=== block 1 ===
[config.mk]
export PLATFORM = sky130hd
export DESIGN_NAME = panel_ctrl
export DESIGN_NICKNAME = d
export VERILOG_FILES = /design/src/rtl/panel_pkg.sv /design/src/rtl/btn_debounce.sv /design/src/rtl/panel_ctrl.sv
export SDC_FILE = /design/constraint.sdc
export NUM_CORES = 1
export LEC_CHECK = 0
export ABC_AREA = 1
export CAP_MARGIN = 15
export CORE_MARGIN = 2
export CORE_UTILIZATION = 55
export CTS_CLUSTER_DIAMETER = 50
export CTS_CLUSTER_SIZE = 20
export DETAILED_ROUTE_END_ITERATION = 10
export GPL_ROUTABILITY_DRIVEN = 0
export PLACE_DENSITY_LB_ADDON = 0.1
export SYNTH_ARGS = -nofsm -noshare
export SYNTH_HDL_FRONTEND = slang
export SYNTH_HIERARCHICAL = 1
export SYNTH_SLANG_ARGS = --single-unit
[constraint.sdc]
create_clock -name clk -period 2.3 [get_ports clk]
set_clock_uncertainty 0.1 [all_clocks]
set_input_delay 0.575 -clock clk [delete_from_list [all_inputs] [get_ports clk]]
set_output_delay 0.575 -clock clk [all_outputs]
set_load 0.005 [all_outputs]
[src/rtl/panel_pkg.sv]
// Shared definitions for the front-panel controller: operator-flow states,
// button positions on the raw button bus, and a counter-width helper.
package panel_pkg;

   typedef enum logic [1:0] {
      ST_IDLE   = 2'd0,
      ST_SELECT = 2'd1,
      ST_INPUT  = 2'd2,
      ST_RUN    = 2'd3
   } state_e;

   localparam int BTN_UP      = 0;
   localparam int BTN_LEFT    = 1;
   localparam int BTN_RIGHT   = 2;
   localparam int BTN_CONFIRM = 3;
   localparam int N_BTN       = 4;

   // Bits needed to hold values 0..max_val, never less than one.
   function automatic int cnt_width(input int max_val);
      int w;
      w = $clog2(max_val + 1);
      return (w < 1) ? 1 : w;
   endfunction

endpackage

[src/rtl/btn_debounce.sv]
// One push-button: 2-FF synchroniser, stability-counter debounce, press pulse
// on the debounced rising edge, and optional hold-to-repeat pulses.
module btn_debounce
   import panel_pkg::*;
#(
   parameter int DB_CYCLES    = 200000,
   parameter bit REPEAT       = 1'b0,
   parameter int REPEAT_DELAY = 25000000,
   parameter int REPEAT_RATE  = 5000000
) (
   input  logic clk,
   input  logic rst,
   input  logic btn_i,
   output logic press_o
);

   localparam int DB_W   = cnt_width(DB_CYCLES);
   localparam int RP_MAX = (REPEAT_DELAY > REPEAT_RATE) ? REPEAT_DELAY : REPEAT_RATE;
   localparam int RP_W   = cnt_width(RP_MAX);

   localparam logic [DB_W-1:0] DB_LAST = DB_W'(DB_CYCLES - 1);

   logic            sync1_q, sync2_q;
   logic [DB_W-1:0] db_cnt_q, db_cnt_d;
   logic            level_q, level_d;
   logic            level_prev_q;
   logic            press_q, press_d;
   logic            rise;
   logic            rep_fire;

   // The counter only runs while the synchronised input disagrees with the
   // accepted level; any agreeing sample restarts the qualification window.
   always_comb begin
      db_cnt_d = '0;
      level_d  = level_q;
      if (sync2_q != level_q) begin
         if (db_cnt_q == DB_LAST) begin
            level_d = sync2_q;
         end else begin
            db_cnt_d = db_cnt_q + 1'b1;
         end
      end
   end

   assign rise    = level_q & ~level_prev_q;
   assign press_d = rise | rep_fire;

   generate
      if (REPEAT) begin : g_rep
         localparam logic [RP_W-1:0] DELAY_LAST = RP_W'(REPEAT_DELAY - 1);
         localparam logic [RP_W-1:0] RATE_LAST  = RP_W'(REPEAT_RATE - 1);

         logic [RP_W-1:0] rep_cnt_q, rep_cnt_d;
         logic            rep_first_q, rep_first_d;

         // Counts cycles since the last pulse; the first interval is the
         // long delay, later ones the repeat rate.
         always_comb begin
            rep_cnt_d   = '0;
            rep_first_d = 1'b1;
            rep_fire    = 1'b0;
            if (level_q && !rise) begin
               rep_first_d = rep_first_q;
               if (rep_cnt_q == (rep_first_q ? DELAY_LAST : RATE_LAST)) begin
                  rep_fire    = 1'b1;
                  rep_first_d = 1'b0;
               end else begin
                  rep_cnt_d = rep_cnt_q + 1'b1;
               end
            end
         end

         always_ff @(posedge clk) begin
            if (rst) begin
               rep_cnt_q   <= '0;
               rep_first_q <= 1'b1;
            end else begin
               rep_cnt_q   <= rep_cnt_d;
               rep_first_q <= rep_first_d;
            end
         end
      end else begin : g_norep
         assign rep_fire = 1'b0;
      end
   endgenerate

   always_ff @(posedge clk) begin
      if (rst) begin
         sync1_q      <= 1'b0;
         sync2_q      <= 1'b0;
         db_cnt_q     <= '0;
         level_q      <= 1'b0;
         level_prev_q <= 1'b0;
         press_q      <= 1'b0;
      end else begin
         sync1_q      <= btn_i;
         sync2_q      <= sync1_q;
         db_cnt_q     <= db_cnt_d;
         level_q      <= level_d;
         level_prev_q <= level_q;
         press_q      <= press_d;
      end
   end

   assign press_o = press_q;

endmodule

[src/rtl/panel_ctrl.sv]
// Front-panel controller: four debounced buttons drive the IDLE/SELECT/INPUT/RUN
// operator flow, mode selection and the latched switch word.
module panel_ctrl
   import panel_pkg::*;
#(
   parameter int DB_CYCLES    = 200000,
   parameter int REPEAT_DELAY = 25000000,
   parameter int REPEAT_RATE  = 5000000,
   parameter int N_MODES      = 8,
   parameter int IN_W         = 8
) (
   input  logic            clk,
   input  logic            rst,
   input  logic [3:0]      btn_i,
   input  logic [IN_W-1:0] switch,
   output logic [1:0]      state,
   output logic [3:0]      mode,
   output logic [IN_W-1:0] data_o,
   output logic            data_valid,
   output logic [3:0]      btn_press
);

   localparam logic [3:0] MODE_MAX = 4'(N_MODES - 1);

   logic [N_BTN-1:0] press;

   generate
      for (genvar gi = 0; gi < N_BTN; gi++) begin : g_btn
         btn_debounce #(
            .DB_CYCLES    (DB_CYCLES),
            .REPEAT       (1'(gi == BTN_LEFT || gi == BTN_RIGHT)),
            .REPEAT_DELAY (REPEAT_DELAY),
            .REPEAT_RATE  (REPEAT_RATE)
         ) u_db (
            .clk     (clk),
            .rst     (rst),
            .btn_i   (btn_i[gi]),
            .press_o (press[gi])
         );
      end
   endgenerate

   logic [IN_W-1:0] sw_s1_q, sw_s2_q;
   state_e          state_q, state_d;
   logic [3:0]      mode_q, mode_d;
   logic [IN_W-1:0] data_q, data_d;
   logic            valid_q, valid_d;

   logic ev_up, ev_confirm, ev_left, ev_right;

   // Up outranks confirm, which outranks left/right; opposing arrows cancel.
   assign ev_up      = press[BTN_UP];
   assign ev_confirm = press[BTN_CONFIRM] & ~ev_up;
   assign ev_left    = press[BTN_LEFT]  & ~press[BTN_RIGHT] & ~ev_up & ~ev_confirm;
   assign ev_right   = press[BTN_RIGHT] & ~press[BTN_LEFT]  & ~ev_up & ~ev_confirm;

   always_comb begin
      state_d = state_q;
      mode_d  = mode_q;
      data_d  = data_q;
      valid_d = 1'b0;
      unique case (state_q)
         ST_IDLE: begin
            if (ev_confirm) state_d = ST_SELECT;
         end
         ST_SELECT: begin
            if (ev_up) begin
               state_d = ST_IDLE;
            end else if (ev_confirm) begin
               state_d = ST_INPUT;
            end else if (ev_left) begin
               mode_d = (mode_q == 4'd0) ? MODE_MAX : mode_q - 4'd1;
            end else if (ev_right) begin
               mode_d = (mode_q >= MODE_MAX) ? 4'd0 : mode_q + 4'd1;
            end
         end
         ST_INPUT: begin
            if (ev_up) begin
               state_d = ST_SELECT;
            end else if (ev_confirm) begin
               state_d = ST_RUN;
               data_d  = sw_s2_q;
               valid_d = 1'b1;
            end
         end
         ST_RUN: begin
            if (ev_up) begin
               state_d = ST_SELECT;
            end else if (ev_confirm) begin
               state_d = ST_IDLE;
            end
         end
         default: state_d = ST_IDLE;
      endcase
   end

   always_ff @(posedge clk) begin
      if (rst) begin
         sw_s1_q <= '0;
         sw_s2_q <= '0;
         state_q <= ST_IDLE;
         mode_q  <= 4'd0;
         data_q  <= '0;
         valid_q <= 1'b0;
      end else begin
         sw_s1_q <= switch;
         sw_s2_q <= sw_s1_q;
         state_q <= state_d;
         mode_q  <= mode_d;
         data_q  <= data_d;
         valid_q <= valid_d;
      end
   end

   assign state      = state_q;
   assign mode       = mode_q;
   assign data_o     = data_q;
   assign data_valid = valid_q;
   assign btn_press  = press;

endmodule
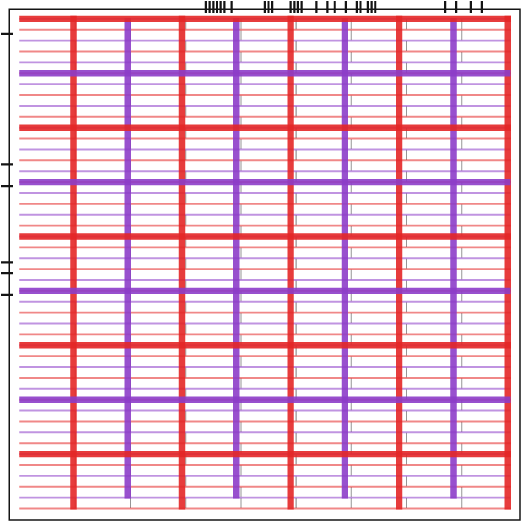
**Above:** block 1 (PDN straps and rails).
Scale: 4 px per um. Pins as bars on the die edge. Tap cells in grey.
- purple: VDD
- red: VSS
- tap cells: 188
- met1 rails: 46
- signal pins: 33

==> flow_summary_export.csv <==
group,metric,value,unit
status,status,"finished, final reports clean",
hold_path,worstHoldPathType,"flip-flop to flip-flop",
drt,drt_wl_total,15.11,mm
final_layout,buffers,33,
power_and_ir_drop,irDropWorstVdd,0.5887,mV
floorplan,nWellTaps,188,
placement,placed_area,0.008816,mm^2
final_layout,area_growth,12.14,%
clock_network,ctsLongestPathBuffers,2,
hold_path,hold_end,"g_btn[3].u_db/press_o",
synthesis,ys_seq_elements,175,
sta,period_needed,2116,ps
floorplan,die_width,127.3,um
clock_network,cts.sinks,175,
drt,vias,6881,
sta,hold_viol,0,
global_routing,grt_pass1_vias,6145,
synthesis,yosys_most_used_dff,"dfxtp_1",
critical_path,crit_start,"g_btn[0].u_db/press_o",
synthesis,synth.most_common_cell,"nor2_1",
critical_path,cp-start-kind,"flip-flop",
final_layout,logic_area,0.004170,mm^2
power_and_ir_drop,intPower,4.528,mW
power_and_ir_drop,p_leak,3.143,nW
critical_path,crit_family,"buffers and inverters",
placement,hpwl,10.94,mm
synthesis,netlist-cell-type-count,32,
sta,fmax,472.6,MHz
hold_path,whs_path_depth,1,
drt,drc_errors,0,
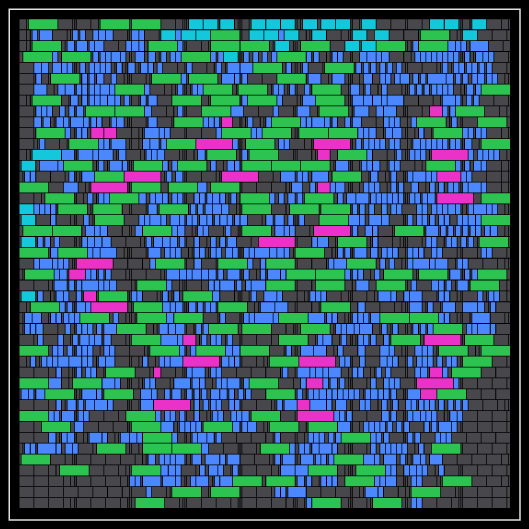
**Above:** block 1 (placement by cell class).
Scale: 4 px per um. Fill, decap, tap and diode cells in grey.
- cyan: remaining buffers and delay cells (cells 33)
- blue: remaining logic cells (cells 1014)
- green: sequential cells (cells 175)
- magenta: clock drivers and dummy loads (cells 32)

## routing by layer
metal  share of wire (%)  up-vias  track usage (%)
met1                  50     3007            26.02
li1                    -     3792                -
met4                 1.0        0            5.947
met3                 2.6       12            4.439
met5                   0        -                0
met2                  47       70            32.56
## cells in the final DEF (no fill, tap or decap), types with 14 or more instances in the layout
master / n
a21oi_1: 35
clkbuf_16: 17
clkdlybuf4s50_1: 32
dfxtp_1: 175
inv_1: 145
nand2_1: 270
nand3_1: 70
nand4_1: 20
nor2_1: 298
o21ai_0: 14
xnor2_1: 17
xor2_1: 45

=== block 2 ===
**Block 2: PDN straps and rails**

Scale: 2 px per um. Pins as bars on the die edge. Tap cells in grey.
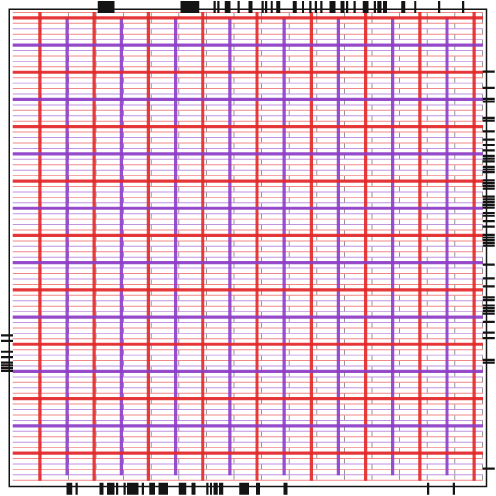
**src/rtl/dsp_mac_pkg.sv**
```systemverilog
// dsp_mac_pkg: shared types and constants for the dsp_mac_seq multiply-accumulate
// slice.
//   mac_state_e  - burst sequencer states.
//   DEF_*        - default widths, depth and mode for the slice.
//   sat_bound()  - two's-complement max/min bound for a given width.
package dsp_mac_pkg;

    typedef enum logic [1:0] {
        IDLE,
        ACCUM,
        DRAIN,
        HOLD
    } mac_state_e;

    localparam int DEF_AW       = 18;
    localparam int DEF_BW       = 18;
    localparam int DEF_PW       = 48;
    localparam int DEF_NTAP_MAX = 16;
    localparam int DEF_PIPE_M   = 1;
    localparam int DEF_SAT_EN   = 0;

    // Widest accumulator the bound helper can describe.
    localparam int SAT_MAX_W = 256;

    // Bound for a pw-bit signed value: neg=0 -> +2^(pw-1)-1, neg=1 -> -2^(pw-1).
    // Bits above pw-1 are zero; callers keep only the low pw bits.
    function automatic logic [SAT_MAX_W-1:0] sat_bound(input int pw, input logic neg);
        logic [SAT_MAX_W-1:0] v;
        v = '0;
        for (int i = 0; i < SAT_MAX_W; i++) begin
            if (i == pw - 1) begin
                v[i] = neg;
            end else if (i < pw - 1) begin
                v[i] = ~neg;
            end
        end
        return v;
    endfunction

endpackage

```
**src/rtl/dsp_mac_seq_if.sv**
```systemverilog
// dsp_mac_seq_if: sample-in / result-out bundle of the dsp_mac_seq slice.
//   in_valid/in_ready     - sample handshake (A, B, D, C, use_pre, pre_sub, acc_len)
//   out_valid/out_ready   - result handshake (P, CARRYOUT, OVF)
//   master modport: sample source / result sink side.
//   slave  modport: the MAC slice.
interface dsp_mac_seq_if
    import dsp_mac_pkg::*;
#(
    parameter int AW       = DEF_AW,
    parameter int BW       = DEF_BW,
    parameter int PW       = DEF_PW,
    parameter int NTAP_MAX = DEF_NTAP_MAX
);
    localparam int LENW = $clog2(NTAP_MAX + 1);

    logic                 in_valid;
    logic                 in_ready;
    logic signed [AW-1:0] A;
    logic signed [BW-1:0] B;
    logic signed [BW-1:0] D;
    logic signed [PW-1:0] C;
    logic                 use_pre;
    logic                 pre_sub;
    logic [LENW-1:0]      acc_len;
    logic                 out_valid;
    logic                 out_ready;
    logic signed [PW-1:0] P;
    logic                 CARRYOUT;
    logic                 OVF;

    modport master (
        output in_valid, A, B, D, C, use_pre, pre_sub, acc_len, out_ready,
        input  in_ready, out_valid, P, CARRYOUT, OVF
    );

    modport slave (
        input  in_valid, A, B, D, C, use_pre, pre_sub, acc_len, out_ready,
        output in_ready, out_valid, P, CARRYOUT, OVF
    );

endinterface

```
**src/rtl/dsp_mac_dp.sv**
```systemverilog
// dsp_mac_dp: datapath of the MAC slice.
//   Stage p0: input registers (operands, seed, controls, first/last markers).
//   Stage p1: product register when PIPE_M=1, otherwise a wire from p0.
//   Stage p2: accumulator with carry, sticky overflow and optional saturation.
// Ports:
//   CLK, RST_N              clock, async active-low reset
//   in_vld, first, last     accepted-sample strobe and burst markers
//   a, b, d, c              operands and burst seed
//   use_pre, pre_sub        pre-adder controls
//   acc, carry, ovf         accumulator state
//   done                    one-cycle pulse when the last product has retired
module dsp_mac_dp
    import dsp_mac_pkg::*;
#(
    parameter int AW     = DEF_AW,
    parameter int BW     = DEF_BW,
    parameter int PW     = DEF_PW,
    parameter int PIPE_M = DEF_PIPE_M,
    parameter int SAT_EN = DEF_SAT_EN
) (
    input  logic                 CLK,
    input  logic                 RST_N,
    input  logic                 in_vld,
    input  logic                 first,
    input  logic                 last,
    input  logic signed [AW-1:0] a,
    input  logic signed [BW-1:0] b,
    input  logic signed [BW-1:0] d,
    input  logic signed [PW-1:0] c,
    input  logic                 use_pre,
    input  logic                 pre_sub,
    output logic signed [PW-1:0] acc,
    output logic                 carry,
    output logic                 ovf,
    output logic                 done
);
    localparam int MW = AW + BW;

    function automatic logic signed [PW-1:0] sat_value(input logic neg);
        logic [SAT_MAX_W-1:0] full;
        full = sat_bound(PW, neg);
        return full[PW-1:0];
    endfunction

    // ---- stage p0: input registers ----
    logic                 vld_p0, first_p0, last_p0, use_pre_p0, pre_sub_p0;
    logic signed [AW-1:0] a_p0;
    logic signed [BW-1:0] b_p0, d_p0;
    logic signed [PW-1:0] c_p0;

    always_ff @(posedge CLK or negedge RST_N) begin
        if (!RST_N) begin
            vld_p0     <= 1'b0;
            first_p0   <= 1'b0;
            last_p0    <= 1'b0;
            use_pre_p0 <= 1'b0;
            pre_sub_p0 <= 1'b0;
            a_p0       <= '0;
            b_p0       <= '0;
            d_p0       <= '0;
            c_p0       <= '0;
        end else begin
            vld_p0 <= in_vld;
            if (in_vld) begin
                first_p0   <= first;
                last_p0    <= last;
                use_pre_p0 <= use_pre;
                pre_sub_p0 <= pre_sub;
                a_p0       <= a;
                b_p0       <= b;
                d_p0       <= d;
                c_p0       <= c;
            end
        end
    end

    // Pre-adder wraps at BW bits; product is sign-extended to the accumulator width.
    logic signed [BW-1:0] pre_p0;
    logic signed [MW-1:0] m_p0;
    logic signed [PW-1:0] mext_p0;

    always_comb begin
        if (!use_pre_p0) begin
            pre_p0 = b_p0;
        end else if (pre_sub_p0) begin
            pre_p0 = d_p0 - b_p0;
        end else begin
            pre_p0 = d_p0 + b_p0;
        end
        m_p0    = MW'(a_p0) * MW'(pre_p0);
        mext_p0 = PW'(m_p0);
    end

    // ---- stage p1: optional product register ----
    logic                 vld_p1, first_p1, last_p1;
    logic signed [PW-1:0] m_p1, c_p1;

    if (PIPE_M != 0) begin : g_mreg
        always_ff @(posedge CLK or negedge RST_N) begin
            if (!RST_N) begin
                vld_p1   <= 1'b0;
                first_p1 <= 1'b0;
                last_p1  <= 1'b0;
                m_p1     <= '0;
                c_p1     <= '0;
            end else begin
                vld_p1 <= vld_p0;
                if (vld_p0) begin
                    first_p1 <= first_p0;
                    last_p1  <= last_p0;
                    m_p1     <= mext_p0;
                    c_p1     <= c_p0;
                end
            end
        end
    end else begin : g_nomreg
        assign vld_p1   = vld_p0;
        assign first_p1 = first_p0;
        assign last_p1  = last_p0;
        assign m_p1     = mext_p0;
        assign c_p1     = c_p0;
    end

    // ---- stage p2: accumulator ----
    logic signed [PW-1:0] acc_p2, acc_in;
    logic [PW:0]          sum;
    logic                 step_ovf, sat_p2, ovf_p2, carry_p2, done_p2;

    always_comb begin
        acc_in   = first_p1 ? c_p1 : acc_p2;
        sum      = {1'b0, acc_in} + {1'b0, m_p1};
        step_ovf = (acc_in[PW-1] == m_p1[PW-1]) && (sum[PW-1] != acc_in[PW-1]);
    end

    always_ff @(posedge CLK or negedge RST_N) begin
        if (!RST_N) begin
            acc_p2   <= '0;
            sat_p2   <= 1'b0;
            ovf_p2   <= 1'b0;
            carry_p2 <= 1'b0;
            done_p2  <= 1'b0;
        end else begin
            done_p2 <= vld_p1 && last_p1;
            if (vld_p1) begin
                carry_p2 <= sum[PW];
                ovf_p2   <= step_ovf || (!first_p1 && ovf_p2);
                if ((SAT_EN != 0) && !first_p1 && sat_p2) begin
                    // Once clamped, the result stays pinned for the rest of the burst.
                    acc_p2 <= acc_p2;
                end else if ((SAT_EN != 0) && step_ovf) begin
                    // Both operands share a sign, so that sign is the overflow direction.
                    acc_p2 <= sat_value(acc_in[PW-1]);
                    sat_p2 <= 1'b1;
                end else begin
                    acc_p2 <= sum[PW-1:0];
                    sat_p2 <= 1'b0;
                end
            end
        end
    end

    assign acc   = acc_p2;
    assign carry = carry_p2;
    assign ovf   = ovf_p2;
    assign done  = done_p2;

endmodule

```
**src/rtl/dsp_mac_seq.sv**
```systemverilog
// dsp_mac_seq: pre-add / multiply / accumulate slice with a burst sequencer.
// A burst of acc_len products (0 -> 1, above NTAP_MAX -> NTAP_MAX) is summed
// onto the seed C and presented as one result on P with CARRYOUT and OVF.
// Ports:
//   CLK    rising-edge clock
//   RST_N  asynchronous active-low reset
//   bus    dsp_mac_seq_if.slave (sample in, result out, both valid/ready)
module dsp_mac_seq
    import dsp_mac_pkg::*;
#(
    parameter int AW       = DEF_AW,
    parameter int BW       = DEF_BW,
    parameter int PW       = DEF_PW,
    parameter int NTAP_MAX = DEF_NTAP_MAX,
    parameter int PIPE_M   = DEF_PIPE_M,
    parameter int SAT_EN   = DEF_SAT_EN
) (
    input logic         CLK,
    input logic         RST_N,
    dsp_mac_seq_if.slave bus
);
    localparam int              LENW    = $clog2(NTAP_MAX + 1);
    localparam logic [LENW-1:0] LEN_MAX = LENW'(NTAP_MAX);
    localparam logic [LENW-1:0] LEN_ONE = LENW'(1);

    mac_state_e           state, state_nxt;
    logic [LENW-1:0]      len_q, len_nxt, cnt_q, cnt_nxt, len_in;
    logic                 in_ready_q, accept, first, last, load_out;
    logic signed [PW-1:0] acc, p_q;
    logic                 acc_carry, acc_ovf, acc_done, co_q, ovf_q;

    always_comb begin
        if (bus.acc_len == '0) begin
            len_in = LEN_ONE;
        end else if (bus.acc_len > LEN_MAX) begin
            len_in = LEN_MAX;
        end else begin
            len_in = bus.acc_len;
        end
    end

    assign accept = bus.in_valid && in_ready_q;

    always_comb begin
        state_nxt = state;
        len_nxt   = len_q;
        cnt_nxt   = cnt_q;
        first     = 1'b0;
        last      = 1'b0;
        load_out  = 1'b0;
        case (state)
            IDLE: begin
                if (accept) begin
                    first   = 1'b1;
                    len_nxt = len_in;
                    cnt_nxt = LEN_ONE;
                    if (len_in == LEN_ONE) begin
                        last      = 1'b1;
                        state_nxt = DRAIN;
                    end else begin
                        state_nxt = ACCUM;
                    end
                end
            end
            ACCUM: begin
                if (accept) begin
                    cnt_nxt = cnt_q + LEN_ONE;
                    if (cnt_q == len_q - LEN_ONE) begin
                        last      = 1'b1;
                        state_nxt = DRAIN;
                    end
                end
            end
            DRAIN: begin
                if (acc_done) begin
                    load_out  = 1'b1;
                    state_nxt = HOLD;
                end
            end
            HOLD: begin
                if (bus.out_ready) begin
                    state_nxt = IDLE;
                end
            end
            default: state_nxt = IDLE;
        endcase
    end

    // in_ready is registered from the next state so it is low throughout reset
    // and never rises in the same cycle as a result handshake.
    always_ff @(posedge CLK or negedge RST_N) begin
        if (!RST_N) begin
            state      <= IDLE;
            len_q      <= '0;
            cnt_q      <= '0;
            in_ready_q <= 1'b0;
            p_q        <= '0;
            co_q       <= 1'b0;
            ovf_q      <= 1'b0;
        end else begin
            state      <= state_nxt;
            len_q      <= len_nxt;
            cnt_q      <= cnt_nxt;
            in_ready_q <= (state_nxt == IDLE) || (state_nxt == ACCUM);
            if (load_out) begin
                p_q   <= acc;
                co_q  <= acc_carry;
                ovf_q <= acc_ovf;
            end
        end
    end

    dsp_mac_dp #(
        .AW     (AW),
        .BW     (BW),
        .PW     (PW),
        .PIPE_M (PIPE_M),
        .SAT_EN (SAT_EN)
    ) u_dp (
        .CLK     (CLK),
        .RST_N   (RST_N),
        .in_vld  (accept),
        .first   (first),
        .last    (last),
        .a       (bus.A),
        .b       (bus.B),
        .d       (bus.D),
        .c       (bus.C),
        .use_pre (bus.use_pre),
        .pre_sub (bus.pre_sub),
        .acc     (acc),
        .carry   (acc_carry),
        .ovf     (acc_ovf),
        .done    (acc_done)
    );

    assign bus.in_ready  = in_ready_q;
    assign bus.out_valid = (state == HOLD);
    assign bus.P         = p_q;
    assign bus.CARRYOUT  = co_q;
    assign bus.OVF       = ovf_q;

endmodule

```
**src/flat_wrapper.sv**
```systemverilog
// flat-port wrapper written by rule: the top's interface ports become plain ports
module dsp_mac_seq_flat import dsp_mac_pkg::*;
#(
    parameter int AW       = DEF_AW,
    parameter int BW       = DEF_BW,
    parameter int PW       = DEF_PW,
    parameter int NTAP_MAX = DEF_NTAP_MAX,
    parameter int PIPE_M   = DEF_PIPE_M,
    parameter int SAT_EN   = DEF_SAT_EN
)
  (CLK, RST_N, bus_in_valid, bus_A, bus_B, bus_D, bus_C, bus_use_pre, bus_pre_sub, bus_acc_len, bus_out_ready, bus_in_ready, bus_out_valid, bus_P, bus_CARRYOUT, bus_OVF);
  dsp_mac_seq_if #(.AW(AW), .BW(BW), .PW(PW), .NTAP_MAX(NTAP_MAX)) bus_i ();
  input logic CLK;
  input logic RST_N;
  input wire logic [$bits(bus_i.in_valid)-1:0] bus_in_valid;
  input wire logic [$bits(bus_i.A)-1:0] bus_A;
  input wire logic [$bits(bus_i.B)-1:0] bus_B;
  input wire logic [$bits(bus_i.D)-1:0] bus_D;
  input wire logic [$bits(bus_i.C)-1:0] bus_C;
  input wire logic [$bits(bus_i.use_pre)-1:0] bus_use_pre;
  input wire logic [$bits(bus_i.pre_sub)-1:0] bus_pre_sub;
  input wire logic [$bits(bus_i.acc_len)-1:0] bus_acc_len;
  input wire logic [$bits(bus_i.out_ready)-1:0] bus_out_ready;
  output wire logic [$bits(bus_i.in_ready)-1:0] bus_in_ready;
  output wire logic [$bits(bus_i.out_valid)-1:0] bus_out_valid;
  output wire logic [$bits(bus_i.P)-1:0] bus_P;
  output wire logic [$bits(bus_i.CARRYOUT)-1:0] bus_CARRYOUT;
  output wire logic [$bits(bus_i.OVF)-1:0] bus_OVF;
  assign bus_i.in_valid = bus_in_valid;
  assign bus_i.A = bus_A;
  assign bus_i.B = bus_B;
  assign bus_i.D = bus_D;
  assign bus_i.C = bus_C;
  assign bus_i.use_pre = bus_use_pre;
  assign bus_i.pre_sub = bus_pre_sub;
  assign bus_i.acc_len = bus_acc_len;
  assign bus_i.out_ready = bus_out_ready;
  assign bus_in_ready = bus_i.in_ready;
  assign bus_out_valid = bus_i.out_valid;
  assign bus_P = bus_i.P;
  assign bus_CARRYOUT = bus_i.CARRYOUT;
  assign bus_OVF = bus_i.OVF;
  dsp_mac_seq #(.AW(AW), .BW(BW), .PW(PW), .NTAP_MAX(NTAP_MAX), .PIPE_M(PIPE_M), .SAT_EN(SAT_EN)) u_core (.CLK(CLK), .RST_N(RST_N), .bus(bus_i));
endmodule
```
**config.mk**
```make
export PLATFORM = sky130hd
export DESIGN_NAME = dsp_mac_seq_flat
export DESIGN_NICKNAME = d
export VERILOG_FILES = /design/src/rtl/dsp_mac_pkg.sv /design/src/rtl/dsp_mac_seq_if.sv /design/src/rtl/dsp_mac_dp.sv /design/src/rtl/dsp_mac_seq.sv /design/src/flat_wrapper.sv
export SDC_FILE = /design/constraint.sdc
export NUM_CORES = 1
export LEC_CHECK = 0
export CORE_UTILIZATION = 50
export DETAILED_ROUTE_END_ITERATION = 10
export PLACE_DENSITY_LB_ADDON = 0.25
export SLEW_MARGIN = 10
export SYNTH_ARGS = -nofsm -noshare
export SYNTH_HDL_FRONTEND = slang
export SYNTH_SLANG_ARGS = --single-unit
export TNS_END_PERCENT = 50
```
**constraint.sdc**
```tcl
create_clock -name CLK -period 15.2 [get_ports CLK]
set_input_delay 2.28 -clock CLK [delete_from_list [all_inputs] [get_ports CLK]]
set_output_delay 2.28 -clock CLK [all_outputs]
set_load 0.01 [all_outputs]
```
==> flow_summary_export.csv <==
group,metric,value,unit
final_layout,flop_area,0.007714,mm^2
floorplan,fp_util,50.58,%
clock_network,cts_root_buf,"clkbuf_16",
floorplan,die_width,237.9,um
drt,drt-met1-wl,26.38,mm
sta,slew_headroom,34.80,%
critical_path,critPathKind,"flip-flop to flip-flop",
drt,routed_via_density,5.404,
clock_network,post_cts_buffers,0,
status,status,"finished, final reports clean",
synthesis,synthCells,2667,
floorplan,fp.coreArea,0.05499,mm^2
synthesis,ys_seq_elements,308,
drt,vias,19190,
final_layout,area_growth,12.59,%
synthesis,ys_cells,2667,
floorplan,die-area,0.05657,mm^2
synthesis,netlist-cell-type-count,75,
final_layout,final_cell_mix,"inv_1, fa_1, mux2_2, dfrtp_1, nand2_1",
final_layout,logic_area,0.01819,mm^2
critical_path,worst_ep_arrival_time,10030,ps
critical_path,crit_end,"u_core.u_dp.m_p1[32]",
drt,wl_met3,2.374,mm
critical_path,cp_num_buf_inv,3,
sta,fmax,104.2,MHz
final_layout,lay_top_count,"inv_1",
floorplan,die_h,237.9,um
global_routing,grt_pass1_wl,106.8,mm
## Picture notes: 'PDN straps and rails' of block 2
- red: VSS
- purple: VDD
- met4 straps: 17
- rows: 86
- met5 straps: 17

==> per-stage QoR <==
stage               instances  cell area, um^2
finish                   3551            31320
detailed placement       3489            30130
global route             3551            31320
CTS                      3551            31320
floorplan                2667            27810
global placement         3489            30120
==> final cells by class <==
| type | count | share of cell area [%] |
|---|---|---|
| Clock buffer | 48 | 3.276 |
| Inverter | 404 | 4.851 |
| Tap cell | 748 | 2.989 |
| Sequential cell | 308 | 24.63 |
| Clock inverter | 14 | 0.5194 |
| Timing Repair Buffer | 180 | 5.642 |
| Multi-Input combinational cell | 1849 | 58.09 |

=== block 3 ===
**Block 3: PDN straps and rails**

Scale: 4 px per um. Pins as bars on the die edge. Tap cells in grey.
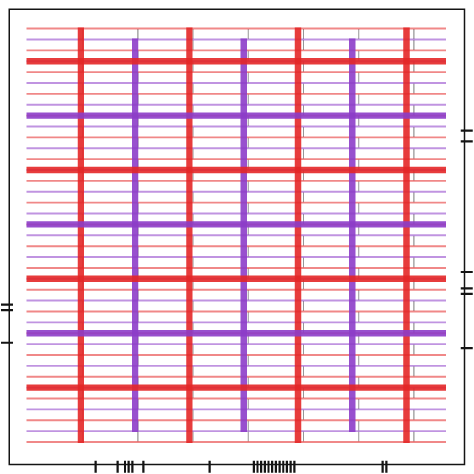
**Block 3: placement by cell class**

Scale: 4 px per um. Fill, decap, tap and diode cells in grey.
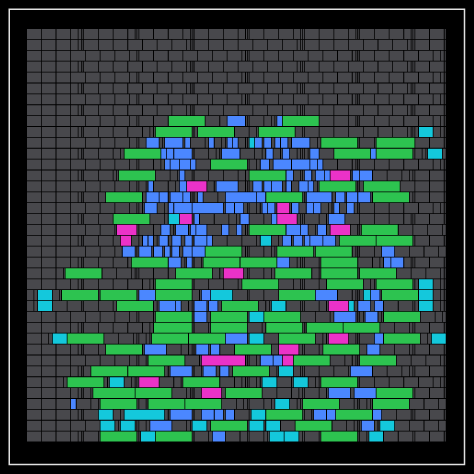
--- src/rtl/nuc_vga_pkg.sv ---
// Shared defaults, frame-geometry helpers and colour type for the nuclear VGA display path.
package nuc_vga_pkg;

    localparam int DEF_CLK_DIV    = 4;
    localparam int DEF_H_ACTIVE   = 640;
    localparam int DEF_H_FP       = 16;
    localparam int DEF_H_SYNC     = 96;
    localparam int DEF_H_BP       = 48;
    localparam int DEF_V_ACTIVE   = 480;
    localparam int DEF_V_FP       = 10;
    localparam int DEF_V_SYNC     = 2;
    localparam int DEF_V_BP       = 33;
    localparam int DEF_COLOR_BITS = 4;
    localparam int DEF_BOX_W      = 128;
    localparam int DEF_BOX_H      = 96;

    typedef struct packed {
        logic [DEF_COLOR_BITS-1:0] r;
        logic [DEF_COLOR_BITS-1:0] g;
        logic [DEF_COLOR_BITS-1:0] b;
    } rgb_t;

    function automatic int h_total(input int active, input int fp, input int sync, input int bp);
        return active + fp + sync + bp;
    endfunction

    function automatic int v_total(input int active, input int fp, input int sync, input int bp);
        return active + fp + sync + bp;
    endfunction

endpackage

--- src/rtl/nuc_vga_timing.sv ---
// Pixel-tick divider, h/v raster counters and stage-1 registered decodes
// (position, active area, sync windows, start-of-frame marker).
module nuc_vga_timing
    import nuc_vga_pkg::*;
#(
    parameter int CLK_DIV  = DEF_CLK_DIV,
    parameter int H_ACTIVE = DEF_H_ACTIVE,
    parameter int H_FP     = DEF_H_FP,
    parameter int H_SYNC   = DEF_H_SYNC,
    parameter int H_BP     = DEF_H_BP,
    parameter int V_ACTIVE = DEF_V_ACTIVE,
    parameter int V_FP     = DEF_V_FP,
    parameter int V_SYNC   = DEF_V_SYNC,
    parameter int V_BP     = DEF_V_BP,
    localparam int HW = $clog2(h_total(H_ACTIVE, H_FP, H_SYNC, H_BP)),
    localparam int VW = $clog2(v_total(V_ACTIVE, V_FP, V_SYNC, V_BP))
) (
    input  logic          clk,
    input  logic          rst_n,
    output logic          tick,
    output logic          vblank_pos,
    output logic [HW-1:0] x,
    output logic [VW-1:0] y,
    output logic          active,
    output logic          hs,
    output logic          vs,
    output logic          sof
);

    localparam int H_TOTAL = h_total(H_ACTIVE, H_FP, H_SYNC, H_BP);
    localparam int V_TOTAL = v_total(V_ACTIVE, V_FP, V_SYNC, V_BP);
    localparam int DW      = (CLK_DIV > 1) ? $clog2(CLK_DIV) : 1;

    localparam logic [DW-1:0] DIV_LAST = DW'(CLK_DIV - 1);
    localparam logic [HW-1:0] H_LAST   = HW'(H_TOTAL - 1);
    localparam logic [HW-1:0] H_ACT    = HW'(H_ACTIVE);
    localparam logic [HW-1:0] HS_FIRST = HW'(H_ACTIVE + H_FP);
    localparam logic [HW-1:0] HS_LAST  = HW'(H_ACTIVE + H_FP + H_SYNC - 1);
    localparam logic [VW-1:0] V_LAST   = VW'(V_TOTAL - 1);
    localparam logic [VW-1:0] V_ACT    = VW'(V_ACTIVE);
    localparam logic [VW-1:0] VS_FIRST = VW'(V_ACTIVE + V_FP);
    localparam logic [VW-1:0] VS_LAST  = VW'(V_ACTIVE + V_FP + V_SYNC - 1);

    logic [DW-1:0] div;
    logic [HW-1:0] h_cnt;
    logic [VW-1:0] v_cnt;

    assign tick       = (div == DIV_LAST);
    assign vblank_pos = (h_cnt == '0) && (v_cnt == V_ACT);

    // NOTE: non-blocking assignments so every flop samples pre-edge values.
    always_ff @(posedge clk or negedge rst_n) begin
        if (!rst_n) begin
            div   <= '0;
            h_cnt <= '0;
            v_cnt <= '0;
        end else begin
            div <= tick ? '0 : div + 1'b1;
            if (tick) begin
                if (h_cnt == H_LAST) begin
                    h_cnt <= '0;
                    v_cnt <= (v_cnt == V_LAST) ? '0 : v_cnt + 1'b1;
                end else begin
                    h_cnt <= h_cnt + 1'b1;
                end
            end
        end
    end

    // div == 0 marks the first clock a new position is held, so sof is one clock wide.
    always_ff @(posedge clk or negedge rst_n) begin
        if (!rst_n) begin
            x      <= '0;
            y      <= '0;
            active <= 1'b0;
            hs     <= 1'b0;
            vs     <= 1'b0;
            sof    <= 1'b0;
        end else begin
            x      <= h_cnt;
            y      <= v_cnt;
            active <= (h_cnt < H_ACT) && (v_cnt < V_ACT);
            hs     <= (h_cnt >= HS_FIRST) && (h_cnt <= HS_LAST);
            vs     <= (v_cnt >= VS_FIRST) && (v_cnt <= VS_LAST);
            sof    <= (h_cnt == '0) && (v_cnt == '0) && (div == '0);
        end
    end

endmodule

--- src/rtl/nuclear_vga_core.sv ---
// Parametrised VGA core: frame-latched switch background with centred inverse box.
// Optional NUC_BOX_BLINK_EN blinks the box with a 64-frame period.
module nuclear_vga_core
    import nuc_vga_pkg::*;
#(
    parameter int CLK_DIV    = DEF_CLK_DIV,
    parameter int H_ACTIVE   = DEF_H_ACTIVE,
    parameter int H_FP       = DEF_H_FP,
    parameter int H_SYNC     = DEF_H_SYNC,
    parameter int H_BP       = DEF_H_BP,
    parameter int V_ACTIVE   = DEF_V_ACTIVE,
    parameter int V_FP       = DEF_V_FP,
    parameter int V_SYNC     = DEF_V_SYNC,
    parameter int V_BP       = DEF_V_BP,
    parameter bit SYNC_POL   = 1'b0,
    parameter int COLOR_BITS = DEF_COLOR_BITS,
    parameter int BOX_W      = DEF_BOX_W,
    parameter int BOX_H      = DEF_BOX_H
) (
    input  logic                    clk_100MHz,
    input  logic                    reset,
    input  logic [3*COLOR_BITS-1:0] sw,
    output logic                    hsync,
    output logic                    vsync,
    output logic [3*COLOR_BITS-1:0] rgb,
    output logic                    video_on,
    output logic                    frame_start
);

    localparam int CW = 3 * COLOR_BITS;
    localparam int HW = $clog2(h_total(H_ACTIVE, H_FP, H_SYNC, H_BP));
    localparam int VW = $clog2(v_total(V_ACTIVE, V_FP, V_SYNC, V_BP));

    localparam logic [HW-1:0] BOX_X0 = HW'((H_ACTIVE - BOX_W) / 2);
    localparam logic [HW-1:0] BOX_X1 = HW'((H_ACTIVE - BOX_W) / 2 + BOX_W - 1);
    localparam logic [VW-1:0] BOX_Y0 = VW'((V_ACTIVE - BOX_H) / 2);
    localparam logic [VW-1:0] BOX_Y1 = VW'((V_ACTIVE - BOX_H) / 2 + BOX_H - 1);
    localparam logic          SYNC_ON  = SYNC_POL;
    localparam logic          SYNC_OFF = ~SYNC_POL;

    typedef struct packed {
        logic [COLOR_BITS-1:0] r;
        logic [COLOR_BITS-1:0] g;
        logic [COLOR_BITS-1:0] b;
    } color_t;

    logic [1:0]    rst_pipe;
    logic          rst_n;
    logic          tick, vblank_pos, active, hs, vs, sof;
    logic [HW-1:0] x;
    logic [VW-1:0] y;
    color_t        sw_meta, sw_sync, frame_color;
    logic [CW-1:0] bg;
    logic          in_box, box_on;

    // Reset asserts immediately but releases two clocks later, synchronous to clk.
    always_ff @(posedge clk_100MHz or negedge reset) begin
        if (!reset) rst_pipe <= 2'b00;
        else        rst_pipe <= {rst_pipe[0], 1'b1};
    end
    assign rst_n = rst_pipe[1];

    nuc_vga_timing #(
        .CLK_DIV  (CLK_DIV),
        .H_ACTIVE (H_ACTIVE),
        .H_FP     (H_FP),
        .H_SYNC   (H_SYNC),
        .H_BP     (H_BP),
        .V_ACTIVE (V_ACTIVE),
        .V_FP     (V_FP),
        .V_SYNC   (V_SYNC),
        .V_BP     (V_BP)
    ) u_timing (
        .clk        (clk_100MHz),
        .rst_n      (rst_n),
        .tick       (tick),
        .vblank_pos (vblank_pos),
        .x          (x),
        .y          (y),
        .active     (active),
        .hs         (hs),
        .vs         (vs),
        .sof        (sof)
    );

    // Colour is only sampled at the start of vertical blanking, never mid-frame.
    always_ff @(posedge clk_100MHz or negedge rst_n) begin
        if (!rst_n) begin
            sw_meta     <= '0;
            sw_sync     <= '0;
            frame_color <= '0;
        end else begin
            sw_meta <= color_t'(sw);
            sw_sync <= sw_meta;
            if (tick && vblank_pos) frame_color <= sw_sync;
        end
    end

    assign bg     = frame_color;
    assign in_box = (x >= BOX_X0) && (x <= BOX_X1) && (y >= BOX_Y0) && (y <= BOX_Y1);

`ifdef NUC_BOX_BLINK_EN
    logic [5:0] blink_cnt;

    always_ff @(posedge clk_100MHz or negedge rst_n) begin
        if (!rst_n)           blink_cnt <= '0;
        else if (frame_start) blink_cnt <= blink_cnt + 1'b1;
    end
    assign box_on = in_box && !blink_cnt[5];
`else
    assign box_on = in_box;
`endif

    always_ff @(posedge clk_100MHz or negedge rst_n) begin
        if (!rst_n) begin
            hsync       <= SYNC_OFF;
            vsync       <= SYNC_OFF;
            rgb         <= '0;
            video_on    <= 1'b0;
            frame_start <= 1'b0;
        end else begin
            hsync       <= hs ? SYNC_ON : SYNC_OFF;
            vsync       <= vs ? SYNC_ON : SYNC_OFF;
            rgb         <= active ? (box_on ? ~bg : bg) : '0;
            video_on    <= active;
            frame_start <= sof;
        end
    end

endmodule

--- config.mk ---
export PLATFORM = sky130hd
export DESIGN_NAME = nuclear_vga_core
export DESIGN_NICKNAME = d
export VERILOG_FILES = /design/src/rtl/nuc_vga_pkg.sv /design/src/rtl/nuc_vga_timing.sv /design/src/rtl/nuclear_vga_core.sv
export SDC_FILE = /design/constraint.sdc
export NUM_CORES = 1
export LEC_CHECK = 0
export CAP_MARGIN = 20
export CORE_MARGIN = 4
export CORE_UTILIZATION = 30
export CTS_CLUSTER_SIZE = 24
export DETAILED_ROUTE_END_ITERATION = 8
export GPL_TIMING_DRIVEN = 0
export MAX_ROUTING_LAYER = met4
export SETUP_SLACK_MARGIN = 0.1
export SYNTH_ARGS = -nofsm -noshare
export SYNTH_HDL_FRONTEND = slang
export SYNTH_SLANG_ARGS = --single-unit
--- constraint.sdc ---
create_clock -name clk_100MHz -period 5.75 [get_ports clk_100MHz]
set_input_delay 0.575 -clock clk_100MHz [delete_from_list [all_inputs] [get_ports clk_100MHz]]
set_output_delay 0.575 -clock clk_100MHz [all_outputs]
set_load 0.02 [all_outputs]
==> flow_summary_export.csv <==
group,metric,value,unit
status,status,"finished, final reports clean",
clock_network,clock_latency,360,ps
sta,min_period_over_period,35.87,%
job,warnings,30,
clock_network,ctsLongestPathBuffers,2,
power_and_ir_drop,pwr-share-seq,57.9,%
floorplan,fp_util,30.77,%
power_and_ir_drop,p_leak,1.762,nW
critical_path,crit_cells,1,
critical_path,worst_ep_arrival_time,1490,ps
final_layout,seq_share,54.58,%
drt,drt-met1-wl,2.425,mm
power_and_ir_drop,p_total,1.095,mW
power_and_ir_drop,pg_seq,634,uW
synthesis,netlist-cell-type-count,44,
sta,hold_viol,0,
synthesis,synth.most_common_cell,"dfrtp_1",
synthesis,mux_share,5.176,%
power_and_ir_drop,comb_power,18.3,uW
power_and_ir_drop,intPower,864.0,uW
clock_network,path_clk_slew,90,ps
final_layout,final_cell_mix,"dfrtp_1, clkdlybuf4s50_1, xnor2_1, nor2_1, and2_1",
synthesis,synthCells,240,
## Picture notes: 'PDN straps and rails' of block 3
- red: VSS
- purple: VDD
- tap cells: 140
- signal pins: 30

## Picture notes: 'placement by cell class' of block 3
- magenta: clock drivers and dummy loads (cells 16)
- cyan: remaining buffers and delay cells (cells 36)
- blue: remaining logic cells (cells 146)
- green: sequential cells (cells 88)

metrics by stage:
| stage | setup slack (ps) | utilization (%) | instance area (um^2) | hold slack, ps | instances |
|---|---|---|---|---|---|
| floorplan | 3121 | - | 3336 | 279.4 | 240 |
| global placement | 2240 | 35.06 | 3801 | 332.8 | 409 |
| detailed placement | 3806 | 35.35 | 3832 | 279.3 | 410 |
| CTS | 3663 | 37.33 | 4046 | 286.2 | 426 |
| global route | 3616 | 37.33 | 4046 | 318.7 | 426 |
| finish | 3688 | 37.33 | 4046 | 267.6 | 426 |

=== block 4 ===
### config.mk
export PLATFORM = sky130hd
export DESIGN_NAME = lut_neuron_loader
export DESIGN_NICKNAME = d
export VERILOG_FILES = /design/src/rtl/lut_neuron_loader.sv
export SDC_FILE = /design/constraint.sdc
export NUM_CORES = 1
export LEC_CHECK = 0
export ABC_AREA = 0
export ABC_CLOCK_PERIOD_IN_PS = 11700
export CAP_MARGIN = 5
export CORE_ASPECT_RATIO = 0.9
export CORE_MARGIN = 2
export CORE_UTILIZATION = 55
export CTS_CLUSTER_DIAMETER = 200
export DETAILED_ROUTE_END_ITERATION = 8
export GPL_TIMING_DRIVEN = 0
export PLACE_DENSITY_LB_ADDON = 0.1
export SLEW_MARGIN = 5
export SYNTH_ARGS = -nofsm -noshare
export SYNTH_HDL_FRONTEND = slang
export SYNTH_SLANG_ARGS = --single-unit
### constraint.sdc
create_clock -name clk -period 11.7 [get_ports clk]
set_input_delay 2.925 -clock clk [delete_from_list [all_inputs] [get_ports clk]]
set_output_delay 2.925 -clock clk [all_outputs]
set_load 0.005 [all_outputs]
### src/rtl/lut_neuron_loader.sv
// Writable truth-table neuron: a streamed config image fills a 2^IN_BITS x OUT_BITS
// table, and a valid/ready lookup port returns table[in_data] through a registered output.
module lut_neuron_loader #(
  parameter int IN_BITS  = 8,
  parameter int OUT_BITS = 1,
  parameter int WORD_W   = 32
) (
  input  logic                clk,
  input  logic                rst_n,
  input  logic                cfg_valid,
  output logic                cfg_ready,
  input  logic [WORD_W-1:0]   cfg_data,
  input  logic                cfg_last,
  output logic                cfg_err,
  output logic                loaded,
  input  logic                in_valid,
  output logic                in_ready,
  input  logic [IN_BITS-1:0]  in_data,
  output logic                out_valid,
  input  logic                out_ready,
  output logic [OUT_BITS-1:0] out_data
);

  localparam int TBITS  = (2 ** IN_BITS) * OUT_BITS;
  localparam int NWORDS = TBITS / WORD_W;
  localparam int CNT_W  = (NWORDS > 1) ? $clog2(NWORDS) : 1;
  localparam int IDX_W  = (TBITS > 1) ? $clog2(TBITS) : 1;
  localparam logic [CNT_W-1:0] LAST_CNT = CNT_W'(NWORDS - 1);

  typedef enum logic [1:0] {
    S_EMPTY = 2'd0,
    S_LOAD  = 2'd1,
    S_RUN   = 2'd2
  } state_t;

  state_t               state_reg, state_next;
  logic [CNT_W-1:0]     cnt_reg, cnt_next;
  logic                 cfg_err_reg, cfg_err_next;
  logic                 out_valid_reg;
  logic [OUT_BITS-1:0]  out_data_reg;

  logic                 cfg_fire;
  logic                 in_fire;
  logic                 wr_en;
  logic [CNT_W-1:0]     wr_word;
  logic [IDX_W-1:0]     rd_base;

  logic [WORD_W-1:0]    table_mem [NWORDS];
  logic [TBITS-1:0]     table_flat;

  // Config is held off while a lookup result is pending so a table write never
  // races a result that is still waiting to be consumed.
  assign cfg_ready = (state_reg != S_RUN) || !out_valid_reg;
  assign in_ready  = (state_reg == S_RUN) && (!out_valid_reg || out_ready);
  assign loaded    = (state_reg == S_RUN);
  assign cfg_err   = cfg_err_reg;
  assign out_valid = out_valid_reg;
  assign out_data  = out_data_reg;

  assign cfg_fire  = cfg_valid && cfg_ready;
  assign in_fire   = in_valid && in_ready;

  always_ff @(posedge clk) begin
    if (!rst_n) begin
      state_reg   <= S_EMPTY;
      cnt_reg     <= '0;
      cfg_err_reg <= 1'b0;
    end else begin
      state_reg   <= state_next;
      cnt_reg     <= cnt_next;
      cfg_err_reg <= cfg_err_next;
    end
  end

  always_comb begin
    state_next   = state_reg;
    cnt_next     = cnt_reg;
    cfg_err_next = 1'b0;
    wr_en        = 1'b0;
    wr_word      = '0;

    case (state_reg)
      S_EMPTY, S_RUN: begin
        if (cfg_fire) begin
          wr_en   = 1'b1;
          wr_word = '0;
          if (NWORDS == 1) begin
            cnt_next = '0;
            if (cfg_last) begin
              state_next = S_RUN;
            end else begin
              cfg_err_next = 1'b1;
              state_next   = S_EMPTY;
            end
          end else if (cfg_last) begin
            cfg_err_next = 1'b1;
            state_next   = S_EMPTY;
            cnt_next     = '0;
          end else begin
            state_next = S_LOAD;
            cnt_next   = CNT_W'(1);
          end
        end
      end

      S_LOAD: begin
        if (cfg_fire) begin
          wr_en    = 1'b1;
          wr_word  = cnt_reg;
          cnt_next = '0;
          if (cnt_reg == LAST_CNT) begin
            if (cfg_last) begin
              state_next = S_RUN;
            end else begin
              cfg_err_next = 1'b1;
              state_next   = S_EMPTY;
            end
          end else if (cfg_last) begin
            cfg_err_next = 1'b1;
            state_next   = S_EMPTY;
          end else begin
            cnt_next = cnt_reg + CNT_W'(1);
          end
        end
      end

      default: begin
        state_next = S_EMPTY;
        cnt_next   = '0;
      end
    endcase
  end

  // Table storage carries no reset: its contents are only observable once a
  // complete image has been written, which always overwrites every word.
  always_ff @(posedge clk) begin
    if (wr_en) begin
      table_mem[wr_word] <= cfg_data;
    end
  end

  generate
    for (genvar gi = 0; gi < NWORDS; gi++) begin : g_flat
      assign table_flat[gi*WORD_W +: WORD_W] = table_mem[gi];
    end
  endgenerate

  // Entries may straddle word boundaries when OUT_BITS does not divide WORD_W,
  // so the lookup indexes the flattened bit image rather than a single word.
  assign rd_base = IDX_W'(in_data) * IDX_W'(OUT_BITS);

  always_ff @(posedge clk) begin
    if (!rst_n) begin
      out_valid_reg <= 1'b0;
      out_data_reg  <= '0;
    end else if (in_fire) begin
      out_valid_reg <= 1'b1;
      out_data_reg  <= table_flat[rd_base +: OUT_BITS];
    end else if (out_ready) begin
      out_valid_reg <= 1'b0;
    end
  end

endmodule

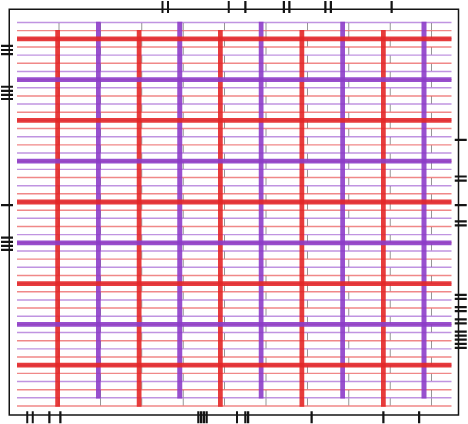
**Above:** block 4 (PDN straps and rails).
Scale: 3 px per um. Pins as bars on the die edge. Tap cells in grey.
- red: VSS
- purple: VDD
- signal pins: 52
- met1 rails: 48
- tap cells: 245
- met4 straps: 10

==> flow_summary_export.csv <==
group,metric,value,unit
status,status,"finished, final reports clean",
floorplan,ioPinCount,52,
critical_path,crit_path_top_delay_cell,"clkdlybuf4s50_1",
placement,hpwl,15.92,mm
final_layout,drive_gt1_share,21.18,%
synthesis,synth_nets,566,
sta,fin_ws,4515,ps
final_layout,fin_area,0.01226,mm^2
final_layout,n_all_inverters,8,
synthesis,ys_sh_aoi,3.379,%
global_routing,grt_overflow,0,
placement,dp_cells,826,
synthesis,synth.most_common_cell,"edfxtp_1",
critical_path,cp.required,8780,ps
final_layout,nClkBuffers,29,
final_layout,logic_area,0.002447,mm^2
sta,hold_viol,0,
power_and_ir_drop,irDropWorstVdd,0.1323,mV
final_layout,largest_register_ff_count,256,
critical_path,critPathKind,"input port to output pin",
drt,drt_wl_total,23.43,mm
critical_path,timing.rr.end,"table_mem[3][27]",
hold_path,worstHoldPathType,"flip-flop to flip-flop",
critical_path,slowest_delay,560,ps
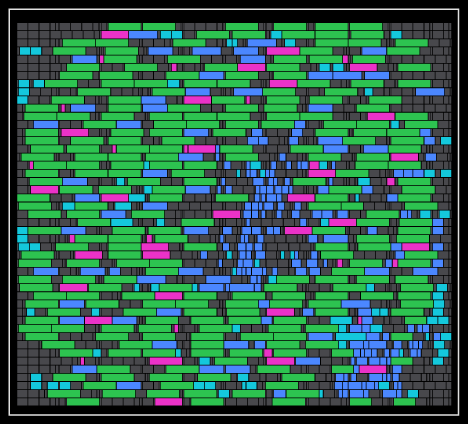
**Above:** block 4 (placement by cell class).
Scale: 3 px per um. Fill, decap, tap and diode cells in grey.
- green: sequential cells (cells 264)
- magenta: clock drivers and dummy loads (cells 47)
- blue: remaining logic cells (cells 227)
- cyan: remaining buffers and delay cells (cells 90)

[layer usage]
layer,track usage (%),wire length [um],up-vias
met2,35.87,10550,239
li1,-,-,2364
met1,38.19,10610,2831
met4,6.931,706,0
met5,0,0,-
met3,3.919,1561,47
[report_power, final]
| part | total (mW) | internal (mW) | switching [mW] | leakage [nW] |
|---|---|---|---|---|
| combinational | 0.111 | 0.0473 | 0.0639 | 1.23 |
| sequential | 1.05 | 1.05 | 0.00234 | 2.39 |
| clock | 0.796 | 0.462 | 0.334 | 0.402 |
| total | 1.95 | 1.55 | 0.400 | 4.03 |

=== block 5 ===
**Block 5: PDN straps and rails**

Scale: 4 px per um. Pins as bars on the die edge. Tap cells in grey.
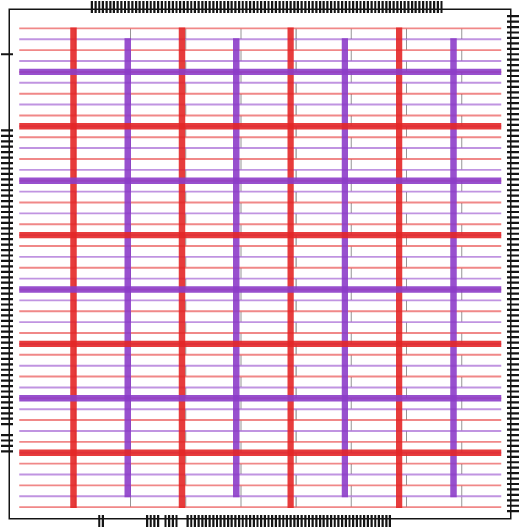
**Block 5: placement by cell class**

Scale: 4 px per um. Fill, decap, tap and diode cells in grey.
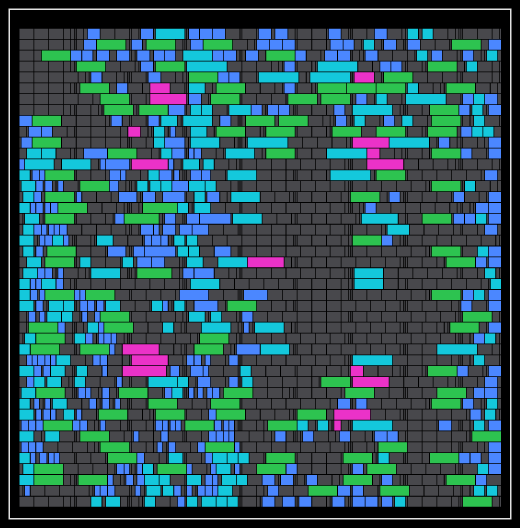
**Block 5: clock network drawn from the DEF**

Scale: 3 px per um.
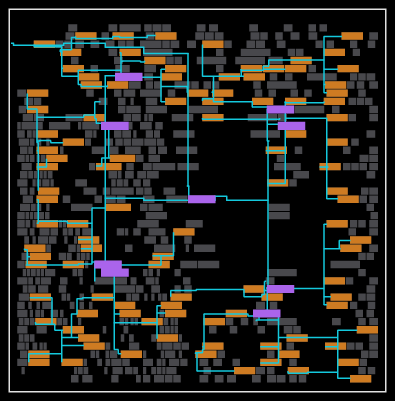
## src/rtl/esi_mmio_arbiter.sv

```systemverilog
// Round-robin arbiter funnelling NUM_REQ MMIO requesters onto one AXI-lite master port.
// One transaction is outstanding at a time; the completion is strobed back to its owner.
module esi_mmio_arbiter #(
  parameter int NUM_REQ = 2
) (
  input  logic                    clk,
  input  logic                    rst,
  input  logic [NUM_REQ-1:0]      req_valid,
  output logic [NUM_REQ-1:0]      req_ready,
  input  logic [NUM_REQ-1:0]      req_write,
  input  logic [32*NUM_REQ-1:0]   req_addr,
  input  logic [32*NUM_REQ-1:0]   req_wdata,
  output logic [NUM_REQ-1:0]      resp_valid,
  output logic [31:0]             resp_data,
  output logic [1:0]              resp_err,
  output logic                    arvalid,
  input  logic                    arready,
  output logic [31:0]             araddr,
  input  logic                    rvalid,
  output logic                    rready,
  input  logic [31:0]             rdata,
  input  logic [1:0]              rresp,
  output logic                    awvalid,
  input  logic                    awready,
  output logic [31:0]             awaddr,
  output logic                    wvalid,
  input  logic                    wready,
  output logic [31:0]             wdata,
  input  logic                    bvalid,
  output logic                    bready,
  input  logic [1:0]              bresp
);

  localparam int IW = (NUM_REQ > 1) ? $clog2(NUM_REQ) : 1;

  typedef enum logic [2:0] {IDLE, RD_ADDR, RD_RESP, WR_ADDR, WR_RESP, RESP} state_e;

  state_e          state_q, state_d;
  logic [IW-1:0]   ptr_q, ptr_d;
  logic [IW-1:0]   id_q, id_d;
  logic [31:0]     addr_q, addr_d;
  logic [31:0]     wdata_q, wdata_d;
  logic [31:0]     data_q, data_d;
  logic [1:0]      err_q, err_d;
  logic            aw_done_q, aw_done_d;
  logic            w_done_q, w_done_d;

  logic            gnt_found;
  logic [IW-1:0]   gnt_idx;
  logic [NUM_REQ-1:0] gnt_oh;
  logic            gnt_write;
  logic [31:0]     gnt_addr;
  logic [31:0]     gnt_wdata;
  int unsigned     scan_idx;

  // Scan from the pointer upward, wrapping, and take the first requester found.
  always_comb begin
    gnt_found = 1'b0;
    gnt_idx   = '0;
    scan_idx  = 0;
    for (int unsigned k = 0; k < NUM_REQ; k++) begin
      scan_idx = 32'(ptr_q) + k;
      if (scan_idx >= NUM_REQ) scan_idx = scan_idx - NUM_REQ;
      if (!gnt_found && req_valid[IW'(scan_idx)]) begin
        gnt_found = 1'b1;
        gnt_idx   = IW'(scan_idx);
      end
    end
    gnt_oh    = '0;
    gnt_write = 1'b0;
    gnt_addr  = '0;
    gnt_wdata = '0;
    for (int unsigned i = 0; i < NUM_REQ; i++) begin
      if (i == 32'(gnt_idx)) begin
        gnt_oh[i] = gnt_found;
        gnt_write = req_write[i];
        gnt_addr  = req_addr[32*i +: 32];
        gnt_wdata = req_wdata[32*i +: 32];
      end
    end
  end

  always_comb begin
    state_d   = state_q;
    ptr_d     = ptr_q;
    id_d      = id_q;
    addr_d    = addr_q;
    wdata_d   = wdata_q;
    data_d    = data_q;
    err_d     = err_q;
    aw_done_d = aw_done_q;
    w_done_d  = w_done_q;
    unique case (state_q)
      IDLE: begin
        if (gnt_found) begin
          id_d      = gnt_idx;
          ptr_d     = (gnt_idx == IW'(NUM_REQ - 1)) ? '0 : gnt_idx + IW'(1);
          addr_d    = gnt_addr;
          wdata_d   = gnt_wdata;
          aw_done_d = 1'b0;
          w_done_d  = 1'b0;
          state_d   = gnt_write ? WR_ADDR : RD_ADDR;
        end
      end
      RD_ADDR: if (arready) state_d = RD_RESP;
      RD_RESP: begin
        if (rvalid) begin
          data_d  = rdata;
          err_d   = rresp;
          state_d = RESP;
        end
      end
      WR_ADDR: begin
        // Address and data channels complete independently; advance once both are done.
        aw_done_d = aw_done_q | awready;
        w_done_d  = w_done_q | wready;
        if (aw_done_d && w_done_d) state_d = WR_RESP;
      end
      WR_RESP: begin
        if (bvalid) begin
          data_d  = '0;
          err_d   = bresp;
          state_d = RESP;
        end
      end
      RESP:    state_d = IDLE;
      default: state_d = IDLE;
    endcase
  end

  always_ff @(posedge clk) begin
    if (rst) begin
      state_q   <= IDLE;
      ptr_q     <= '0;
      id_q      <= '0;
      addr_q    <= '0;
      wdata_q   <= '0;
      data_q    <= '0;
      err_q     <= '0;
      aw_done_q <= 1'b0;
      w_done_q  <= 1'b0;
    end else begin
      state_q   <= state_d;
      ptr_q     <= ptr_d;
      id_q      <= id_d;
      addr_q    <= addr_d;
      wdata_q   <= wdata_d;
      data_q    <= data_d;
      err_q     <= err_d;
      aw_done_q <= aw_done_d;
      w_done_q  <= w_done_d;
    end
  end

  always_comb begin
    req_ready = (!rst && state_q == IDLE) ? gnt_oh : '0;
    arvalid   = !rst && state_q == RD_ADDR;
    rready    = !rst && state_q == RD_RESP;
    awvalid   = !rst && state_q == WR_ADDR && !aw_done_q;
    wvalid    = !rst && state_q == WR_ADDR && !w_done_q;
    bready    = !rst && state_q == WR_RESP;
    araddr    = addr_q;
    awaddr    = addr_q;
    wdata     = wdata_q;
    resp_data = rst ? '0 : data_q;
    resp_err  = rst ? '0 : err_q;
    resp_valid = '0;
    for (int unsigned i = 0; i < NUM_REQ; i++) begin
      resp_valid[i] = !rst && state_q == RESP && (i == 32'(id_q));
    end
  end

endmodule

```

## config.mk

```make
export PLATFORM = sky130hd
export DESIGN_NAME = esi_mmio_arbiter
export DESIGN_NICKNAME = d
export VERILOG_FILES = /design/src/rtl/esi_mmio_arbiter.sv
export SDC_FILE = /design/constraint.sdc
export NUM_CORES = 1
export LEC_CHECK = 0
export CAP_MARGIN = 0
export CORE_AREA = 2 2 123 125
export CTS_CLUSTER_SIZE = 40
export DETAILED_ROUTE_END_ITERATION = 10
export DIE_AREA = 0 0 125 127
export DONT_BUFFER_PORTS = 1
export HOLD_SLACK_MARGIN = 0.12
export PLACE_DENSITY = 0.45
export SYNTH_ARGS = -nofsm -noshare
export SYNTH_HDL_FRONTEND = slang
export SYNTH_SLANG_ARGS = --single-unit
```

## constraint.sdc

```tcl
create_clock -name clk -period 1.6 [get_ports clk]
set_input_delay 0.32 -clock clk [delete_from_list [all_inputs] [get_ports clk]]
set_output_delay 0.32 -clock clk [all_outputs]
set_load 0.05 [all_outputs]
```

==> flow_summary_export.csv <==
group,metric,value,unit
final_layout,antenna_cells,0,
power_and_ir_drop,pwr-share-clk,15.7,%
power_and_ir_drop,top_power_group,"combinational logic",
floorplan,die-area,0.01588,mm^2
critical_path,crit_path_top_delay_cell,"dfxtp_4",
critical_path,worst_ep_arrival_time,2050,ps
status,violations,"setup timing",
floorplan,die_width,125,um
status,status,"finished, violations left",
sta,setup_viol,112,
critical_path,critPathKind,"flip-flop to flip-flop",
placement,pre_cts_slack,-155.9,ps
floorplan,die_h,127,um
final_layout,fin_area,0.006698,mm^2
critical_path,r2r_setup_slack,-210,ps
global_routing,track_usage,18.79,%
critical_path,cpMostUsedCell,"buf_12",
synthesis,top_area_share,46.36,%
sta,fmax,553.4,MHz
sta,fin_ws,-206.9,ps
synthesis,synth_adder_area_share,0,%
clock_network,path_clk_slew,70,ps
floorplan,ioPinCount,314,
synthesis,ys_top_logic_family,"AND-OR/OR-AND gates",
clock_network,clock_latency,350,ps
hold_path,whs_path_depth,2,
sta,min_period_over_period,112.9,%
## Picture notes: 'PDN straps and rails' of block 5
- purple: VDD
- red: VSS
- met1 rails: 45
- rows: 44
- tap cells: 184

## Picture notes: 'placement by cell class' of block 5
- green: sequential cells (cells 105)
- blue: remaining logic cells (cells 317)
- magenta: clock drivers and dummy loads (cells 16)
- cyan: remaining buffers and delay cells (cells 168)

## Picture notes: 'clock network drawn from the DEF' of block 5
- purple: clock-net drivers (count 9)
- cyan: clock wires (length 1400 um)
- orange: flip-flops (count 105)
- routed clock nets: 10

state kept, by name (all words and copies together), names as in the netlist:
| name | count |
|---|---|
| state_q | 3 |
| aw_done_q | 1 |
| araddr | 32 |
| data_q | 32 |
| ptr_q | 1 |
| w_done_q | 1 |
| err_q | 2 |
| id_q | 1 |
| wdata | 32 |
how the worst max path moves through the flow:
stage | startpoint | endpoint | cells past startpoint
finish | state_q[2] | wdata[2] | 7
global route | state_q[1] | req_ready[1] | 3
CTS | state_q[1] | bready | 5
detailed placement | state_q[2] | state_q[2] | 4
global placement | state_q[1] | wdata[2] | 5
floorplan | state_q[0] | resp_valid[0] | 4

=== block 6 ===
**Block 6: PDN straps and rails**

Scale: 8 px per um. Pins as bars on the die edge. Tap cells in grey.
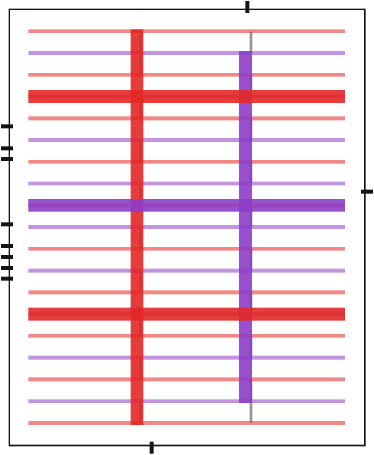
**Block 6: placement by cell class**

Scale: 8 px per um. Fill, decap, tap and diode cells in grey.
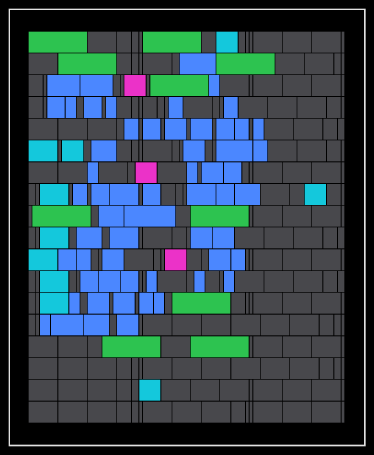
File: config.mk
export PLATFORM = sky130hd
export DESIGN_NAME = rr_grant_encoder_flat
export DESIGN_NICKNAME = d
export VERILOG_FILES = /design/src/rtl/rr_grant_encoder_if.sv /design/src/rtl/rr_grant_encoder.sv /design/src/flat_wrapper.sv
export SDC_FILE = /design/constraint.sdc
export NUM_CORES = 1
export LEC_CHECK = 0
export CORE_ASPECT_RATIO = 1.25
export CORE_MARGIN = 2
export CORE_UTILIZATION = 30
export CTS_CLUSTER_DIAMETER = 120
export DETAILED_ROUTE_END_ITERATION = 16
export GPL_ROUTABILITY_DRIVEN = 0
export SYNTH_ARGS = -nofsm -noshare
export SYNTH_HDL_FRONTEND = slang
export SYNTH_SLANG_ARGS = --single-unit
File: constraint.sdc
create_clock -name clk -period 2.3 [get_ports clk]
set_input_delay 0.23 -clock clk [delete_from_list [all_inputs] [get_ports clk]]
set_output_delay 0.23 -clock clk [all_outputs]
set_load 0.1 [all_outputs]
File: src/rtl/rr_grant_encoder_if.sv
// Request/grant bundle between requesters and the round-robin grant encoder.
// The master side drives requests and release; the slave side returns the grant.
interface rr_grant_encoder_if;
  logic [3:0] req;
  logic       done;
  logic [1:0] gnt_idx;
  logic       gnt_vld;
  logic       timeout;

  modport master (output req, done, input gnt_idx, gnt_vld, timeout);
  modport slave  (input req, done, output gnt_idx, gnt_vld, timeout);
endinterface

File: src/rtl/rr_grant_encoder.sv
// Four-requester round-robin arbiter producing a registered grant index and valid
// for a downstream 2x4 decoder, with a hold limit that revokes long grants.
module rr_grant_encoder #(
  parameter int HOLD_MAX = 15,
  parameter int CNT_W    = 4
) (
  input  logic               clk,
  input  logic               rst,
  rr_grant_encoder_if.slave  bus
);

  typedef enum logic {IDLE, GRANT} state_t;

  localparam logic [CNT_W-1:0] HOLD_LAST = CNT_W'(HOLD_MAX - 1);

  state_t           state_q, state_n;
  logic [1:0]       ptr_q, ptr_n;
  logic [CNT_W-1:0] hold_q, hold_n;
  logic [1:0]       idx_q, idx_n;
  logic             to_q, to_n;
  logic             rel_norm, rel_hold;

  // First requester found scanning from the priority pointer upward, modulo 4.
  function automatic logic [1:0] rr_pick(input logic [3:0] r, input logic [1:0] p);
    logic [1:0] idx;
    logic [1:0] cand;
    logic       found;
    idx   = p;
    found = 1'b0;
    for (int k = 0; k < 4; k++) begin
      cand = p + 2'(k);
      if (!found && r[cand]) begin
        idx   = cand;
        found = 1'b1;
      end
    end
    return idx;
  endfunction

  always_comb begin
    state_n  = state_q;
    ptr_n    = ptr_q;
    hold_n   = hold_q;
    idx_n    = idx_q;
    to_n     = 1'b0;
    rel_norm = bus.done || !bus.req[idx_q];
    rel_hold = (hold_q == HOLD_LAST);
    unique case (state_q)
      IDLE: begin
        if (|bus.req) begin
          idx_n   = rr_pick(bus.req, ptr_q);
          hold_n  = '0;
          state_n = GRANT;
        end
      end
      GRANT: begin
        if (rel_norm || rel_hold) begin
          state_n = IDLE;
          ptr_n   = idx_q + 2'd1;
          // A hold-limit release coinciding with a normal release is not a timeout.
          to_n    = rel_hold && !rel_norm;
        end else begin
          hold_n  = hold_q + CNT_W'(1);
        end
      end
      default: state_n = IDLE;
    endcase
  end

  // Registered stage: grant state and outputs
  always_ff @(posedge clk) begin
    if (rst) begin
      state_q <= IDLE;
      ptr_q   <= 2'd0;
      hold_q  <= '0;
      idx_q   <= 2'd0;
      to_q    <= 1'b0;
    end else begin
      state_q <= state_n;
      ptr_q   <= ptr_n;
      hold_q  <= hold_n;
      idx_q   <= idx_n;
      to_q    <= to_n;
    end
  end

  assign bus.gnt_idx = idx_q;
  assign bus.gnt_vld = (state_q == GRANT);
  assign bus.timeout = to_q;

endmodule

File: src/flat_wrapper.sv
// flat-port wrapper written by rule: the top's interface ports become plain ports
module rr_grant_encoder_flat 
#(
  parameter int HOLD_MAX = 15,
  parameter int CNT_W    = 4
)
  (clk, rst, bus_req, bus_done, bus_gnt_idx, bus_gnt_vld, bus_timeout);
  rr_grant_encoder_if bus_i ();
  input  logic clk;
  input  logic rst;
  input wire logic [$bits(bus_i.req)-1:0] bus_req;
  input wire logic [$bits(bus_i.done)-1:0] bus_done;
  output wire logic [$bits(bus_i.gnt_idx)-1:0] bus_gnt_idx;
  output wire logic [$bits(bus_i.gnt_vld)-1:0] bus_gnt_vld;
  output wire logic [$bits(bus_i.timeout)-1:0] bus_timeout;
  assign bus_i.req = bus_req;
  assign bus_i.done = bus_done;
  assign bus_gnt_idx = bus_i.gnt_idx;
  assign bus_gnt_vld = bus_i.gnt_vld;
  assign bus_timeout = bus_i.timeout;
  rr_grant_encoder #(.HOLD_MAX(HOLD_MAX), .CNT_W(CNT_W)) u_core (.clk(clk), .rst(rst), .bus(bus_i));
endmodule
==> flow_summary_export.csv <==
group,metric,value,unit
status,status,"finished, final reports clean",
drt,wl_met3,35,um
final_layout,seq_share,27.16,%
power_and_ir_drop,p_sw_share,32.78,%
final_layout,logic_area,380.4,um^2
clock_network,cts_buffers,3,
floorplan,nWellTaps,20,
sta,skew,4.669,ps
sta,fin_setup_tns,0,ps
hold_path,worst_hold_startpoint,"u_core.hold_q[2]",
global_routing,grt_max_degree,13,
clock_network,cts_hold_buffers,0,
clock_network,cts.sinks,10,
critical_path,cp_num_buf_inv,1,
final_layout,buffers,10,
floorplan,die_width,44.27,um
final_layout,area_growth,21.19,%
critical_path,worstReg2RegStart,"u_core.bus.gnt_idx[1]",
clock_network,path_clk_slew,60,ps
synthesis,synth_nets,78,
critical_path,crit_path_cell_trace,"clkdlybuf4s50_1 -> mux2i_1 -> o22a_4 -> or4b_1 -> a31oi_1",
## Picture notes: 'PDN straps and rails' of block 6
- purple: VDD
- red: VSS
- signal pins: 11
- met4 straps: 2
- met1 rails: 19
- met5 straps: 3

## Picture notes: 'placement by cell class' of block 6
- blue: remaining logic cells (cells 58)
- cyan: remaining buffers and delay cells (cells 10)
- green: sequential cells (cells 10)
- magenta: clock-net drivers (cells 3)

[state kept, by name, indices dropped and copies added (netlist names)]
signal / cells
u_core.bus.gnt_vld: 1
u_core.bus.gnt_idx: 2
u_core.bus.timeout: 1
u_core.hold_q: 4
u_core.ptr_q: 2
[kinds of logic after synthesis]
logic type                 synth area share, %
and+or+nand+nor                          25.51
AOI/OAI and AO/OA                        24.49
DFF                                      32.92
buffers and inverters                    4.527
muxes                                    6.996
adders and majority gates                4.115
xor gates and xnor gates                 1.441

=== block 7 ===
**Block 7: PDN straps and rails**

Scale: 2 px per um. Pins as bars on the die edge. Tap cells in grey.
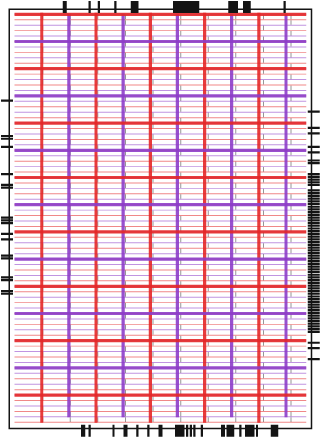
## src/rtl/gcd_client.sv

```systemverilog
// gcd_client: request-side initiator for the single-problem GCD unit.
// Host commands (A,B) are queued in a DEPTH-entry FIFO and issued one at a
// time; each result is returned to the host together with its operands.
// Optional build macro GCD_CLIENT_ZERO_BYPASS_EN: pairs with a zero operand
// are answered locally (gcd = A|B) without visiting the GCD unit.
module gcd_client #(
  parameter int W     = 16,
  parameter int DEPTH = 4
) (
  input  logic         clk,
  input  logic         reset,
  input  logic         cmd_val,
  output logic         cmd_rdy,
  input  logic [W-1:0] cmd_A,
  input  logic [W-1:0] cmd_B,
  output logic         operands_val,
  input  logic         operands_rdy,
  output logic [W-1:0] operands_bits_A,
  output logic [W-1:0] operands_bits_B,
  input  logic         result_val,
  output logic         result_rdy,
  input  logic [W-1:0] result_bits_data,
  output logic         resp_val,
  input  logic         resp_rdy,
  output logic [W-1:0] resp_A,
  output logic [W-1:0] resp_B,
  output logic [W-1:0] resp_gcd,
  output logic         busy,
  output logic [15:0]  done_count
);

  localparam int PW = (DEPTH > 1) ? $clog2(DEPTH) : 1;
  localparam int CW = $clog2(DEPTH + 1);
  localparam logic [CW-1:0] CNT_FULL = CW'(DEPTH);
  localparam logic [CW-1:0] CNT_ONE  = CW'(1);
  localparam logic [CW-1:0] CNT_ZERO = CW'(0);
  localparam logic [PW-1:0] PTR_ONE  = PW'(1);

  localparam logic [1:0] ST_IDLE = 2'd0;
  localparam logic [1:0] ST_SEND = 2'd1;
  localparam logic [1:0] ST_WAIT = 2'd2;
  localparam logic [1:0] ST_RESP = 2'd3;

  logic [W-1:0]  mem_a_q [DEPTH];
  logic [W-1:0]  mem_b_q [DEPTH];
  logic [PW-1:0] wr_ptr_q, wr_ptr_d, rd_ptr_q, rd_ptr_d;
  logic [CW-1:0] count_q, count_d;
  logic [1:0]    state_q, state_d;
  logic [W-1:0]  op_a_q, op_a_d, op_b_q, op_b_d;
  logic [W-1:0]  hold_a_q, hold_a_d, hold_b_q, hold_b_d, gcd_q, gcd_d;
  logic [W-1:0]  resp_a_q, resp_a_d, resp_b_q, resp_b_d, resp_gcd_q, resp_gcd_d;
  logic [15:0]   done_q, done_d;
  logic          cmd_rdy_q, cmd_rdy_d, op_val_q, op_val_d;
  logic          res_rdy_q, res_rdy_d, resp_val_q, resp_val_d, busy_q, busy_d;

  logic          push_s, pop_s, op_fire_s, res_fire_s, resp_fire_s;
  logic          bypass_s, zero_head_s;
  logic [W-1:0]  head_a_s, head_b_s;

  assign head_a_s = mem_a_q[rd_ptr_q];
  assign head_b_s = mem_b_q[rd_ptr_q];

`ifdef GCD_CLIENT_ZERO_BYPASS_EN
  assign zero_head_s = (head_a_s == {W{1'b0}}) || (head_b_s == {W{1'b0}});
`else
  assign zero_head_s = 1'b0;
`endif

  // Handshake fires and FIFO pointer/occupancy bookkeeping.
  always_comb begin
    push_s      = cmd_val && cmd_rdy_q;
    op_fire_s   = op_val_q && operands_rdy;
    res_fire_s  = res_rdy_q && result_val;
    resp_fire_s = resp_val_q && resp_rdy;
    bypass_s    = (state_q == ST_IDLE) && (count_q != CNT_ZERO) && zero_head_s;
    pop_s       = op_fire_s || bypass_s;
    if (push_s) begin
      wr_ptr_d = wr_ptr_q + PTR_ONE;
    end else begin
      wr_ptr_d = wr_ptr_q;
    end
    if (pop_s) begin
      rd_ptr_d = rd_ptr_q + PTR_ONE;
    end else begin
      rd_ptr_d = rd_ptr_q;
    end
    case ({push_s, pop_s})
      2'b10:   count_d = count_q + CNT_ONE;
      2'b01:   count_d = count_q - CNT_ONE;
      default: count_d = count_q;
    endcase
  end

  // Issue FSM: next state plus operand, hold and result registers.
  always_comb begin
    state_d  = state_q;
    op_a_d   = op_a_q;
    op_b_d   = op_b_q;
    hold_a_d = hold_a_q;
    hold_b_d = hold_b_q;
    gcd_d    = gcd_q;
    done_d   = done_q;
    case (state_q)
      ST_IDLE: begin
        if (bypass_s) begin
          hold_a_d = head_a_s;
          hold_b_d = head_b_s;
          gcd_d    = head_a_s | head_b_s;
          state_d  = ST_RESP;
        end else if (count_q != CNT_ZERO) begin
          op_a_d  = head_a_s;
          op_b_d  = head_b_s;
          state_d = ST_SEND;
        end else begin
          state_d = ST_IDLE;
        end
      end
      ST_SEND: begin
        if (op_fire_s) begin
          hold_a_d = op_a_q;
          hold_b_d = op_b_q;
          state_d  = ST_WAIT;
        end else begin
          state_d = ST_SEND;
        end
      end
      ST_WAIT: begin
        if (res_fire_s) begin
          gcd_d   = result_bits_data;
          state_d = ST_RESP;
        end else begin
          state_d = ST_WAIT;
        end
      end
      ST_RESP: begin
        if (resp_fire_s) begin
          done_d  = done_q + 16'd1;
          state_d = ST_IDLE;
        end else begin
          state_d = ST_RESP;
        end
      end
      default: state_d = ST_IDLE;
    endcase
  end

  // Registered handshake/status outputs; response data refreshes only on RESP entry.
  always_comb begin
    op_val_d   = (state_d == ST_SEND);
    res_rdy_d  = (state_d == ST_WAIT);
    resp_val_d = (state_d == ST_RESP);
    busy_d     = (state_d != ST_IDLE) || (count_d != CNT_ZERO);
    cmd_rdy_d  = (count_d != CNT_FULL);
    if ((state_d == ST_RESP) && (state_q != ST_RESP)) begin
      resp_a_d   = hold_a_d;
      resp_b_d   = hold_b_d;
      resp_gcd_d = gcd_d;
    end else begin
      resp_a_d   = resp_a_q;
      resp_b_d   = resp_b_q;
      resp_gcd_d = resp_gcd_q;
    end
  end

  // State, pointer and output registers with synchronous reset.
  always_ff @(posedge clk) begin
    if (reset) begin
      state_q    <= ST_IDLE;
      wr_ptr_q   <= {PW{1'b0}};
      rd_ptr_q   <= {PW{1'b0}};
      count_q    <= CNT_ZERO;
      op_a_q     <= {W{1'b0}};
      op_b_q     <= {W{1'b0}};
      hold_a_q   <= {W{1'b0}};
      hold_b_q   <= {W{1'b0}};
      gcd_q      <= {W{1'b0}};
      resp_a_q   <= {W{1'b0}};
      resp_b_q   <= {W{1'b0}};
      resp_gcd_q <= {W{1'b0}};
      done_q     <= 16'd0;
      cmd_rdy_q  <= 1'b1;
      op_val_q   <= 1'b0;
      res_rdy_q  <= 1'b0;
      resp_val_q <= 1'b0;
      busy_q     <= 1'b0;
    end else begin
      state_q    <= state_d;
      wr_ptr_q   <= wr_ptr_d;
      rd_ptr_q   <= rd_ptr_d;
      count_q    <= count_d;
      op_a_q     <= op_a_d;
      op_b_q     <= op_b_d;
      hold_a_q   <= hold_a_d;
      hold_b_q   <= hold_b_d;
      gcd_q      <= gcd_d;
      resp_a_q   <= resp_a_d;
      resp_b_q   <= resp_b_d;
      resp_gcd_q <= resp_gcd_d;
      done_q     <= done_d;
      cmd_rdy_q  <= cmd_rdy_d;
      op_val_q   <= op_val_d;
      res_rdy_q  <= res_rdy_d;
      resp_val_q <= resp_val_d;
      busy_q     <= busy_d;
    end
  end

  // Command FIFO storage: cleared on reset, written at the tail on enqueue.
  always_ff @(posedge clk) begin
    if (reset) begin
      for (int i = 0; i < DEPTH; i++) begin
        mem_a_q[i] <= {W{1'b0}};
        mem_b_q[i] <= {W{1'b0}};
      end
    end else if (push_s) begin
      mem_a_q[wr_ptr_q] <= cmd_A;
      mem_b_q[wr_ptr_q] <= cmd_B;
    end
  end

  assign cmd_rdy         = cmd_rdy_q;
  assign operands_val    = op_val_q;
  assign operands_bits_A = op_a_q;
  assign operands_bits_B = op_b_q;
  assign result_rdy      = res_rdy_q;
  assign resp_val        = resp_val_q;
  assign resp_A          = resp_a_q;
  assign resp_B          = resp_b_q;
  assign resp_gcd        = resp_gcd_q;
  assign busy            = busy_q;
  assign done_count      = done_q;

endmodule

```

## config.mk

```make
export PLATFORM = sky130hd
export DESIGN_NAME = gcd_client
export DESIGN_NICKNAME = d
export VERILOG_FILES = /design/src/rtl/gcd_client.sv
export SDC_FILE = /design/constraint.sdc
export NUM_CORES = 1
export LEC_CHECK = 0
export CORE_ASPECT_RATIO = 1.4
export CORE_MARGIN = 2
export CORE_UTILIZATION = 35
export CTS_BUF_LIST = sky130_fd_sc_hd__clkbuf_4
export DETAILED_ROUTE_END_ITERATION = 8
export PLACE_DENSITY_LB_ADDON = 0.2
export SLEW_MARGIN = 10
export SYNTH_ARGS = -nofsm -noshare
export SYNTH_HDL_FRONTEND = slang
export SYNTH_SLANG_ARGS = --single-unit
```

## constraint.sdc

```tcl
create_clock -name clk -period 3.5 [get_ports clk]
set_clock_uncertainty 0.05 [all_clocks]
set_input_delay 0.875 -clock clk [delete_from_list [all_inputs] [get_ports clk]]
set_output_delay 0.875 -clock clk [all_outputs]
set_load 0.02 [all_outputs]
```

==> flow_summary_export.csv <==
group,metric,value,unit
sta,rsz0062_at_grt,"false",
synthesis,syn_area_per_cell,10.65,um^2
critical_path,cp_num_buf_inv,1,
critical_path,r2r_setup_slack,1350,ps
sta,slew_viol_final,0,
critical_path,crit_fanout,7,
synthesis,syn_area,0.01049,mm^2
floorplan,row_count,75,
final_layout,fin_area,0.01327,mm^2
sta,slew_headroom,27.04,%
status,status,"finished, final reports clean",
clock_network,path_clk_slew,60,ps
clock_network,post_cts_buffers,0,
final_layout,fin_cells,1597,
synthesis,top_area_share,36.63,%
hold_path,whs_path_depth,2,
clock_network,cts_root_buf,"clkbuf_4",
drt,wl_met3,1.578,mm
placement,placed_area,0.01244,mm^2
hold_path,worstHoldPathType,"flip-flop to flip-flop",
synthesis,ys_sh_simple,17.14,%
synthesis,synth_adder_area_share,0.4293,%
job,maxCapViolations,0,
final_layout,n_all_inverters,35,
Notes on 'PDN straps and rails' of block 7 above:
- purple: VDD
- red: VSS
- signal pins: 155
- met4 straps: 10
- met1 rails: 76
- met5 straps: 15

-- sequential cells by signal, indices dropped and copies added, names as in the netlist, 16 cells and up --
signal           count
mem_a_q             64
mem_b_q             64
done_count          16
hold_a_q            16
hold_b_q            16
operands_bits_A     16
operands_bits_B     16
resp_A              16
resp_B              16
resp_gcd            16
-- power breakdown --
group,switching (mW),internal [mW],leakage [nW],total (mW)
sequential,0.180,3.59,2.48,3.77
clock,1.22,1.31,0.490,2.53
combinational,0.806,0.565,1.81,1.37
total,2.21,5.46,4.78,7.67

=== block 8 ===
**Block 8: PDN straps and rails**

Scale: 2 px per um. Pins as bars on the die edge. Tap cells in grey.
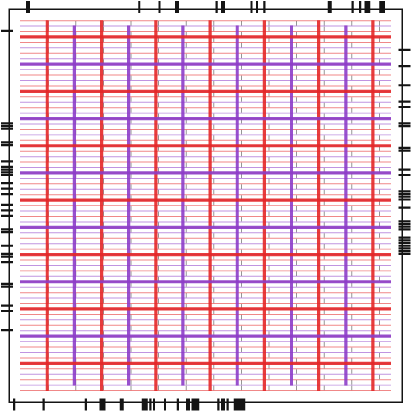
==> src/rtl/axi4_write_command_issuer.sv <==
// axi4_write_command_issuer: queues divider burst commands, issues them on AW,
// hands burst lengths to the data mover and tracks outstanding B responses.
module axi4_write_command_issuer #(
   parameter int AddressWidth   = 32,
   parameter int DataWidth      = 32,
   parameter int QueueDepth     = 8,
   parameter int IssueThreshold = 4,
   parameter int MaxOutstanding = 8
) (
   input  logic                    ACLK,
   input  logic                    ARESETN,
   input  logic [AddressWidth-1:0] DIVADDR,
   input  logic [7:0]              DIVLEN,
   input  logic                    DIVVALID,
   output logic                    DIVREADY,
   input  logic                    DIVFLUSH,
   output logic [AddressWidth-1:0] M_AWADDR,
   output logic [7:0]              M_AWLEN,
   output logic [2:0]              M_AWSIZE,
   output logic [1:0]              M_AWBURST,
   output logic                    M_AWVALID,
   input  logic                    M_AWREADY,
   output logic [7:0]              WLEN,
   output logic                    WLENVALID,
   input  logic                    WLENREADY,
   input  logic                    M_BVALID,
   input  logic [1:0]              M_BRESP,
   output logic                    M_BREADY,
   output logic                    BUSY,
   output logic                    ERROR
);
   localparam int PW = $clog2(QueueDepth);
   localparam int CW = PW + 1;
   localparam int OW = $clog2(MaxOutstanding) + 1;
   localparam logic [CW-1:0] QD  = CW'(QueueDepth);
   localparam logic [CW-1:0] THR = CW'(IssueThreshold);
   localparam logic [OW-1:0] MO  = OW'(MaxOutstanding);

   typedef enum logic {IDLE, ISSUE} state_t;
   state_t state_q;

   logic [AddressWidth-1:0] cmd_addr_q [QueueDepth];
   logic [7:0]              cmd_len_q  [QueueDepth];
   logic [7:0]              len_mem_q  [QueueDepth];
   logic [PW-1:0]           cmd_wr_q, cmd_rd_q, len_wr_q, len_rd_q;
   logic [CW-1:0]           cmd_cnt_q, cmd_cnt_d, len_cnt_q, len_cnt_d;
   logic [OW-1:0]           out_q, out_d;
   logic [AddressWidth-1:0] awaddr_q;
   logic [7:0]              awlen_q;
   logic                    awvalid_q, error_q;
   logic                    cmd_push, issue, aw_hs, len_pop, b_hs;

   assign DIVREADY  = (cmd_cnt_q < QD) && ARESETN;
   assign WLENVALID = (len_cnt_q != '0) && ARESETN;
   assign WLEN      = WLENVALID ? len_mem_q[len_rd_q] : 8'd0;
   assign M_BREADY  = (out_q != '0) && ARESETN;
   assign BUSY      = ARESETN && (cmd_cnt_q != '0 || len_cnt_q != '0 || awvalid_q || out_q != '0);
   assign ERROR     = error_q;
   assign M_AWADDR  = awaddr_q;
   assign M_AWLEN   = awlen_q;
   assign M_AWVALID = awvalid_q;
   assign M_AWSIZE  = 3'($clog2(DataWidth / 8));
   assign M_AWBURST = 2'b01;

   always_comb begin
      cmd_push  = DIVVALID && DIVREADY;
      aw_hs     = awvalid_q && M_AWREADY;
      len_pop   = WLENVALID && WLENREADY;
      b_hs      = M_BVALID && M_BREADY;
      // Room in the length queue is reserved up front so the AW handshake can always push.
      issue     = state_q == IDLE && cmd_cnt_q != '0 && (cmd_cnt_q >= THR || DIVFLUSH) &&
                  out_q < MO && len_cnt_q < QD;
      cmd_cnt_d = cmd_cnt_q + CW'(cmd_push) - CW'(issue);
      len_cnt_d = len_cnt_q + CW'(aw_hs) - CW'(len_pop);
      out_d     = out_q + OW'(aw_hs) - OW'(b_hs);
   end

   always_ff @(posedge ACLK) begin
      if (!ARESETN) begin
         state_q   <= IDLE;
         cmd_wr_q  <= '0;
         cmd_rd_q  <= '0;
         cmd_cnt_q <= '0;
         len_wr_q  <= '0;
         len_rd_q  <= '0;
         len_cnt_q <= '0;
         out_q     <= '0;
         awaddr_q  <= '0;
         awlen_q   <= '0;
         awvalid_q <= 1'b0;
         error_q   <= 1'b0;
      end else begin
         if (cmd_push) begin
            cmd_addr_q[cmd_wr_q] <= DIVADDR;
            cmd_len_q[cmd_wr_q]  <= DIVLEN;
            cmd_wr_q             <= cmd_wr_q + 1'b1;
         end
         if (issue) begin
            awaddr_q  <= cmd_addr_q[cmd_rd_q];
            awlen_q   <= cmd_len_q[cmd_rd_q];
            cmd_rd_q  <= cmd_rd_q + 1'b1;
            awvalid_q <= 1'b1;
            state_q   <= ISSUE;
         end else if (aw_hs) begin
            awvalid_q <= 1'b0;
            state_q   <= IDLE;
         end
         if (aw_hs) begin
            len_mem_q[len_wr_q] <= awlen_q;
            len_wr_q            <= len_wr_q + 1'b1;
         end
         if (len_pop) len_rd_q <= len_rd_q + 1'b1;
         if (b_hs && M_BRESP[1]) error_q <= 1'b1;
         cmd_cnt_q <= cmd_cnt_d;
         len_cnt_q <= len_cnt_d;
         out_q     <= out_d;
      end
   end
endmodule
==> config.mk <==
export PLATFORM = sky130hd
export DESIGN_NAME = axi4_write_command_issuer
export DESIGN_NICKNAME = d
export VERILOG_FILES = /design/src/rtl/axi4_write_command_issuer.sv
export SDC_FILE = /design/constraint.sdc
export NUM_CORES = 1
export LEC_CHECK = 0
export CAP_MARGIN = 20
export CORE_MARGIN = 5
export CORE_UTILIZATION = 50
export CTS_CLUSTER_SIZE = 28
export DETAILED_ROUTE_END_ITERATION = 8
export PLACE_DENSITY = 0.69
export SYNTH_ARGS = -nofsm -noshare
export SYNTH_HDL_FRONTEND = slang
export SYNTH_SLANG_ARGS = --single-unit
export TNS_END_PERCENT = 30
==> constraint.sdc <==
create_clock -name ACLK -period 5.3 [get_ports ACLK]
set_input_delay 1.06 -clock ACLK [delete_from_list [all_inputs] [get_ports ACLK]]
set_output_delay 1.06 -clock ACLK [all_outputs]
set_load 0.01 [all_outputs]
==> flow_summary_export.csv <==
group,metric,value,unit
floorplan,die_h,195.7,um
clock_network,path_clk_slew,60,ps
power_and_ir_drop,switchingPower,2.551,mW
hold_path,whs_path_depth,1,
final_layout,drive_gt1_share,14.34,%
synthesis,synth_adder_area_share,1.727,%
final_layout,buffer_area_share,5.779,%
synthesis,ys_area,0.01725,mm^2
synthesis,synthXorXnorAreaFrac,0.5586,%
final_layout,fin_area,0.02026,mm^2
critical_path,cp-start-kind,"input port",
floorplan,fp_util,50.30,%
sta,slew_viol_final,0,
final_layout,comb_cells,440,
synthesis,ys_sh_aoi,5.644,%
critical_path,r2r_setup_slack,2490,ps
power_and_ir_drop,top_power_group,"registers",
power_and_ir_drop,pg_seq,4.55,mW
power_and_ir_drop,p_leak,6.468,nW
final_layout,design.seq.count,453,
hold_path,worst_hold_startpoint,"len_rd_q[2]",
floorplan,die-area,0.03831,mm^2
sta,hold_viol,0,
final_layout,logic_area,0.004011,mm^2
drt,drt_wl_total,33.03,mm
critical_path,worstRegToRegCells,4,
status,status,"finished, final reports clean",
synthesis,ys_top_logic_family,"multiplexers",
Notes on 'PDN straps and rails' of block 8 above:
- purple: VDD
- red: VSS
- signal pins: 108
- met4 straps: 13

## layer usage
metal,up-vias,share of wire (%),track usage [%]
met1,4402,44,24.24
met2,194,48,27.69
met3,43,5.3,3.641
met5,-,0.076,0
met4,4,1.9,4.474
li1,4040,-,-
## registers in the layout (all words and copies together) (netlist names), named ones only
signal,flops
len_rd_q,3
M_AWADDR,32
M_AWLEN,8
len_cnt_q,4
cmd_rd_q,3
len_mem_q,64
out_q,4
cmd_wr_q,3
len_wr_q,3
cmd_cnt_q,4
M_AWVALID,1
ERROR,1
cmd_len_q,64
cmd_addr_q,256

=== block 9 ===
**Block 9: PDN straps and rails**

Scale: 10 px per um. Pins as bars on the die edge. Tap cells in grey.
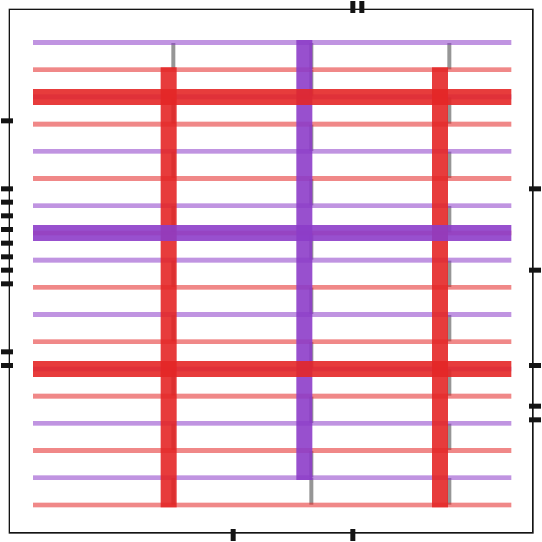
===== config.mk =====
export PLATFORM = sky130hd
export DESIGN_NAME = serial_subtractor_ctrl_flat
export DESIGN_NICKNAME = d
export VERILOG_FILES = /design/src/rtl/serial_subtractor_ctrl_if.sv /design/src/rtl/serial_subtractor_ctrl.sv /design/src/flat_wrapper.sv
export SDC_FILE = /design/constraint.sdc
export NUM_CORES = 1
export LEC_CHECK = 0
export CAP_MARGIN = 20
export CORE_MARGIN = 2
export CORE_UTILIZATION = 45
export CTS_CLUSTER_DIAMETER = 120
export DETAILED_ROUTE_END_ITERATION = 16
export GPL_TIMING_DRIVEN = 0
export PLACE_DENSITY = 0.73
export SYNTH_ARGS = -nofsm -noshare
export SYNTH_HDL_FRONTEND = slang
export SYNTH_SLANG_ARGS = --single-unit
export TNS_END_PERCENT = 1

===== constraint.sdc =====
create_clock -name clk -period 1.3 [get_ports clk]
set_input_delay 0.13 -clock clk [delete_from_list [all_inputs] [get_ports clk]]
set_output_delay 0.13 -clock clk [all_outputs]
set_load 0.005 [all_outputs]

===== src/rtl/serial_subtractor_ctrl_if.sv =====
`default_nettype none
// ============================================================================
// serial_subtractor_ctrl_if : start/result handshake bundle for the serial subtractor
// Rev 1.0
// ============================================================================
interface serial_subtractor_ctrl_if #(
  parameter int WIDTH = 4
) ();
  logic             start_valid;
  logic             start_ready;
  logic [WIDTH-1:0] a;
  logic [WIDTH-1:0] b;
  logic [WIDTH:0]   answer;
  logic             result_valid;
  logic             result_ready;
  logic             busy;

  modport master (
    output start_valid, a, b, result_ready,
    input  start_ready, answer, result_valid, busy
  );

  modport slave (
    input  start_valid, a, b, result_ready,
    output start_ready, answer, result_valid, busy
  );
endinterface
`default_nettype wire


===== src/rtl/serial_subtractor_ctrl.sv =====
`default_nettype none
// ============================================================================
// serial_subtractor_ctrl : bit-serial a-b using one shared full-subtractor cell
// Rev 1.0
// ============================================================================
module serial_subtractor_ctrl #(
  parameter int WIDTH = 4
) (
  input  logic                     clk,
  input  logic                     rst_n,
  serial_subtractor_ctrl_if.slave  bus
);

  localparam int CNT_W = (WIDTH <= 2) ? 1 : $clog2(WIDTH);
  localparam logic [CNT_W-1:0] c_last_cnt = CNT_W'(WIDTH - 1);

  typedef enum logic [1:0] {
    ST_IDLE = 2'd0,
    ST_RUN  = 2'd1,
    ST_DONE = 2'd2
  } state_t;

  state_t           r_state;
  state_t           w_state_nxt;
  logic [WIDTH-1:0] r_a;
  logic [WIDTH-1:0] r_b;
  logic [WIDTH-1:0] r_diff;
  logic [WIDTH:0]   r_answer;
  logic             r_borrow;
  logic [CNT_W-1:0] r_cnt;

  logic             w_accept;
  logic             w_last;
  logic             w_d;
  logic             w_borrow_nxt;
  logic [WIDTH-1:0] w_diff_nxt;

  assign w_accept     = bus.start_valid && (r_state == ST_IDLE);
  assign w_last       = (r_cnt == c_last_cnt);
  assign w_d          = r_a[0] ^ r_b[0] ^ r_borrow;
  assign w_borrow_nxt = (~r_a[0] & r_b[0]) | (~(r_a[0] ^ r_b[0]) & r_borrow);
  // LSB-first processing: each new bit enters at the top and slides down
  assign w_diff_nxt   = {w_d, r_diff[WIDTH-1:1]};

  assign bus.start_ready  = (r_state == ST_IDLE);
  assign bus.result_valid = (r_state == ST_DONE);
  assign bus.busy         = (r_state != ST_IDLE);
  assign bus.answer       = r_answer;

  always_ff @(posedge clk or negedge rst_n) begin
    if (!rst_n) begin
      r_state <= ST_IDLE;
    end else begin
      r_state <= w_state_nxt;
    end
  end

  always_comb begin
    w_state_nxt = r_state;
    case (r_state)
      ST_IDLE: if (w_accept) w_state_nxt = ST_RUN;
      ST_RUN:  if (w_last) w_state_nxt = ST_DONE;
      ST_DONE: if (bus.result_ready) w_state_nxt = ST_IDLE;
      default: w_state_nxt = ST_IDLE;
    endcase
  end

  always_ff @(posedge clk or negedge rst_n) begin
    if (!rst_n) begin
      r_a      <= '0;
      r_b      <= '0;
      r_diff   <= '0;
      r_answer <= '0;
      r_borrow <= 1'b0;
      r_cnt    <= '0;
    end else begin
      case (r_state)
        ST_IDLE: begin
          if (w_accept) begin
            r_a      <= bus.a;
            r_b      <= bus.b;
            r_diff   <= '0;
            r_borrow <= 1'b0;
            r_cnt    <= '0;
          end
        end
        ST_RUN: begin
          r_borrow <= w_borrow_nxt;
          r_diff   <= w_diff_nxt;
          r_a      <= r_a >> 1;
          r_b      <= r_b >> 1;
          // answer only changes on completion, so it holds through DONE and after
          if (w_last) begin
            r_answer <= {w_borrow_nxt, w_diff_nxt};
          end else begin
            r_cnt <= r_cnt + CNT_W'(1);
          end
        end
        default: ;
      endcase
    end
  end

endmodule
`default_nettype wire

===== src/flat_wrapper.sv =====
// flat-port wrapper written by rule: the top's interface ports become plain ports
module serial_subtractor_ctrl_flat 
#(
  parameter int WIDTH = 4
)
  (clk, rst_n, bus_start_valid, bus_a, bus_b, bus_result_ready, bus_start_ready, bus_answer, bus_result_valid, bus_busy);
  serial_subtractor_ctrl_if #(.WIDTH(WIDTH)) bus_i ();
  input  logic clk;
  input  logic rst_n;
  input wire logic [$bits(bus_i.start_valid)-1:0] bus_start_valid;
  input wire logic [$bits(bus_i.a)-1:0] bus_a;
  input wire logic [$bits(bus_i.b)-1:0] bus_b;
  input wire logic [$bits(bus_i.result_ready)-1:0] bus_result_ready;
  output wire logic [$bits(bus_i.start_ready)-1:0] bus_start_ready;
  output wire logic [$bits(bus_i.answer)-1:0] bus_answer;
  output wire logic [$bits(bus_i.result_valid)-1:0] bus_result_valid;
  output wire logic [$bits(bus_i.busy)-1:0] bus_busy;
  assign bus_i.start_valid = bus_start_valid;
  assign bus_i.a = bus_a;
  assign bus_i.b = bus_b;
  assign bus_i.result_ready = bus_result_ready;
  assign bus_start_ready = bus_i.start_ready;
  assign bus_answer = bus_i.answer;
  assign bus_result_valid = bus_i.result_valid;
  assign bus_busy = bus_i.busy;
  serial_subtractor_ctrl #(.WIDTH(WIDTH)) u_core (.clk(clk), .rst_n(rst_n), .bus(bus_i));
endmodule

==> flow_summary_export.csv <==
group,metric,value,unit
final_layout,drive_gt1_share,34.86,%
status,status,"finished, final reports clean",
power_and_ir_drop,pg_seq,1.14,mW
drt,ant_nets,0,
power_and_ir_drop,switchingPower,1.130,mW
clock_network,cts_root_buf,"clkbuf_4",
clock_network,path_clk_slew,120,ps
global_routing,top_usage_layer,"met2",
synthesis,yosys_most_used_dff,"dfrtp_1",
drt,routedWlPerCell,14.35,um
clock_network,cts_hold_buffers,0,
power_and_ir_drop,p_total,3.217,mW
power_and_ir_drop,p_clk,313,uW
critical_path,worstRegToRegCells,3,
power_and_ir_drop,p_comb_share,54.9,%
drt,drc_errors,0,
global_routing,grt_pass1_wl,3.491,mm
drt,routed_via_density,5.409,
drt,drt-met1-wl,891,um
synthesis,yosysWarnings,0,
global_routing,met2_usage,29.75,%
final_layout,design.seq.count,21,
final_layout,antenna_cells,0,
critical_path,crit_end,"u_core.bus.answer[3]",
final_layout,logic_area,474.2,um^2
floorplan,fp_util,47.29,%
final_layout,seq_share,37.72,%
global_routing,grt_pass1_vias,788,
## Picture notes: 'PDN straps and rails' of block 9
- red: VSS
- purple: VDD
- met1 rails: 18
- signal pins: 20
- tap cells: 28
- met4 straps: 3
- rows: 17

==> how the worst min path moves through the flow <==
| stage | slack (ps) | depth (start not counted) | endpoint |
|---|---|---|---|
| 6_report | 340 | 1 | u_core.r_diff[2] |
| 5_1_grt | 370 | 2 | u_core.r_state[1] |
| 4_1_cts | 360 | 1 | u_core.bus.answer[2] |
| 3_5_place_dp | 490 | 1 | u_core.r_borrow |
| 3_3_place_gp | 480 | 1 | u_core.r_a[3] |
| 2_1_floorplan | -170 | 0 | u_core.bus.answer[0] |
==> worst max-delay path: stages (launching register included) <==
cell,delay (ps)
dfrtp_1,410
inv_1,70
fa_1,430
mux2_2,270

=== block 10 ===
## config.mk

```make
export PLATFORM = sky130hd
export DESIGN_NAME = mem_arbiter
export DESIGN_NICKNAME = d
export VERILOG_FILES = /design/src/rtl/memory_types_pkg.sv /design/src/rtl/owner_fifo.sv /design/src/rtl/mem_arbiter.sv
export SDC_FILE = /design/constraint.sdc
export NUM_CORES = 1
export LEC_CHECK = 0
export CAP_MARGIN = 20
export CORE_AREA = 2 2 169 171
export DETAILED_ROUTE_END_ITERATION = 10
export DIE_AREA = 0 0 171 173
export PLACE_DENSITY = 0.43
export SYNTH_ARGS = -nofsm -noshare
export SYNTH_HDL_FRONTEND = slang
export SYNTH_SLANG_ARGS = --single-unit
```

## constraint.sdc

```tcl
create_clock -name clk -period 5.21 [get_ports clk]
set_input_delay 0.521 -clock clk [delete_from_list [all_inputs] [get_ports clk]]
set_output_delay 0.521 -clock clk [all_outputs]
set_load 0.1 [all_outputs]
```

## src/rtl/memory_types_pkg.sv

```systemverilog
// Shared memory packet format, operation encodings and requester identities
// used by the core-side and memory-side ports of the arbiter.
package memory_types_pkg;

   localparam int ADDR_W = 32;
   localparam int DATA_W = 32;
   localparam int BE_W   = DATA_W / 8;

   typedef enum logic {
      MEM_READ  = 1'b0,
      MEM_WRITE = 1'b1
   } mem_op_t;

   typedef struct packed {
      mem_op_t           op;
      logic [ADDR_W-1:0] addr;
      logic [DATA_W-1:0] data;
      logic [BE_W-1:0]   be;
   } mem_pkt_t;

   // The encoding doubles as the owner tag stored per outstanding request
   typedef enum logic {
      REQ_IMEM = 1'b0,
      REQ_DMEM = 1'b1
   } req_id_t;

   function automatic req_id_t other_req(input req_id_t id);
      return (id == REQ_IMEM) ? REQ_DMEM : REQ_IMEM;
   endfunction

endpackage

```

## src/rtl/owner_fifo.sv

```systemverilog
// Small FIFO of 1-bit owner tags, one entry per request still waiting for its
// response. DEPTH must be a power of two so the pointers wrap naturally.
module owner_fifo #(
   parameter int DEPTH = 2
) (
   input  logic clk,
   input  logic rst,
   input  logic push,
   input  logic push_tag,
   input  logic pop,
   output logic full,
   output logic empty,
   output logic head
);

   localparam int PTR_W = $clog2(DEPTH);
   localparam int CNT_W = PTR_W + 1;

   logic [DEPTH-1:0] tags;
   logic [PTR_W-1:0] wr_ptr;
   logic [PTR_W-1:0] rd_ptr;
   logic [CNT_W-1:0] count;
   logic             do_push;
   logic             do_pop;

   assign full    = (count == CNT_W'(DEPTH));
   assign empty   = (count == '0);
   assign head    = tags[rd_ptr];
   assign do_push = push && !full;
   assign do_pop  = pop && !empty;

   always_ff @(posedge clk) begin
      if (rst) begin
         tags   <= '0;
         wr_ptr <= '0;
         rd_ptr <= '0;
         count  <= '0;
      end else begin
         if (do_push) begin
            tags[wr_ptr] <= push_tag;
            wr_ptr       <= wr_ptr + PTR_W'(1);
         end
         if (do_pop) begin
            rd_ptr <= rd_ptr + PTR_W'(1);
         end
         // A push and a pop in the same cycle cancel out in the occupancy
         if (do_push && !do_pop) begin
            count <= count + CNT_W'(1);
         end else if (do_pop && !do_push) begin
            count <= count - CNT_W'(1);
         end
      end
   end

endmodule

```

## src/rtl/mem_arbiter.sv

```systemverilog
// Round-robin arbiter merging instruction and data request streams onto one
// in-order memory port, steering each response back to the side that issued it.
module mem_arbiter
   import memory_types_pkg::*;
#(
   parameter int MAX_OUTSTANDING = 2
) (
   input  logic     clk,
   input  logic     rst,

   input  logic     imem_req_vld,
   output logic     imem_req_rdy,
   input  mem_pkt_t imem_req,
   output logic     imem_rsp_vld,
   input  logic     imem_rsp_rdy,
   output mem_pkt_t imem_rsp,

   input  logic     dmem_req_vld,
   output logic     dmem_req_rdy,
   input  mem_pkt_t dmem_req,
   output logic     dmem_rsp_vld,
   input  logic     dmem_rsp_rdy,
   output mem_pkt_t dmem_rsp,

   output logic     mem_req_vld,
   input  logic     mem_req_rdy,
   output mem_pkt_t mem_req,
   input  logic     mem_rsp_vld,
   output logic     mem_rsp_rdy,
   input  mem_pkt_t mem_rsp,

   output logic     err_orphan_rsp
);

   req_id_t last_grant;
   req_id_t winner;
   logic    winner_vld;
   logic    req_open;
   logic    req_accept;

   logic    owner_full;
   logic    owner_empty;
   logic    owner_head;
   logic    head_valid;
   logic    rsp_pop;
   logic    orphan;

   // On a conflict the side that did not get the previous grant goes first
   always_comb begin
      winner = other_req(last_grant);
      if (imem_req_vld && !dmem_req_vld) begin
         winner = REQ_IMEM;
      end else if (dmem_req_vld && !imem_req_vld) begin
         winner = REQ_DMEM;
      end
   end

   always_comb begin
      winner_vld   = (winner == REQ_IMEM) ? imem_req_vld : dmem_req_vld;
      mem_req      = (winner == REQ_IMEM) ? imem_req : dmem_req;
      mem_req_vld  = winner_vld && !owner_full && !rst;
      req_open     = mem_req_rdy && !owner_full && !rst;
      imem_req_rdy = (winner == REQ_IMEM) && req_open;
      dmem_req_rdy = (winner == REQ_DMEM) && req_open;
      req_accept   = mem_req_vld && mem_req_rdy;
   end

   always_ff @(posedge clk) begin
      if (rst) begin
         last_grant <= REQ_IMEM;
      end else if (req_accept) begin
         last_grant <= winner;
      end
   end

   owner_fifo #(
      .DEPTH (MAX_OUTSTANDING)
   ) u_owner_fifo (
      .clk      (clk),
      .rst      (rst),
      .push     (req_accept),
      .push_tag (winner),
      .pop      (rsp_pop),
      .full     (owner_full),
      .empty    (owner_empty),
      .head     (owner_head)
   );

   // A response with no tag waiting is swallowed so memory never stalls on it
   always_comb begin
      head_valid   = !owner_empty && !rst;
      imem_rsp     = mem_rsp;
      dmem_rsp     = mem_rsp;
      imem_rsp_vld = 1'b0;
      dmem_rsp_vld = 1'b0;
      mem_rsp_rdy  = 1'b1;
      if (head_valid) begin
         if (req_id_t'(owner_head) == REQ_IMEM) begin
            imem_rsp_vld = mem_rsp_vld;
            mem_rsp_rdy  = imem_rsp_rdy;
         end else begin
            dmem_rsp_vld = mem_rsp_vld;
            mem_rsp_rdy  = dmem_rsp_rdy;
         end
      end
      rsp_pop = mem_rsp_vld && mem_rsp_rdy && head_valid;
      orphan  = mem_rsp_vld && !head_valid && !rst;
   end

   always_ff @(posedge clk) begin
      if (rst) begin
         err_orphan_rsp <= 1'b0;
      end else if (orphan) begin
         err_orphan_rsp <= 1'b1;
      end
   end

endmodule

```

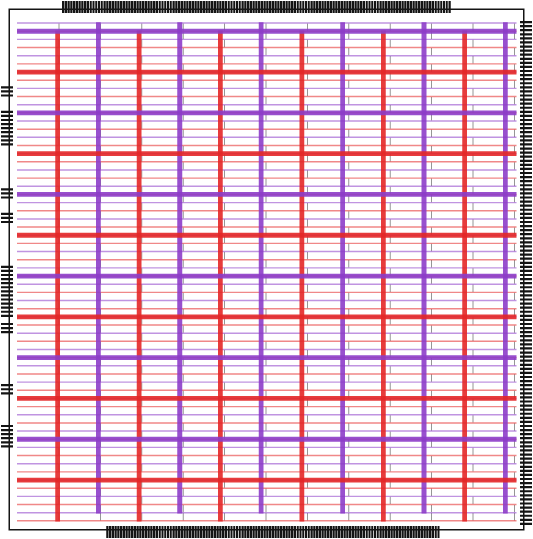
**Above:** block 10 (PDN straps and rails).
Scale: 3 px per um. Pins as bars on the die edge. Tap cells in grey.
- purple: VDD
- red: VSS
- signal pins: 429
- rows: 61
- met5 straps: 12

==> flow_summary_export.csv <==
group,metric,value,unit
floorplan,nWellTaps,378,
critical_path,worst_ep_arrival_time,3500,ps
sta,fin_setup_tns,0,ps
power_and_ir_drop,intPower,436.6,uW
power_and_ir_drop,p_sw_share,54.21,%
sta,fin_ws,1191,ps
clock_network,clock_latency,230,ps
floorplan,die_h,173,um
final_layout,antenna_cells,0,
final_layout,seq_share,3.776,%
critical_path,critPathKind,"input port to output pin",
power_and_ir_drop,p_leak,1.603,nW
status,status,"finished, final reports clean",
critical_path,crit_cells,5,
critical_path,crit_end,"mem_req[54]",
synthesis,netlist_top_cells_area,"buf_4, mux2_4, dfxtp_1",
synthesis,synthXorXnorAreaFrac,0.6610,%
global_routing,grt_pass1_wl,11.64,mm
power_and_ir_drop,pwr-share-clk,13.3,%
job,maxCapViolations,0,
final_layout,logic_area,0.001297,mm^2
power_and_ir_drop,p_total,953.7,uW
synthesis,ys_sh_aoi,2.550,%
-- how the worst min path moves through the flow --
stage / startpoint / endpoint / slack (ps) / cells after the start
6_report: err_orphan_rsp / err_orphan_rsp / 480 / 2
3_3_place_gp: err_orphan_rsp / err_orphan_rsp / 470 / 2
5_1_grt: u_owner_fifo.tags[0] / u_owner_fifo.tags[0] / 520 / 2
4_1_cts: u_owner_fifo.tags[0] / u_owner_fifo.tags[0] / 490 / 2
2_1_floorplan: u_owner_fifo.tags[0] / u_owner_fifo.tags[0] / 450 / 2
3_5_place_dp: err_orphan_rsp / err_orphan_rsp / 470 / 2

=== block 11 ===
**Block 11: PDN straps and rails**

Scale: 4 px per um. Pins as bars on the die edge. Tap cells in grey.
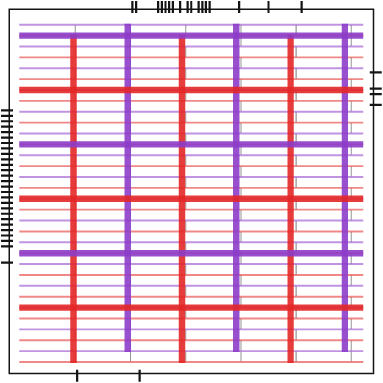
===== config.mk =====
export PLATFORM = sky130hd
export DESIGN_NAME = op_process_ctrl
export DESIGN_NICKNAME = d
export VERILOG_FILES = /design/src/rtl/op_process_ctrl.sv
export SDC_FILE = /design/constraint.sdc
export NUM_CORES = 1
export LEC_CHECK = 0
export CAP_MARGIN = 5
export CORE_MARGIN = 2
export CORE_UTILIZATION = 40
export DETAILED_ROUTE_END_ITERATION = 16
export PLACE_DENSITY = 0.65
export SLEW_MARGIN = 30
export SYNTH_ARGS = -nofsm -noshare
export SYNTH_HDL_FRONTEND = slang
export SYNTH_SLANG_ARGS = --single-unit

===== constraint.sdc =====
create_clock -name clk -period 2.8 [get_ports clk]
set_clock_uncertainty 0.2 [all_clocks]
set_input_delay 0.84 -clock clk [delete_from_list [all_inputs] [get_ports clk]]
set_output_delay 0.84 -clock clk [all_outputs]
set_load 0.01 [all_outputs]

===== src/rtl/op_process_ctrl.sv =====
// Operation sequencer for a matrix compute core: validates operand dimensions,
// launches the core, and runs a timed error recovery with a visible countdown.
module op_process_ctrl #(
    parameter int TICK_CYCLES = 50_000_000,
    parameter int DIM_W       = 4,
    parameter int MAX_DIM     = 5,
    parameter int CNT_MIN     = 5,
    parameter int CNT_MAX     = 15,
    parameter int CNT_DEFAULT = 10
) (
    input  logic             clk,
    input  logic             rst,
    input  logic             confirm_btn,
    input  logic [2:0]       op_code,
    input  logic [DIM_W-1:0] matA_row,
    input  logic [DIM_W-1:0] matA_col,
    input  logic [DIM_W-1:0] matB_row,
    input  logic [DIM_W-1:0] matB_col,
    input  logic             config_en,
    input  logic [3:0]       config_val,
    input  logic             calc_done,
    output logic             calc_start,
    output logic [DIM_W-1:0] res_row,
    output logic [DIM_W-1:0] res_col,
    output logic             busy,
    output logic             error_led,
    output logic [1:0]       err_code,
    output logic [3:0]       cnt_display,
    output logic             sel_reset,
    output logic             done_pulse,
    output logic [2:0]       status_code
);

    localparam int TICK_W = (TICK_CYCLES > 1) ? $clog2(TICK_CYCLES) : 1;
    localparam logic [TICK_W-1:0] TICK_LAST = TICK_W'(TICK_CYCLES - 1);
    localparam logic [DIM_W-1:0]  MAX_DIM_V = DIM_W'(MAX_DIM);
    localparam logic [3:0] CNT_MIN_V = 4'(CNT_MIN);
    localparam logic [3:0] CNT_MAX_V = 4'(CNT_MAX);
    localparam logic [3:0] CNT_DEF_V = 4'(CNT_DEFAULT);

    localparam logic [2:0] OP_ADD    = 3'd0;
    localparam logic [2:0] OP_MUL    = 3'd1;
    localparam logic [2:0] OP_SCALAR = 3'd2;
    localparam logic [2:0] OP_TRANS  = 3'd3;

    typedef enum logic [2:0] {
        ST_IDLE  = 3'd0,
        ST_CHECK = 3'd1,
        ST_CALC  = 3'd2,
        ST_DONE  = 3'd3,
        ST_ERROR = 3'd4
    } state_e;

    typedef enum logic [1:0] {
        ERR_NONE     = 2'd0,
        ERR_MISMATCH = 2'd1,
        ERR_RANGE    = 2'd2,
        ERR_OP       = 2'd3
    } err_e;

    state_e             state_q, state_d;
    err_e               err_code_q, err_code_d;
    logic [3:0]         setting_q, setting_d;
    logic [3:0]         cnt_q, cnt_d;
    logic [TICK_W-1:0]  tick_q, tick_d;
    logic [DIM_W-1:0]   res_row_q, res_row_d;
    logic [DIM_W-1:0]   res_col_q, res_col_d;
    logic               calc_start_q, calc_start_d;
    logic               sel_reset_q, sel_reset_d;

    err_e               chk_code;
    logic [DIM_W-1:0]   chk_row, chk_col;
    logic               a_bad, b_bad;
    logic [3:0]         cfg_clamped;
    logic               tick_wrap, timeout;

    function automatic logic dim_bad(input logic [DIM_W-1:0] d);
        return (d == '0) || (d > MAX_DIM_V);
    endfunction

    // Validity and result shape of the operation currently on the inputs.
    always_comb begin
        a_bad    = dim_bad(matA_row) || dim_bad(matA_col);
        b_bad    = dim_bad(matB_row) || dim_bad(matB_col);
        chk_code = ERR_NONE;
        chk_row  = matA_row;
        chk_col  = matA_col;
        case (op_code)
            OP_ADD: begin
                if (a_bad || b_bad)
                    chk_code = ERR_RANGE;
                else if ((matA_row != matB_row) || (matA_col != matB_col))
                    chk_code = ERR_MISMATCH;
            end
            OP_MUL: begin
                chk_col = matB_col;
                if (a_bad || b_bad)
                    chk_code = ERR_RANGE;
                else if (matA_col != matB_row)
                    chk_code = ERR_MISMATCH;
            end
            OP_SCALAR: begin
                if (a_bad)
                    chk_code = ERR_RANGE;
            end
            OP_TRANS: begin
                chk_row = matA_col;
                chk_col = matA_row;
                if (a_bad)
                    chk_code = ERR_RANGE;
            end
            default: chk_code = ERR_OP;
        endcase
    end

    always_comb begin
        if (config_val < CNT_MIN_V)
            cfg_clamped = CNT_MIN_V;
        else if (config_val > CNT_MAX_V)
            cfg_clamped = CNT_MAX_V;
        else
            cfg_clamped = config_val;
    end

    assign tick_wrap = (tick_q == TICK_LAST);
    assign timeout   = tick_wrap && (cnt_q == 4'd1);

    // NOTE: every variable gets its hold value first, so no path can infer a latch.
    always_comb begin
        state_d      = state_q;
        err_code_d   = err_code_q;
        setting_d    = setting_q;
        cnt_d        = cnt_q;
        tick_d       = tick_q;
        res_row_d    = res_row_q;
        res_col_d    = res_col_q;
        calc_start_d = 1'b0;
        sel_reset_d  = 1'b0;

        if (config_en)
            setting_d = cfg_clamped;

        case (state_q)
            ST_IDLE: begin
                if (confirm_btn)
                    state_d = ST_CHECK;
            end
            ST_CHECK: begin
                if (chk_code != ERR_NONE) begin
                    state_d    = ST_ERROR;
                    err_code_d = chk_code;
                    cnt_d      = setting_q;
                    tick_d     = '0;
                end else begin
                    state_d      = ST_CALC;
                    calc_start_d = 1'b1;
                    res_row_d    = chk_row;
                    res_col_d    = chk_col;
                end
            end
            ST_CALC: begin
                if (calc_done)
                    state_d = ST_DONE;
            end
            ST_DONE: state_d = ST_IDLE;
            ST_ERROR: begin
                if (tick_wrap) begin
                    tick_d = '0;
                    cnt_d  = cnt_q - 4'd1;
                end else begin
                    tick_d = tick_q + TICK_W'(1);
                end
                // Timeout wins over a coincident confirm.
                if (timeout) begin
                    state_d     = ST_IDLE;
                    sel_reset_d = 1'b1;
                    err_code_d  = ERR_NONE;
                end else if (confirm_btn) begin
                    state_d = ST_CHECK;
                end
            end
            default: state_d = ST_IDLE;
        endcase
    end

    // NOTE: sequential state uses non-blocking assignments so all registers update together.
    always_ff @(posedge clk) begin
        if (rst) begin
            state_q      <= ST_IDLE;
            err_code_q   <= ERR_NONE;
            setting_q    <= CNT_DEF_V;
            cnt_q        <= '0;
            tick_q       <= '0;
            res_row_q    <= '0;
            res_col_q    <= '0;
            calc_start_q <= 1'b0;
            sel_reset_q  <= 1'b0;
        end else begin
            state_q      <= state_d;
            err_code_q   <= err_code_d;
            setting_q    <= setting_d;
            cnt_q        <= cnt_d;
            tick_q       <= tick_d;
            res_row_q    <= res_row_d;
            res_col_q    <= res_col_d;
            calc_start_q <= calc_start_d;
            sel_reset_q  <= sel_reset_d;
        end
    end

    assign status_code = state_q;
    assign busy        = (state_q == ST_CHECK) || (state_q == ST_CALC) || (state_q == ST_DONE);
    assign error_led   = (state_q == ST_ERROR);
    assign cnt_display = error_led ? cnt_q : 4'd0;
    assign done_pulse  = (state_q == ST_DONE);
    assign calc_start  = calc_start_q;
    assign sel_reset   = sel_reset_q;
    assign err_code    = err_code_q;
    assign res_row     = res_row_q;
    assign res_col     = res_col_q;

endmodule

==> flow_summary_export.csv <==
group,metric,value,unit
hold_path,worst_hold_startpoint,"res_col[3]",
final_layout,clkCellAreaFrac,1.913,%
final_layout,drive_gt1_share,27.83,%
synthesis,syn_area_per_cell,8.643,um^2
status,status,"finished, violations left",
final_layout,final_cell_mix,"buf_4, dfxtp_1, nor2_1, clkdlybuf4s50_1, nand2_1",
synthesis,netlist_top_cells_area,"dfxtp_1, a311oi_2, nor2_1",
power_and_ir_drop,p_sw_share,27.55,%
placement,port_buffers,49,
sta,holdWs,273.5,ps
final_layout,fin_area,0.004185,mm^2
placement,pre_cts_slack,-527.4,ps
global_routing,grt_overflow,0,
power_and_ir_drop,p_leak,1.476,nW
drt,drt-met1-wl,3.896,mm
sta,fin_ws,-17.63,ps
status,violations,"setup timing",
synthesis,synth_adder_area_share,1.248,%
clock_network,ctsLongestPathBuffers,2,
critical_path,timing.rr.end,"tick_q[15]",
final_layout,design.seq.count,49,
sta,setup_viol,3,
final_layout,fill_cells,673,
synthesis,synthCells,348,
global_routing,met1_usage,25.97,%
global_routing,antenna_found_initial,0,
About 'PDN straps and rails' of block 11:
- red: VSS
- purple: VDD
- met1 rails: 32
- rows: 31
- met5 straps: 6
- met4 straps: 6

state kept, by name, summed over array words and instances, names as in the netlist:
register and count:
calc_start 1, cnt_q 4, err_code 2, res_col 4
res_row 4, sel_reset 1, setting_q 4, status_code 3
tick_q 26
timing repair:
item	in CTS	in global routing
buffers inserted	10	1
setup endpoints to repair	41	38
hold buffers	0	0
gates resized	51	12
cloned	2	1
pin swaps	9	12
worst max-delay path, cell delays in order:
cell	delay [ps]
buf_8	90
a211o_1	280
a2111o_1	400
a211o_4	350
buf_12	140
a31oi_4	170
o21ai_4	130
clkbuf_16	190
a311oi_2	240

=== block 12 ===
==> src/rtl/mem_port_arbiter_if.sv <==
// Bus bundle between the two memory requesters, the arbiter and the single-port memory.
// The slave view is the arbiter; the master view is its surroundings (requesters plus memory).
interface mem_port_arbiter_if #(
    parameter int AW = 16,
    parameter int DW = 32
);
    logic          Req0;
    logic          Req1;
    logic          We0;
    logic          We1;
    logic [AW-1:0] Addr0;
    logic [AW-1:0] Addr1;
    logic [DW-1:0] WData0;
    logic [DW-1:0] WData1;
    logic          Ack0;
    logic          Ack1;
    logic [DW-1:0] RData;
    logic [1:0]    Grant;
    logic          Busy;
    logic          Mem_En;
    logic          Mem_We;
    logic [AW-1:0] Mem_Addr;
    logic [DW-1:0] Mem_WData;
    logic [DW-1:0] Mem_RData;
    logic [1:0]    Stateout;

    modport slave (
        input  Req0, Req1, We0, We1, Addr0, Addr1, WData0, WData1, Mem_RData,
        output Ack0, Ack1, RData, Grant, Busy, Mem_En, Mem_We, Mem_Addr, Mem_WData, Stateout
    );

    modport master (
        output Req0, Req1, We0, We1, Addr0, Addr1, WData0, WData1, Mem_RData,
        input  Ack0, Ack1, RData, Grant, Busy, Mem_En, Mem_We, Mem_Addr, Mem_WData, Stateout
    );
endinterface

==> src/rtl/mem_port_arbiter.sv <==
// Round-robin two-port arbiter and access sequencer for the CPU's single-port main memory.
// One access per grant: IDLE -> ISSUE -> WAIT x WAIT_CYCLES -> DONE (Ack) -> IDLE.
module mem_port_arbiter #(
    parameter int AW          = 16,
    parameter int DW          = 32,
    parameter int WAIT_CYCLES = 1
) (
    input  logic                 Clk,
    input  logic                 Reset,
    mem_port_arbiter_if.slave    bus
);
    localparam logic [1:0] S_IDLE  = 2'b00;
    localparam logic [1:0] S_ISSUE = 2'b01;
    localparam logic [1:0] S_WAIT  = 2'b10;
    localparam logic [1:0] S_DONE  = 2'b11;

    localparam logic [3:0] WAIT_LOAD = 4'(WAIT_CYCLES);

    logic [1:0]    r_state;
    logic [1:0]    r_grant;
    logic          r_last_grant;   // index of the last winner; 1 after reset so port 0 wins the first tie
    logic          r_we_latch;
    logic [AW-1:0] r_mem_addr;
    logic [DW-1:0] r_mem_wdata;
    logic [DW-1:0] r_rdata;
    logic [3:0]    r_wait_cnt;

    logic          w_req_any;
    logic          w_pick;
    logic [1:0]    w_next_state;
    logic          w_last_wait;
    logic          w_capture;

    assign w_req_any   = bus.Req0 | bus.Req1;
    assign w_last_wait = (r_state == S_WAIT) && (r_wait_cnt <= 4'd1);
    assign w_capture   = !r_we_latch &&
                         (((r_state == S_ISSUE) && (WAIT_LOAD == 4'd0)) || w_last_wait);

    // NOTE: every signal assigned in always_comb gets a default first, so no latch is inferred.
    always_comb begin
        w_pick = 1'b0;
        if (bus.Req0 && bus.Req1) begin
            w_pick = ~r_last_grant;
        end else if (bus.Req1) begin
            w_pick = 1'b1;
        end
    end

    always_comb begin
        w_next_state = r_state;
        case (r_state)
            S_IDLE:  if (w_req_any) w_next_state = S_ISSUE;
            S_ISSUE: w_next_state = (WAIT_LOAD == 4'd0) ? S_DONE : S_WAIT;
            S_WAIT:  if (w_last_wait) w_next_state = S_DONE;
            S_DONE:  w_next_state = S_IDLE;
            default: w_next_state = S_IDLE;
        endcase
    end

    // NOTE: sequential state uses non-blocking assignments so all registers update from pre-edge values.
    always_ff @(posedge Clk) begin
        if (Reset) begin
            r_state      <= S_IDLE;
            r_grant      <= 2'b00;
            r_last_grant <= 1'b1;
            r_we_latch   <= 1'b0;
            r_mem_addr   <= '0;
            r_mem_wdata  <= '0;
            r_rdata      <= '0;
            r_wait_cnt   <= 4'd0;
        end else begin
            r_state <= w_next_state;
            case (r_state)
                S_IDLE: begin
                    if (w_req_any) begin
                        r_grant      <= w_pick ? 2'b10 : 2'b01;
                        r_last_grant <= w_pick;
                        r_we_latch   <= w_pick ? bus.We1    : bus.We0;
                        r_mem_addr   <= w_pick ? bus.Addr1  : bus.Addr0;
                        r_mem_wdata  <= w_pick ? bus.WData1 : bus.WData0;
                    end
                end
                S_ISSUE: r_wait_cnt <= WAIT_LOAD;
                S_WAIT:  r_wait_cnt <= r_wait_cnt - 4'd1;
                S_DONE:  r_grant    <= 2'b00;
                default: r_grant    <= 2'b00;
            endcase
            // Writes leave the previous read data visible on RData.
            if (w_capture) begin
                r_rdata <= bus.Mem_RData;
            end
        end
    end

    assign bus.Ack0      = (r_state == S_DONE) && r_grant[0];
    assign bus.Ack1      = (r_state == S_DONE) && r_grant[1];
    assign bus.RData     = r_rdata;
    assign bus.Grant     = r_grant;
    assign bus.Busy      = (r_state != S_IDLE);
    assign bus.Mem_En    = (r_state == S_ISSUE);
    assign bus.Mem_We    = (r_state == S_ISSUE) && r_we_latch;
    assign bus.Mem_Addr  = r_mem_addr;
    assign bus.Mem_WData = r_mem_wdata;
    assign bus.Stateout  = r_state;

    a_ack_exclusive: assert property (@(posedge Clk) disable iff (Reset) !(bus.Ack0 && bus.Ack1));
    a_grant_onehot:  assert property (@(posedge Clk) disable iff (Reset) $onehot0(r_grant));
endmodule

==> src/flat_wrapper.sv <==
// flat-port wrapper written by rule: the top's interface ports become plain ports
module mem_port_arbiter_flat 
#(
    parameter int AW          = 16,
    parameter int DW          = 32,
    parameter int WAIT_CYCLES = 1
)
  (Clk, Reset, bus_Req0, bus_Req1, bus_We0, bus_We1, bus_Addr0, bus_Addr1, bus_WData0, bus_WData1, bus_Mem_RData, bus_Ack0, bus_Ack1, bus_RData, bus_Grant, bus_Busy, bus_Mem_En, bus_Mem_We, bus_Mem_Addr, bus_Mem_WData, bus_Stateout);
  mem_port_arbiter_if #(.AW(AW), .DW(DW)) bus_i ();
  input  logic Clk;
  input  logic Reset;
  input wire logic [$bits(bus_i.Req0)-1:0] bus_Req0;
  input wire logic [$bits(bus_i.Req1)-1:0] bus_Req1;
  input wire logic [$bits(bus_i.We0)-1:0] bus_We0;
  input wire logic [$bits(bus_i.We1)-1:0] bus_We1;
  input wire logic [$bits(bus_i.Addr0)-1:0] bus_Addr0;
  input wire logic [$bits(bus_i.Addr1)-1:0] bus_Addr1;
  input wire logic [$bits(bus_i.WData0)-1:0] bus_WData0;
  input wire logic [$bits(bus_i.WData1)-1:0] bus_WData1;
  input wire logic [$bits(bus_i.Mem_RData)-1:0] bus_Mem_RData;
  output wire logic [$bits(bus_i.Ack0)-1:0] bus_Ack0;
  output wire logic [$bits(bus_i.Ack1)-1:0] bus_Ack1;
  output wire logic [$bits(bus_i.RData)-1:0] bus_RData;
  output wire logic [$bits(bus_i.Grant)-1:0] bus_Grant;
  output wire logic [$bits(bus_i.Busy)-1:0] bus_Busy;
  output wire logic [$bits(bus_i.Mem_En)-1:0] bus_Mem_En;
  output wire logic [$bits(bus_i.Mem_We)-1:0] bus_Mem_We;
  output wire logic [$bits(bus_i.Mem_Addr)-1:0] bus_Mem_Addr;
  output wire logic [$bits(bus_i.Mem_WData)-1:0] bus_Mem_WData;
  output wire logic [$bits(bus_i.Stateout)-1:0] bus_Stateout;
  assign bus_i.Req0 = bus_Req0;
  assign bus_i.Req1 = bus_Req1;
  assign bus_i.We0 = bus_We0;
  assign bus_i.We1 = bus_We1;
  assign bus_i.Addr0 = bus_Addr0;
  assign bus_i.Addr1 = bus_Addr1;
  assign bus_i.WData0 = bus_WData0;
  assign bus_i.WData1 = bus_WData1;
  assign bus_i.Mem_RData = bus_Mem_RData;
  assign bus_Ack0 = bus_i.Ack0;
  assign bus_Ack1 = bus_i.Ack1;
  assign bus_RData = bus_i.RData;
  assign bus_Grant = bus_i.Grant;
  assign bus_Busy = bus_i.Busy;
  assign bus_Mem_En = bus_i.Mem_En;
  assign bus_Mem_We = bus_i.Mem_We;
  assign bus_Mem_Addr = bus_i.Mem_Addr;
  assign bus_Mem_WData = bus_i.Mem_WData;
  assign bus_Stateout = bus_i.Stateout;
  mem_port_arbiter #(.AW(AW), .DW(DW), .WAIT_CYCLES(WAIT_CYCLES)) u_core (.Clk(Clk), .Reset(Reset), .bus(bus_i));
endmodule
==> config.mk <==
export PLATFORM = sky130hd
export DESIGN_NAME = mem_port_arbiter_flat
export DESIGN_NICKNAME = d
export VERILOG_FILES = /design/src/rtl/mem_port_arbiter_if.sv /design/src/rtl/mem_port_arbiter.sv /design/src/flat_wrapper.sv
export SDC_FILE = /design/constraint.sdc
export NUM_CORES = 1
export LEC_CHECK = 0
export CORE_ASPECT_RATIO = 0.7
export CORE_MARGIN = 2
export CORE_UTILIZATION = 41
export CTS_CLUSTER_DIAMETER = 60
export DETAILED_ROUTE_END_ITERATION = 8
export GPL_TIMING_DRIVEN = 0
export PLACE_DENSITY = 0.82
export SKIP_CTS_REPAIR_TIMING = 1
export SYNTH_ARGS = -nofsm -noshare
export SYNTH_HDL_FRONTEND = slang
export SYNTH_SLANG_ARGS = --single-unit
==> constraint.sdc <==
create_clock -name Clk -period 4.4 [get_ports Clk]
set_clock_uncertainty 0.2 [all_clocks]
set_input_delay 0.88 -clock Clk [delete_from_list [all_inputs] [get_ports Clk]]
set_output_delay 0.88 -clock Clk [all_outputs]
set_load 0.02 [all_outputs]
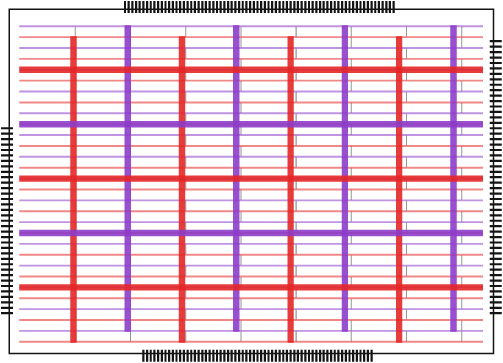
**Above:** block 12 (PDN straps and rails).
Scale: 4 px per um. Pins as bars on the die edge. Tap cells in grey.
- purple: VDD
- red: VSS
- rows: 29
- signal pins: 223
- met5 straps: 5
- met1 rails: 30

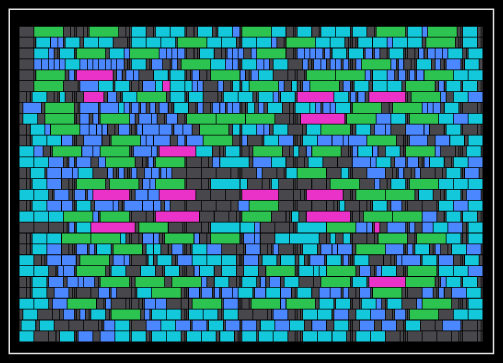
**Above:** block 12 (placement by cell class).
Scale: 4 px per um. Fill, decap, tap and diode cells in grey.
- cyan: remaining buffers and delay cells (cells 253)
- blue: remaining logic cells (cells 300)
- green: sequential cells (cells 90)
- magenta: clock drivers and dummy loads (cells 16)

==> flow_summary_export.csv <==
group,metric,value,unit
status,status,"finished, final reports clean",
global_routing,track_usage,23.97,%
critical_path,cpMostUsedCell,"inv_1",
floorplan,ioPinCount,223,
final_layout,area_growth,70.02,%
synthesis,edf_count,0,
synthesis,ys_sh_simple,14.13,%
critical_path,r2r_setup_slack,2280,ps
critical_path,crit_fanout,5,
sta,slew_headroom,61.03,%
synthesis,yosysWarnings,0,
synthesis,ys_seq_elements,90,
power_and_ir_drop,pwr_density_cell,581.3,mW/mm^2
final_layout,fin_area,0.006641,mm^2
final_layout,n_all_inverters,7,
critical_path,crit_cells,4,
floorplan,fp.coreArea,0.009144,mm^2
critical_path,crit_end,"bus_Busy",
drt,routed_via_density,5.064,
floorplan,die_width,120.7,um
final_layout,final_cell_mix,"clkdlybuf4s50_1, dfxtp_1, nand2_1, nor2_1, mux2i_1",
synthesis,mux_share,12.81,%
-- routing by layer --
metal	share of wire [%]	routed length, um
met4	2.0	253
met2	49	6155
met1	42	5286
met3	6.2	768
met5	0	0
-- report_power, final --
group / switching, mW / internal (mW)
Sequential: 0.136 / 1.05
Combinational: 0.930 / 0.803
Clock: 0.310 / 0.627
Total: 1.38 / 2.48
-- worst reg2reg max path, cell delays in order, from the launching register on --
cell	delay (ps)
dfxtp_1	350
inv_1	140
ha_1	250
inv_1	120
nor2_4	240
buf_2	280
buf_2	300
a211oi_2	110

=== block 13 ===
--- config.mk ---
export PLATFORM = sky130hd
export DESIGN_NAME = leitor_placar
export DESIGN_NICKNAME = d
export VERILOG_FILES = /design/src/rtl/leitor_placar_pkg.sv /design/src/rtl/leitor_placar_seg7_decod.sv /design/src/rtl/leitor_placar.sv
export SDC_FILE = /design/constraint.sdc
export NUM_CORES = 1
export LEC_CHECK = 0
export ABC_AREA = 1
export CAP_MARGIN = 20
export CORE_ASPECT_RATIO = 1.25
export CORE_MARGIN = 1.5
export CORE_UTILIZATION = 55
export DETAILED_ROUTE_END_ITERATION = 10
export PLACE_DENSITY = 0.86
export SLEW_MARGIN = 20
export SYNTH_ARGS = -nofsm -noshare
export SYNTH_HDL_FRONTEND = slang
export SYNTH_SLANG_ARGS = --single-unit
--- constraint.sdc ---
create_clock -name clk -period 2.3 [get_ports clk]
set_clock_uncertainty 0.15 [all_clocks]
set_input_delay 0.575 -clock clk [delete_from_list [all_inputs] [get_ports clk]]
set_output_delay 0.575 -clock clk [all_outputs]
set_load 0.03 [all_outputs]
--- src/rtl/leitor_placar_pkg.sv ---
// Shared definitions for the scoreboard display readback: segment codes, FSM states,
// and one reverse double-dabble step. Segment codes hold bit i = segment i (a = bit 0).
package leitor_placar_pkg;

   localparam logic [6:0] SEG_0     = 7'h3F;
   localparam logic [6:0] SEG_1     = 7'h06;
   localparam logic [6:0] SEG_2     = 7'h5B;
   localparam logic [6:0] SEG_3     = 7'h4F;
   localparam logic [6:0] SEG_4     = 7'h66;
   localparam logic [6:0] SEG_5     = 7'h6D;
   localparam logic [6:0] SEG_6     = 7'h7D;
   localparam logic [6:0] SEG_7     = 7'h07;
   localparam logic [6:0] SEG_8     = 7'h7F;
   localparam logic [6:0] SEG_9     = 7'h6F;
   localparam logic [6:0] SEG_9ALT  = 7'h67;
   localparam logic [6:0] SEG_BLANK = 7'h00;

   localparam int CONV_STEPS = 7;

   typedef enum logic [1:0] {ACQ, CONV, PUB} state_e;

   // Work word is {bcd[7:0], bin[6:0]}: shift right, then pull each BCD nibble back below 8.
   function automatic logic [14:0] rdd_step(input logic [14:0] w);
      logic [14:0] s;
      s = w >> 1;
      if (s[14:11] >= 4'd8) s[14:11] = s[14:11] - 4'd3;
      if (s[10:7]  >= 4'd8) s[10:7]  = s[10:7]  - 4'd3;
      return s;
   endfunction

endpackage

--- src/rtl/leitor_placar_seg7_decod.sv ---
// Combinational 7-segment to BCD decoder; a blank digit is only legal in the tens position.
module seg7_decod
   import leitor_placar_pkg::*;
(
   input  logic [6:0] seg_i,
   input  logic       is_tens_i,
   output logic [3:0] digit_o,
   output logic       invalid_o
);

   always_comb begin
      digit_o   = 4'd0;
      invalid_o = 1'b0;
      case (seg_i)
         SEG_0:           digit_o = 4'd0;
         SEG_1:           digit_o = 4'd1;
         SEG_2:           digit_o = 4'd2;
         SEG_3:           digit_o = 4'd3;
         SEG_4:           digit_o = 4'd4;
         SEG_5:           digit_o = 4'd5;
         SEG_6:           digit_o = 4'd6;
         SEG_7:           digit_o = 4'd7;
         SEG_8:           digit_o = 4'd8;
         SEG_9, SEG_9ALT: digit_o = 4'd9;
         SEG_BLANK:       invalid_o = ~is_tens_i;
         default:         invalid_o = 1'b1;
      endcase
   end

endmodule

--- src/rtl/leitor_placar.sv ---
// Reads the multiplexed 7-segment scoreboard back: captures settled digits, debounces
// whole frames and converts a newly stable score from BCD to binary.
module leitor_placar
   import leitor_placar_pkg::*;
#(
   parameter int SETTLE       = 2,
   parameter int MATCH_FRAMES = 2,
   parameter int TIMEOUT      = 1024
) (
   input  logic       clk,
   input  logic       rst_n,
   input  logic [6:0] seg_in,
   input  logic [1:0] dig_en,
   input  logic       alerta_in,
   output logic [7:0] placar_bcd,
   output logic [6:0] placar_bin,
   output logic       alerta,
   output logic       valido,
   output logic       err_seg,
   output logic       lost
);

   localparam int SW = $clog2(SETTLE + 1);
   localparam int MW = $clog2(MATCH_FRAMES + 1);
   localparam int TW = $clog2(TIMEOUT + 1);

   logic [6:0]    seg_m_q, seg_s_q;
   logic [1:0]    en_m_q, en_s_q, en_prev_q;
   logic          al_m_q, al_s_q;
   logic [SW-1:0] settle_q;
   logic [TW-1:0] tmo_q;
   logic [3:0]    tens_q, units_q;
   logic          al_slot_q;
   logic [1:0]    filled_q, filled_d;
   logic [MW-1:0] match_q, match_d, match_next;
   logic [8:0]    prev_frame_q;
   logic          lost_q, err_q;

   state_e        state_q;
   logic [2:0]    step_q;
   logic [14:0]   work_q;
   logic [7:0]    conv_bcd_q, placar_bcd_q;
   logic          conv_al_q, alerta_q, valido_q, pub_any_q;
   logic [6:0]    placar_bin_q;

   logic          onehot, stable, capture, timeout_hit, frame_done, start_conv;
   logic [3:0]    dec_digit;
   logic          dec_invalid;
   logic [8:0]    frame;

   seg7_decod u_decod (
      .seg_i     (seg_s_q),
      .is_tens_i (en_s_q[0]),
      .digit_o   (dec_digit),
      .invalid_o (dec_invalid)
   );

   assign onehot      = (en_s_q == 2'b01) || (en_s_q == 2'b10);
   assign stable      = onehot && (en_s_q == en_prev_q);
   // settle_q saturates above SETTLE-1, so each enable interval captures once.
   assign capture     = stable && (settle_q == SW'(SETTLE - 1));
   assign timeout_hit = !capture && (tmo_q == TW'(TIMEOUT - 1));
   assign frame_done  = (filled_q == 2'b11);
   assign frame       = {tens_q, units_q, al_slot_q};
   assign match_next  = (frame != prev_frame_q)       ? MW'(1)  :
                        (match_q == MW'(MATCH_FRAMES)) ? match_q : match_q + MW'(1);
   assign start_conv  = frame_done && (state_q == ACQ) && (match_next >= MW'(MATCH_FRAMES)) &&
                        (!pub_any_q || (frame != {placar_bcd_q, alerta_q}));

   always_comb begin
      filled_d = filled_q;
      match_d  = match_q;
      if (frame_done) begin
         filled_d = 2'b00;
         match_d  = match_next;
      end
      if (capture) begin
         if (dec_invalid)    filled_d    = 2'b00;
         else if (en_s_q[0]) filled_d[0] = 1'b1;
         else                filled_d[1] = 1'b1;
      end
      if (timeout_hit) begin
         filled_d = 2'b00;
         match_d  = '0;
      end
   end

   always_ff @(posedge clk) begin
      if (!rst_n) begin
         seg_m_q <= '0; seg_s_q <= '0;
         en_m_q <= '0; en_s_q <= '0; en_prev_q <= '0;
         al_m_q <= 1'b0; al_s_q <= 1'b0;
         settle_q <= '0; tmo_q <= '0;
         tens_q <= '0; units_q <= '0; al_slot_q <= 1'b0;
         filled_q <= '0; match_q <= '0; prev_frame_q <= '0;
         lost_q <= 1'b0; err_q <= 1'b0;
      end else begin
         seg_m_q   <= seg_in;    seg_s_q <= seg_m_q;
         en_m_q    <= dig_en;    en_s_q  <= en_m_q;
         al_m_q    <= alerta_in; al_s_q  <= al_m_q;
         en_prev_q <= en_s_q;
         settle_q  <= !stable ? '0 : (settle_q == SW'(SETTLE)) ? settle_q : settle_q + SW'(1);
         tmo_q     <= capture ? '0 : (tmo_q == TW'(TIMEOUT)) ? tmo_q : tmo_q + TW'(1);
         if (capture)          lost_q <= 1'b0;
         else if (timeout_hit) lost_q <= 1'b1;
         if (capture && dec_invalid) err_q <= 1'b1;
         else if (state_q == PUB)    err_q <= 1'b0;
         if (capture && !dec_invalid) begin
            if (en_s_q[0]) tens_q  <= dec_digit;
            else           units_q <= dec_digit;
            al_slot_q <= al_s_q;
         end
         if (frame_done && !timeout_hit) prev_frame_q <= frame;
         filled_q <= filled_d;
         match_q  <= match_d;
      end
   end

   // Conversion works on a private copy, so captures may keep filling the slots meanwhile.
   always_ff @(posedge clk) begin
      if (!rst_n) begin
         state_q <= ACQ; step_q <= '0; work_q <= '0;
         conv_bcd_q <= '0; conv_al_q <= 1'b0;
         placar_bcd_q <= '0; placar_bin_q <= '0; alerta_q <= 1'b0;
         valido_q <= 1'b0; pub_any_q <= 1'b0;
      end else begin
         valido_q <= 1'b0;
         case (state_q)
            ACQ: if (start_conv) begin
               work_q     <= {tens_q, units_q, 7'd0};
               conv_bcd_q <= {tens_q, units_q};
               conv_al_q  <= al_slot_q;
               step_q     <= '0;
               state_q    <= CONV;
            end
            CONV: begin
               work_q <= rdd_step(work_q);
               if (step_q == 3'(CONV_STEPS - 1)) state_q <= PUB;
               else                              step_q  <= step_q + 3'd1;
            end
            PUB: begin
               placar_bcd_q <= conv_bcd_q;
               placar_bin_q <= work_q[6:0];
               alerta_q     <= conv_al_q;
               valido_q     <= 1'b1;
               pub_any_q    <= 1'b1;
               state_q      <= ACQ;
            end
            default: state_q <= ACQ;
         endcase
      end
   end

   assign placar_bcd = placar_bcd_q;
   assign placar_bin = placar_bin_q;
   assign alerta     = alerta_q;
   assign valido     = valido_q;
   assign err_seg    = err_q;
   assign lost       = lost_q;

endmodule

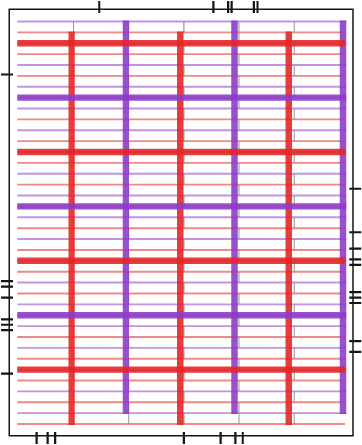
**Above:** block 13 (PDN straps and rails).
Scale: 4 px per um. Pins as bars on the die edge. Tap cells in grey.
- purple: VDD
- red: VSS
- met4 straps: 6
- rows: 37

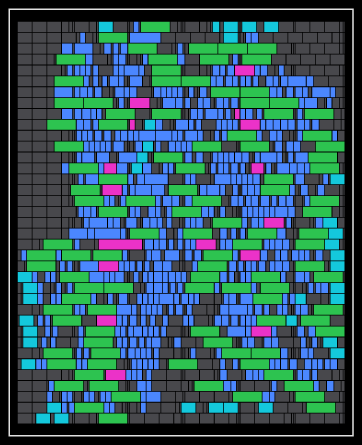
**Above:** block 13 (placement by cell class).
Scale: 4 px per um. Fill, decap, tap and diode cells in grey.
- green: sequential cells (cells 106)
- magenta: clock drivers and dummy loads (cells 16)
- cyan: remaining buffers and delay cells (cells 36)
- blue: remaining logic cells (cells 518)

==> flow_summary_export.csv <==
group,metric,value,unit
synthesis,ys_seq_share,45.26,%
status,status,"finished, violations left",
final_layout,nClkBuffers,13,
synthesis,netlist_top_cells_area,"dfxtp_1, nand2_1, inv_1",
synthesis,yosysWarnings,0,
final_layout,antenna_cells,0,
final_layout,biggestCellCategory,"registers",
status,violations,"DRC",
power_and_ir_drop,pwr-share-clk,37.2,%
sta,fin_setup_tns,0,ps
global_routing,antenna_found_initial,0,
drt,drc_errors,2,
power_and_ir_drop,p_clk,1.18,mW
critical_path,crit_cells,1,
placement,dp_cells,757,
placement,port_buffers,30,
final_layout,drive_gt1_share,7.544,%
clock_network,clock_latency,370,ps
power_and_ir_drop,p_total,3.165,mW
==> sequential cells by signal (all words and copies together), names as in the netlist, 7 cells and up <==
signal        count
work_q           15
tmo_q            11
prev_frame_q      9
conv_bcd_q        8
placar_bcd        8
placar_bin        7
seg_m_q           7
seg_s_q           7
==> per-layer routing <==
metal / vias up / track usage [%] / routed length [um]
met1: 1858 / 24.56 / 3971
met5: - / 0 / 0
li1: 2066 / - / -
met3: 27 / 4.348 / 416
met4: 0 / 13.13 / 327
met2: 115 / 39.48 / 4980

=== block 14 ===
`src/rtl/alu_wide_pkg.sv`:
```
// Shared opcode codes and FSM state encoding for the alu_wide ALU.
package alu_wide_pkg;

  localparam logic [3:0] ALU_NOT = 4'h0;
  localparam logic [3:0] ALU_XOR = 4'h1;
  localparam logic [3:0] ALU_OR  = 4'h2;
  localparam logic [3:0] ALU_AND = 4'h3;
  localparam logic [3:0] ALU_SUB = 4'h4;
  localparam logic [3:0] ALU_ADD = 4'h5;
  localparam logic [3:0] ALU_RR  = 4'h6;
  localparam logic [3:0] ALU_RL  = 4'h7;
  localparam logic [3:0] ALU_DEC = 4'h8;
  localparam logic [3:0] ALU_INC = 4'h9;
  localparam logic [3:0] ALU_ADC = 4'hA;
  localparam logic [3:0] ALU_SBB = 4'hB;
  localparam logic [3:0] ALU_CMP = 4'hC;
  localparam logic [3:0] ALU_MUL = 4'hD;

  typedef enum logic [0:0] {
    StIdle,
    StMul
  } alu_state_e;

endpackage

```
`src/rtl/alu_wide_mul.sv`:
```
// Shift-add unsigned multiplier: one partial-product step per busy cycle, WIDTH steps total.
module alu_wide_mul #(
  parameter int unsigned WIDTH = 8
) (
  input  logic             clk,
  input  logic             rst,
  input  logic             start_i,
  input  logic             busy_i,
  input  logic [WIDTH-1:0] a_i,
  input  logic [WIDTH-1:0] b_i,
  output logic             done_o,
  output logic [WIDTH-1:0] prod_lo_o,
  output logic [WIDTH-1:0] prod_hi_o
);

  localparam int unsigned CntW = $clog2(WIDTH);

  logic [WIDTH-1:0] mcand_q, mcand_d;
  logic [WIDTH-1:0] hi_q, hi_d;
  logic [WIDTH-1:0] lo_q, lo_d;
  logic [CntW-1:0]  cnt_q, cnt_d;
  logic [WIDTH:0]   step_sum;
  logic [WIDTH-1:0] hi_step, lo_step;

  // lo holds the remaining multiplier bits; product bits shift in from the top.
  always_comb begin
    step_sum = {1'b0, hi_q} + (lo_q[0] ? {1'b0, mcand_q} : '0);
    hi_step  = step_sum[WIDTH:1];
    lo_step  = {step_sum[0], lo_q[WIDTH-1:1]};
    mcand_d  = mcand_q;
    hi_d     = hi_q;
    lo_d     = lo_q;
    cnt_d    = cnt_q;
    if (start_i) begin
      mcand_d = a_i;
      hi_d    = '0;
      lo_d    = b_i;
      cnt_d   = '0;
    end else if (busy_i) begin
      hi_d  = hi_step;
      lo_d  = lo_step;
      cnt_d = cnt_q + 1'b1;
    end
  end

  assign done_o    = busy_i && (cnt_q == CntW'(WIDTH - 1));
  assign prod_lo_o = lo_step;
  assign prod_hi_o = hi_step;

  always_ff @(posedge clk or posedge rst) begin
    if (rst) begin
      mcand_q <= '0;
      hi_q    <= '0;
      lo_q    <= '0;
      cnt_q   <= '0;
    end else begin
      mcand_q <= mcand_d;
      hi_q    <= hi_d;
      lo_q    <= lo_d;
      cnt_q   <= cnt_d;
    end
  end

endmodule

```
`src/rtl/alu_wide.sv`:
```
// Handshaked ALU with registered result and flags. Define ALU_MUL_EN to build the
// multi-cycle multiply; otherwise MUL behaves as a NOP.
module alu_wide
  import alu_wide_pkg::*;
#(
  parameter int unsigned           WIDTH      = 8,
  parameter logic [WIDTH-1:0]      RESULT_RST = '0
) (
  input  logic             clk,
  input  logic             rst,
  input  logic             in_valid,
  output logic             in_ready,
  input  logic [3:0]       op,
  input  logic [WIDTH-1:0] a,
  input  logic [WIDTH-1:0] b,
  output logic             out_valid,
  output logic [WIDTH-1:0] result,
  output logic [WIDTH-1:0] result_hi,
  output logic             flag_z,
  output logic             flag_cy,
  output logic             flag_ov,
  output logic             flag_p,
  output logic             flag_s
);

  localparam int unsigned Msb = WIDTH - 1;

  logic [WIDTH-1:0] result_q, result_d, result_hi_q, result_hi_d;
  logic z_q, z_d, cy_q, cy_d, ov_q, ov_d, p_q, p_d, s_q, s_d;
  logic out_valid_q, out_valid_d;

  logic             accept, mul_start, mul_done;
  logic [WIDTH-1:0] prod_lo, prod_hi;
  logic [WIDTH-1:0] opnd, alu_res;
  logic [WIDTH:0]   sum, diff;
  logic             cin, alu_cy, alu_ov, wr_res, wr_flags;

  assign accept = in_valid && in_ready;

`ifdef ALU_MUL_EN
  alu_state_e state_q, state_d;

  assign in_ready  = (state_q == StIdle);
  assign mul_start = accept && (op == ALU_MUL);

  always_comb begin
    state_d = state_q;
    if (mul_start) begin
      state_d = StMul;
    end else if (mul_done) begin
      state_d = StIdle;
    end
  end

  always_ff @(posedge clk or posedge rst) begin
    if (rst) begin
      state_q <= StIdle;
    end else begin
      state_q <= state_d;
    end
  end

  alu_wide_mul #(
    .WIDTH(WIDTH)
  ) u_mul (
    .clk      (clk),
    .rst      (rst),
    .start_i  (mul_start),
    .busy_i   (state_q == StMul),
    .a_i      (a),
    .b_i      (b),
    .done_o   (mul_done),
    .prod_lo_o(prod_lo),
    .prod_hi_o(prod_hi)
  );
`else
  assign in_ready  = 1'b1;
  assign mul_start = 1'b0;
  assign mul_done  = 1'b0;
  assign prod_lo   = '0;
  assign prod_hi   = '0;
`endif

  // Shared adder/subtractor; INC/DEC reuse it with an implicit operand of 1.
  always_comb begin
    opnd = ((op == ALU_INC) || (op == ALU_DEC)) ? WIDTH'(1) : b;
    cin  = ((op == ALU_ADC) || (op == ALU_SBB)) ? cy_q : 1'b0;
    sum  = {1'b0, a} + {1'b0, opnd} + {{WIDTH{1'b0}}, cin};
    diff = {1'b0, a} - {1'b0, opnd} - {{WIDTH{1'b0}}, cin};

    alu_res  = result_q;
    alu_cy   = cy_q;
    alu_ov   = ov_q;
    wr_res   = 1'b1;
    wr_flags = 1'b1;
    case (op)
      ALU_NOT: alu_res = ~a;
      ALU_XOR: alu_res = a ^ b;
      ALU_OR:  alu_res = a | b;
      ALU_AND: alu_res = a & b;
      ALU_ADD, ALU_ADC, ALU_INC: begin
        alu_res = sum[Msb:0];
        alu_cy  = sum[WIDTH];
        alu_ov  = (a[Msb] == opnd[Msb]) && (sum[Msb] != a[Msb]);
      end
      ALU_SUB, ALU_SBB, ALU_DEC, ALU_CMP: begin
        alu_res = diff[Msb:0];
        alu_cy  = diff[WIDTH];
        alu_ov  = (a[Msb] != opnd[Msb]) && (diff[Msb] != a[Msb]);
        wr_res  = (op != ALU_CMP);
      end
      ALU_RR: begin
        alu_res = {1'b0, a[Msb:1]};
        alu_cy  = a[0];
        alu_ov  = 1'b0;
      end
      ALU_RL: begin
        alu_res = {a[Msb-1:0], 1'b0};
        alu_cy  = a[Msb];
        alu_ov  = 1'b0;
      end
      default: begin
        wr_res   = 1'b0;
        wr_flags = 1'b0;
      end
    endcase
  end

  always_comb begin
    result_d    = result_q;
    result_hi_d = result_hi_q;
    z_d         = z_q;
    cy_d        = cy_q;
    ov_d        = ov_q;
    p_d         = p_q;
    s_d         = s_q;
    out_valid_d = 1'b0;
    if (accept && !mul_start) begin
      out_valid_d = 1'b1;
      result_hi_d = '0;
      if (wr_res) begin
        result_d = alu_res;
      end
      if (wr_flags) begin
        z_d  = (alu_res == '0);
        cy_d = alu_cy;
        ov_d = alu_ov;
        p_d  = ~^alu_res;
        s_d  = alu_res[Msb];
      end
    end else if (mul_done) begin
      out_valid_d = 1'b1;
      result_d    = prod_lo;
      result_hi_d = prod_hi;
      z_d         = (prod_lo == '0);
      cy_d        = |prod_hi;
      ov_d        = |prod_hi;
      p_d         = ~^prod_lo;
      s_d         = prod_lo[Msb];
    end
  end

  always_ff @(posedge clk or posedge rst) begin
    if (rst) begin
      result_q    <= RESULT_RST;
      result_hi_q <= '0;
      z_q         <= 1'b0;
      cy_q        <= 1'b0;
      ov_q        <= 1'b0;
      p_q         <= 1'b0;
      s_q         <= 1'b0;
      out_valid_q <= 1'b0;
    end else begin
      result_q    <= result_d;
      result_hi_q <= result_hi_d;
      z_q         <= z_d;
      cy_q        <= cy_d;
      ov_q        <= ov_d;
      p_q         <= p_d;
      s_q         <= s_d;
      out_valid_q <= out_valid_d;
    end
  end

  assign result    = result_q;
  assign result_hi = result_hi_q;
  assign out_valid = out_valid_q;
  assign flag_z    = z_q;
  assign flag_cy   = cy_q;
  assign flag_ov   = ov_q;
  assign flag_p    = p_q;
  assign flag_s    = s_q;

endmodule

```
`config.mk`:
```
export PLATFORM = sky130hd
export DESIGN_NAME = alu_wide
export DESIGN_NICKNAME = d
export VERILOG_FILES = /design/src/rtl/alu_wide_pkg.sv /design/src/rtl/alu_wide_mul.sv /design/src/rtl/alu_wide.sv
export SDC_FILE = /design/constraint.sdc
export NUM_CORES = 1
export LEC_CHECK = 0
export CORE_MARGIN = 2
export CORE_UTILIZATION = 36
export DETAILED_ROUTE_END_ITERATION = 12
export HOLD_SLACK_MARGIN = 0.05
export PLACE_DENSITY_LB_ADDON = 0.08
export SLEW_MARGIN = 20
export SYNTH_ARGS = -nofsm -noshare
export SYNTH_HDL_FRONTEND = slang
export SYNTH_SLANG_ARGS = --single-unit
export TNS_END_PERCENT = 10
```
`constraint.sdc`:
```
create_clock -name clk -period 4 [get_ports clk]
set_clock_uncertainty 0.15 [all_clocks]
set_input_delay 0.8 -clock clk [delete_from_list [all_inputs] [get_ports clk]]
set_output_delay 0.8 -clock clk [all_outputs]
set_load 0.02 [all_outputs]
```
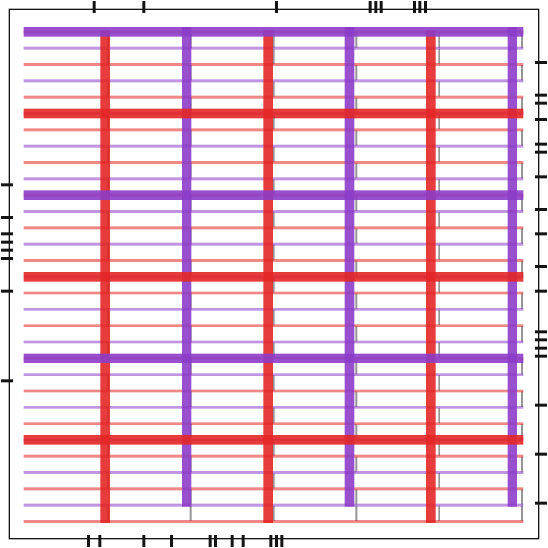
**Above:** block 14 (PDN straps and rails).
Scale: 6 px per um. Pins as bars on the die edge. Tap cells in grey.
- red: VSS
- purple: VDD
- tap cells: 96
- rows: 30
- met1 rails: 31
- met4 straps: 6
- met5 straps: 6

## Yosys cell counts (all sizes together) (5+ instances only)
master / n / area [um^2]
buf: 17 / 122.6
nor2b: 10 / 62.56
a21oi: 17 / 85.08
mux2: 6 / 67.56
mux2i: 6 / 60.06
inv: 42 / 157.7
dfrtp: 14 / 350.3
xnor2: 10 / 87.58
nor2: 20 / 75.07
ha: 41 / 513.0
xor2: 5 / 51.30
nand2: 15 / 56.30
nand3: 5 / 25.02
o21ai: 30 / 150.1
==> flow_summary_export.csv <==
group,metric,value,unit
placement,dp_cells,503,
synthesis,synthCells,317,
power_and_ir_drop,irDropWorstVdd,0.1006,mV
power_and_ir_drop,intPower,611.8,uW
synthesis,syn_area,0.002539,mm^2
global_routing,grt_pass1_vias,2521,
final_layout,seq_share,9.472,%
critical_path,crit_path_top_delay_cell,"or3_4",
clock_network,cts.sinks,14,
floorplan,die_h,87.98,um
drt,dr.pass1.iters,4,
sta,hold_viol,0,
drt,vias,2605,
critical_path,critPathKind,"input port to flip-flop",
status,status,"finished, final reports clean",
power_and_ir_drop,pg_seq,199,uW
critical_path,cp_num_buf_inv,4,
power_and_ir_drop,pwr-share-seq,19.6,%
floorplan,nWellTaps,96,
synthesis,synthXorXnorAreaFrac,5.471,%
critical_path,crit_fanout,5,
hold_path,worstHoldPathType,"flip-flop to flip-flop",
drt,wl_met3,391,um
final_layout,fin_area,0.003699,mm^2
synthesis,ys_seq_share,13.80,%
synthesis,ys_async_sr_fraction,100.0,%
hold_path,worst_hold_startpoint,"flag_z",

=== block 15 ===
**Block 15: PDN straps and rails**

Scale: 6 px per um. Pins as bars on the die edge. Tap cells in grey.
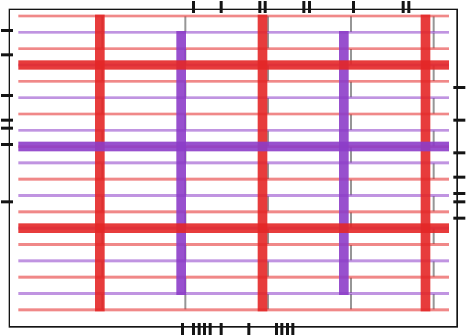
==> src/rtl/fft_frame_gen.sv <==
// Avalon-ST framing generator for an FFT sink port: emits valid/sop/eop and a sample index
// for FRAME_LEN-sample frames, with single, N-frame or continuous runs and an optional inter-frame gap.
module fft_frame_gen #(
    parameter int FRAME_LEN = 1024,
    parameter int GAP_LEN   = 0,
    parameter int CNT_W     = 16,
    parameter int NFR_W     = 8
) (
    input  logic             clk,
    input  logic             rst_n,
    input  logic             start,
    input  logic             stop,
    input  logic [NFR_W-1:0] num_frames,
    input  logic             sink_ready,
    output logic             sink_valid,
    output logic             sink_sop,
    output logic             sink_eop,
    output logic [CNT_W-1:0] sample_idx,
    output logic             busy,
    output logic             frame_done
);

    typedef enum logic [1:0] {IDLE, STREAM, GAP} state_t;

    localparam logic [CNT_W-1:0] IDX_LAST  = CNT_W'(FRAME_LEN - 1);
    localparam logic [CNT_W-1:0] GAP_LAST  = CNT_W'((GAP_LEN > 0) ? GAP_LEN - 1 : 0);
    localparam logic             FIRST_EOP = (FRAME_LEN == 1);

    state_t           state_q, state_d;
    logic             valid_q, valid_d;
    logic             sop_q, sop_d;
    logic             eop_q, eop_d;
    logic [CNT_W-1:0] idx_q, idx_d;
    logic             busy_q, busy_d;
    logic             done_q, done_d;
    logic [NFR_W-1:0] left_q, left_d;
    logic             cont_q, cont_d;
    logic             stop_q, stop_d;
    logic [CNT_W-1:0] gap_q, gap_d;
    logic             go_frame, go_idle;

    always_comb begin
        state_d  = state_q;
        valid_d  = valid_q;
        sop_d    = sop_q;
        eop_d    = eop_q;
        idx_d    = idx_q;
        busy_d   = busy_q;
        done_d   = 1'b0;
        left_d   = left_q;
        cont_d   = cont_q;
        gap_d    = gap_q;
        go_frame = 1'b0;
        go_idle  = 1'b0;
        // A stop seen on the same edge as the final beat still ends the run there.
        stop_d   = stop_q | (stop & (state_q != IDLE));

        case (state_q)
            IDLE: begin
                if (start) begin
                    go_frame = 1'b1;
                    left_d   = num_frames;
                    cont_d   = (num_frames == '0);
                end
            end
            STREAM: begin
                if (sink_ready) begin
                    if (eop_q) begin
                        done_d = 1'b1;
                        if (!cont_q) left_d = left_q - NFR_W'(1);
                        if ((!cont_q && left_q == NFR_W'(1)) || stop_d) begin
                            go_idle = 1'b1;
                        end else if (GAP_LEN > 0) begin
                            state_d = GAP;
                            valid_d = 1'b0;
                            sop_d   = 1'b0;
                            eop_d   = 1'b0;
                            idx_d   = '0;
                            gap_d   = '0;
                        end else begin
                            go_frame = 1'b1;
                        end
                    end else begin
                        idx_d = idx_q + CNT_W'(1);
                        sop_d = 1'b0;
                        eop_d = ((idx_q + CNT_W'(1)) == IDX_LAST);
                    end
                end
            end
            GAP: begin
                if (gap_q == GAP_LAST) begin
                    if (stop_d) go_idle = 1'b1;
                    else        go_frame = 1'b1;
                end else begin
                    gap_d = gap_q + CNT_W'(1);
                end
            end
            default: go_idle = 1'b1;
        endcase

        if (go_frame) begin
            state_d = STREAM;
            valid_d = 1'b1;
            sop_d   = 1'b1;
            eop_d   = FIRST_EOP;
            idx_d   = '0;
            busy_d  = 1'b1;
        end
        if (go_idle) begin
            state_d = IDLE;
            valid_d = 1'b0;
            sop_d   = 1'b0;
            eop_d   = 1'b0;
            idx_d   = '0;
            busy_d  = 1'b0;
            stop_d  = 1'b0;
        end
    end

    always_ff @(posedge clk or negedge rst_n) begin
        if (!rst_n) begin
            state_q <= IDLE;
            valid_q <= 1'b0;
            sop_q   <= 1'b0;
            eop_q   <= 1'b0;
            idx_q   <= '0;
            busy_q  <= 1'b0;
            done_q  <= 1'b0;
            left_q  <= '0;
            cont_q  <= 1'b0;
            stop_q  <= 1'b0;
            gap_q   <= '0;
        end else begin
            state_q <= state_d;
            valid_q <= valid_d;
            sop_q   <= sop_d;
            eop_q   <= eop_d;
            idx_q   <= idx_d;
            busy_q  <= busy_d;
            done_q  <= done_d;
            left_q  <= left_d;
            cont_q  <= cont_d;
            stop_q  <= stop_d;
            gap_q   <= gap_d;
        end
    end

    assign sink_valid = valid_q;
    assign sink_sop   = sop_q;
    assign sink_eop   = eop_q;
    assign sample_idx = idx_q;
    assign busy       = busy_q;
    assign frame_done = done_q;

endmodule

==> config.mk <==
export PLATFORM = sky130hd
export DESIGN_NAME = fft_frame_gen
export DESIGN_NICKNAME = d
export VERILOG_FILES = /design/src/rtl/fft_frame_gen.sv
export SDC_FILE = /design/constraint.sdc
export NUM_CORES = 1
export LEC_CHECK = 0
export CORE_ASPECT_RATIO = 0.7
export CORE_MARGIN = 1
export CORE_UTILIZATION = 53
export CTS_CLUSTER_DIAMETER = 40
export DETAILED_ROUTE_END_ITERATION = 10
export PLACE_DENSITY = 0.8
export SYNTH_ARGS = -nofsm -noshare
export SYNTH_HDL_FRONTEND = slang
export SYNTH_SLANG_ARGS = --single-unit
export TNS_END_PERCENT = 50
==> constraint.sdc <==
create_clock -name clk -period 2.12 [get_ports clk]
set_input_delay 0.424 -clock clk [delete_from_list [all_inputs] [get_ports clk]]
set_output_delay 0.424 -clock clk [all_outputs]
set_load 0.005 [all_outputs]
==> flow_summary_export.csv <==
group,metric,value,unit
synthesis,ys_sh_simple,28.36,%
synthesis,ys_top_logic_family,"simple AND/OR/NAND/NOR gates",
synthesis,netlist-cell-type-count,51,
sta,fmax,498.0,MHz
critical_path,cp-start-kind,"flip-flop",
status,status,"finished, final reports clean",
final_layout,fin_cells,316,
final_layout,final_cell_mix,"clkdlybuf4s50_1, o21ai_0, dfrtp_1, nand2_1",
critical_path,crit_path_top_delay_cell,"dfrtp_1",
sta,hold_viol,0,
critical_path,critPathKind,"flip-flop to flip-flop",
sta,period_needed,2008,ps
sta,skew,9.404,ps
clock_network,ctsLongestPathBuffers,2,
critical_path,crit_path_cell_trace,"ha_1 -> nand2_4 -> nor3_4 -> mux2_4 -> o311a_1 -> a211oi_1",
final_layout,lay_top_count,"clkdlybuf4s50_1",
About 'PDN straps and rails' of block 15:
- purple: VDD
- red: VSS
- rows: 18
- met4 straps: 5
- met1 rails: 19
- tap cells: 50
- met5 straps: 3

-- metal layers --
metal / vias up / track usage [%] / wire (um)
met2: 72 / 36.19 / 1931
met5: - / 0 / 0
met4: 0 / 7.862 / 48
met3: 6 / 8.077 / 377
li1: 913 / - / -
met1: 886 / 40.92 / 2251
-- cell type report --
type / count / area (um^2) / share of cell area (%)
Inverter: 7 / 26.28 / 1.068
Sequential cell: 30 / 750.7 / 30.52
Multi-Input combinational cell: 175 / 1095 / 44.51
Tap cell: 50 / 62.56 / 2.543
Timing Repair Buffer: 48 / 442.9 / 18.01
Clock buffer: 6 / 82.58 / 3.357

=== block 16 ===
## src/rtl/mem_arbiter_if.sv

```systemverilog
// Core, debug-loader and memory-macro signals around the unified-memory arbiter.
// Latency: wiring only, no registers.
// Backpressure: each requester holds req and its fields until its own done pulse.
interface mem_arbiter_if #(
  parameter int ADDR_W = 16,
  parameter int DATA_W = 16
);
  // core side
  logic              core_req;
  logic              core_we;
  logic [ADDR_W-1:0] core_addr;
  logic [DATA_W-1:0] core_wdata;
  logic              core_done;
  logic [DATA_W-1:0] core_rdata;
  logic              core_stall;
  // debug / program-loader side
  logic              dbg_req;
  logic              dbg_we;
  logic [ADDR_W-1:0] dbg_addr;
  logic [DATA_W-1:0] dbg_wdata;
  logic              dbg_done;
  logic [DATA_W-1:0] dbg_rdata;
  // memory macro side
  logic [ADDR_W-1:0] mem_addr;
  logic [DATA_W-1:0] mem_wdata;
  logic              mem_re;
  logic              mem_we;
  logic [DATA_W-1:0] mem_rdata;
  // status
  logic              busy;

  // arbiter view
  modport slave (
    input  core_req, core_we, core_addr, core_wdata,
    output core_done, core_rdata, core_stall,
    input  dbg_req, dbg_we, dbg_addr, dbg_wdata,
    output dbg_done, dbg_rdata,
    output mem_addr, mem_wdata, mem_re, mem_we,
    input  mem_rdata,
    output busy
  );

  // requester / memory-model view
  modport master (
    output core_req, core_we, core_addr, core_wdata,
    input  core_done, core_rdata, core_stall,
    output dbg_req, dbg_we, dbg_addr, dbg_wdata,
    input  dbg_done, dbg_rdata,
    input  mem_addr, mem_wdata, mem_re, mem_we,
    output mem_rdata,
    input  busy
  );
endinterface

```

## src/rtl/mem_arbiter.sv

```systemverilog
// Shares the single-ported unified memory between the core and the debug loader, one transaction at a time.
// Latency: request sampled in IDLE -> done pulse WAIT_STATES+2 cycles later; WAIT_STATES+3 cycles per transaction.
// Backpressure: requests are only sampled in IDLE; core_stall holds the control FSM until core_done.
module mem_arbiter #(
  parameter int ADDR_W       = 16,
  parameter int DATA_W       = 16,
  parameter int WAIT_STATES  = 1,
  parameter int STARVE_LIMIT = 4
) (
  input  logic         CLK,
  input  logic         Reset,
  mem_arbiter_if.slave bus
);

  typedef enum logic [1:0] {
    S_IDLE   = 2'd0,
    S_ACCESS = 2'd1,
    S_DONE   = 2'd2
  } state_t;

  localparam logic [3:0] WAIT_INIT  = 4'(WAIT_STATES);
  localparam logic [3:0] STARVE_MAX = 4'(STARVE_LIMIT);

  state_t            state;
  state_t            state_nxt;
  logic              owner_dbg;    // 1 = current transaction belongs to the debug port
  logic              we_q;
  logic [ADDR_W-1:0] addr_q;
  logic [DATA_W-1:0] wdata_q;
  logic [3:0]        wait_cnt;
  logic [3:0]        starve_cnt;
  logic [DATA_W-1:0] core_rdata_q;
  logic [DATA_W-1:0] dbg_rdata_q;
  logic              any_req;
  logic              grant_dbg;
  logic              last_access;

  assign any_req     = bus.core_req | bus.dbg_req;
  // core has priority unless the debug port has been passed over STARVE_LIMIT times
  assign grant_dbg   = bus.dbg_req & (~bus.core_req | (starve_cnt == STARVE_MAX));
  assign last_access = (state == S_ACCESS) && (wait_cnt == 4'd0);

  // state register; reset aborts any transaction in flight
  always_ff @(posedge CLK or negedge Reset) begin
    if (!Reset) state <= S_IDLE;
    else        state <= state_nxt;
  end

  // next-state: IDLE -> ACCESS on any request, ACCESS until wait states expire, DONE for one cycle
  always_comb begin
    state_nxt = state;
    case (state)
      S_IDLE:   if (any_req) state_nxt = S_ACCESS;
      S_ACCESS: if (wait_cnt == 4'd0) state_nxt = S_DONE;
      S_DONE:   state_nxt = S_IDLE;
      default:  state_nxt = S_IDLE;
    endcase
  end

  // outputs: memory strobes only in ACCESS, write strobe on the final ACCESS cycle, done in DONE
  always_comb begin
    bus.mem_re    = 1'b0;
    bus.mem_we    = 1'b0;
    bus.core_done = 1'b0;
    bus.dbg_done  = 1'b0;
    bus.busy      = 1'b0;
    case (state)
      S_ACCESS: begin
        bus.mem_re = ~we_q;
        bus.mem_we = we_q & (wait_cnt == 4'd0);
        bus.busy   = 1'b1;
      end
      S_DONE: begin
        bus.core_done = ~owner_dbg;
        bus.dbg_done  = owner_dbg;
        bus.busy      = 1'b1;
      end
      default: ;
    endcase
  end

  // latch owner and request fields at grant; they keep driving the memory bus until the next grant
  always_ff @(posedge CLK or negedge Reset) begin
    if (!Reset) begin
      owner_dbg <= 1'b0;
      we_q      <= 1'b0;
      addr_q    <= '0;
      wdata_q   <= '0;
    end else if (state == S_IDLE && any_req) begin
      owner_dbg <= grant_dbg;
      we_q      <= grant_dbg ? bus.dbg_we    : bus.core_we;
      addr_q    <= grant_dbg ? bus.dbg_addr  : bus.core_addr;
      wdata_q   <= grant_dbg ? bus.dbg_wdata : bus.core_wdata;
    end
  end

  // wait-state counter: reloaded while idle, counts down through ACCESS
  always_ff @(posedge CLK or negedge Reset) begin
    if (!Reset)                                   wait_cnt <= 4'd0;
    else if (state == S_IDLE)                     wait_cnt <= WAIT_INIT;
    else if (state == S_ACCESS && wait_cnt != 0)  wait_cnt <= wait_cnt - 4'd1;
  end

  // starvation counter: counts core grants that passed over a pending debug request
  always_ff @(posedge CLK or negedge Reset) begin
    if (!Reset) begin
      starve_cnt <= 4'd0;
    end else if (state == S_IDLE) begin
      if (!bus.dbg_req || grant_dbg)
        starve_cnt <= 4'd0;
      else if (starve_cnt != STARVE_MAX)
        starve_cnt <= starve_cnt + 4'd1;
    end
  end

  // read data capture into the owner's register only, on the final ACCESS cycle
  always_ff @(posedge CLK or negedge Reset) begin
    if (!Reset) begin
      core_rdata_q <= '0;
      dbg_rdata_q  <= '0;
    end else if (last_access && !we_q) begin
      if (owner_dbg) dbg_rdata_q  <= bus.mem_rdata;
      else           core_rdata_q <= bus.mem_rdata;
    end
  end

  assign bus.mem_addr   = addr_q;
  assign bus.mem_wdata  = wdata_q;
  assign bus.core_rdata = core_rdata_q;
  assign bus.dbg_rdata  = dbg_rdata_q;
  assign bus.core_stall = bus.core_req & ~bus.core_done;

endmodule

```

## src/flat_wrapper.sv

```systemverilog
// flat-port wrapper written by rule: the top's interface ports become plain ports
module mem_arbiter_flat 
#(
  parameter int ADDR_W       = 16,
  parameter int DATA_W       = 16,
  parameter int WAIT_STATES  = 1,
  parameter int STARVE_LIMIT = 4
)
  (CLK, Reset, bus_core_req, bus_core_we, bus_core_addr, bus_core_wdata, bus_core_done, bus_core_rdata, bus_core_stall, bus_dbg_req, bus_dbg_we, bus_dbg_addr, bus_dbg_wdata, bus_dbg_done, bus_dbg_rdata, bus_mem_addr, bus_mem_wdata, bus_mem_re, bus_mem_we, bus_mem_rdata, bus_busy);
  mem_arbiter_if #(.ADDR_W(ADDR_W), .DATA_W(DATA_W)) bus_i ();
  input  logic CLK;
  input  logic Reset;
  input wire logic [$bits(bus_i.core_req)-1:0] bus_core_req;
  input wire logic [$bits(bus_i.core_we)-1:0] bus_core_we;
  input wire logic [$bits(bus_i.core_addr)-1:0] bus_core_addr;
  input wire logic [$bits(bus_i.core_wdata)-1:0] bus_core_wdata;
  output wire logic [$bits(bus_i.core_done)-1:0] bus_core_done;
  output wire logic [$bits(bus_i.core_rdata)-1:0] bus_core_rdata;
  output wire logic [$bits(bus_i.core_stall)-1:0] bus_core_stall;
  input wire logic [$bits(bus_i.dbg_req)-1:0] bus_dbg_req;
  input wire logic [$bits(bus_i.dbg_we)-1:0] bus_dbg_we;
  input wire logic [$bits(bus_i.dbg_addr)-1:0] bus_dbg_addr;
  input wire logic [$bits(bus_i.dbg_wdata)-1:0] bus_dbg_wdata;
  output wire logic [$bits(bus_i.dbg_done)-1:0] bus_dbg_done;
  output wire logic [$bits(bus_i.dbg_rdata)-1:0] bus_dbg_rdata;
  output wire logic [$bits(bus_i.mem_addr)-1:0] bus_mem_addr;
  output wire logic [$bits(bus_i.mem_wdata)-1:0] bus_mem_wdata;
  output wire logic [$bits(bus_i.mem_re)-1:0] bus_mem_re;
  output wire logic [$bits(bus_i.mem_we)-1:0] bus_mem_we;
  input wire logic [$bits(bus_i.mem_rdata)-1:0] bus_mem_rdata;
  output wire logic [$bits(bus_i.busy)-1:0] bus_busy;
  assign bus_i.core_req = bus_core_req;
  assign bus_i.core_we = bus_core_we;
  assign bus_i.core_addr = bus_core_addr;
  assign bus_i.core_wdata = bus_core_wdata;
  assign bus_core_done = bus_i.core_done;
  assign bus_core_rdata = bus_i.core_rdata;
  assign bus_core_stall = bus_i.core_stall;
  assign bus_i.dbg_req = bus_dbg_req;
  assign bus_i.dbg_we = bus_dbg_we;
  assign bus_i.dbg_addr = bus_dbg_addr;
  assign bus_i.dbg_wdata = bus_dbg_wdata;
  assign bus_dbg_done = bus_i.dbg_done;
  assign bus_dbg_rdata = bus_i.dbg_rdata;
  assign bus_mem_addr = bus_i.mem_addr;
  assign bus_mem_wdata = bus_i.mem_wdata;
  assign bus_mem_re = bus_i.mem_re;
  assign bus_mem_we = bus_i.mem_we;
  assign bus_i.mem_rdata = bus_mem_rdata;
  assign bus_busy = bus_i.busy;
  mem_arbiter #(.ADDR_W(ADDR_W), .DATA_W(DATA_W), .WAIT_STATES(WAIT_STATES), .STARVE_LIMIT(STARVE_LIMIT)) u_core (.CLK(CLK), .Reset(Reset), .bus(bus_i));
endmodule
```

## config.mk

```make
export PLATFORM = sky130hd
export DESIGN_NAME = mem_arbiter_flat
export DESIGN_NICKNAME = d
export VERILOG_FILES = /design/src/rtl/mem_arbiter_if.sv /design/src/rtl/mem_arbiter.sv /design/src/flat_wrapper.sv
export SDC_FILE = /design/constraint.sdc
export NUM_CORES = 1
export LEC_CHECK = 0
export ABC_AREA = 1
export CORE_MARGIN = 1.5
export CORE_UTILIZATION = 45
export DETAILED_ROUTE_END_ITERATION = 8
export PLACE_DENSITY = 0.91
export SLEW_MARGIN = 20
export SYNTH_ARGS = -nofsm -noshare
export SYNTH_HDL_FRONTEND = slang
export SYNTH_SLANG_ARGS = --single-unit
```

## constraint.sdc

```tcl
create_clock -name CLK -period 2.4 [get_ports CLK]
set_clock_uncertainty 0.2 [all_clocks]
set_input_delay 0.48 -clock CLK [delete_from_list [all_inputs] [get_ports CLK]]
set_output_delay 0.48 -clock CLK [all_outputs]
set_load 0.02 [all_outputs]
```

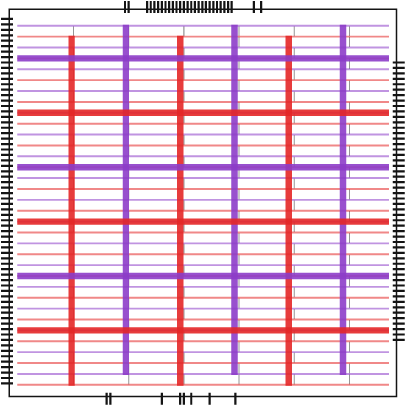
**Above:** block 16 (PDN straps and rails).
Scale: 4 px per um. Pins as bars on the die edge. Tap cells in grey.
- red: VSS
- purple: VDD
- signal pins: 156
- met5 straps: 6

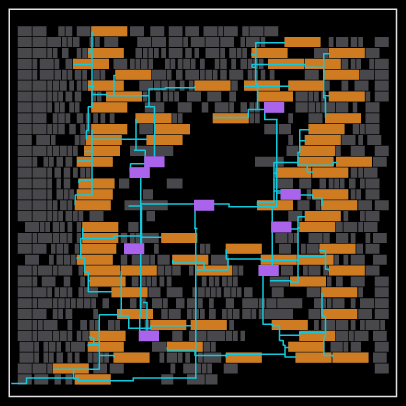
**Above:** block 16 (clock network drawn from the DEF).
Scale: 4 px per um.
- orange: flip-flops (count 76)
- purple: clock-net drivers (count 9)
- cyan: clock wires (length 870 um)
- routed clock nets: 10
- flops lie: spread over the die

==> flow_summary_export.csv <==
group,metric,value,unit
status,status,"finished, final reports clean",
power_and_ir_drop,comb_power,3.58,mW
clock_network,path_clk_slew,80,ps
sta,hold_viol,0,
hold_path,whs_path_depth,2,
critical_path,crit_fanout,4,
critical_path,slowest_delay,410,ps
clock_network,clock_latency,330,ps
global_routing,track_usage,21.08,%
global_routing,grt_max_degree,43,
synthesis,top_area_share,48.42,%
final_layout,final_core_util,68.66,%
synthesis,syn_area,0.003928,mm^2
clock_network,post_cts_buffers,0,
final_layout,finalNetCount,736,
synthesis,ys_seq_elements,76,
floorplan,fp.coreArea,0.008341,mm^2
synthesis,synth_top_cell_by_area,"dfrtp_1",
drt,routed_via_density,4.769,
sta,holdWs,287.9,ps
clock_network,cts_tree,"yes",
sta,worstMarginPinSlew,453.4,ps
global_routing,grt_overflow,0,
critical_path,crit_path_cell_trace,"inv_1 -> ha_1 -> inv_2 -> nor2_4 -> dlygate4sd2_1",
global_routing,top_usage_layer,"met2",
drt,routedWlPerCell,12.73,um
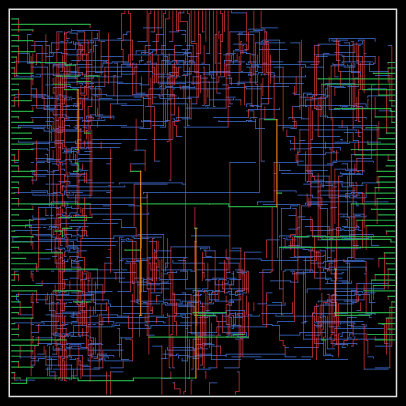
**Above:** block 16 (wiring by layer).
Scale: 4 px per um.
- red: M2 (wire length 4620 um)
- blue: M1 (wire length 4010 um)
- orange: M4 (wire length 122 um)
- green: M3 (wire length 832 um)

==> flip-flops by register name (all words and copies together), names as in the netlist <==
signal                 flops
u_core.bus.core_rdata     16
u_core.bus.dbg_rdata      16
u_core.bus.mem_addr       16
u_core.bus.mem_wdata      16
u_core.starve_cnt          4
u_core.wait_cnt            4
u_core.state               2
u_core.owner_dbg           1
u_core.we_q                1
==> logic make-up after synthesis <==
group / count (synthesis)
and+or+nand+nor: 241
buffers and inverters: 124
DFF: 76
AOI/OAI and AO/OA: 41
adders and majority gates: 7
xor gates and xnor gates: 2

=== block 17 ===
$ cat src/rtl/seq_det_param.sv
// Parametrised serial bit-pattern detector with run-time reloadable pattern/mask,
// overlapping or non-overlapping detection, and a saturating match counter.
module seq_det_param #(
   parameter int unsigned   W         = 4,
   parameter logic [W-1:0]  RESET_PAT = 4'b0110,
   parameter int unsigned   CW        = 8
) (
   input  logic          clk,
   input  logic          rst,
   input  logic          in_valid,
   input  logic          in,
   input  logic          pat_load,
   input  logic [W-1:0]  pat_in,
   input  logic [W-1:0]  mask_in,
   input  logic          overlap_en,
   output logic          out,
   output logic [CW-1:0] match_cnt,
   output logic          cnt_sat
);

   localparam int unsigned   FW        = $clog2(W + 1);
   localparam logic [FW-1:0] FILL_FULL = FW'(W);
   localparam logic [CW-1:0] CNT_MAX   = '1;

   logic [W-1:0]  pat_q, pat_d;
   logic [W-1:0]  mask_q, mask_d;
   logic [W-1:0]  hist_q, hist_d;
   logic [FW-1:0] fill_q, fill_d;
   logic          out_q, out_d;
   logic [CW-1:0] cnt_q, cnt_d;
   logic          sat_q, sat_d;

   logic [W-1:0]  nh;
   logic [FW-1:0] nf;
   logic          hit;

   // Next-state: reload beats a consumed bit; idle cycles hold history and drop the pulse.
   always_comb begin
      pat_d  = pat_q;
      mask_d = mask_q;
      hist_d = hist_q;
      fill_d = fill_q;
      out_d  = 1'b0;
      cnt_d  = cnt_q;
      sat_d  = sat_q;

      nh  = {hist_q[W-2:0], in};
      nf  = (fill_q == FILL_FULL) ? FILL_FULL : fill_q + FW'(1);
      hit = (nf == FILL_FULL) && (((nh ^ pat_q) & mask_q) == '0);

      if (pat_load) begin
         pat_d  = pat_in;
         mask_d = mask_in;
         hist_d = '0;
         fill_d = '0;
         cnt_d  = '0;
         sat_d  = 1'b0;
      end else if (in_valid) begin
         hist_d = nh;
         out_d  = hit;
         // Non-overlap mode discards the matched bits so the next match needs W fresh ones.
         fill_d = (hit && !overlap_en) ? '0 : nf;
         if (hit && (cnt_q != CNT_MAX)) begin
            cnt_d = cnt_q + CW'(1);
         end
         sat_d = sat_q | (cnt_d == CNT_MAX);
      end
   end

   // State registers with asynchronous reset to the power-on pattern.
   always_ff @(posedge clk or posedge rst) begin
      if (rst) begin
         pat_q  <= RESET_PAT;
         mask_q <= '1;
         hist_q <= '0;
         fill_q <= '0;
         out_q  <= 1'b0;
         cnt_q  <= '0;
         sat_q  <= 1'b0;
      end else begin
         pat_q  <= pat_d;
         mask_q <= mask_d;
         hist_q <= hist_d;
         fill_q <= fill_d;
         out_q  <= out_d;
         cnt_q  <= cnt_d;
         sat_q  <= sat_d;
      end
   end

   assign out       = out_q;
   assign match_cnt = cnt_q;
   assign cnt_sat   = sat_q;

endmodule
$ cat config.mk
export PLATFORM = sky130hd
export DESIGN_NAME = seq_det_param
export DESIGN_NICKNAME = d
export VERILOG_FILES = /design/src/rtl/seq_det_param.sv
export SDC_FILE = /design/constraint.sdc
export NUM_CORES = 1
export LEC_CHECK = 0
export CAP_MARGIN = 40
export CORE_ASPECT_RATIO = 1.75
export CORE_MARGIN = 2
export CORE_UTILIZATION = 50
export CTS_CLUSTER_DIAMETER = 120
export CTS_CLUSTER_SIZE = 14
export DETAILED_ROUTE_END_ITERATION = 8
export PLACE_DENSITY = 0.76
export SLEW_MARGIN = 20
export SYNTH_ARGS = -nofsm -noshare
export SYNTH_HDL_FRONTEND = slang
export SYNTH_SLANG_ARGS = --single-unit
$ cat constraint.sdc
create_clock -name clk -period 2.4 [get_ports clk]
set_input_delay 0.24 -clock clk [delete_from_list [all_inputs] [get_ports clk]]
set_output_delay 0.24 -clock clk [all_outputs]
set_load 0.005 [all_outputs]
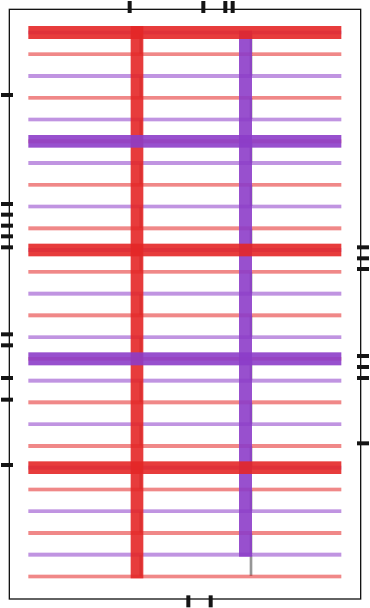
**Above:** block 17 (PDN straps and rails).
Scale: 8 px per um. Pins as bars on the die edge. Tap cells in grey.
- purple: VDD
- red: VSS
- met5 straps: 5
- signal pins: 24

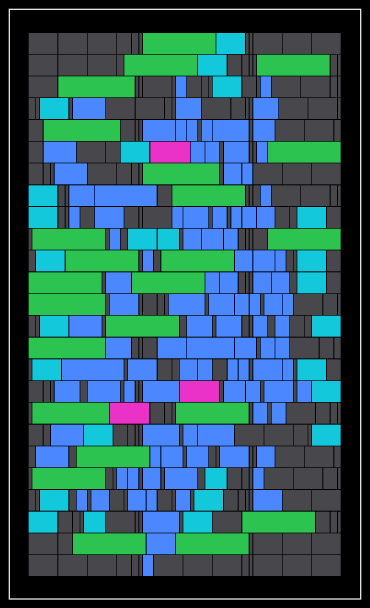
**Above:** block 17 (placement by cell class).
Scale: 8 px per um. Fill, decap, tap and diode cells in grey.
- green: sequential cells (cells 24)
- magenta: clock-net drivers (cells 3)
- blue: remaining logic cells (cells 103)
- cyan: remaining buffers and delay cells (cells 26)

## metal layers
layer,GRT usage [%],routed length (um)
met5,0,0
met3,4.914,98
met1,21.17,1093
met4,15.49,94
met2,34.15,1516
## Yosys cell counts, types with 3 or more instances
cell type	count
nor3_1	7
o21ai_0	4
nand3b_1	3
mux2_2	8
a21oi_1	4
dfstp_2	6
dfrtp_1	18
inv_1	3
nand2_1	7
clkbuf_1	3
xnor2_1	6
ha_1	3
nor2b_1	3
xor2_1	4
nand3_1	3
mux2i_1	7
and2_1	4
nor2_1	17
==> flow_summary_export.csv <==
group,metric,value,unit
sta,slew_headroom,78.64,%
placement,gp_congestion,0.9652,
critical_path,crit_start,"fill_q[0]",
sta,worstMarginPinSlew,317.5,ps
power_and_ir_drop,p_sw_share,24.15,%
critical_path,crit_family,"simple AND/OR/NAND/NOR gates",
final_layout,area_growth,21.83,%
synthesis,synthCells,132,
final_layout,buffers,26,
status,status,"finished, final reports clean",
synthesis,mux_share,11.59,%
hold_path,worstHoldPathType,"input port to async pin",
drt,routedWlPerCell,15.31,um
critical_path,cp-end-kind,"flip-flop",
floorplan,nWellTaps,27,
global_routing,track_usage,20.41,%
synthesis,yosys_most_used_dff,"dfrtp_1",

=== block 18 ===
--- src/rtl/dwt_block_ctrl.sv ---
// Block sequencer for the 8x8 2D DWT core: gathers 8 input rows, holds them on the
// core for its fixed latency, captures the 8 result rows and streams them downstream.
module dwt_block_ctrl #(
    parameter int ROW_W       = 64,
    parameter int DWT_LATENCY = 4,
    parameter int CNT_W       = 16
) (
    input  logic             clk,
    input  logic             rst,
    input  logic             in_valid,
    output logic             in_ready,
    input  logic [ROW_W-1:0] in_row,
    output logic [ROW_W-1:0] dwt_in1,
    output logic [ROW_W-1:0] dwt_in2,
    output logic [ROW_W-1:0] dwt_in3,
    output logic [ROW_W-1:0] dwt_in4,
    output logic [ROW_W-1:0] dwt_in5,
    output logic [ROW_W-1:0] dwt_in6,
    output logic [ROW_W-1:0] dwt_in7,
    output logic [ROW_W-1:0] dwt_in8,
    input  logic [ROW_W-1:0] dwt_out1,
    input  logic [ROW_W-1:0] dwt_out2,
    input  logic [ROW_W-1:0] dwt_out3,
    input  logic [ROW_W-1:0] dwt_out4,
    input  logic [ROW_W-1:0] dwt_out5,
    input  logic [ROW_W-1:0] dwt_out6,
    input  logic [ROW_W-1:0] dwt_out7,
    input  logic [ROW_W-1:0] dwt_out8,
    output logic             out_valid,
    input  logic             out_ready,
    output logic [ROW_W-1:0] out_row,
    output logic             out_last,
    output logic             busy,
    output logic [CNT_W-1:0] blk_count
);

    typedef enum logic [1:0] {LOAD, WAIT, DRAIN} state_t;

    localparam int WAIT_W = (DWT_LATENCY > 1) ? $clog2(DWT_LATENCY) : 1;
    localparam logic [WAIT_W-1:0] WAIT_LAST = WAIT_W'(DWT_LATENCY - 1);

    // Handshakes: a row moves only on a cycle where both valid and ready are high at the
    // rising edge; the source holds its data until then and ready never depends on valid.
    state_t           state, state_next;
    logic [2:0]       row_cnt, out_cnt, out_cnt_next;
    logic [WAIT_W-1:0] wait_cnt;
    logic [ROW_W-1:0] din  [8];
    logic [ROW_W-1:0] obuf [8];
    logic             in_fire, out_fire, wait_done;

    assign dwt_in1 = din[0];
    assign dwt_in2 = din[1];
    assign dwt_in3 = din[2];
    assign dwt_in4 = din[3];
    assign dwt_in5 = din[4];
    assign dwt_in6 = din[5];
    assign dwt_in7 = din[6];
    assign dwt_in8 = din[7];

    assign out_cnt_next = out_cnt + 3'd1;

    always_ff @(posedge clk) begin
        if (rst) state <= LOAD;
        else     state <= state_next;
    end

    always_comb begin
        state_next = state;
        in_ready   = 1'b0;
        busy       = 1'b0;
        in_fire    = 1'b0;
        out_fire   = 1'b0;
        wait_done  = 1'b0;
        case (state)
            LOAD: begin
                in_ready = !rst;
                in_fire  = in_valid && !rst;
                if (in_fire && row_cnt == 3'd7) state_next = WAIT;
            end
            WAIT: begin
                busy      = 1'b1;
                wait_done = (wait_cnt == WAIT_LAST);
                if (wait_done) state_next = DRAIN;
            end
            DRAIN: begin
                busy     = 1'b1;
                out_fire = out_valid && out_ready;
                if (out_fire && out_last) state_next = LOAD;
            end
            default: state_next = LOAD;
        endcase
    end

    always_ff @(posedge clk) begin
        if (rst) begin
            row_cnt   <= '0;
            wait_cnt  <= '0;
            out_cnt   <= '0;
            out_row   <= '0;
            out_valid <= 1'b0;
            out_last  <= 1'b0;
            blk_count <= '0;
            for (int i = 0; i < 8; i++) begin
                din[i]  <= '0;
                obuf[i] <= '0;
            end
        end else begin
            // row_cnt wraps 7 -> 0 on the eighth accept, ready for the next block
            if (in_fire) begin
                din[row_cnt] <= in_row;
                row_cnt      <= row_cnt + 3'd1;
                if (row_cnt == 3'd7) wait_cnt <= '0;
            end
            if (state == WAIT) begin
                wait_cnt <= wait_cnt + WAIT_W'(1);
                if (wait_done) begin
                    obuf[0]   <= dwt_out1;
                    obuf[1]   <= dwt_out2;
                    obuf[2]   <= dwt_out3;
                    obuf[3]   <= dwt_out4;
                    obuf[4]   <= dwt_out5;
                    obuf[5]   <= dwt_out6;
                    obuf[6]   <= dwt_out7;
                    obuf[7]   <= dwt_out8;
                    out_cnt   <= '0;
                    out_row   <= dwt_out1;
                    out_valid <= 1'b1;
                    out_last  <= 1'b0;
                end
            end
            // Present the next buffered row straight from obuf so out_row stays a register
            if (out_fire) begin
                out_cnt <= out_cnt_next;
                if (out_last) begin
                    out_valid <= 1'b0;
                    out_last  <= 1'b0;
                    blk_count <= blk_count + CNT_W'(1);
                end else begin
                    out_row  <= obuf[out_cnt_next];
                    out_last <= (out_cnt == 3'd6);
                end
            end
        end
    end

endmodule

--- config.mk ---
export PLATFORM = sky130hd
export DESIGN_NAME = dwt_block_ctrl
export DESIGN_NICKNAME = d
export VERILOG_FILES = /design/src/rtl/dwt_block_ctrl.sv
export SDC_FILE = /design/constraint.sdc
export NUM_CORES = 1
export LEC_CHECK = 0
export CAP_MARGIN = 20
export CELL_PAD_IN_SITES_DETAIL_PLACEMENT = 1
export CELL_PAD_IN_SITES_GLOBAL_PLACEMENT = 2
export CORE_AREA = 2 2 452 454
export DETAILED_ROUTE_END_ITERATION = 12
export DIE_AREA = 0 0 454 456
export PLACE_DENSITY = 0.57
export SETUP_SLACK_MARGIN = 0.02
export SYNTH_ARGS = -nofsm -noshare
export SYNTH_HDL_FRONTEND = slang
export SYNTH_SLANG_ARGS = --single-unit
--- constraint.sdc ---
create_clock -name clk -period 21.7 [get_ports clk]
set_input_delay 4.34 -clock clk [delete_from_list [all_inputs] [get_ports clk]]
set_output_delay 4.34 -clock clk [all_outputs]
set_load 0.02 [all_outputs]
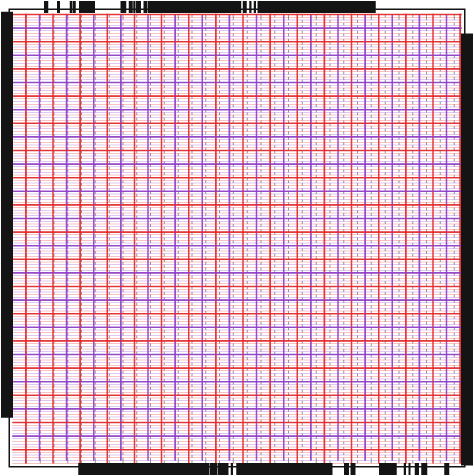
**Above:** block 18 (PDN straps and rails).
Scale: 1 px per um. Pins as bars on the die edge. Tap cells in grey.
- red: VSS
- purple: VDD
- signal pins: 1176
- rows: 165
- tap cells: 2672

==> flow_summary_export.csv <==
group,metric,value,unit
status,status,"finished, final reports clean",
power_and_ir_drop,pwr_density_cell,79.80,mW/mm^2
power_and_ir_drop,top_power_group,"registers",
synthesis,synth_top_cell_by_area,"edfxtp_1",
power_and_ir_drop,comb_power,394,uW
floorplan,fp.coreArea,0.2017,mm^2
sta,slew_headroom,6.225,%
synthesis,yosys_most_used_dff,"edfxtp_1",
clock_network,ctsLongestPathBuffers,3,
clock_network,clock_latency,800,ps
global_routing,antenna_found_initial,70,
global_routing,track_usage,16.73,%
floorplan,die_h,456,um
critical_path,crit_fanout,24,
global_routing,grt_max_degree,259,
synthesis,ys_async_sr_fraction,0,%
hold_path,hold_end,"blk_count[15]",
final_layout,lay_top_count,"clkdlybuf4s50_1",
final_layout,finalNetCount,4622,
critical_path,r2r_setup_slack,17680,ps
job,maxCapViolations,0,
power_and_ir_drop,switchingPower,1.204,mW
synthesis,ys_seq_elements,1116,
drt,drt_wl_total,176.9,mm
power_and_ir_drop,p_sw_share,23.37,%
[cell type report]
class	count	area share (%)
Clock inverter	61	1.200
Timing Repair Buffer	1220	18.83
Tap cell	2672	5.180
Antenna cell	16	0.06204
Multi-Input combinational cell	1550	18.51
Sequential cell	1116	50.50
Inverter	6	0.03490
Clock buffer	185	5.684
[layer usage]
metal,share of wire [%],vias up
met5,0.26,-
met4,2.6,72
met3,7.1,289
met2,52,971
met1,38,14400
li1,-,12830
[cell families after synthesis]
family          synth area share [%]
mux                            6.448
buf+inv                        1.750
xor+xnor                      0.2133
flops                          72.15
simple gates                   16.90
fa+ha+maj                     0.3047
compound gates                 2.243

=== block 19 ===
$ cat src/rtl/grid_pkg.sv
// Shared constants and state type for the grid front end and its consumer.
package grid_pkg;

    localparam int GRID_WIDTH = 16;
    localparam int GRID_DEPTH = 16;

    localparam logic [7:0] CH_ROLL  = 8'h40;
    localparam logic [7:0] CH_EMPTY = 8'h2E;
    localparam logic [7:0] CH_LF    = 8'h0A;
    localparam logic [7:0] CH_CR    = 8'h0D;

    typedef enum logic [1:0] {
        LOAD  = 2'd0,
        DONE  = 2'd1,
        ERROR = 2'd2
    } state_t;

endpackage

$ cat src/rtl/grid_loader_char_decode.sv
// Combinational ASCII byte classifier; exactly one output is high for any byte.
module char_decode
    import grid_pkg::*;
(
    input  logic [7:0] ch,
    output logic       is_roll,
    output logic       is_empty,
    output logic       is_lf,
    output logic       is_cr,
    output logic       is_bad
);

    assign is_roll  = (ch == CH_ROLL);
    assign is_empty = (ch == CH_EMPTY);
    assign is_lf    = (ch == CH_LF);
    assign is_cr    = (ch == CH_CR);
    assign is_bad   = !(is_roll || is_empty || is_lf || is_cr);

endmodule

$ cat src/rtl/grid_loader.sv
// Assembles an ASCII '@'/'.' grid stream into a DEPTH x WIDTH bit matrix.
// Define GRID_LOADER_ROLLCNT_EN to build the live '@' counter on roll_count.
//
// state | meaning
// LOAD  | accepting bytes, building rows
// DONE  | frame complete, matrix frozen until mat_ack
// ERROR | format error, held until reset
module grid_loader
    import grid_pkg::*;
#(
    parameter int WIDTH = GRID_WIDTH,
    parameter int DEPTH = GRID_DEPTH
)
(
    input  logic                                clk,
    input  logic                                reset,
    input  logic [7:0]                          in_char,
    input  logic                                in_valid,
    output logic                                in_ready,
    output logic [DEPTH-1:0][WIDTH-1:0]         mat_out,
    output logic                                mat_valid,
    input  logic                                mat_ack,
    output logic                                err,
    output logic [$clog2(DEPTH+1)-1:0]          rows,
    output logic [$clog2(WIDTH*DEPTH+1)-1:0]    roll_count
);

    localparam int RW = $clog2(DEPTH+1);
    localparam int CW = $clog2(WIDTH+1);
    localparam int NW = $clog2(WIDTH*DEPTH+1);

    state_t        state;
    logic [CW-1:0] col;
    logic          is_roll, is_empty, is_lf, is_cr, is_bad;
    logic          col_room;

    char_decode u_decode (
        .ch       (in_char),
        .is_roll  (is_roll),
        .is_empty (is_empty),
        .is_lf    (is_lf),
        .is_cr    (is_cr),
        .is_bad   (is_bad)
    );

    assign col_room = (col < CW'(WIDTH));

`ifdef GRID_LOADER_ROLLCNT_EN
    logic [NW-1:0] roll_q;

    always_ff @(posedge clk) begin
        if (!reset) begin
            roll_q <= '0;
        end else if (state == DONE && mat_ack) begin
            roll_q <= '0;
        end else if (state == LOAD && in_valid && is_roll && col_room) begin
            roll_q <= roll_q + NW'(1);
        end
    end

    assign roll_count = roll_q;
`else
    assign roll_count = '0;
`endif

    always_ff @(posedge clk) begin
        if (!reset) begin
            state     <= LOAD;
            mat_out   <= '0;
            rows      <= '0;
            col       <= '0;
            mat_valid <= 1'b0;
            err       <= 1'b0;
            in_ready  <= 1'b1;
        end else begin
            case (state)
                LOAD: begin
                    if (in_valid) begin
                        case (1'b1)
                            is_roll, is_empty: begin
                                if (col_room) begin
                                    for (int r = 0; r < DEPTH; r++) begin
                                        for (int c = 0; c < WIDTH; c++) begin
                                            if (rows == RW'(r) && col == CW'(c)) begin
                                                mat_out[r][c] <= is_roll;
                                            end
                                        end
                                    end
                                    col <= col + CW'(1);
                                end else begin
                                    state    <= ERROR;
                                    err      <= 1'b1;
                                    in_ready <= 1'b0;
                                end
                            end
                            is_lf: begin
                                if (col != '0) begin
                                    rows <= rows + RW'(1);
                                    col  <= '0;
                                    if (rows == RW'(DEPTH-1)) begin
                                        state     <= DONE;
                                        mat_valid <= 1'b1;
                                        in_ready  <= 1'b0;
                                    end
                                end else begin
                                    // blank line terminates the frame early
                                    state     <= DONE;
                                    mat_valid <= 1'b1;
                                    in_ready  <= 1'b0;
                                end
                            end
                            is_cr: begin
                            end
                            is_bad: begin
                                state    <= ERROR;
                                err      <= 1'b1;
                                in_ready <= 1'b0;
                            end
                            default: begin
                            end
                        endcase
                    end
                end
                DONE: begin
                    if (mat_ack) begin
                        state     <= LOAD;
                        mat_out   <= '0;
                        rows      <= '0;
                        col       <= '0;
                        mat_valid <= 1'b0;
                        in_ready  <= 1'b1;
                    end
                end
                ERROR: begin
                end
                default: begin
                    state    <= ERROR;
                    err      <= 1'b1;
                    in_ready <= 1'b0;
                end
            endcase
        end
    end

endmodule

$ cat config.mk
export PLATFORM = sky130hd
export DESIGN_NAME = grid_loader
export DESIGN_NICKNAME = d
export VERILOG_FILES = /design/src/rtl/grid_pkg.sv /design/src/rtl/grid_loader_char_decode.sv /design/src/rtl/grid_loader.sv
export SDC_FILE = /design/constraint.sdc
export NUM_CORES = 1
export LEC_CHECK = 0
export CORE_AREA = 2 2 189 191
export DETAILED_ROUTE_END_ITERATION = 6
export DIE_AREA = 0 0 191 193
export GPL_ROUTABILITY_DRIVEN = 0
export GPL_TIMING_DRIVEN = 1
export MAX_ROUTING_LAYER = met4
export PLACE_DENSITY = 0.61
export SYNTH_ARGS = -nofsm -noshare
export SYNTH_HDL_FRONTEND = slang
export SYNTH_SLANG_ARGS = --single-unit
export TNS_END_PERCENT = 100
$ cat constraint.sdc
create_clock -name clk -period 2.6 [get_ports clk]
set_input_delay 0.26 -clock clk [delete_from_list [all_inputs] [get_ports clk]]
set_output_delay 0.26 -clock clk [all_outputs]
set_load 0.05 [all_outputs]
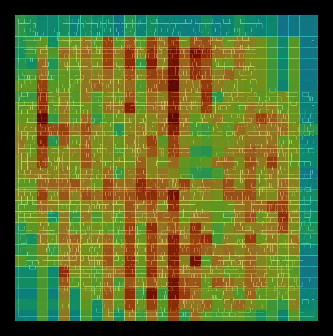
**Above:** block 19 (routing congestion map).
GRT Max-Usage Layer: met2
WL/cell: 20.19 um
met1 Use GR: 33.06%

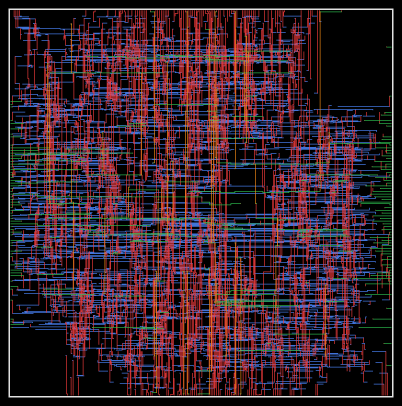
**Above:** block 19 (wiring by layer).
Scale: 2 px per um.
- orange: M4 (wire length 1930 um)
- green: M3 (wire length 2600 um)
- blue: M1 (wire length 20.9 mm)
- red: M2 (wire length 21.6 mm)

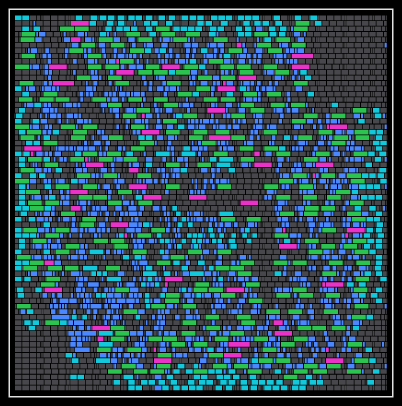
**Above:** block 19 (placement by cell class).
Scale: 2 px per um. Fill, decap, tap and diode cells in grey.
- blue: remaining logic cells (cells 1209)
- green: sequential cells (cells 271)
- magenta: clock drivers and dummy loads (cells 57)
- cyan: remaining buffers and delay cells (cells 336)

==> flow_summary_export.csv <==
group,metric,value,unit
status,status,"finished, final reports clean",
floorplan,die-area,0.03686,mm^2
power_and_ir_drop,switchingPower,2.492,mW
critical_path,cp.required,2340,ps
placement,placed_area,0.01695,mm^2
drt,detailedRoute.firstIterationViolations,1152,
synthesis,edf_count,0,
drt,routed_via_density,5.439,
drt,drt-met1-wl,20.94,mm
final_layout,final_cell_mix,"nand2_1, clkdlybuf4s50_1, dfxtp_1, mux2i_1, o21ai_0",
critical_path,critPathKind,"flip-flop to output pin",
drt,wl_met3,2.604,mm
clock_network,cts_root_buf,"clkbuf_16",
sta,holdWs,49.40,ps
drt,dr.pass1.iters,5,
clock_network,cts_tree,"yes",
floorplan,die_h,193,um
flip-flops by register name, indices dropped and copies added (netlist names):
| name | flops |
|---|---|
| mat_out | 256 |
| rows | 5 |
| in_ready | 1 |
| col | 5 |
| mat_valid | 1 |
| state | 2 |
| err | 1 |
area by class of cell:
cell class / count / area (um^2) / area share, %
clock buffer: 39 / 855.8 / 4.751
clock inverter: 18 / 200.2 / 1.111
inverter: 12 / 45.04 / 0.2500
multi-input combinational: 1197 / 7535 / 41.83
sequential: 271 / 5425 / 30.12
tap: 461 / 576.8 / 3.202
timing repair buffer: 336 / 3377 / 18.75

=== block 20 ===
**src/rtl/xor_bist_pkg.sv**
```systemverilog
// Shared types and constants for the XOR/XNOR cell BIST controller.
package xor_bist_pkg;

  // Controller states; the encoding is visible to anything that imports this package.
  typedef enum logic [2:0] {
    ST_IDLE   = 3'd0,
    ST_APPLY  = 3'd1,
    ST_SETTLE = 3'd2,
    ST_SAMPLE = 3'd3,
    ST_DONE   = 3'd4
  } bist_state_e;

  // Input vectors {a,b} in the order they are applied within a round.
  localparam logic [1:0] VEC_00 = 2'b00;
  localparam logic [1:0] VEC_01 = 2'b01;
  localparam logic [1:0] VEC_10 = 2'b10;
  localparam logic [1:0] VEC_11 = 2'b11;

  // Error counter ceiling.
  localparam logic [3:0] ERR_MAX = 4'd15;

  // Map a vector index onto its {a,b} pattern.
  function automatic logic [1:0] vec_pattern(input logic [1:0] idx);
    logic [1:0] pat;
    pat = VEC_00;
    case (idx)
      2'd0:    pat = VEC_00;
      2'd1:    pat = VEC_01;
      2'd2:    pat = VEC_10;
      default: pat = VEC_11;
    endcase
    return pat;
  endfunction

  // Increment that sticks at ERR_MAX.
  function automatic logic [3:0] sat_inc(input logic [3:0] v);
    return (v == ERR_MAX) ? v : v + 4'd1;
  endfunction

endpackage

```
**src/rtl/bist_settle_timer.sv**
```systemverilog
// Loadable down-counter: after a load it reports expired during the
// CYCLES-th following cycle, so a consumer that leaves its wait state on
// expired_o spends exactly CYCLES cycles there.
module bist_settle_timer #(
  parameter int unsigned CYCLES = 2
) (
  input  logic clk,
  input  logic rst,
  input  logic load_i,
  output logic expired_o
);

  localparam int unsigned W = $clog2(CYCLES) + 1;
  localparam logic [W-1:0] LOAD_VAL = W'(CYCLES - 1);

  logic [W-1:0] cnt_q;
  logic [W-1:0] cnt_d;

  // Next count: reload on request, otherwise count down and hold at zero.
  always_comb begin
    cnt_d = cnt_q;
    if (load_i) begin
      cnt_d = LOAD_VAL;
    end else if (cnt_q != '0) begin
      cnt_d = cnt_q - W'(1);
    end
  end

  // Counter register.
  always_ff @(posedge clk or posedge rst) begin
    if (rst) begin
      cnt_q <= '0;
    end else begin
      cnt_q <= cnt_d;
    end
  end

  assign expired_o = (cnt_q == '0);

endmodule

```
**src/rtl/xor_xnor_bist_ctrl.sv**
```systemverilog
// BIST controller for one XOR/XNOR cell: walks the four input vectors for
// ROUNDS passes, samples both cell outputs after a settle delay and
// reports pass/fail, the first failing vector and a saturating error count.
//
// Handshake: start is a level request that is only looked at in IDLE; the
// run it launches is reported by a single-cycle done pulse, with pass,
// err_count and fail_vec valid from that cycle until the next accepted start.
module xor_xnor_bist_ctrl #(
  parameter int unsigned SETTLE_CYCLES = 2,
  parameter int unsigned ROUNDS        = 1
) (
  input  logic       clk,
  input  logic       rst,
  input  logic       start,
  output logic       busy,
  output logic       done,
  output logic       pass,
  output logic [3:0] err_count,
  output logic [1:0] fail_vec,
  output logic       dut_a,
  output logic       dut_b,
  input  logic       dut_xor,
  input  logic       dut_xnor
);

  import xor_bist_pkg::*;

  localparam int unsigned RW = $clog2(ROUNDS) + 1;
  localparam logic [RW-1:0] LAST_ROUND = RW'(ROUNDS - 1);

  bist_state_e   state_q;
  logic [1:0]    vec_q;
  logic [RW-1:0] round_q;
  logic          busy_q;
  logic          done_q;
  logic          pass_q;
  logic [3:0]    err_q;
  logic [3:0]    err_d;
  logic [1:0]    fail_q;
  logic          a_q;
  logic          b_q;

  logic          settle_load;
  logic          settle_expired;
  logic          exp_xor;
  logic          exp_xnor;
  logic          mismatch;
  logic [1:0]    vec_nxt;
  logic [1:0]    pat_nxt;
  logic          last_sample;

  // The settle timer is loaded while in APPLY and counts through SETTLE.
  assign settle_load = (state_q == ST_APPLY);

  bist_settle_timer #(
    .CYCLES (SETTLE_CYCLES)
  ) u_settle (
    .clk       (clk),
    .rst       (rst),
    .load_i    (settle_load),
    .expired_o (settle_expired)
  );

  // Compare the cell against the vector currently driven. Case inequality
  // makes an X or Z on either output count as a mismatch in simulation;
  // hardware only ever sees 0/1 so it reduces to a plain compare.
  always_comb begin
    exp_xor  = a_q ^ b_q;
    exp_xnor = ~(a_q ^ b_q);
    mismatch = (dut_xor !== exp_xor) || (dut_xnor !== exp_xnor);
  end

  // Next vector, whether this sample closes the run, and the error count
  // after this sample (one count per vector regardless of which output failed).
  always_comb begin
    vec_nxt     = vec_q + 2'd1;
    pat_nxt     = vec_pattern(vec_nxt);
    last_sample = (vec_q == 2'd3) && (round_q == LAST_ROUND);
    err_d       = err_q;
    if ((state_q == ST_SAMPLE) && mismatch) begin
      err_d = sat_inc(err_q);
    end
  end

  // Main FSM with registered status and cell drive. The cell inputs are
  // loaded on the edge that enters APPLY, so each vector is stable through
  // APPLY, SETTLE and SAMPLE and the sample lands on its last cycle.
  always_ff @(posedge clk or posedge rst) begin
    if (rst) begin
      state_q <= ST_IDLE;
      vec_q   <= 2'd0;
      round_q <= '0;
      busy_q  <= 1'b0;
      done_q  <= 1'b0;
      pass_q  <= 1'b0;
      err_q   <= 4'd0;
      fail_q  <= 2'd0;
      a_q     <= 1'b0;
      b_q     <= 1'b0;
    end else begin
      done_q <= 1'b0;
      case (state_q)
        ST_IDLE: begin
          if (start) begin
            state_q <= ST_APPLY;
            busy_q  <= 1'b1;
            vec_q   <= 2'd0;
            round_q <= '0;
            pass_q  <= 1'b0;
            err_q   <= 4'd0;
            fail_q  <= 2'd0;
            a_q     <= VEC_00[1];
            b_q     <= VEC_00[0];
          end
        end
        ST_APPLY: begin
          state_q <= ST_SETTLE;
        end
        ST_SETTLE: begin
          if (settle_expired) begin
            state_q <= ST_SAMPLE;
          end
        end
        ST_SAMPLE: begin
          err_q <= err_d;
          if (mismatch && (err_q == 4'd0)) begin
            fail_q <= {a_q, b_q};
          end
          if (last_sample) begin
            state_q <= ST_DONE;
            busy_q  <= 1'b0;
            done_q  <= 1'b1;
            pass_q  <= (err_d == 4'd0);
          end else begin
            state_q <= ST_APPLY;
            vec_q   <= vec_nxt;
            a_q     <= pat_nxt[1];
            b_q     <= pat_nxt[0];
            if (vec_q == 2'd3) begin
              round_q <= round_q + RW'(1);
            end
          end
        end
        ST_DONE: begin
          state_q <= ST_IDLE;
        end
        default: begin
          state_q <= ST_IDLE;
          busy_q  <= 1'b0;
        end
      endcase
    end
  end

  assign busy      = busy_q;
  assign done      = done_q;
  assign pass      = pass_q;
  assign err_count = err_q;
  assign fail_vec  = fail_q;
  assign dut_a     = a_q;
  assign dut_b     = b_q;

endmodule

```
**config.mk**
```make
export PLATFORM = sky130hd
export DESIGN_NAME = xor_xnor_bist_ctrl
export DESIGN_NICKNAME = d
export VERILOG_FILES = /design/src/rtl/xor_bist_pkg.sv /design/src/rtl/bist_settle_timer.sv /design/src/rtl/xor_xnor_bist_ctrl.sv
export SDC_FILE = /design/constraint.sdc
export NUM_CORES = 1
export LEC_CHECK = 0
export CAP_MARGIN = 10
export CORE_MARGIN = 2
export CORE_UTILIZATION = 50
export DETAILED_ROUTE_END_ITERATION = 10
export DONT_BUFFER_PORTS = 1
export GPL_TIMING_DRIVEN = 0
export MAX_ROUTING_LAYER = met4
export PLACE_DENSITY = 0.68
export SLEW_MARGIN = 25
export SYNTH_ARGS = -nofsm -noshare
export SYNTH_HDL_FRONTEND = slang
export SYNTH_SLANG_ARGS = --single-unit
```
**constraint.sdc**
```tcl
create_clock -name clk -period 1.7 [get_ports clk]
set_input_delay 0.34 -clock clk [delete_from_list [all_inputs] [get_ports clk]]
set_output_delay 0.34 -clock clk [all_outputs]
set_load 0.03 [all_outputs]
```
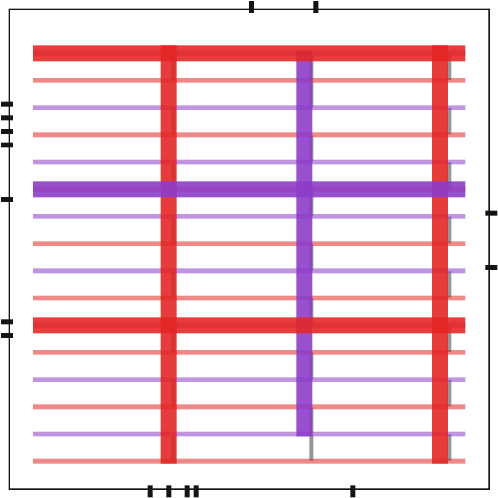
**Above:** block 20 (PDN straps and rails).
Scale: 10 px per um. Pins as bars on the die edge. Tap cells in grey.
- purple: VDD
- red: VSS
- met1 rails: 16
- tap cells: 25

==> flow_summary_export.csv <==
group,metric,value,unit
status,violations,"setup timing",
floorplan,fp_util,54.47,%
synthesis,synth_nets,111,
sta,holdWs,8.434,ps
job,maxCapViolations,0,
drt,drt_wl_total,1.890,mm
final_layout,lay_top_count,"dfrtp_1",
drt,wl_met2,903,um
clock_network,path_clk_slew,90,ps
critical_path,critPathKind,"flip-flop to flip-flop",
final_layout,drive_gt1_share,21.50,%
global_routing,grt_pass1_vias,755,
status,status,"finished, violations left",
global_routing,grtUsageMet3,3.774,%
power_and_ir_drop,intPower,1.061,mW
sta,fin_ws,-259.2,ps
critical_path,crit_start,"vec_q[1]",
sta,setup_viol,2,
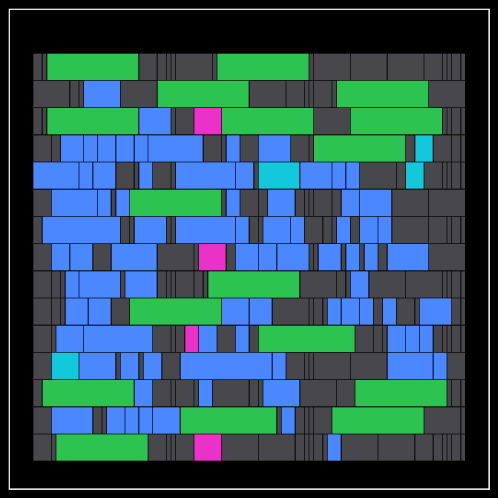
**Above:** block 20 (placement by cell class).
Scale: 10 px per um. Fill, decap, tap and diode cells in grey.
- green: sequential cells (cells 17)
- blue: remaining logic cells (cells 82)
- cyan: remaining buffers and delay cells (cells 4)
- magenta: clock drivers and dummy loads (cells 4)

[per-stage QoR]
stage	power [mW]	util, %	setup WS [ps]	instance area [um^2]	TNS [ps]
final	2.000	61.56	-259.2	1086	-272.7
after global routing	2.187	61.56	-310.8	1086	-862.7
after CTS	1.954	60.28	-271.5	1064	-330.9
after detailed placement	1.678	57.09	-260.1	1007	-548.9
after global placement	1.642	57.09	-244.9	1007	-543.5
after floorplan	1.497	-	-175.7	975.9	-175.7
[critical path: stages (launching register included)]
cell and delay [ps]:
dfrtp_2 520, ha_4 290, or3b_4 380, and4_4 190, mux2_4 290, o41ai_2 190

=== block 21 ===
**Block 21: wiring by layer**

Scale: 4 px per um.
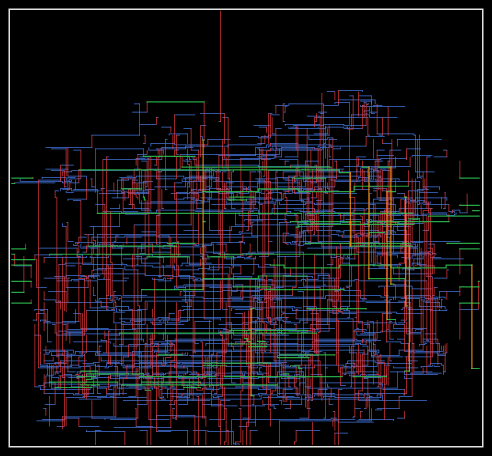
**Block 21: placement by cell class**

Scale: 4 px per um. Fill, decap, tap and diode cells in grey.
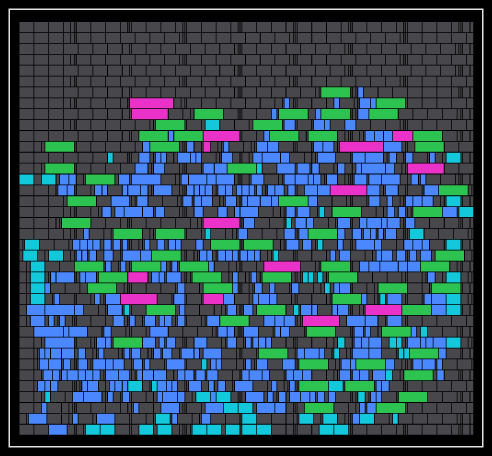
===== config.mk =====
export PLATFORM = sky130hd
export DESIGN_NAME = seq_arith_unit
export DESIGN_NICKNAME = d
export VERILOG_FILES = /design/src/rtl/seq_arith_unit.sv
export SDC_FILE = /design/constraint.sdc
export NUM_CORES = 1
export LEC_CHECK = 0
export CORE_AREA = 2 2 116 107
export DETAILED_ROUTE_END_ITERATION = 8
export DIE_AREA = 0 0 118 109
export GPL_TIMING_DRIVEN = 0
export SLEW_MARGIN = 10
export SYNTH_ARGS = -nofsm -noshare
export SYNTH_HDL_FRONTEND = slang
export SYNTH_SLANG_ARGS = --single-unit

===== constraint.sdc =====
create_clock -name clk -period 7.8 [get_ports clk]
set_clock_uncertainty 0.2 [all_clocks]
set_input_delay 0.78 -clock clk [delete_from_list [all_inputs] [get_ports clk]]
set_output_delay 0.78 -clock clk [all_outputs]
set_load 0.03 [all_outputs]

===== src/rtl/seq_arith_unit.sv =====
// Registered arithmetic unit: ADD with carry, SUB with borrow, unsigned GEQ and a
// WIDTH-step shift-add multiplier, with valid/ready handshakes on both sides.
module seq_arith_unit #(
  parameter int unsigned WIDTH = 8,
  localparam int unsigned CNT_W = $clog2(WIDTH + 1)
) (
  input  logic                 clk,
  input  logic                 rst,
  input  logic                 in_valid,
  output logic                 in_ready,
  input  logic [1:0]           op,
  input  logic [WIDTH-1:0]     x,
  input  logic [WIDTH-1:0]     y,
  input  logic                 ci,
  output logic                 out_valid,
  input  logic                 out_ready,
  output logic [2*WIDTH-1:0]   res,
  output logic                 co
);

  localparam logic [1:0] OpAdd = 2'b00;
  localparam logic [1:0] OpSub = 2'b01;
  localparam logic [1:0] OpMul = 2'b10;
  localparam logic [1:0] OpGeq = 2'b11;

  typedef enum logic [1:0] {StIdle, StMulRun, StDone} state_e;

  state_e               state_q, state_d;
  logic [2*WIDTH-1:0]   res_q, res_d;
  logic                 co_q, co_d;
  logic [2*WIDTH-1:0]   mcand_q, mcand_d;
  logic [WIDTH-1:0]     mplier_q, mplier_d;
  logic [2*WIDTH-1:0]   acc_q, acc_d;
  logic [CNT_W-1:0]     cnt_q, cnt_d;

  logic [WIDTH:0]       add_sum;
  logic [WIDTH:0]       sub_diff;
  logic [2*WIDTH-1:0]   acc_next;

  // Single-cycle datapath results and the next multiplier accumulator value
  always_comb begin
    add_sum  = {1'b0, x} + {1'b0, y} + {{WIDTH{1'b0}}, ci};
    // The extra MSB of the widened difference is exactly the borrow (x < y)
    sub_diff = {1'b0, x} - {1'b0, y};
    acc_next = acc_q + (mplier_q[0] ? mcand_q : {2*WIDTH{1'b0}});
  end

  // Next-state logic for the FSM, result registers and multiplier datapath
  always_comb begin
    state_d  = state_q;
    res_d    = res_q;
    co_d     = co_q;
    mcand_d  = mcand_q;
    mplier_d = mplier_q;
    acc_d    = acc_q;
    cnt_d    = cnt_q;

    unique case (state_q)
      StIdle: begin
        if (in_valid) begin
          state_d = StDone;
          unique case (op)
            OpAdd: begin
              res_d = {{WIDTH{1'b0}}, add_sum[WIDTH-1:0]};
              co_d  = add_sum[WIDTH];
            end
            OpSub: begin
              res_d = {{WIDTH{1'b0}}, sub_diff[WIDTH-1:0]};
              co_d  = sub_diff[WIDTH];
            end
            OpGeq: begin
              res_d = {{(2*WIDTH-1){1'b0}}, (x >= y)};
              co_d  = 1'b0;
            end
            OpMul: begin
              state_d  = StMulRun;
              mcand_d  = {{WIDTH{1'b0}}, x};
              mplier_d = y;
              acc_d    = '0;
              cnt_d    = '0;
            end
            default: ;
          endcase
        end
      end
      StMulRun: begin
        acc_d    = acc_next;
        mcand_d  = mcand_q << 1;
        mplier_d = mplier_q >> 1;
        cnt_d    = cnt_q + 1'b1;
        // Last of WIDTH steps: publish the completed product
        if (cnt_q == CNT_W'(WIDTH - 1)) begin
          state_d = StDone;
          res_d   = acc_next;
          co_d    = 1'b0;
        end
      end
      StDone: begin
        if (out_ready) state_d = StIdle;
      end
      default: state_d = StIdle;
    endcase
  end

  // State registers with synchronous reset
  always_ff @(posedge clk) begin
    if (rst) begin
      state_q  <= StIdle;
      res_q    <= '0;
      co_q     <= 1'b0;
      mcand_q  <= '0;
      mplier_q <= '0;
      acc_q    <= '0;
      cnt_q    <= '0;
    end else begin
      state_q  <= state_d;
      res_q    <= res_d;
      co_q     <= co_d;
      mcand_q  <= mcand_d;
      mplier_q <= mplier_d;
      acc_q    <= acc_d;
      cnt_q    <= cnt_d;
    end
  end

  // Outputs come straight from registers; no input-to-output combinational path
  always_comb begin
    in_ready  = (state_q == StIdle);
    out_valid = (state_q == StDone);
    res       = res_q;
    co        = co_q;
  end

endmodule


==> flow_summary_export.csv <==
group,metric,value,unit
status,status,"finished, final reports clean",
critical_path,crit_start,"y[0]",
global_routing,met1_usage,26.89,%
drt,dr.pass1.iters,5,
floorplan,ioPinCount,42,
power_and_ir_drop,pwr-share-clk,47.2,%
final_layout,buffers,68,
hold_path,whs_path_depth,2,
power_and_ir_drop,pwr-share-seq,36.0,%
power_and_ir_drop,comb_power,159,uW
sta,worstMarginPinSlew,668.5,ps
hold_path,worst_hold_startpoint,"res[9]",
drt,routed_via_density,5.610,
critical_path,worstReg2RegStart,"mplier_q[0]",
synthesis,netlist_top_cells_area,"dfxtp_1, ha_1, nor2_1",
power_and_ir_drop,pg_seq,341,uW
synthesis,ys_sh_aoi,26.23,%
critical_path,cp.required,7860,ps
synthesis,ys_area,0.003993,mm^2
clock_network,cts.sinks,63,
synthesis,ys_top_logic_family,"AND-OR/OR-AND gates",
floorplan,nWellTaps,160,
clock_network,cts_buffers,9,
synthesis,ys_sh_simple,21.03,%
sta,slew_headroom,55.43,%
About 'wiring by layer' of block 21:
- red: M2 (wire length 5340 um)
- blue: M1 (wire length 5920 um)
- green: M3 (wire length 1070 um)
- orange: M4 (wire length 251 um)

About 'placement by cell class' of block 21:
- green: sequential cells (cells 63)
- magenta: clock drivers and dummy loads (cells 15)
- blue: remaining logic cells (cells 406)
- cyan: remaining buffers and delay cells (cells 68)

-- metrics by stage --
stage / total power, mW / utilization, % / hold slack [ps] / std cells / setup slack (ps)
floorplan: 0.4409 / - / 238.3 / 496 / 5124
global placement: 0.5027 / 39.20 / 250.0 / 697 / 4277
detailed placement: 0.5042 / 39.20 / 255.9 / 697 / 4271
CTS: 0.9482 / 42.02 / 263.5 / 712 / 4602
global route: 0.9770 / 42.02 / 271.2 / 712 / 4329
finish: 0.9465 / 42.02 / 259.4 / 712 / 4534

=== block 22 ===
--- src/rtl/rbm_stochastic_neuron.sv ---
// rbm_stochastic_neuron: stochastic RBM unit; saturating weighted sum, PWL sigmoid, LFSR-sampled output bit.
// The "rand" port is named rand_num because rand is a reserved SystemVerilog keyword.
module rbm_stochastic_neuron #(
    parameter int BITLENGTH = 12,
    parameter int SIG_BITS = 8,
    parameter int INPUT_DIM = 15,
    parameter logic [BITLENGTH-1:0] INF = 12'h7FF,
    parameter logic [SIG_BITS-1:0] SEED = 8'd124
) (
    input  logic                           clock,
    input  logic                           reset,
    input  logic                           data_valid,
    input  logic [INPUT_DIM-1:0]           input_bits,
    input  logic [INPUT_DIM*BITLENGTH-1:0] weights,
    input  logic [BITLENGTH-1:0]           bias,
    output logic [BITLENGTH-1:0]           sum,
    output logic [SIG_BITS-1:0]            prob,
    output logic [SIG_BITS-1:0]            rand_num,
    output logic                           neuron_out,
    output logic                           out_valid
);
    localparam logic [SIG_BITS-1:0] SEED_NZ = (SEED == '0) ? SIG_BITS'(1) : SEED;
    localparam logic [BITLENGTH-1:0] T0 = BITLENGTH'(256);
    localparam logic [BITLENGTH-1:0] T1 = BITLENGTH'(608);
    localparam logic [BITLENGTH-1:0] T2 = BITLENGTH'(1280);

    function automatic logic [BITLENGTH-1:0] sat(input logic [BITLENGTH-1:0] a, input logic [BITLENGTH-1:0] b);
        logic signed [BITLENGTH:0] s;
        s = $signed({a[BITLENGTH-1], a}) + $signed({b[BITLENGTH-1], b});
        return (s > $signed({1'b0, INF})) ? INF :
               (s < $signed({~INF[BITLENGTH-1], ~INF})) ? ~INF : s[BITLENGTH-1:0];
    endfunction

    logic [BITLENGTH-1:0] mag;
    logic [8:0]           y;
    logic [SIG_BITS-1:0]  lfsr;

    // Saturation is applied after every stage, so ordering matters.
    always_comb begin
        sum = bias;
        for (int h = 0; h < INPUT_DIM; h++)
            sum = sat(sum, input_bits[h] ? weights[h*BITLENGTH +: BITLENGTH] : '0);
    end

    always_comb begin
        mag = sum[BITLENGTH-1] ? -sum : sum;
        y = (mag < T0) ? 9'(mag >> 2) + 9'd128 :
            (mag < T1) ? 9'(mag >> 3) + 9'd160 :
            (mag < T2) ? 9'(mag >> 5) + 9'd216 : 9'd256;
        prob = sum[BITLENGTH-1] ? SIG_BITS'(9'd256 - y) : (y[8] ? '1 : SIG_BITS'(y));
    end

    assign rand_num = lfsr;

    always_ff @(posedge clock or posedge reset) begin
        if (reset) begin
            lfsr       <= SEED_NZ;
            neuron_out <= 1'b0;
            out_valid  <= 1'b0;
        end else begin
            lfsr      <= {lfsr[6:0], lfsr[7] ^ lfsr[5] ^ lfsr[4] ^ lfsr[3]};
            out_valid <= data_valid;
            if (data_valid)
                neuron_out <= prob > lfsr;
        end
    end
endmodule

--- config.mk ---
export PLATFORM = sky130hd
export DESIGN_NAME = rbm_stochastic_neuron
export DESIGN_NICKNAME = d
export VERILOG_FILES = /design/src/rtl/rbm_stochastic_neuron.sv
export SDC_FILE = /design/constraint.sdc
export NUM_CORES = 1
export LEC_CHECK = 0
export ABC_AREA = 0
export CORE_MARGIN = 1
export CORE_UTILIZATION = 58
export DETAILED_ROUTE_END_ITERATION = 16
export PLACE_DENSITY = 0.87
export SYNTH_ARGS = -nofsm -noshare
export SYNTH_HDL_FRONTEND = slang
export SYNTH_SLANG_ARGS = --single-unit
--- constraint.sdc ---
create_clock -name clock -period 76.7 [get_ports clock]
set_input_delay 7.67 -clock clock [delete_from_list [all_inputs] [get_ports clock]]
set_output_delay 7.67 -clock clock [all_outputs]
set_load 0.02 [all_outputs]
==> flow_summary_export.csv <==
group,metric,value,unit
synthesis,top_area_share,22.83,%
clock_network,post_cts_buffers,0,
synthesis,ys_seq_share,2.400,%
drt,detailedRoute.firstIterationViolations,424,
critical_path,worstReg2RegStart,"rand_num[1]",
synthesis,netlist_top_cells_area,"ha_1, a21oi_1, and2_1",
clock_network,cts-htree-levels,1,
floorplan,die-area,0.01897,mm^2
critical_path,cp-end-kind,"output pin",
clock_network,ctsResizeCount,0,
synthesis,synthXorXnorAreaFrac,11.96,%
final_layout,drive_gt1_share,2.874,%
status,status,"finished, final reports clean",
floorplan,die_h,137.7,um
synthesis,yosys_most_used_dff,"dfstp_2",
sta,setup_viol,0,
synthesis,ys_sh_aoi,31.45,%
synthesis,ys_async_sr_fraction,100.0,%
placement,pre_cts_slack,15490,ps
sta,holdWs,391.1,ps
## layout make-up
| cell class | instances | share of cell area (%) |
|---|---|---|
| Clock buffer | 4 | 0.5948 |
| Inverter | 152 | 4.315 |
| Multi-Input combinational cell | 1299 | 72.89 |
| Sequential cell | 10 | 1.935 |
| Tap cell | 229 | 2.162 |
| Timing Repair Buffer | 240 | 18.11 |
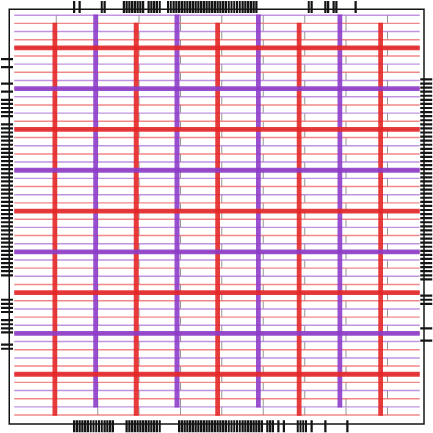
**Above:** block 22 (PDN straps and rails).
Scale: 3 px per um. Pins as bars on the die edge. Tap cells in grey.
- red: VSS
- purple: VDD
- met1 rails: 50
- tap cells: 229
- rows: 49
- signal pins: 240


=== block 23 ===
**Block 23: PDN straps and rails**

Scale: 4 px per um. Pins as bars on the die edge. Tap cells in grey.
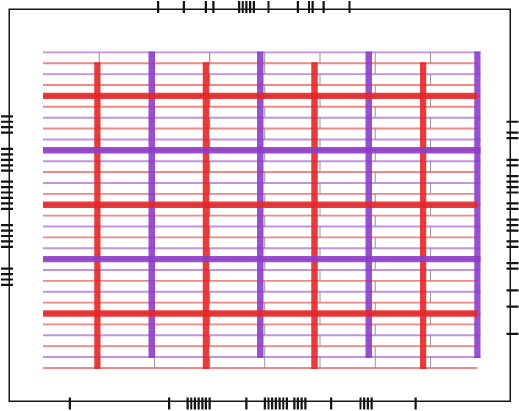
===== config.mk =====
export PLATFORM = sky130hd
export DESIGN_NAME = pipeline_idex_skid
export DESIGN_NICKNAME = d
export VERILOG_FILES = /design/src/rtl/pipe_pkg.sv /design/src/rtl/pipe_skid_reg.sv /design/src/rtl/pipeline_idex_skid.sv
export SDC_FILE = /design/constraint.sdc
export NUM_CORES = 1
export LEC_CHECK = 0
export CAP_MARGIN = 20
export CORE_ASPECT_RATIO = 0.75
export CORE_MARGIN = 8
export CORE_UTILIZATION = 45
export DETAILED_ROUTE_END_ITERATION = 16
export GPL_ROUTABILITY_DRIVEN = 0
export PLACE_DENSITY = 0.72
export SLEW_MARGIN = 20
export SYNTH_ARGS = -nofsm -noshare
export SYNTH_HDL_FRONTEND = slang
export SYNTH_SLANG_ARGS = --single-unit

===== constraint.sdc =====
create_clock -name clk_i -period 3.6 [get_ports clk_i]
set_clock_uncertainty 0.2 [all_clocks]
set_input_delay 0.9 -clock clk_i [delete_from_list [all_inputs] [get_ports clk_i]]
set_output_delay 0.9 -clock clk_i [all_outputs]
set_load 0.005 [all_outputs]

===== src/rtl/pipe_pkg.sv =====
// Shared types and default widths for the flow-controlled pipeline stage registers.
// The bundle struct below is the default-width layout; parametrised stages build their own.
package pipe_pkg;

  localparam int unsigned DATA_W_DEF  = 8;
  localparam int unsigned RADDR_W_DEF = 3;
  localparam int unsigned IMM_W_DEF   = 5;
  localparam int unsigned ALUC_W_DEF  = 4;

  typedef struct packed {
    logic regwrite;
    logic write_data_control;
    logic cbwrite;
    logic memwrite;
    logic memread;
  } ctrl_t;

  localparam int unsigned CTRL_W = $bits(ctrl_t);

  // Control bits that must read 0 on a bubble; they change architectural state downstream.
  localparam ctrl_t CTRL_INERT_MASK = '{
    regwrite:           1'b1,
    write_data_control: 1'b0,
    cbwrite:            1'b1,
    memwrite:           1'b1,
    memread:            1'b1
  };

  typedef struct packed {
    ctrl_t                   ctrl;
    logic [ALUC_W_DEF-1:0]   alucontrol;
    logic [DATA_W_DEF-1:0]   rs_data;
    logic [DATA_W_DEF-1:0]   rt_data;
    logic [RADDR_W_DEF-1:0]  rs_addr;
    logic [RADDR_W_DEF-1:0]  rt_addr;
    logic [RADDR_W_DEF-1:0]  write_addr;
    logic [IMM_W_DEF-1:0]    immediate;
  } idex_bundle_t;

  typedef enum logic [1:0] {
    SKID_EMPTY = 2'd0,
    SKID_ONE   = 2'd1,
    SKID_FULL  = 2'd2
  } skid_state_e;

  function automatic ctrl_t ctrl_make_inert(input ctrl_t c);
    return ctrl_t'(c & ~CTRL_INERT_MASK);
  endfunction

endpackage


===== src/rtl/pipe_skid_reg.sv =====
// Generic 2-entry valid/ready skid register for an opaque payload of width W.
// Bits set in CLR_MASK are zeroed in storage on every transition to EMPTY.
module pipe_skid_reg
  import pipe_pkg::*;
#(
  parameter int unsigned    W        = 8,
  parameter logic [W-1:0]   CLR_MASK = '0
) (
  input  logic          clk_i,
  input  logic          rst_ni,
  input  logic          flush_i,
  input  logic          in_valid_i,
  output logic          in_ready_o,
  input  logic [W-1:0]  in_data_i,
  output logic          out_valid_o,
  input  logic          out_ready_i,
  output logic [W-1:0]  out_data_o,
  output logic [1:0]    occupancy_o
);

  skid_state_e  state_q;
  logic [W-1:0] main_q;
  logic [W-1:0] skid_q;
  logic         out_valid_q;
  logic         in_ready_q;
  logic [1:0]   occ_q;

  logic accept;
  logic drain;

  assign accept = in_valid_i & in_ready_q;
  assign drain  = out_valid_q & out_ready_i;

  always_ff @(posedge clk_i or negedge rst_ni) begin
    if (!rst_ni) begin
      state_q     <= SKID_EMPTY;
      main_q      <= '0;
      skid_q      <= '0;
      out_valid_q <= 1'b0;
      in_ready_q  <= 1'b1;
      occ_q       <= 2'd0;
    end else if (flush_i) begin
      // A drain in this cycle has already been taken by the consumer; nothing to keep.
      state_q     <= SKID_EMPTY;
      main_q      <= main_q & ~CLR_MASK;
      skid_q      <= skid_q & ~CLR_MASK;
      out_valid_q <= 1'b0;
      in_ready_q  <= 1'b1;
      occ_q       <= 2'd0;
    end else begin
      case (state_q)
        SKID_EMPTY: begin
          if (accept) begin
            main_q      <= in_data_i;
            state_q     <= SKID_ONE;
            out_valid_q <= 1'b1;
            occ_q       <= 2'd1;
          end
        end
        SKID_ONE: begin
          if (accept && drain) begin
            main_q <= in_data_i;
          end else if (accept) begin
            skid_q     <= in_data_i;
            state_q    <= SKID_FULL;
            in_ready_q <= 1'b0;
            occ_q      <= 2'd2;
          end else if (drain) begin
            main_q      <= main_q & ~CLR_MASK;
            state_q     <= SKID_EMPTY;
            out_valid_q <= 1'b0;
            occ_q       <= 2'd0;
          end
        end
        SKID_FULL: begin
          if (drain) begin
            main_q     <= skid_q;
            state_q    <= SKID_ONE;
            in_ready_q <= 1'b1;
            occ_q      <= 2'd1;
          end
        end
        default: begin
          state_q     <= SKID_EMPTY;
          main_q      <= main_q & ~CLR_MASK;
          out_valid_q <= 1'b0;
          in_ready_q  <= 1'b1;
          occ_q       <= 2'd0;
        end
      endcase
    end
  end

  assign in_ready_o  = in_ready_q;
  assign out_valid_o = out_valid_q;
  assign out_data_o  = main_q;
  assign occupancy_o = occ_q;

endmodule


===== src/rtl/pipeline_idex_skid.sv =====
// ID/EX stage register with valid/ready flow control, flush and inert bubbles.
// Splits the decoded bundle into a flat payload for pipe_skid_reg and merges it back.
module pipeline_idex_skid
  import pipe_pkg::*;
#(
  parameter int unsigned DATA_W  = DATA_W_DEF,
  parameter int unsigned RADDR_W = RADDR_W_DEF,
  parameter int unsigned IMM_W   = IMM_W_DEF,
  parameter int unsigned ALUC_W  = ALUC_W_DEF
) (
  input  logic               clk_i,
  input  logic               rst_ni,
  input  logic               flush_i,
  input  logic               in_valid_i,
  output logic               in_ready_o,
  input  logic [ALUC_W-1:0]  alucontrol_i,
  input  logic               regwrite_i,
  input  logic               write_data_control_i,
  input  logic               CBwrite_i,
  input  logic               memwrite_i,
  input  logic               memread_i,
  input  logic [DATA_W-1:0]  rs_data_i,
  input  logic [DATA_W-1:0]  rt_data_i,
  input  logic [RADDR_W-1:0] rs_addr_i,
  input  logic [RADDR_W-1:0] rt_addr_i,
  input  logic [RADDR_W-1:0] write_addr_i,
  input  logic [IMM_W-1:0]   immediate_i,
  output logic               out_valid_o,
  input  logic               out_ready_i,
  output logic [ALUC_W-1:0]  alucontrol_o,
  output logic               regwrite_o,
  output logic               write_data_control_o,
  output logic               CBwrite_o,
  output logic               memwrite_o,
  output logic               memread_o,
  output logic [DATA_W-1:0]  rs_data_o,
  output logic [DATA_W-1:0]  rt_data_o,
  output logic [RADDR_W-1:0] rs_addr_o,
  output logic [RADDR_W-1:0] rt_addr_o,
  output logic [RADDR_W-1:0] write_addr_o,
  output logic [IMM_W-1:0]   immediate_o,
  output logic [1:0]         occupancy_o
);

  typedef struct packed {
    ctrl_t               ctrl;
    logic [ALUC_W-1:0]   alucontrol;
    logic [DATA_W-1:0]   rs_data;
    logic [DATA_W-1:0]   rt_data;
    logic [RADDR_W-1:0]  rs_addr;
    logic [RADDR_W-1:0]  rt_addr;
    logic [RADDR_W-1:0]  write_addr;
    logic [IMM_W-1:0]    immediate;
  } bundle_t;

  localparam int unsigned BW = $bits(bundle_t);

  // ctrl is the MSB field, so the clear mask is the inert mask followed by zeros.
  localparam logic [BW-1:0] CLR_MASK = {CTRL_INERT_MASK, {(BW - CTRL_W){1'b0}}};

  bundle_t         in_b;
  bundle_t         out_b;
  logic [BW-1:0]   out_data;
  logic            out_valid;
  ctrl_t           ctrl_view;

  always_comb begin
    in_b                         = '0;
    in_b.ctrl.regwrite           = regwrite_i;
    in_b.ctrl.write_data_control = write_data_control_i;
    in_b.ctrl.cbwrite            = CBwrite_i;
    in_b.ctrl.memwrite           = memwrite_i;
    in_b.ctrl.memread            = memread_i;
    in_b.alucontrol              = alucontrol_i;
    in_b.rs_data                 = rs_data_i;
    in_b.rt_data                 = rt_data_i;
    in_b.rs_addr                 = rs_addr_i;
    in_b.rt_addr                 = rt_addr_i;
    in_b.write_addr              = write_addr_i;
    in_b.immediate               = immediate_i;
  end

  pipe_skid_reg #(
    .W        (BW),
    .CLR_MASK (CLR_MASK)
  ) u_skid (
    .clk_i       (clk_i),
    .rst_ni      (rst_ni),
    .flush_i     (flush_i),
    .in_valid_i  (in_valid_i),
    .in_ready_o  (in_ready_o),
    .in_data_i   (in_b),
    .out_valid_o (out_valid),
    .out_ready_i (out_ready_i),
    .out_data_o  (out_data),
    .occupancy_o (occupancy_o)
  );

  assign out_b = bundle_t'(out_data);

  // Storage is already cleared on entry to EMPTY; gating by valid is a second guarantee.
  assign ctrl_view = out_valid ? out_b.ctrl : ctrl_make_inert(out_b.ctrl);

  assign out_valid_o          = out_valid;
  assign regwrite_o           = ctrl_view.regwrite;
  assign write_data_control_o = ctrl_view.write_data_control;
  assign CBwrite_o            = ctrl_view.cbwrite;
  assign memwrite_o           = ctrl_view.memwrite;
  assign memread_o            = ctrl_view.memread;
  assign alucontrol_o         = out_b.alucontrol;
  assign rs_data_o            = out_b.rs_data;
  assign rt_data_o            = out_b.rt_data;
  assign rs_addr_o            = out_b.rs_addr;
  assign rt_addr_o            = out_b.rt_addr;
  assign write_addr_o         = out_b.write_addr;
  assign immediate_o          = out_b.immediate;

endmodule


==> flow_summary_export.csv <==
group,metric,value,unit
power_and_ir_drop,pwr-share-seq,41.3,%
sta,setup_viol,0,
clock_network,path_clk_slew,60,ps
power_and_ir_drop,pwr_density_cell,755.0,mW/mm^2
final_layout,nClkBuffers,12,
synthesis,syn_area,0.003999,mm^2
synthesis,edf_count,0,
floorplan,row_count,29,
final_layout,comb_cells,157,
synthesis,ys_async_sr_fraction,100.0,%
critical_path,timing.rr.end,"u_skid.skid_q[16]",
synthesis,synth_nets,336,
global_routing,grtUsageMet3,5.537,%
global_routing,grt_overflow,0,
synthesis,synthXorXnorAreaFrac,0,%
status,status,"finished, final reports clean",
synthesis,ys_cells,292,
synthesis,synth_adder_area_share,0,%
clock_network,cts.sinks,82,
sta,fmax,352.4,MHz
power_and_ir_drop,pwr-share-clk,25.8,%
critical_path,worst_ep_arrival_time,2850,ps
Notes on 'PDN straps and rails' of block 23 above:
- purple: VDD
- red: VSS
- met5 straps: 5
- tap cells: 108

==> registers in the layout (all words and copies together), names as in the netlist <==
signal	flops
u_skid.in_ready_o	1
u_skid.occupancy_o	2
u_skid.out_data_o	39
u_skid.out_valid_o	1
u_skid.skid_q	39
==> through the flow <==
stage / power, mW / area, um^2 / utilization [%] / cells
2_1_floorplan: 2.455 / 3999 / - / 292
3_3_place_gp: 2.806 / 4696 / 54.84 / 441
3_5_place_dp: 2.841 / 4696 / 54.84 / 441
4_1_cts: 3.844 / 5017 / 58.59 / 457
5_1_grt: 4.012 / 5021 / 58.64 / 457
6_report: 3.791 / 5021 / 58.64 / 457

=== block 24 ===
**Block 24: routing congestion map**

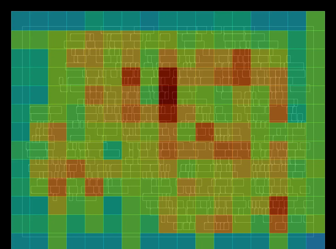
**Block 24: clock network drawn from the DEF**

Scale: 3 px per um.
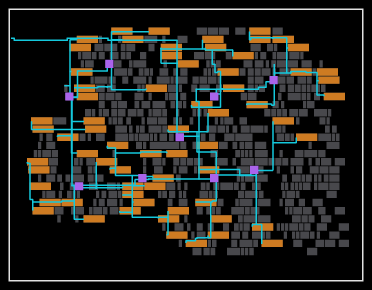
==> src/rtl/led_pattern_gen.sv <==
`default_nettype none
// +--------------------------------------------------------------------------+
// | Module   : led_pattern_gen                                               |
// | Purpose  : Prescaled step timebase driving BLINK/SHIFT/BOUNCE/BREATHE    |
// |            LED patterns.                                                 |
// | Revision : 1.0                                                           |
// +--------------------------------------------------------------------------+
module led_pattern_gen #(
  parameter int LED_NUM  = 5,
  parameter int PRESCALE = 50000,
  parameter int PWM_BITS = 8
) (
  input  logic               CLOCK_50,
  input  logic               RESET,
  input  logic [1:0]         mode,
  input  logic [15:0]        period,
  output logic [LED_NUM-1:0] LED,
  output logic               step_pulse
);

  typedef enum logic [1:0] {
    M_BLINK   = 2'd0,
    M_SHIFT   = 2'd1,
    M_BOUNCE  = 2'd2,
    M_BREATHE = 2'd3
  } mode_e;

  localparam int PRE_W = (PRESCALE > 1) ? $clog2(PRESCALE) : 1;
  localparam int POS_W = (LED_NUM > 1) ? $clog2(LED_NUM) : 1;
  localparam logic [PRE_W-1:0]    PRE_MAX  = PRE_W'(PRESCALE - 1);
  localparam logic [POS_W-1:0]    POS_MAX  = POS_W'(LED_NUM - 1);
  localparam logic [PWM_BITS-1:0] DUTY_MAX = '1;
  localparam logic [LED_NUM-1:0]  LED_ONE  = LED_NUM'(1);

  mode_e               mode_q, mode_d;
  logic [PRE_W-1:0]    pre_q, pre_d;
  logic [15:0]         stp_q, stp_d;
  logic                phase_q, phase_d;
  logic [LED_NUM-1:0]  shift_q, shift_d;
  logic [POS_W-1:0]    pos_q, pos_d;
  logic                down_q, down_d;
  logic [PWM_BITS-1:0] duty_q, duty_d;
  logic [PWM_BITS-1:0] pwm_q, pwm_d;
  logic [LED_NUM-1:0]  led_q, led_d;
  logic                step_q, step_d;

  logic                tick_w;
  logic [15:0]         term_w;
  logic [LED_NUM-1:0]  blink0_w;
  logic [LED_NUM-1:0]  rot_w;

  // BLINK phase-0 pattern: odd LEDs lit, even LEDs dark
  for (genvar i = 0; i < LED_NUM; i++) begin : g_blink
    assign blink0_w[i] = (i % 2 == 1);
  end

  if (LED_NUM == 1) begin : g_rot_single
    assign rot_w = shift_q;
  end else begin : g_rot_multi
    assign rot_w = {shift_q[LED_NUM-2:0], shift_q[LED_NUM-1]};
  end

  assign tick_w = (pre_q == PRE_MAX);
  // period 0 is treated as 1, so the terminal count is 0 in both cases
  assign term_w = (period == 16'd0) ? 16'd0 : period - 16'd1;

  always_comb begin
    mode_d  = mode_q;
    pre_d   = pre_q;
    stp_d   = stp_q;
    phase_d = phase_q;
    shift_d = shift_q;
    pos_d   = pos_q;
    down_d  = down_q;
    duty_d  = duty_q;
    pwm_d   = pwm_q + 1'b1;
    step_d  = 1'b0;
    led_d   = led_q;

    if (mode_e'(mode) != mode_q) begin
      mode_d  = mode_e'(mode);
      pre_d   = '0;
      stp_d   = '0;
      phase_d = 1'b0;
      shift_d = LED_ONE;
      pos_d   = '0;
      down_d  = 1'b0;
      duty_d  = '0;
    end else begin
      pre_d = tick_w ? '0 : pre_q + 1'b1;
      if (tick_w) begin
        // >= also catches a period shrunk below the running count
        if (stp_q >= term_w) begin
          stp_d  = '0;
          step_d = 1'b1;
          case (mode_q)
            M_BLINK: phase_d = ~phase_q;
            M_SHIFT: shift_d = rot_w;
            M_BOUNCE: begin
              if (LED_NUM > 1) begin
                if (!down_q) begin
                  if (pos_q == POS_MAX) begin
                    pos_d  = pos_q - 1'b1;
                    down_d = 1'b1;
                  end else begin
                    pos_d = pos_q + 1'b1;
                  end
                end else begin
                  if (pos_q == '0) begin
                    pos_d  = pos_q + 1'b1;
                    down_d = 1'b0;
                  end else begin
                    pos_d = pos_q - 1'b1;
                  end
                end
              end
            end
            default: begin
              if (!down_q) begin
                if (duty_q == DUTY_MAX) begin
                  duty_d = duty_q - 1'b1;
                  down_d = 1'b1;
                end else begin
                  duty_d = duty_q + 1'b1;
                end
              end else begin
                if (duty_q == '0) begin
                  duty_d = duty_q + 1'b1;
                  down_d = 1'b0;
                end else begin
                  duty_d = duty_q - 1'b1;
                end
              end
            end
          endcase
        end else begin
          stp_d = stp_q + 16'd1;
        end
      end
    end

    case (mode_d)
      M_BLINK:  led_d = phase_d ? ~blink0_w : blink0_w;
      M_SHIFT:  led_d = shift_d;
      M_BOUNCE: led_d = LED_ONE << pos_d;
      default:  led_d = {LED_NUM{(pwm_q < duty_d)}};
    endcase
  end

  always_ff @(posedge CLOCK_50) begin
    if (RESET) begin
      mode_q  <= M_BLINK;
      pre_q   <= '0;
      stp_q   <= '0;
      phase_q <= 1'b0;
      shift_q <= LED_ONE;
      pos_q   <= '0;
      down_q  <= 1'b0;
      duty_q  <= '0;
      pwm_q   <= '0;
      led_q   <= blink0_w;
      step_q  <= 1'b0;
    end else begin
      mode_q  <= mode_d;
      pre_q   <= pre_d;
      stp_q   <= stp_d;
      phase_q <= phase_d;
      shift_q <= shift_d;
      pos_q   <= pos_d;
      down_q  <= down_d;
      duty_q  <= duty_d;
      pwm_q   <= pwm_d;
      led_q   <= led_d;
      step_q  <= step_d;
    end
  end

  assign LED        = led_q;
  assign step_pulse = step_q;

endmodule
`default_nettype wire
==> config.mk <==
export PLATFORM = sky130hd
export DESIGN_NAME = led_pattern_gen
export DESIGN_NICKNAME = d
export VERILOG_FILES = /design/src/rtl/led_pattern_gen.sv
export SDC_FILE = /design/constraint.sdc
export NUM_CORES = 1
export LEC_CHECK = 0
export CAP_MARGIN = 20
export CORE_ASPECT_RATIO = 0.75
export CORE_MARGIN = 4
export CORE_UTILIZATION = 45
export CTS_BUF_LIST = sky130_fd_sc_hd__clkbuf_4
export CTS_CLUSTER_SIZE = 8
export DETAILED_ROUTE_END_ITERATION = 8
export PLACE_DENSITY = 0.68
export SLEW_MARGIN = 30
export SYNTH_ARGS = -nofsm -noshare
export SYNTH_HDL_FRONTEND = slang
export SYNTH_SLANG_ARGS = --single-unit
==> constraint.sdc <==
create_clock -name CLOCK_50 -period 11.9 [get_ports CLOCK_50]
set_input_delay 1.19 -clock CLOCK_50 [delete_from_list [all_inputs] [get_ports CLOCK_50]]
set_output_delay 1.19 -clock CLOCK_50 [all_outputs]
set_load 0.02 [all_outputs]
==> flow_summary_export.csv <==
group,metric,value,unit
synthesis,mux_share,1.767,%
synthesis,ys_sh_aoi,12.06,%
clock_network,cts_hold_buffers,0,
synthesis,syn_area,0.004036,mm^2
global_routing,met2_usage,24.81,%
synthesis,synth_nets,549,
power_and_ir_drop,pwr-share-clk,32.7,%
final_layout,area_growth,11.31,%
drt,dr.pass1.iters,4,
critical_path,slowest_delay,620,ps
status,status,"finished, final reports clean",
power_and_ir_drop,top_power_group,"registers",
critical_path,cp-end-kind,"flip-flop",
clock_network,cts_root_buf,"clkbuf_4",
clock_network,cts-htree-levels,3,
power_and_ir_drop,p_total,392.7,uW
clock_network,path_clk_slew,110,ps
synthesis,ys_top_logic_family,"simple AND/OR/NAND/NOR gates",
Notes on 'routing congestion map' of block 24 above:
WL/cell: 14.13 um
total global-route track usage: 17.40%
met1 Use GR: 25.58%
met3 Usage GRT: 4.831%

Notes on 'clock network drawn from the DEF' of block 24 above:
- purple: clock-net drivers (count 9)
- cyan: clock wires (length 893 um)
- orange: flip-flops (count 66)
- flops lie: spread over the die

area by class of cell:
| class | instances | area share (%) |
|---|---|---|
| Multi-Input combinational cell | 402 | 58.20 |
| Clock inverter | 7 | 0.9747 |
| Tap cell | 108 | 3.008 |
| Inverter | 16 | 1.337 |
| Clock buffer | 9 | 1.504 |
| Timing Repair Buffer | 25 | 5.569 |
| Sequential cell | 66 | 29.41 |
logic make-up after synthesis:
kind of cell	Yosys count
and+or+nand+nor	231
muxes	7
AOI/OAI and AO/OA	74
DFF	66
xor gates and xnor gates	55
buffers and inverters	26
adders and majority gates	35

=== block 25 ===
[config.mk]
export PLATFORM = sky130hd
export DESIGN_NAME = nc_grant_arbiter
export DESIGN_NICKNAME = d
export VERILOG_FILES = /design/src/rtl/nc_arb_pkg.sv /design/src/rtl/nc_grant_arbiter_rr_pick.sv /design/src/rtl/nc_grant_arbiter.sv
export SDC_FILE = /design/constraint.sdc
export NUM_CORES = 1
export LEC_CHECK = 0
export CAP_MARGIN = 25
export CORE_AREA = 4 4 45 47
export DETAILED_ROUTE_END_ITERATION = 10
export DIE_AREA = 0 0 49 51
export DONT_BUFFER_PORTS = 1
export PLACE_DENSITY = 0.77
export SYNTH_ARGS = -nofsm -noshare
export SYNTH_HDL_FRONTEND = slang
export SYNTH_HIERARCHICAL = 1
export SYNTH_SLANG_ARGS = --single-unit
export TNS_END_PERCENT = 50
[constraint.sdc]
create_clock -name clk -period 4.55 [get_ports clk]
set_input_delay 0.455 -clock clk [delete_from_list [all_inputs] [get_ports clk]]
set_output_delay 0.455 -clock clk [all_outputs]
set_load 0.05 [all_outputs]
[src/rtl/nc_arb_pkg.sv]
// Shared definitions for the grant arbiters: FSM states, counter widths and
// default parameter values.
package nc_arb_pkg;

  localparam int unsigned DEF_NUM_REQ        = 4;
  localparam int unsigned DEF_GRANTS_PER_REQ = 3;
  localparam int unsigned DEF_GAP_CYCLES     = 1;

  typedef enum logic [1:0] {
    ST_IDLE    = 2'd0,
    ST_GRANT   = 2'd1,
    ST_GAP     = 2'd2,
    ST_RELEASE = 2'd3
  } arb_state_e;

  // Width of a counter that must hold the values 0..grants.
  function automatic int unsigned grant_cnt_w(input int unsigned grants);
    return $clog2(grants + 1);
  endfunction

  // Width of a counter that must hold the values 0..gap.
  function automatic int unsigned gap_cnt_w(input int unsigned gap);
    return $clog2(gap + 1);
  endfunction

endpackage

[src/rtl/nc_grant_arbiter_rr_pick.sv]
// Combinational round-robin picker: returns the first set request bit at or
// after the pointer, wrapping from N-1 back to 0.
module rr_pick
  import nc_arb_pkg::*;
#(
  parameter int unsigned N  = DEF_NUM_REQ,
  parameter int unsigned IW = $clog2(N)
) (
  input  logic [N-1:0]  i_req,
  input  logic [IW-1:0] i_ptr,
  output logic          o_valid,
  output logic [IW-1:0] o_idx
);

  logic [IW:0]   w_sum;
  logic [IW-1:0] w_cand;

  // Scan candidates in priority order ptr, ptr+1, ... and keep the first hit.
  // ptr < N and offset < N, so one conditional subtraction gives the modulo.
  always_comb begin
    o_valid = 1'b0;
    o_idx   = '0;
    w_sum   = '0;
    w_cand  = '0;
    for (int unsigned off = 0; off < N; off++) begin
      w_sum = {1'b0, i_ptr} + (IW+1)'(off);
      if (w_sum >= (IW+1)'(N)) begin
        w_sum = w_sum - (IW+1)'(N);
      end
      w_cand = w_sum[IW-1:0];
      if (!o_valid && i_req[w_cand]) begin
        o_valid = 1'b1;
        o_idx   = w_cand;
      end
    end
  end

endmodule

[src/rtl/nc_grant_arbiter.sv]
// Round-robin arbiter that hands the shared resource to one requester for a
// tenure of GRANTS_PER_REQ single-cycle grant pulses spaced by GAP_CYCLES idle
// cycles, then requires the owner to drop its request.
//
// Handshake: req[i] is a level held for the whole tenure. gnt[i] is a
// registered one-cycle pulse; each pulse is one grant. The owner must keep
// req[i] high up to and including the edge of its last grant and must have it
// low on the next edge. Dropping early aborts the tenure; holding late flags
// err once and the arbiter waits for the drop.
module nc_grant_arbiter
  import nc_arb_pkg::*;
#(
  parameter int unsigned NUM_REQ        = DEF_NUM_REQ,
  parameter int unsigned GRANTS_PER_REQ = DEF_GRANTS_PER_REQ,
  parameter int unsigned GAP_CYCLES     = DEF_GAP_CYCLES
) (
  input  logic                       clk,
  input  logic                       rst,
  input  logic [NUM_REQ-1:0]         req,
  output logic [NUM_REQ-1:0]         gnt,
  output logic [$clog2(NUM_REQ)-1:0] owner,
  output logic                       busy,
  output logic                       done,
  output logic                       abort,
  output logic                       err,
  output arb_state_e                 dbg_state
);

  localparam int unsigned OW  = $clog2(NUM_REQ);
  localparam int unsigned GCW = grant_cnt_w(GRANTS_PER_REQ);
  localparam int unsigned PCW = gap_cnt_w(GAP_CYCLES);

  if (NUM_REQ < 2) begin : g_bad_num_req
    $error("NUM_REQ must be at least 2");
  end
  if (GRANTS_PER_REQ < 1) begin : g_bad_grants
    $error("GRANTS_PER_REQ must be at least 1");
  end
  if (GAP_CYCLES < 1) begin : g_bad_gap
    $error("GAP_CYCLES must be at least 1");
  end

  arb_state_e         r_state;
  logic [NUM_REQ-1:0] r_gnt;
  logic [OW-1:0]      r_owner;
  logic [OW-1:0]      r_ptr;
  logic               r_busy;
  logic               r_done;
  logic               r_abort;
  logic               r_err;
  logic               r_err_sent;
  logic [GCW-1:0]     r_grant_cnt;
  logic [PCW-1:0]     r_gap_cnt;

  arb_state_e         w_state_nxt;
  logic [NUM_REQ-1:0] w_gnt_nxt;
  logic [OW-1:0]      w_owner_nxt;
  logic [OW-1:0]      w_ptr_nxt;
  logic               w_busy_nxt;
  logic               w_done_nxt;
  logic               w_abort_nxt;
  logic               w_err_nxt;
  logic               w_err_sent_nxt;
  logic [GCW-1:0]     w_grant_cnt_nxt;
  logic [PCW-1:0]     w_gap_cnt_nxt;

  logic               w_pick_valid;
  logic [OW-1:0]      w_pick_idx;
  logic               w_req_own;
  logic [OW-1:0]      w_ptr_after_owner;

  rr_pick #(
    .N  (NUM_REQ),
    .IW (OW)
  ) u_rr_pick (
    .i_req   (req),
    .i_ptr   (r_ptr),
    .o_valid (w_pick_valid),
    .o_idx   (w_pick_idx)
  );

  assign w_req_own         = req[r_owner];
  assign w_ptr_after_owner = (r_owner == OW'(NUM_REQ - 1)) ? '0 : r_owner + OW'(1);

  // Next-state and next-output logic. Any path that ends a tenure returns
  // owner to 0; the owner's req is checked first so an early drop beats the
  // grant and gap counters.
  always_comb begin
    w_state_nxt     = r_state;
    w_gnt_nxt       = '0;
    w_owner_nxt     = r_owner;
    w_ptr_nxt       = r_ptr;
    w_done_nxt      = 1'b0;
    w_abort_nxt     = 1'b0;
    w_err_nxt       = 1'b0;
    w_err_sent_nxt  = r_err_sent;
    w_grant_cnt_nxt = r_grant_cnt;
    w_gap_cnt_nxt   = r_gap_cnt;
    unique case (r_state)
      ST_IDLE: begin
        w_owner_nxt = '0;
        if (w_pick_valid) begin
          w_state_nxt     = ST_GRANT;
          w_owner_nxt     = w_pick_idx;
          w_gnt_nxt       = NUM_REQ'(1) << w_pick_idx;
          w_grant_cnt_nxt = '0;
          w_err_sent_nxt  = 1'b0;
        end
      end
      ST_GRANT: begin
        if (!w_req_own) begin
          w_abort_nxt = 1'b1;
          w_ptr_nxt   = w_ptr_after_owner;
          w_owner_nxt = '0;
          w_state_nxt = ST_IDLE;
        end else begin
          w_grant_cnt_nxt = r_grant_cnt + GCW'(1);
          if (r_grant_cnt + GCW'(1) == GCW'(GRANTS_PER_REQ)) begin
            w_state_nxt = ST_RELEASE;
          end else begin
            w_gap_cnt_nxt = PCW'(GAP_CYCLES);
            w_state_nxt   = ST_GAP;
          end
        end
      end
      ST_GAP: begin
        if (!w_req_own) begin
          w_abort_nxt = 1'b1;
          w_ptr_nxt   = w_ptr_after_owner;
          w_owner_nxt = '0;
          w_state_nxt = ST_IDLE;
        end else if (r_gap_cnt == PCW'(1)) begin
          w_gnt_nxt   = NUM_REQ'(1) << r_owner;
          w_state_nxt = ST_GRANT;
        end else begin
          w_gap_cnt_nxt = r_gap_cnt - PCW'(1);
        end
      end
      ST_RELEASE: begin
        if (!w_req_own) begin
          // A late release already reported err; it never also reports done.
          w_done_nxt  = !r_err_sent;
          w_ptr_nxt   = w_ptr_after_owner;
          w_owner_nxt = '0;
          w_state_nxt = ST_IDLE;
        end else if (!r_err_sent) begin
          w_err_nxt      = 1'b1;
          w_err_sent_nxt = 1'b1;
        end
      end
      default: begin
        w_state_nxt = ST_IDLE;
        w_owner_nxt = '0;
      end
    endcase
    w_busy_nxt = (w_state_nxt != ST_IDLE);
  end

  // State and output registers; reset abandons any tenure without pulses.
  always_ff @(posedge clk) begin
    if (rst) begin
      r_state     <= ST_IDLE;
      r_gnt       <= '0;
      r_owner     <= '0;
      r_ptr       <= '0;
      r_busy      <= 1'b0;
      r_done      <= 1'b0;
      r_abort     <= 1'b0;
      r_err       <= 1'b0;
      r_err_sent  <= 1'b0;
      r_grant_cnt <= '0;
      r_gap_cnt   <= '0;
    end else begin
      r_state     <= w_state_nxt;
      r_gnt       <= w_gnt_nxt;
      r_owner     <= w_owner_nxt;
      r_ptr       <= w_ptr_nxt;
      r_busy      <= w_busy_nxt;
      r_done      <= w_done_nxt;
      r_abort     <= w_abort_nxt;
      r_err       <= w_err_nxt;
      r_err_sent  <= w_err_sent_nxt;
      r_grant_cnt <= w_grant_cnt_nxt;
      r_gap_cnt   <= w_gap_cnt_nxt;
    end
  end

  assign gnt       = r_gnt;
  assign owner     = r_owner;
  assign busy      = r_busy;
  assign done      = r_done;
  assign abort     = r_abort;
  assign err       = r_err;
  assign dbg_state = r_state;

endmodule

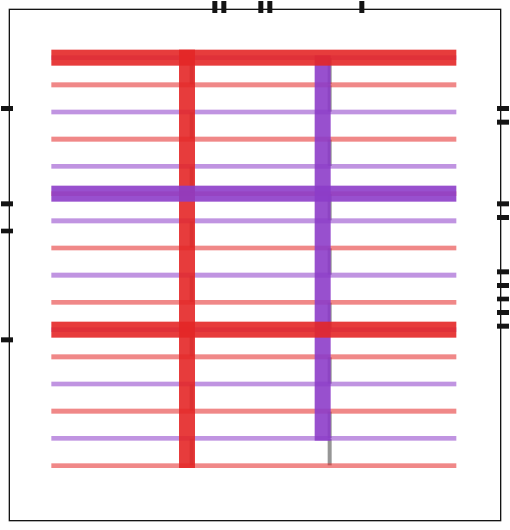
**Above:** block 25 (PDN straps and rails).
Scale: 10 px per um. Pins as bars on the die edge. Tap cells in grey.
- purple: VDD
- red: VSS
- rows: 15
- tap cells: 17

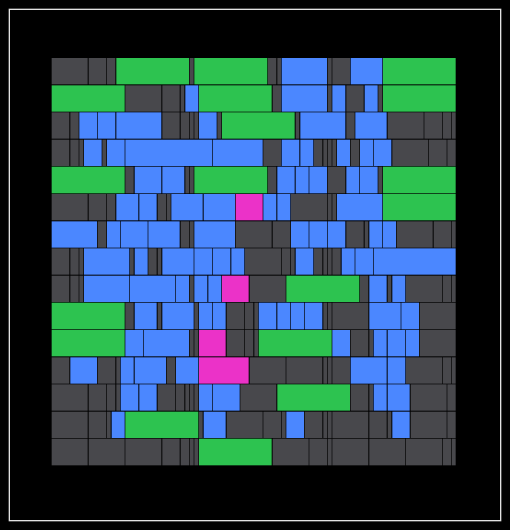
**Above:** block 25 (placement by cell class).
Scale: 10 px per um. Fill, decap, tap and diode cells in grey.
- magenta: clock drivers and dummy loads (cells 4)
- green: sequential cells (cells 18)
- blue: remaining logic cells (cells 94)

==> flow_summary_export.csv <==
group,metric,value,unit
clock_network,ctsLongestPathBuffers,2,
synthesis,synth_nets,132,
clock_network,cts-htree-levels,1,
placement,port_buffers,0,
critical_path,r2r_setup_slack,2210,ps
synthesis,netlist-cell-type-count,35,
placement,dp_cells,129,
global_routing,track_usage,16.00,%
hold_path,hold_end,"r_ptr[0]",
status,status,"finished, final reports clean",
clock_network,cts.sinks,18,
synthesis,ys_top_logic_family,"AND-OR/OR-AND gates",
sta,hold_viol,0,
sta,setup_viol,0,
critical_path,crit_family,"AND-OR/OR-AND gates",
sta,slew_viol_final,0,
drt,detailedRoute.firstIterationViolations,25,
power_and_ir_drop,switchingPower,224.3,uW
job,maxCapViolations,0,
critical_path,crit_end,"busy",
final_layout,final_core_util,62.58,%
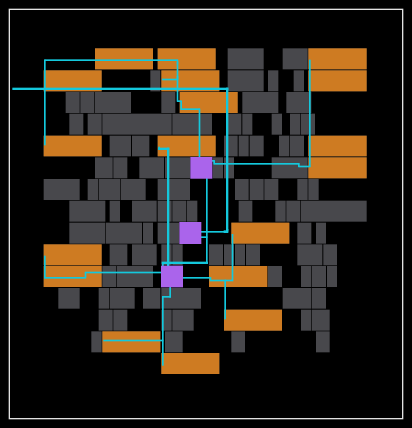
**Above:** block 25 (clock network drawn from the DEF).
Scale: 8 px per um.
- cyan: clock wires (length 219 um)
- purple: clock-net drivers (count 3)
- orange: flip-flops (count 18)
- flops lie: spread over the die

==> layout make-up <==
cell class                      count  area (um^2)  area share, %
Multi-Input combinational cell     82        570.5          55.21
Inverter                           12        45.04          4.358
Clock buffer                        4        36.28          3.511
Sequential cell                    18        360.3          34.87
Tap cell                           17        21.27          2.058
==> per-layer routing <==
metal	GRT usage [%]	share of wire, %	up-vias
met3	4.665	7.7	6
met5	0	0	-
met1	18.33	43	387
met2	27.39	46	32
li1	-	-	419
met4	7.175	2.4	0


==> notes/layouts.md <==
Pictures saved along the way, in no particular order.

Routing congestion map.
image #1
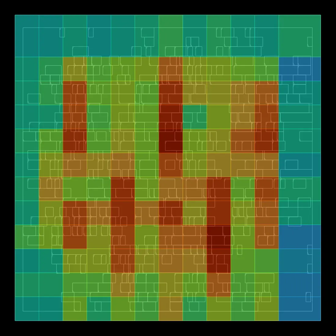
image #2
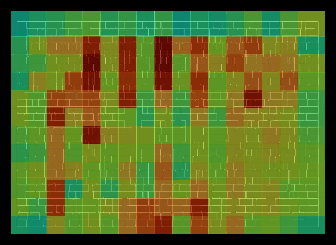
image #3
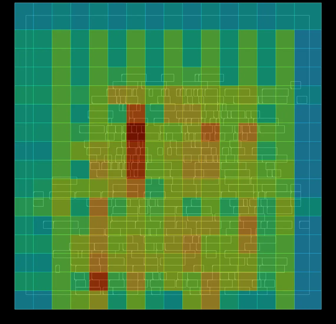
image #4
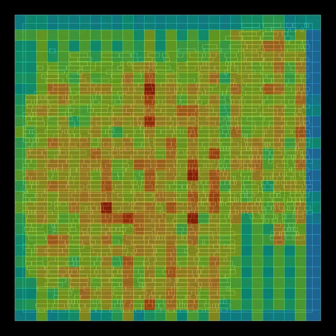
image #5
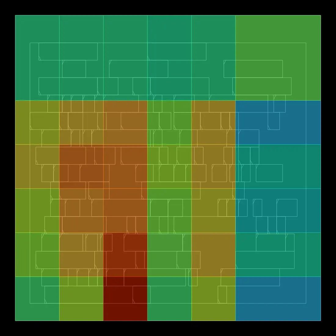
image #6
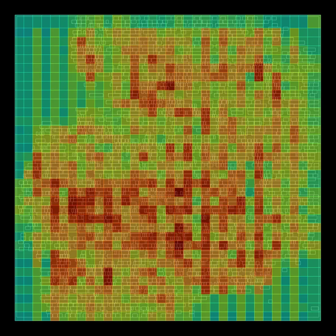
image #5 -> block 20
image #2 -> block 12
image #1 -> block 14
image #3 -> block 3
image #4 -> block 8
image #6 -> block 2
The one with the lowest track usage is image #3.
The one with the lowest utilization is image #3.


## Gallery

Wiring by layer.
panel A
Scale: 10 px per um.
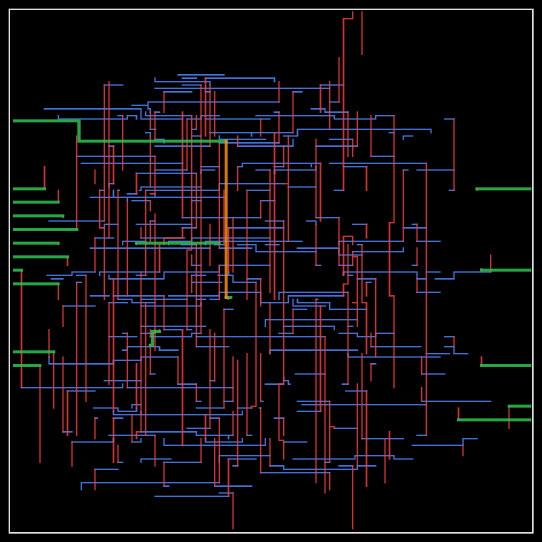
panel B
Scale: 3 px per um.
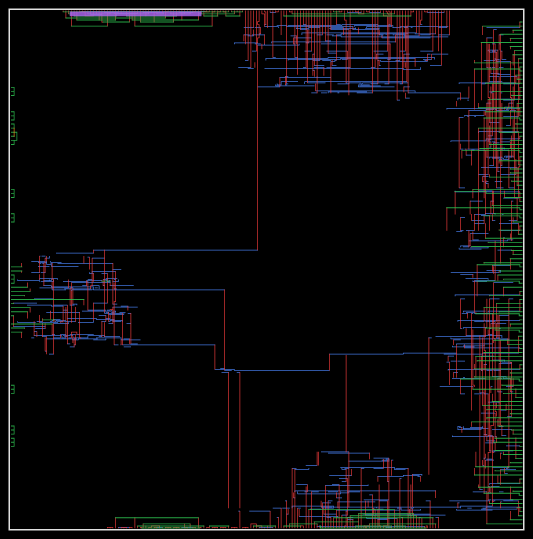
panel C
Scale: 3 px per um.
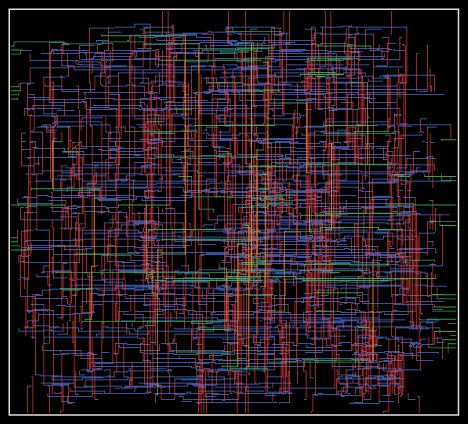
panel D
Scale: 4 px per um.
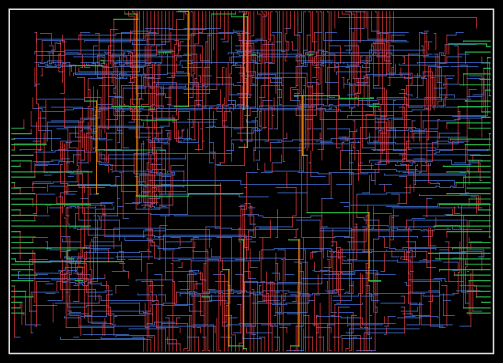
panel E
Scale: 4 px per um.
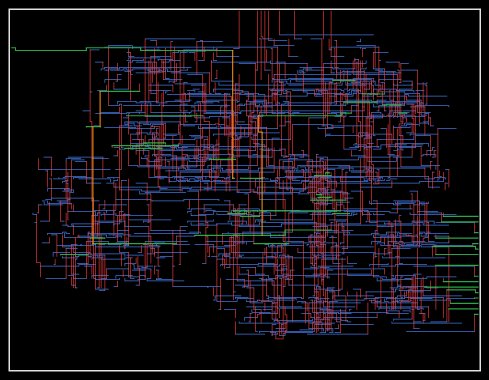
panel F
Scale: 1 px per um.
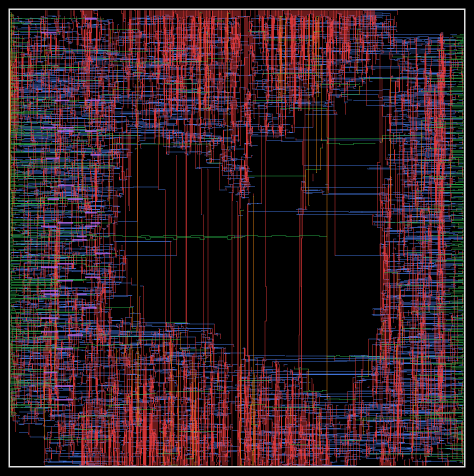
Of these, smallest die: panel A
Of these, least wire: panel A
- panel D = block 12
- panel A = block 9
- panel C = block 4
- panel E = block 24
- panel F = block 18
- panel B = block 10

Key to panel C:
- green: M3 (wire length 1560 um)
- blue: M1 (wire length 10600 um)
- orange: M4 (wire length 706 um)
- red: M2 (wire length 10600 um)

Power figures rest on the tool's default switching activity, not on a simulated workload.
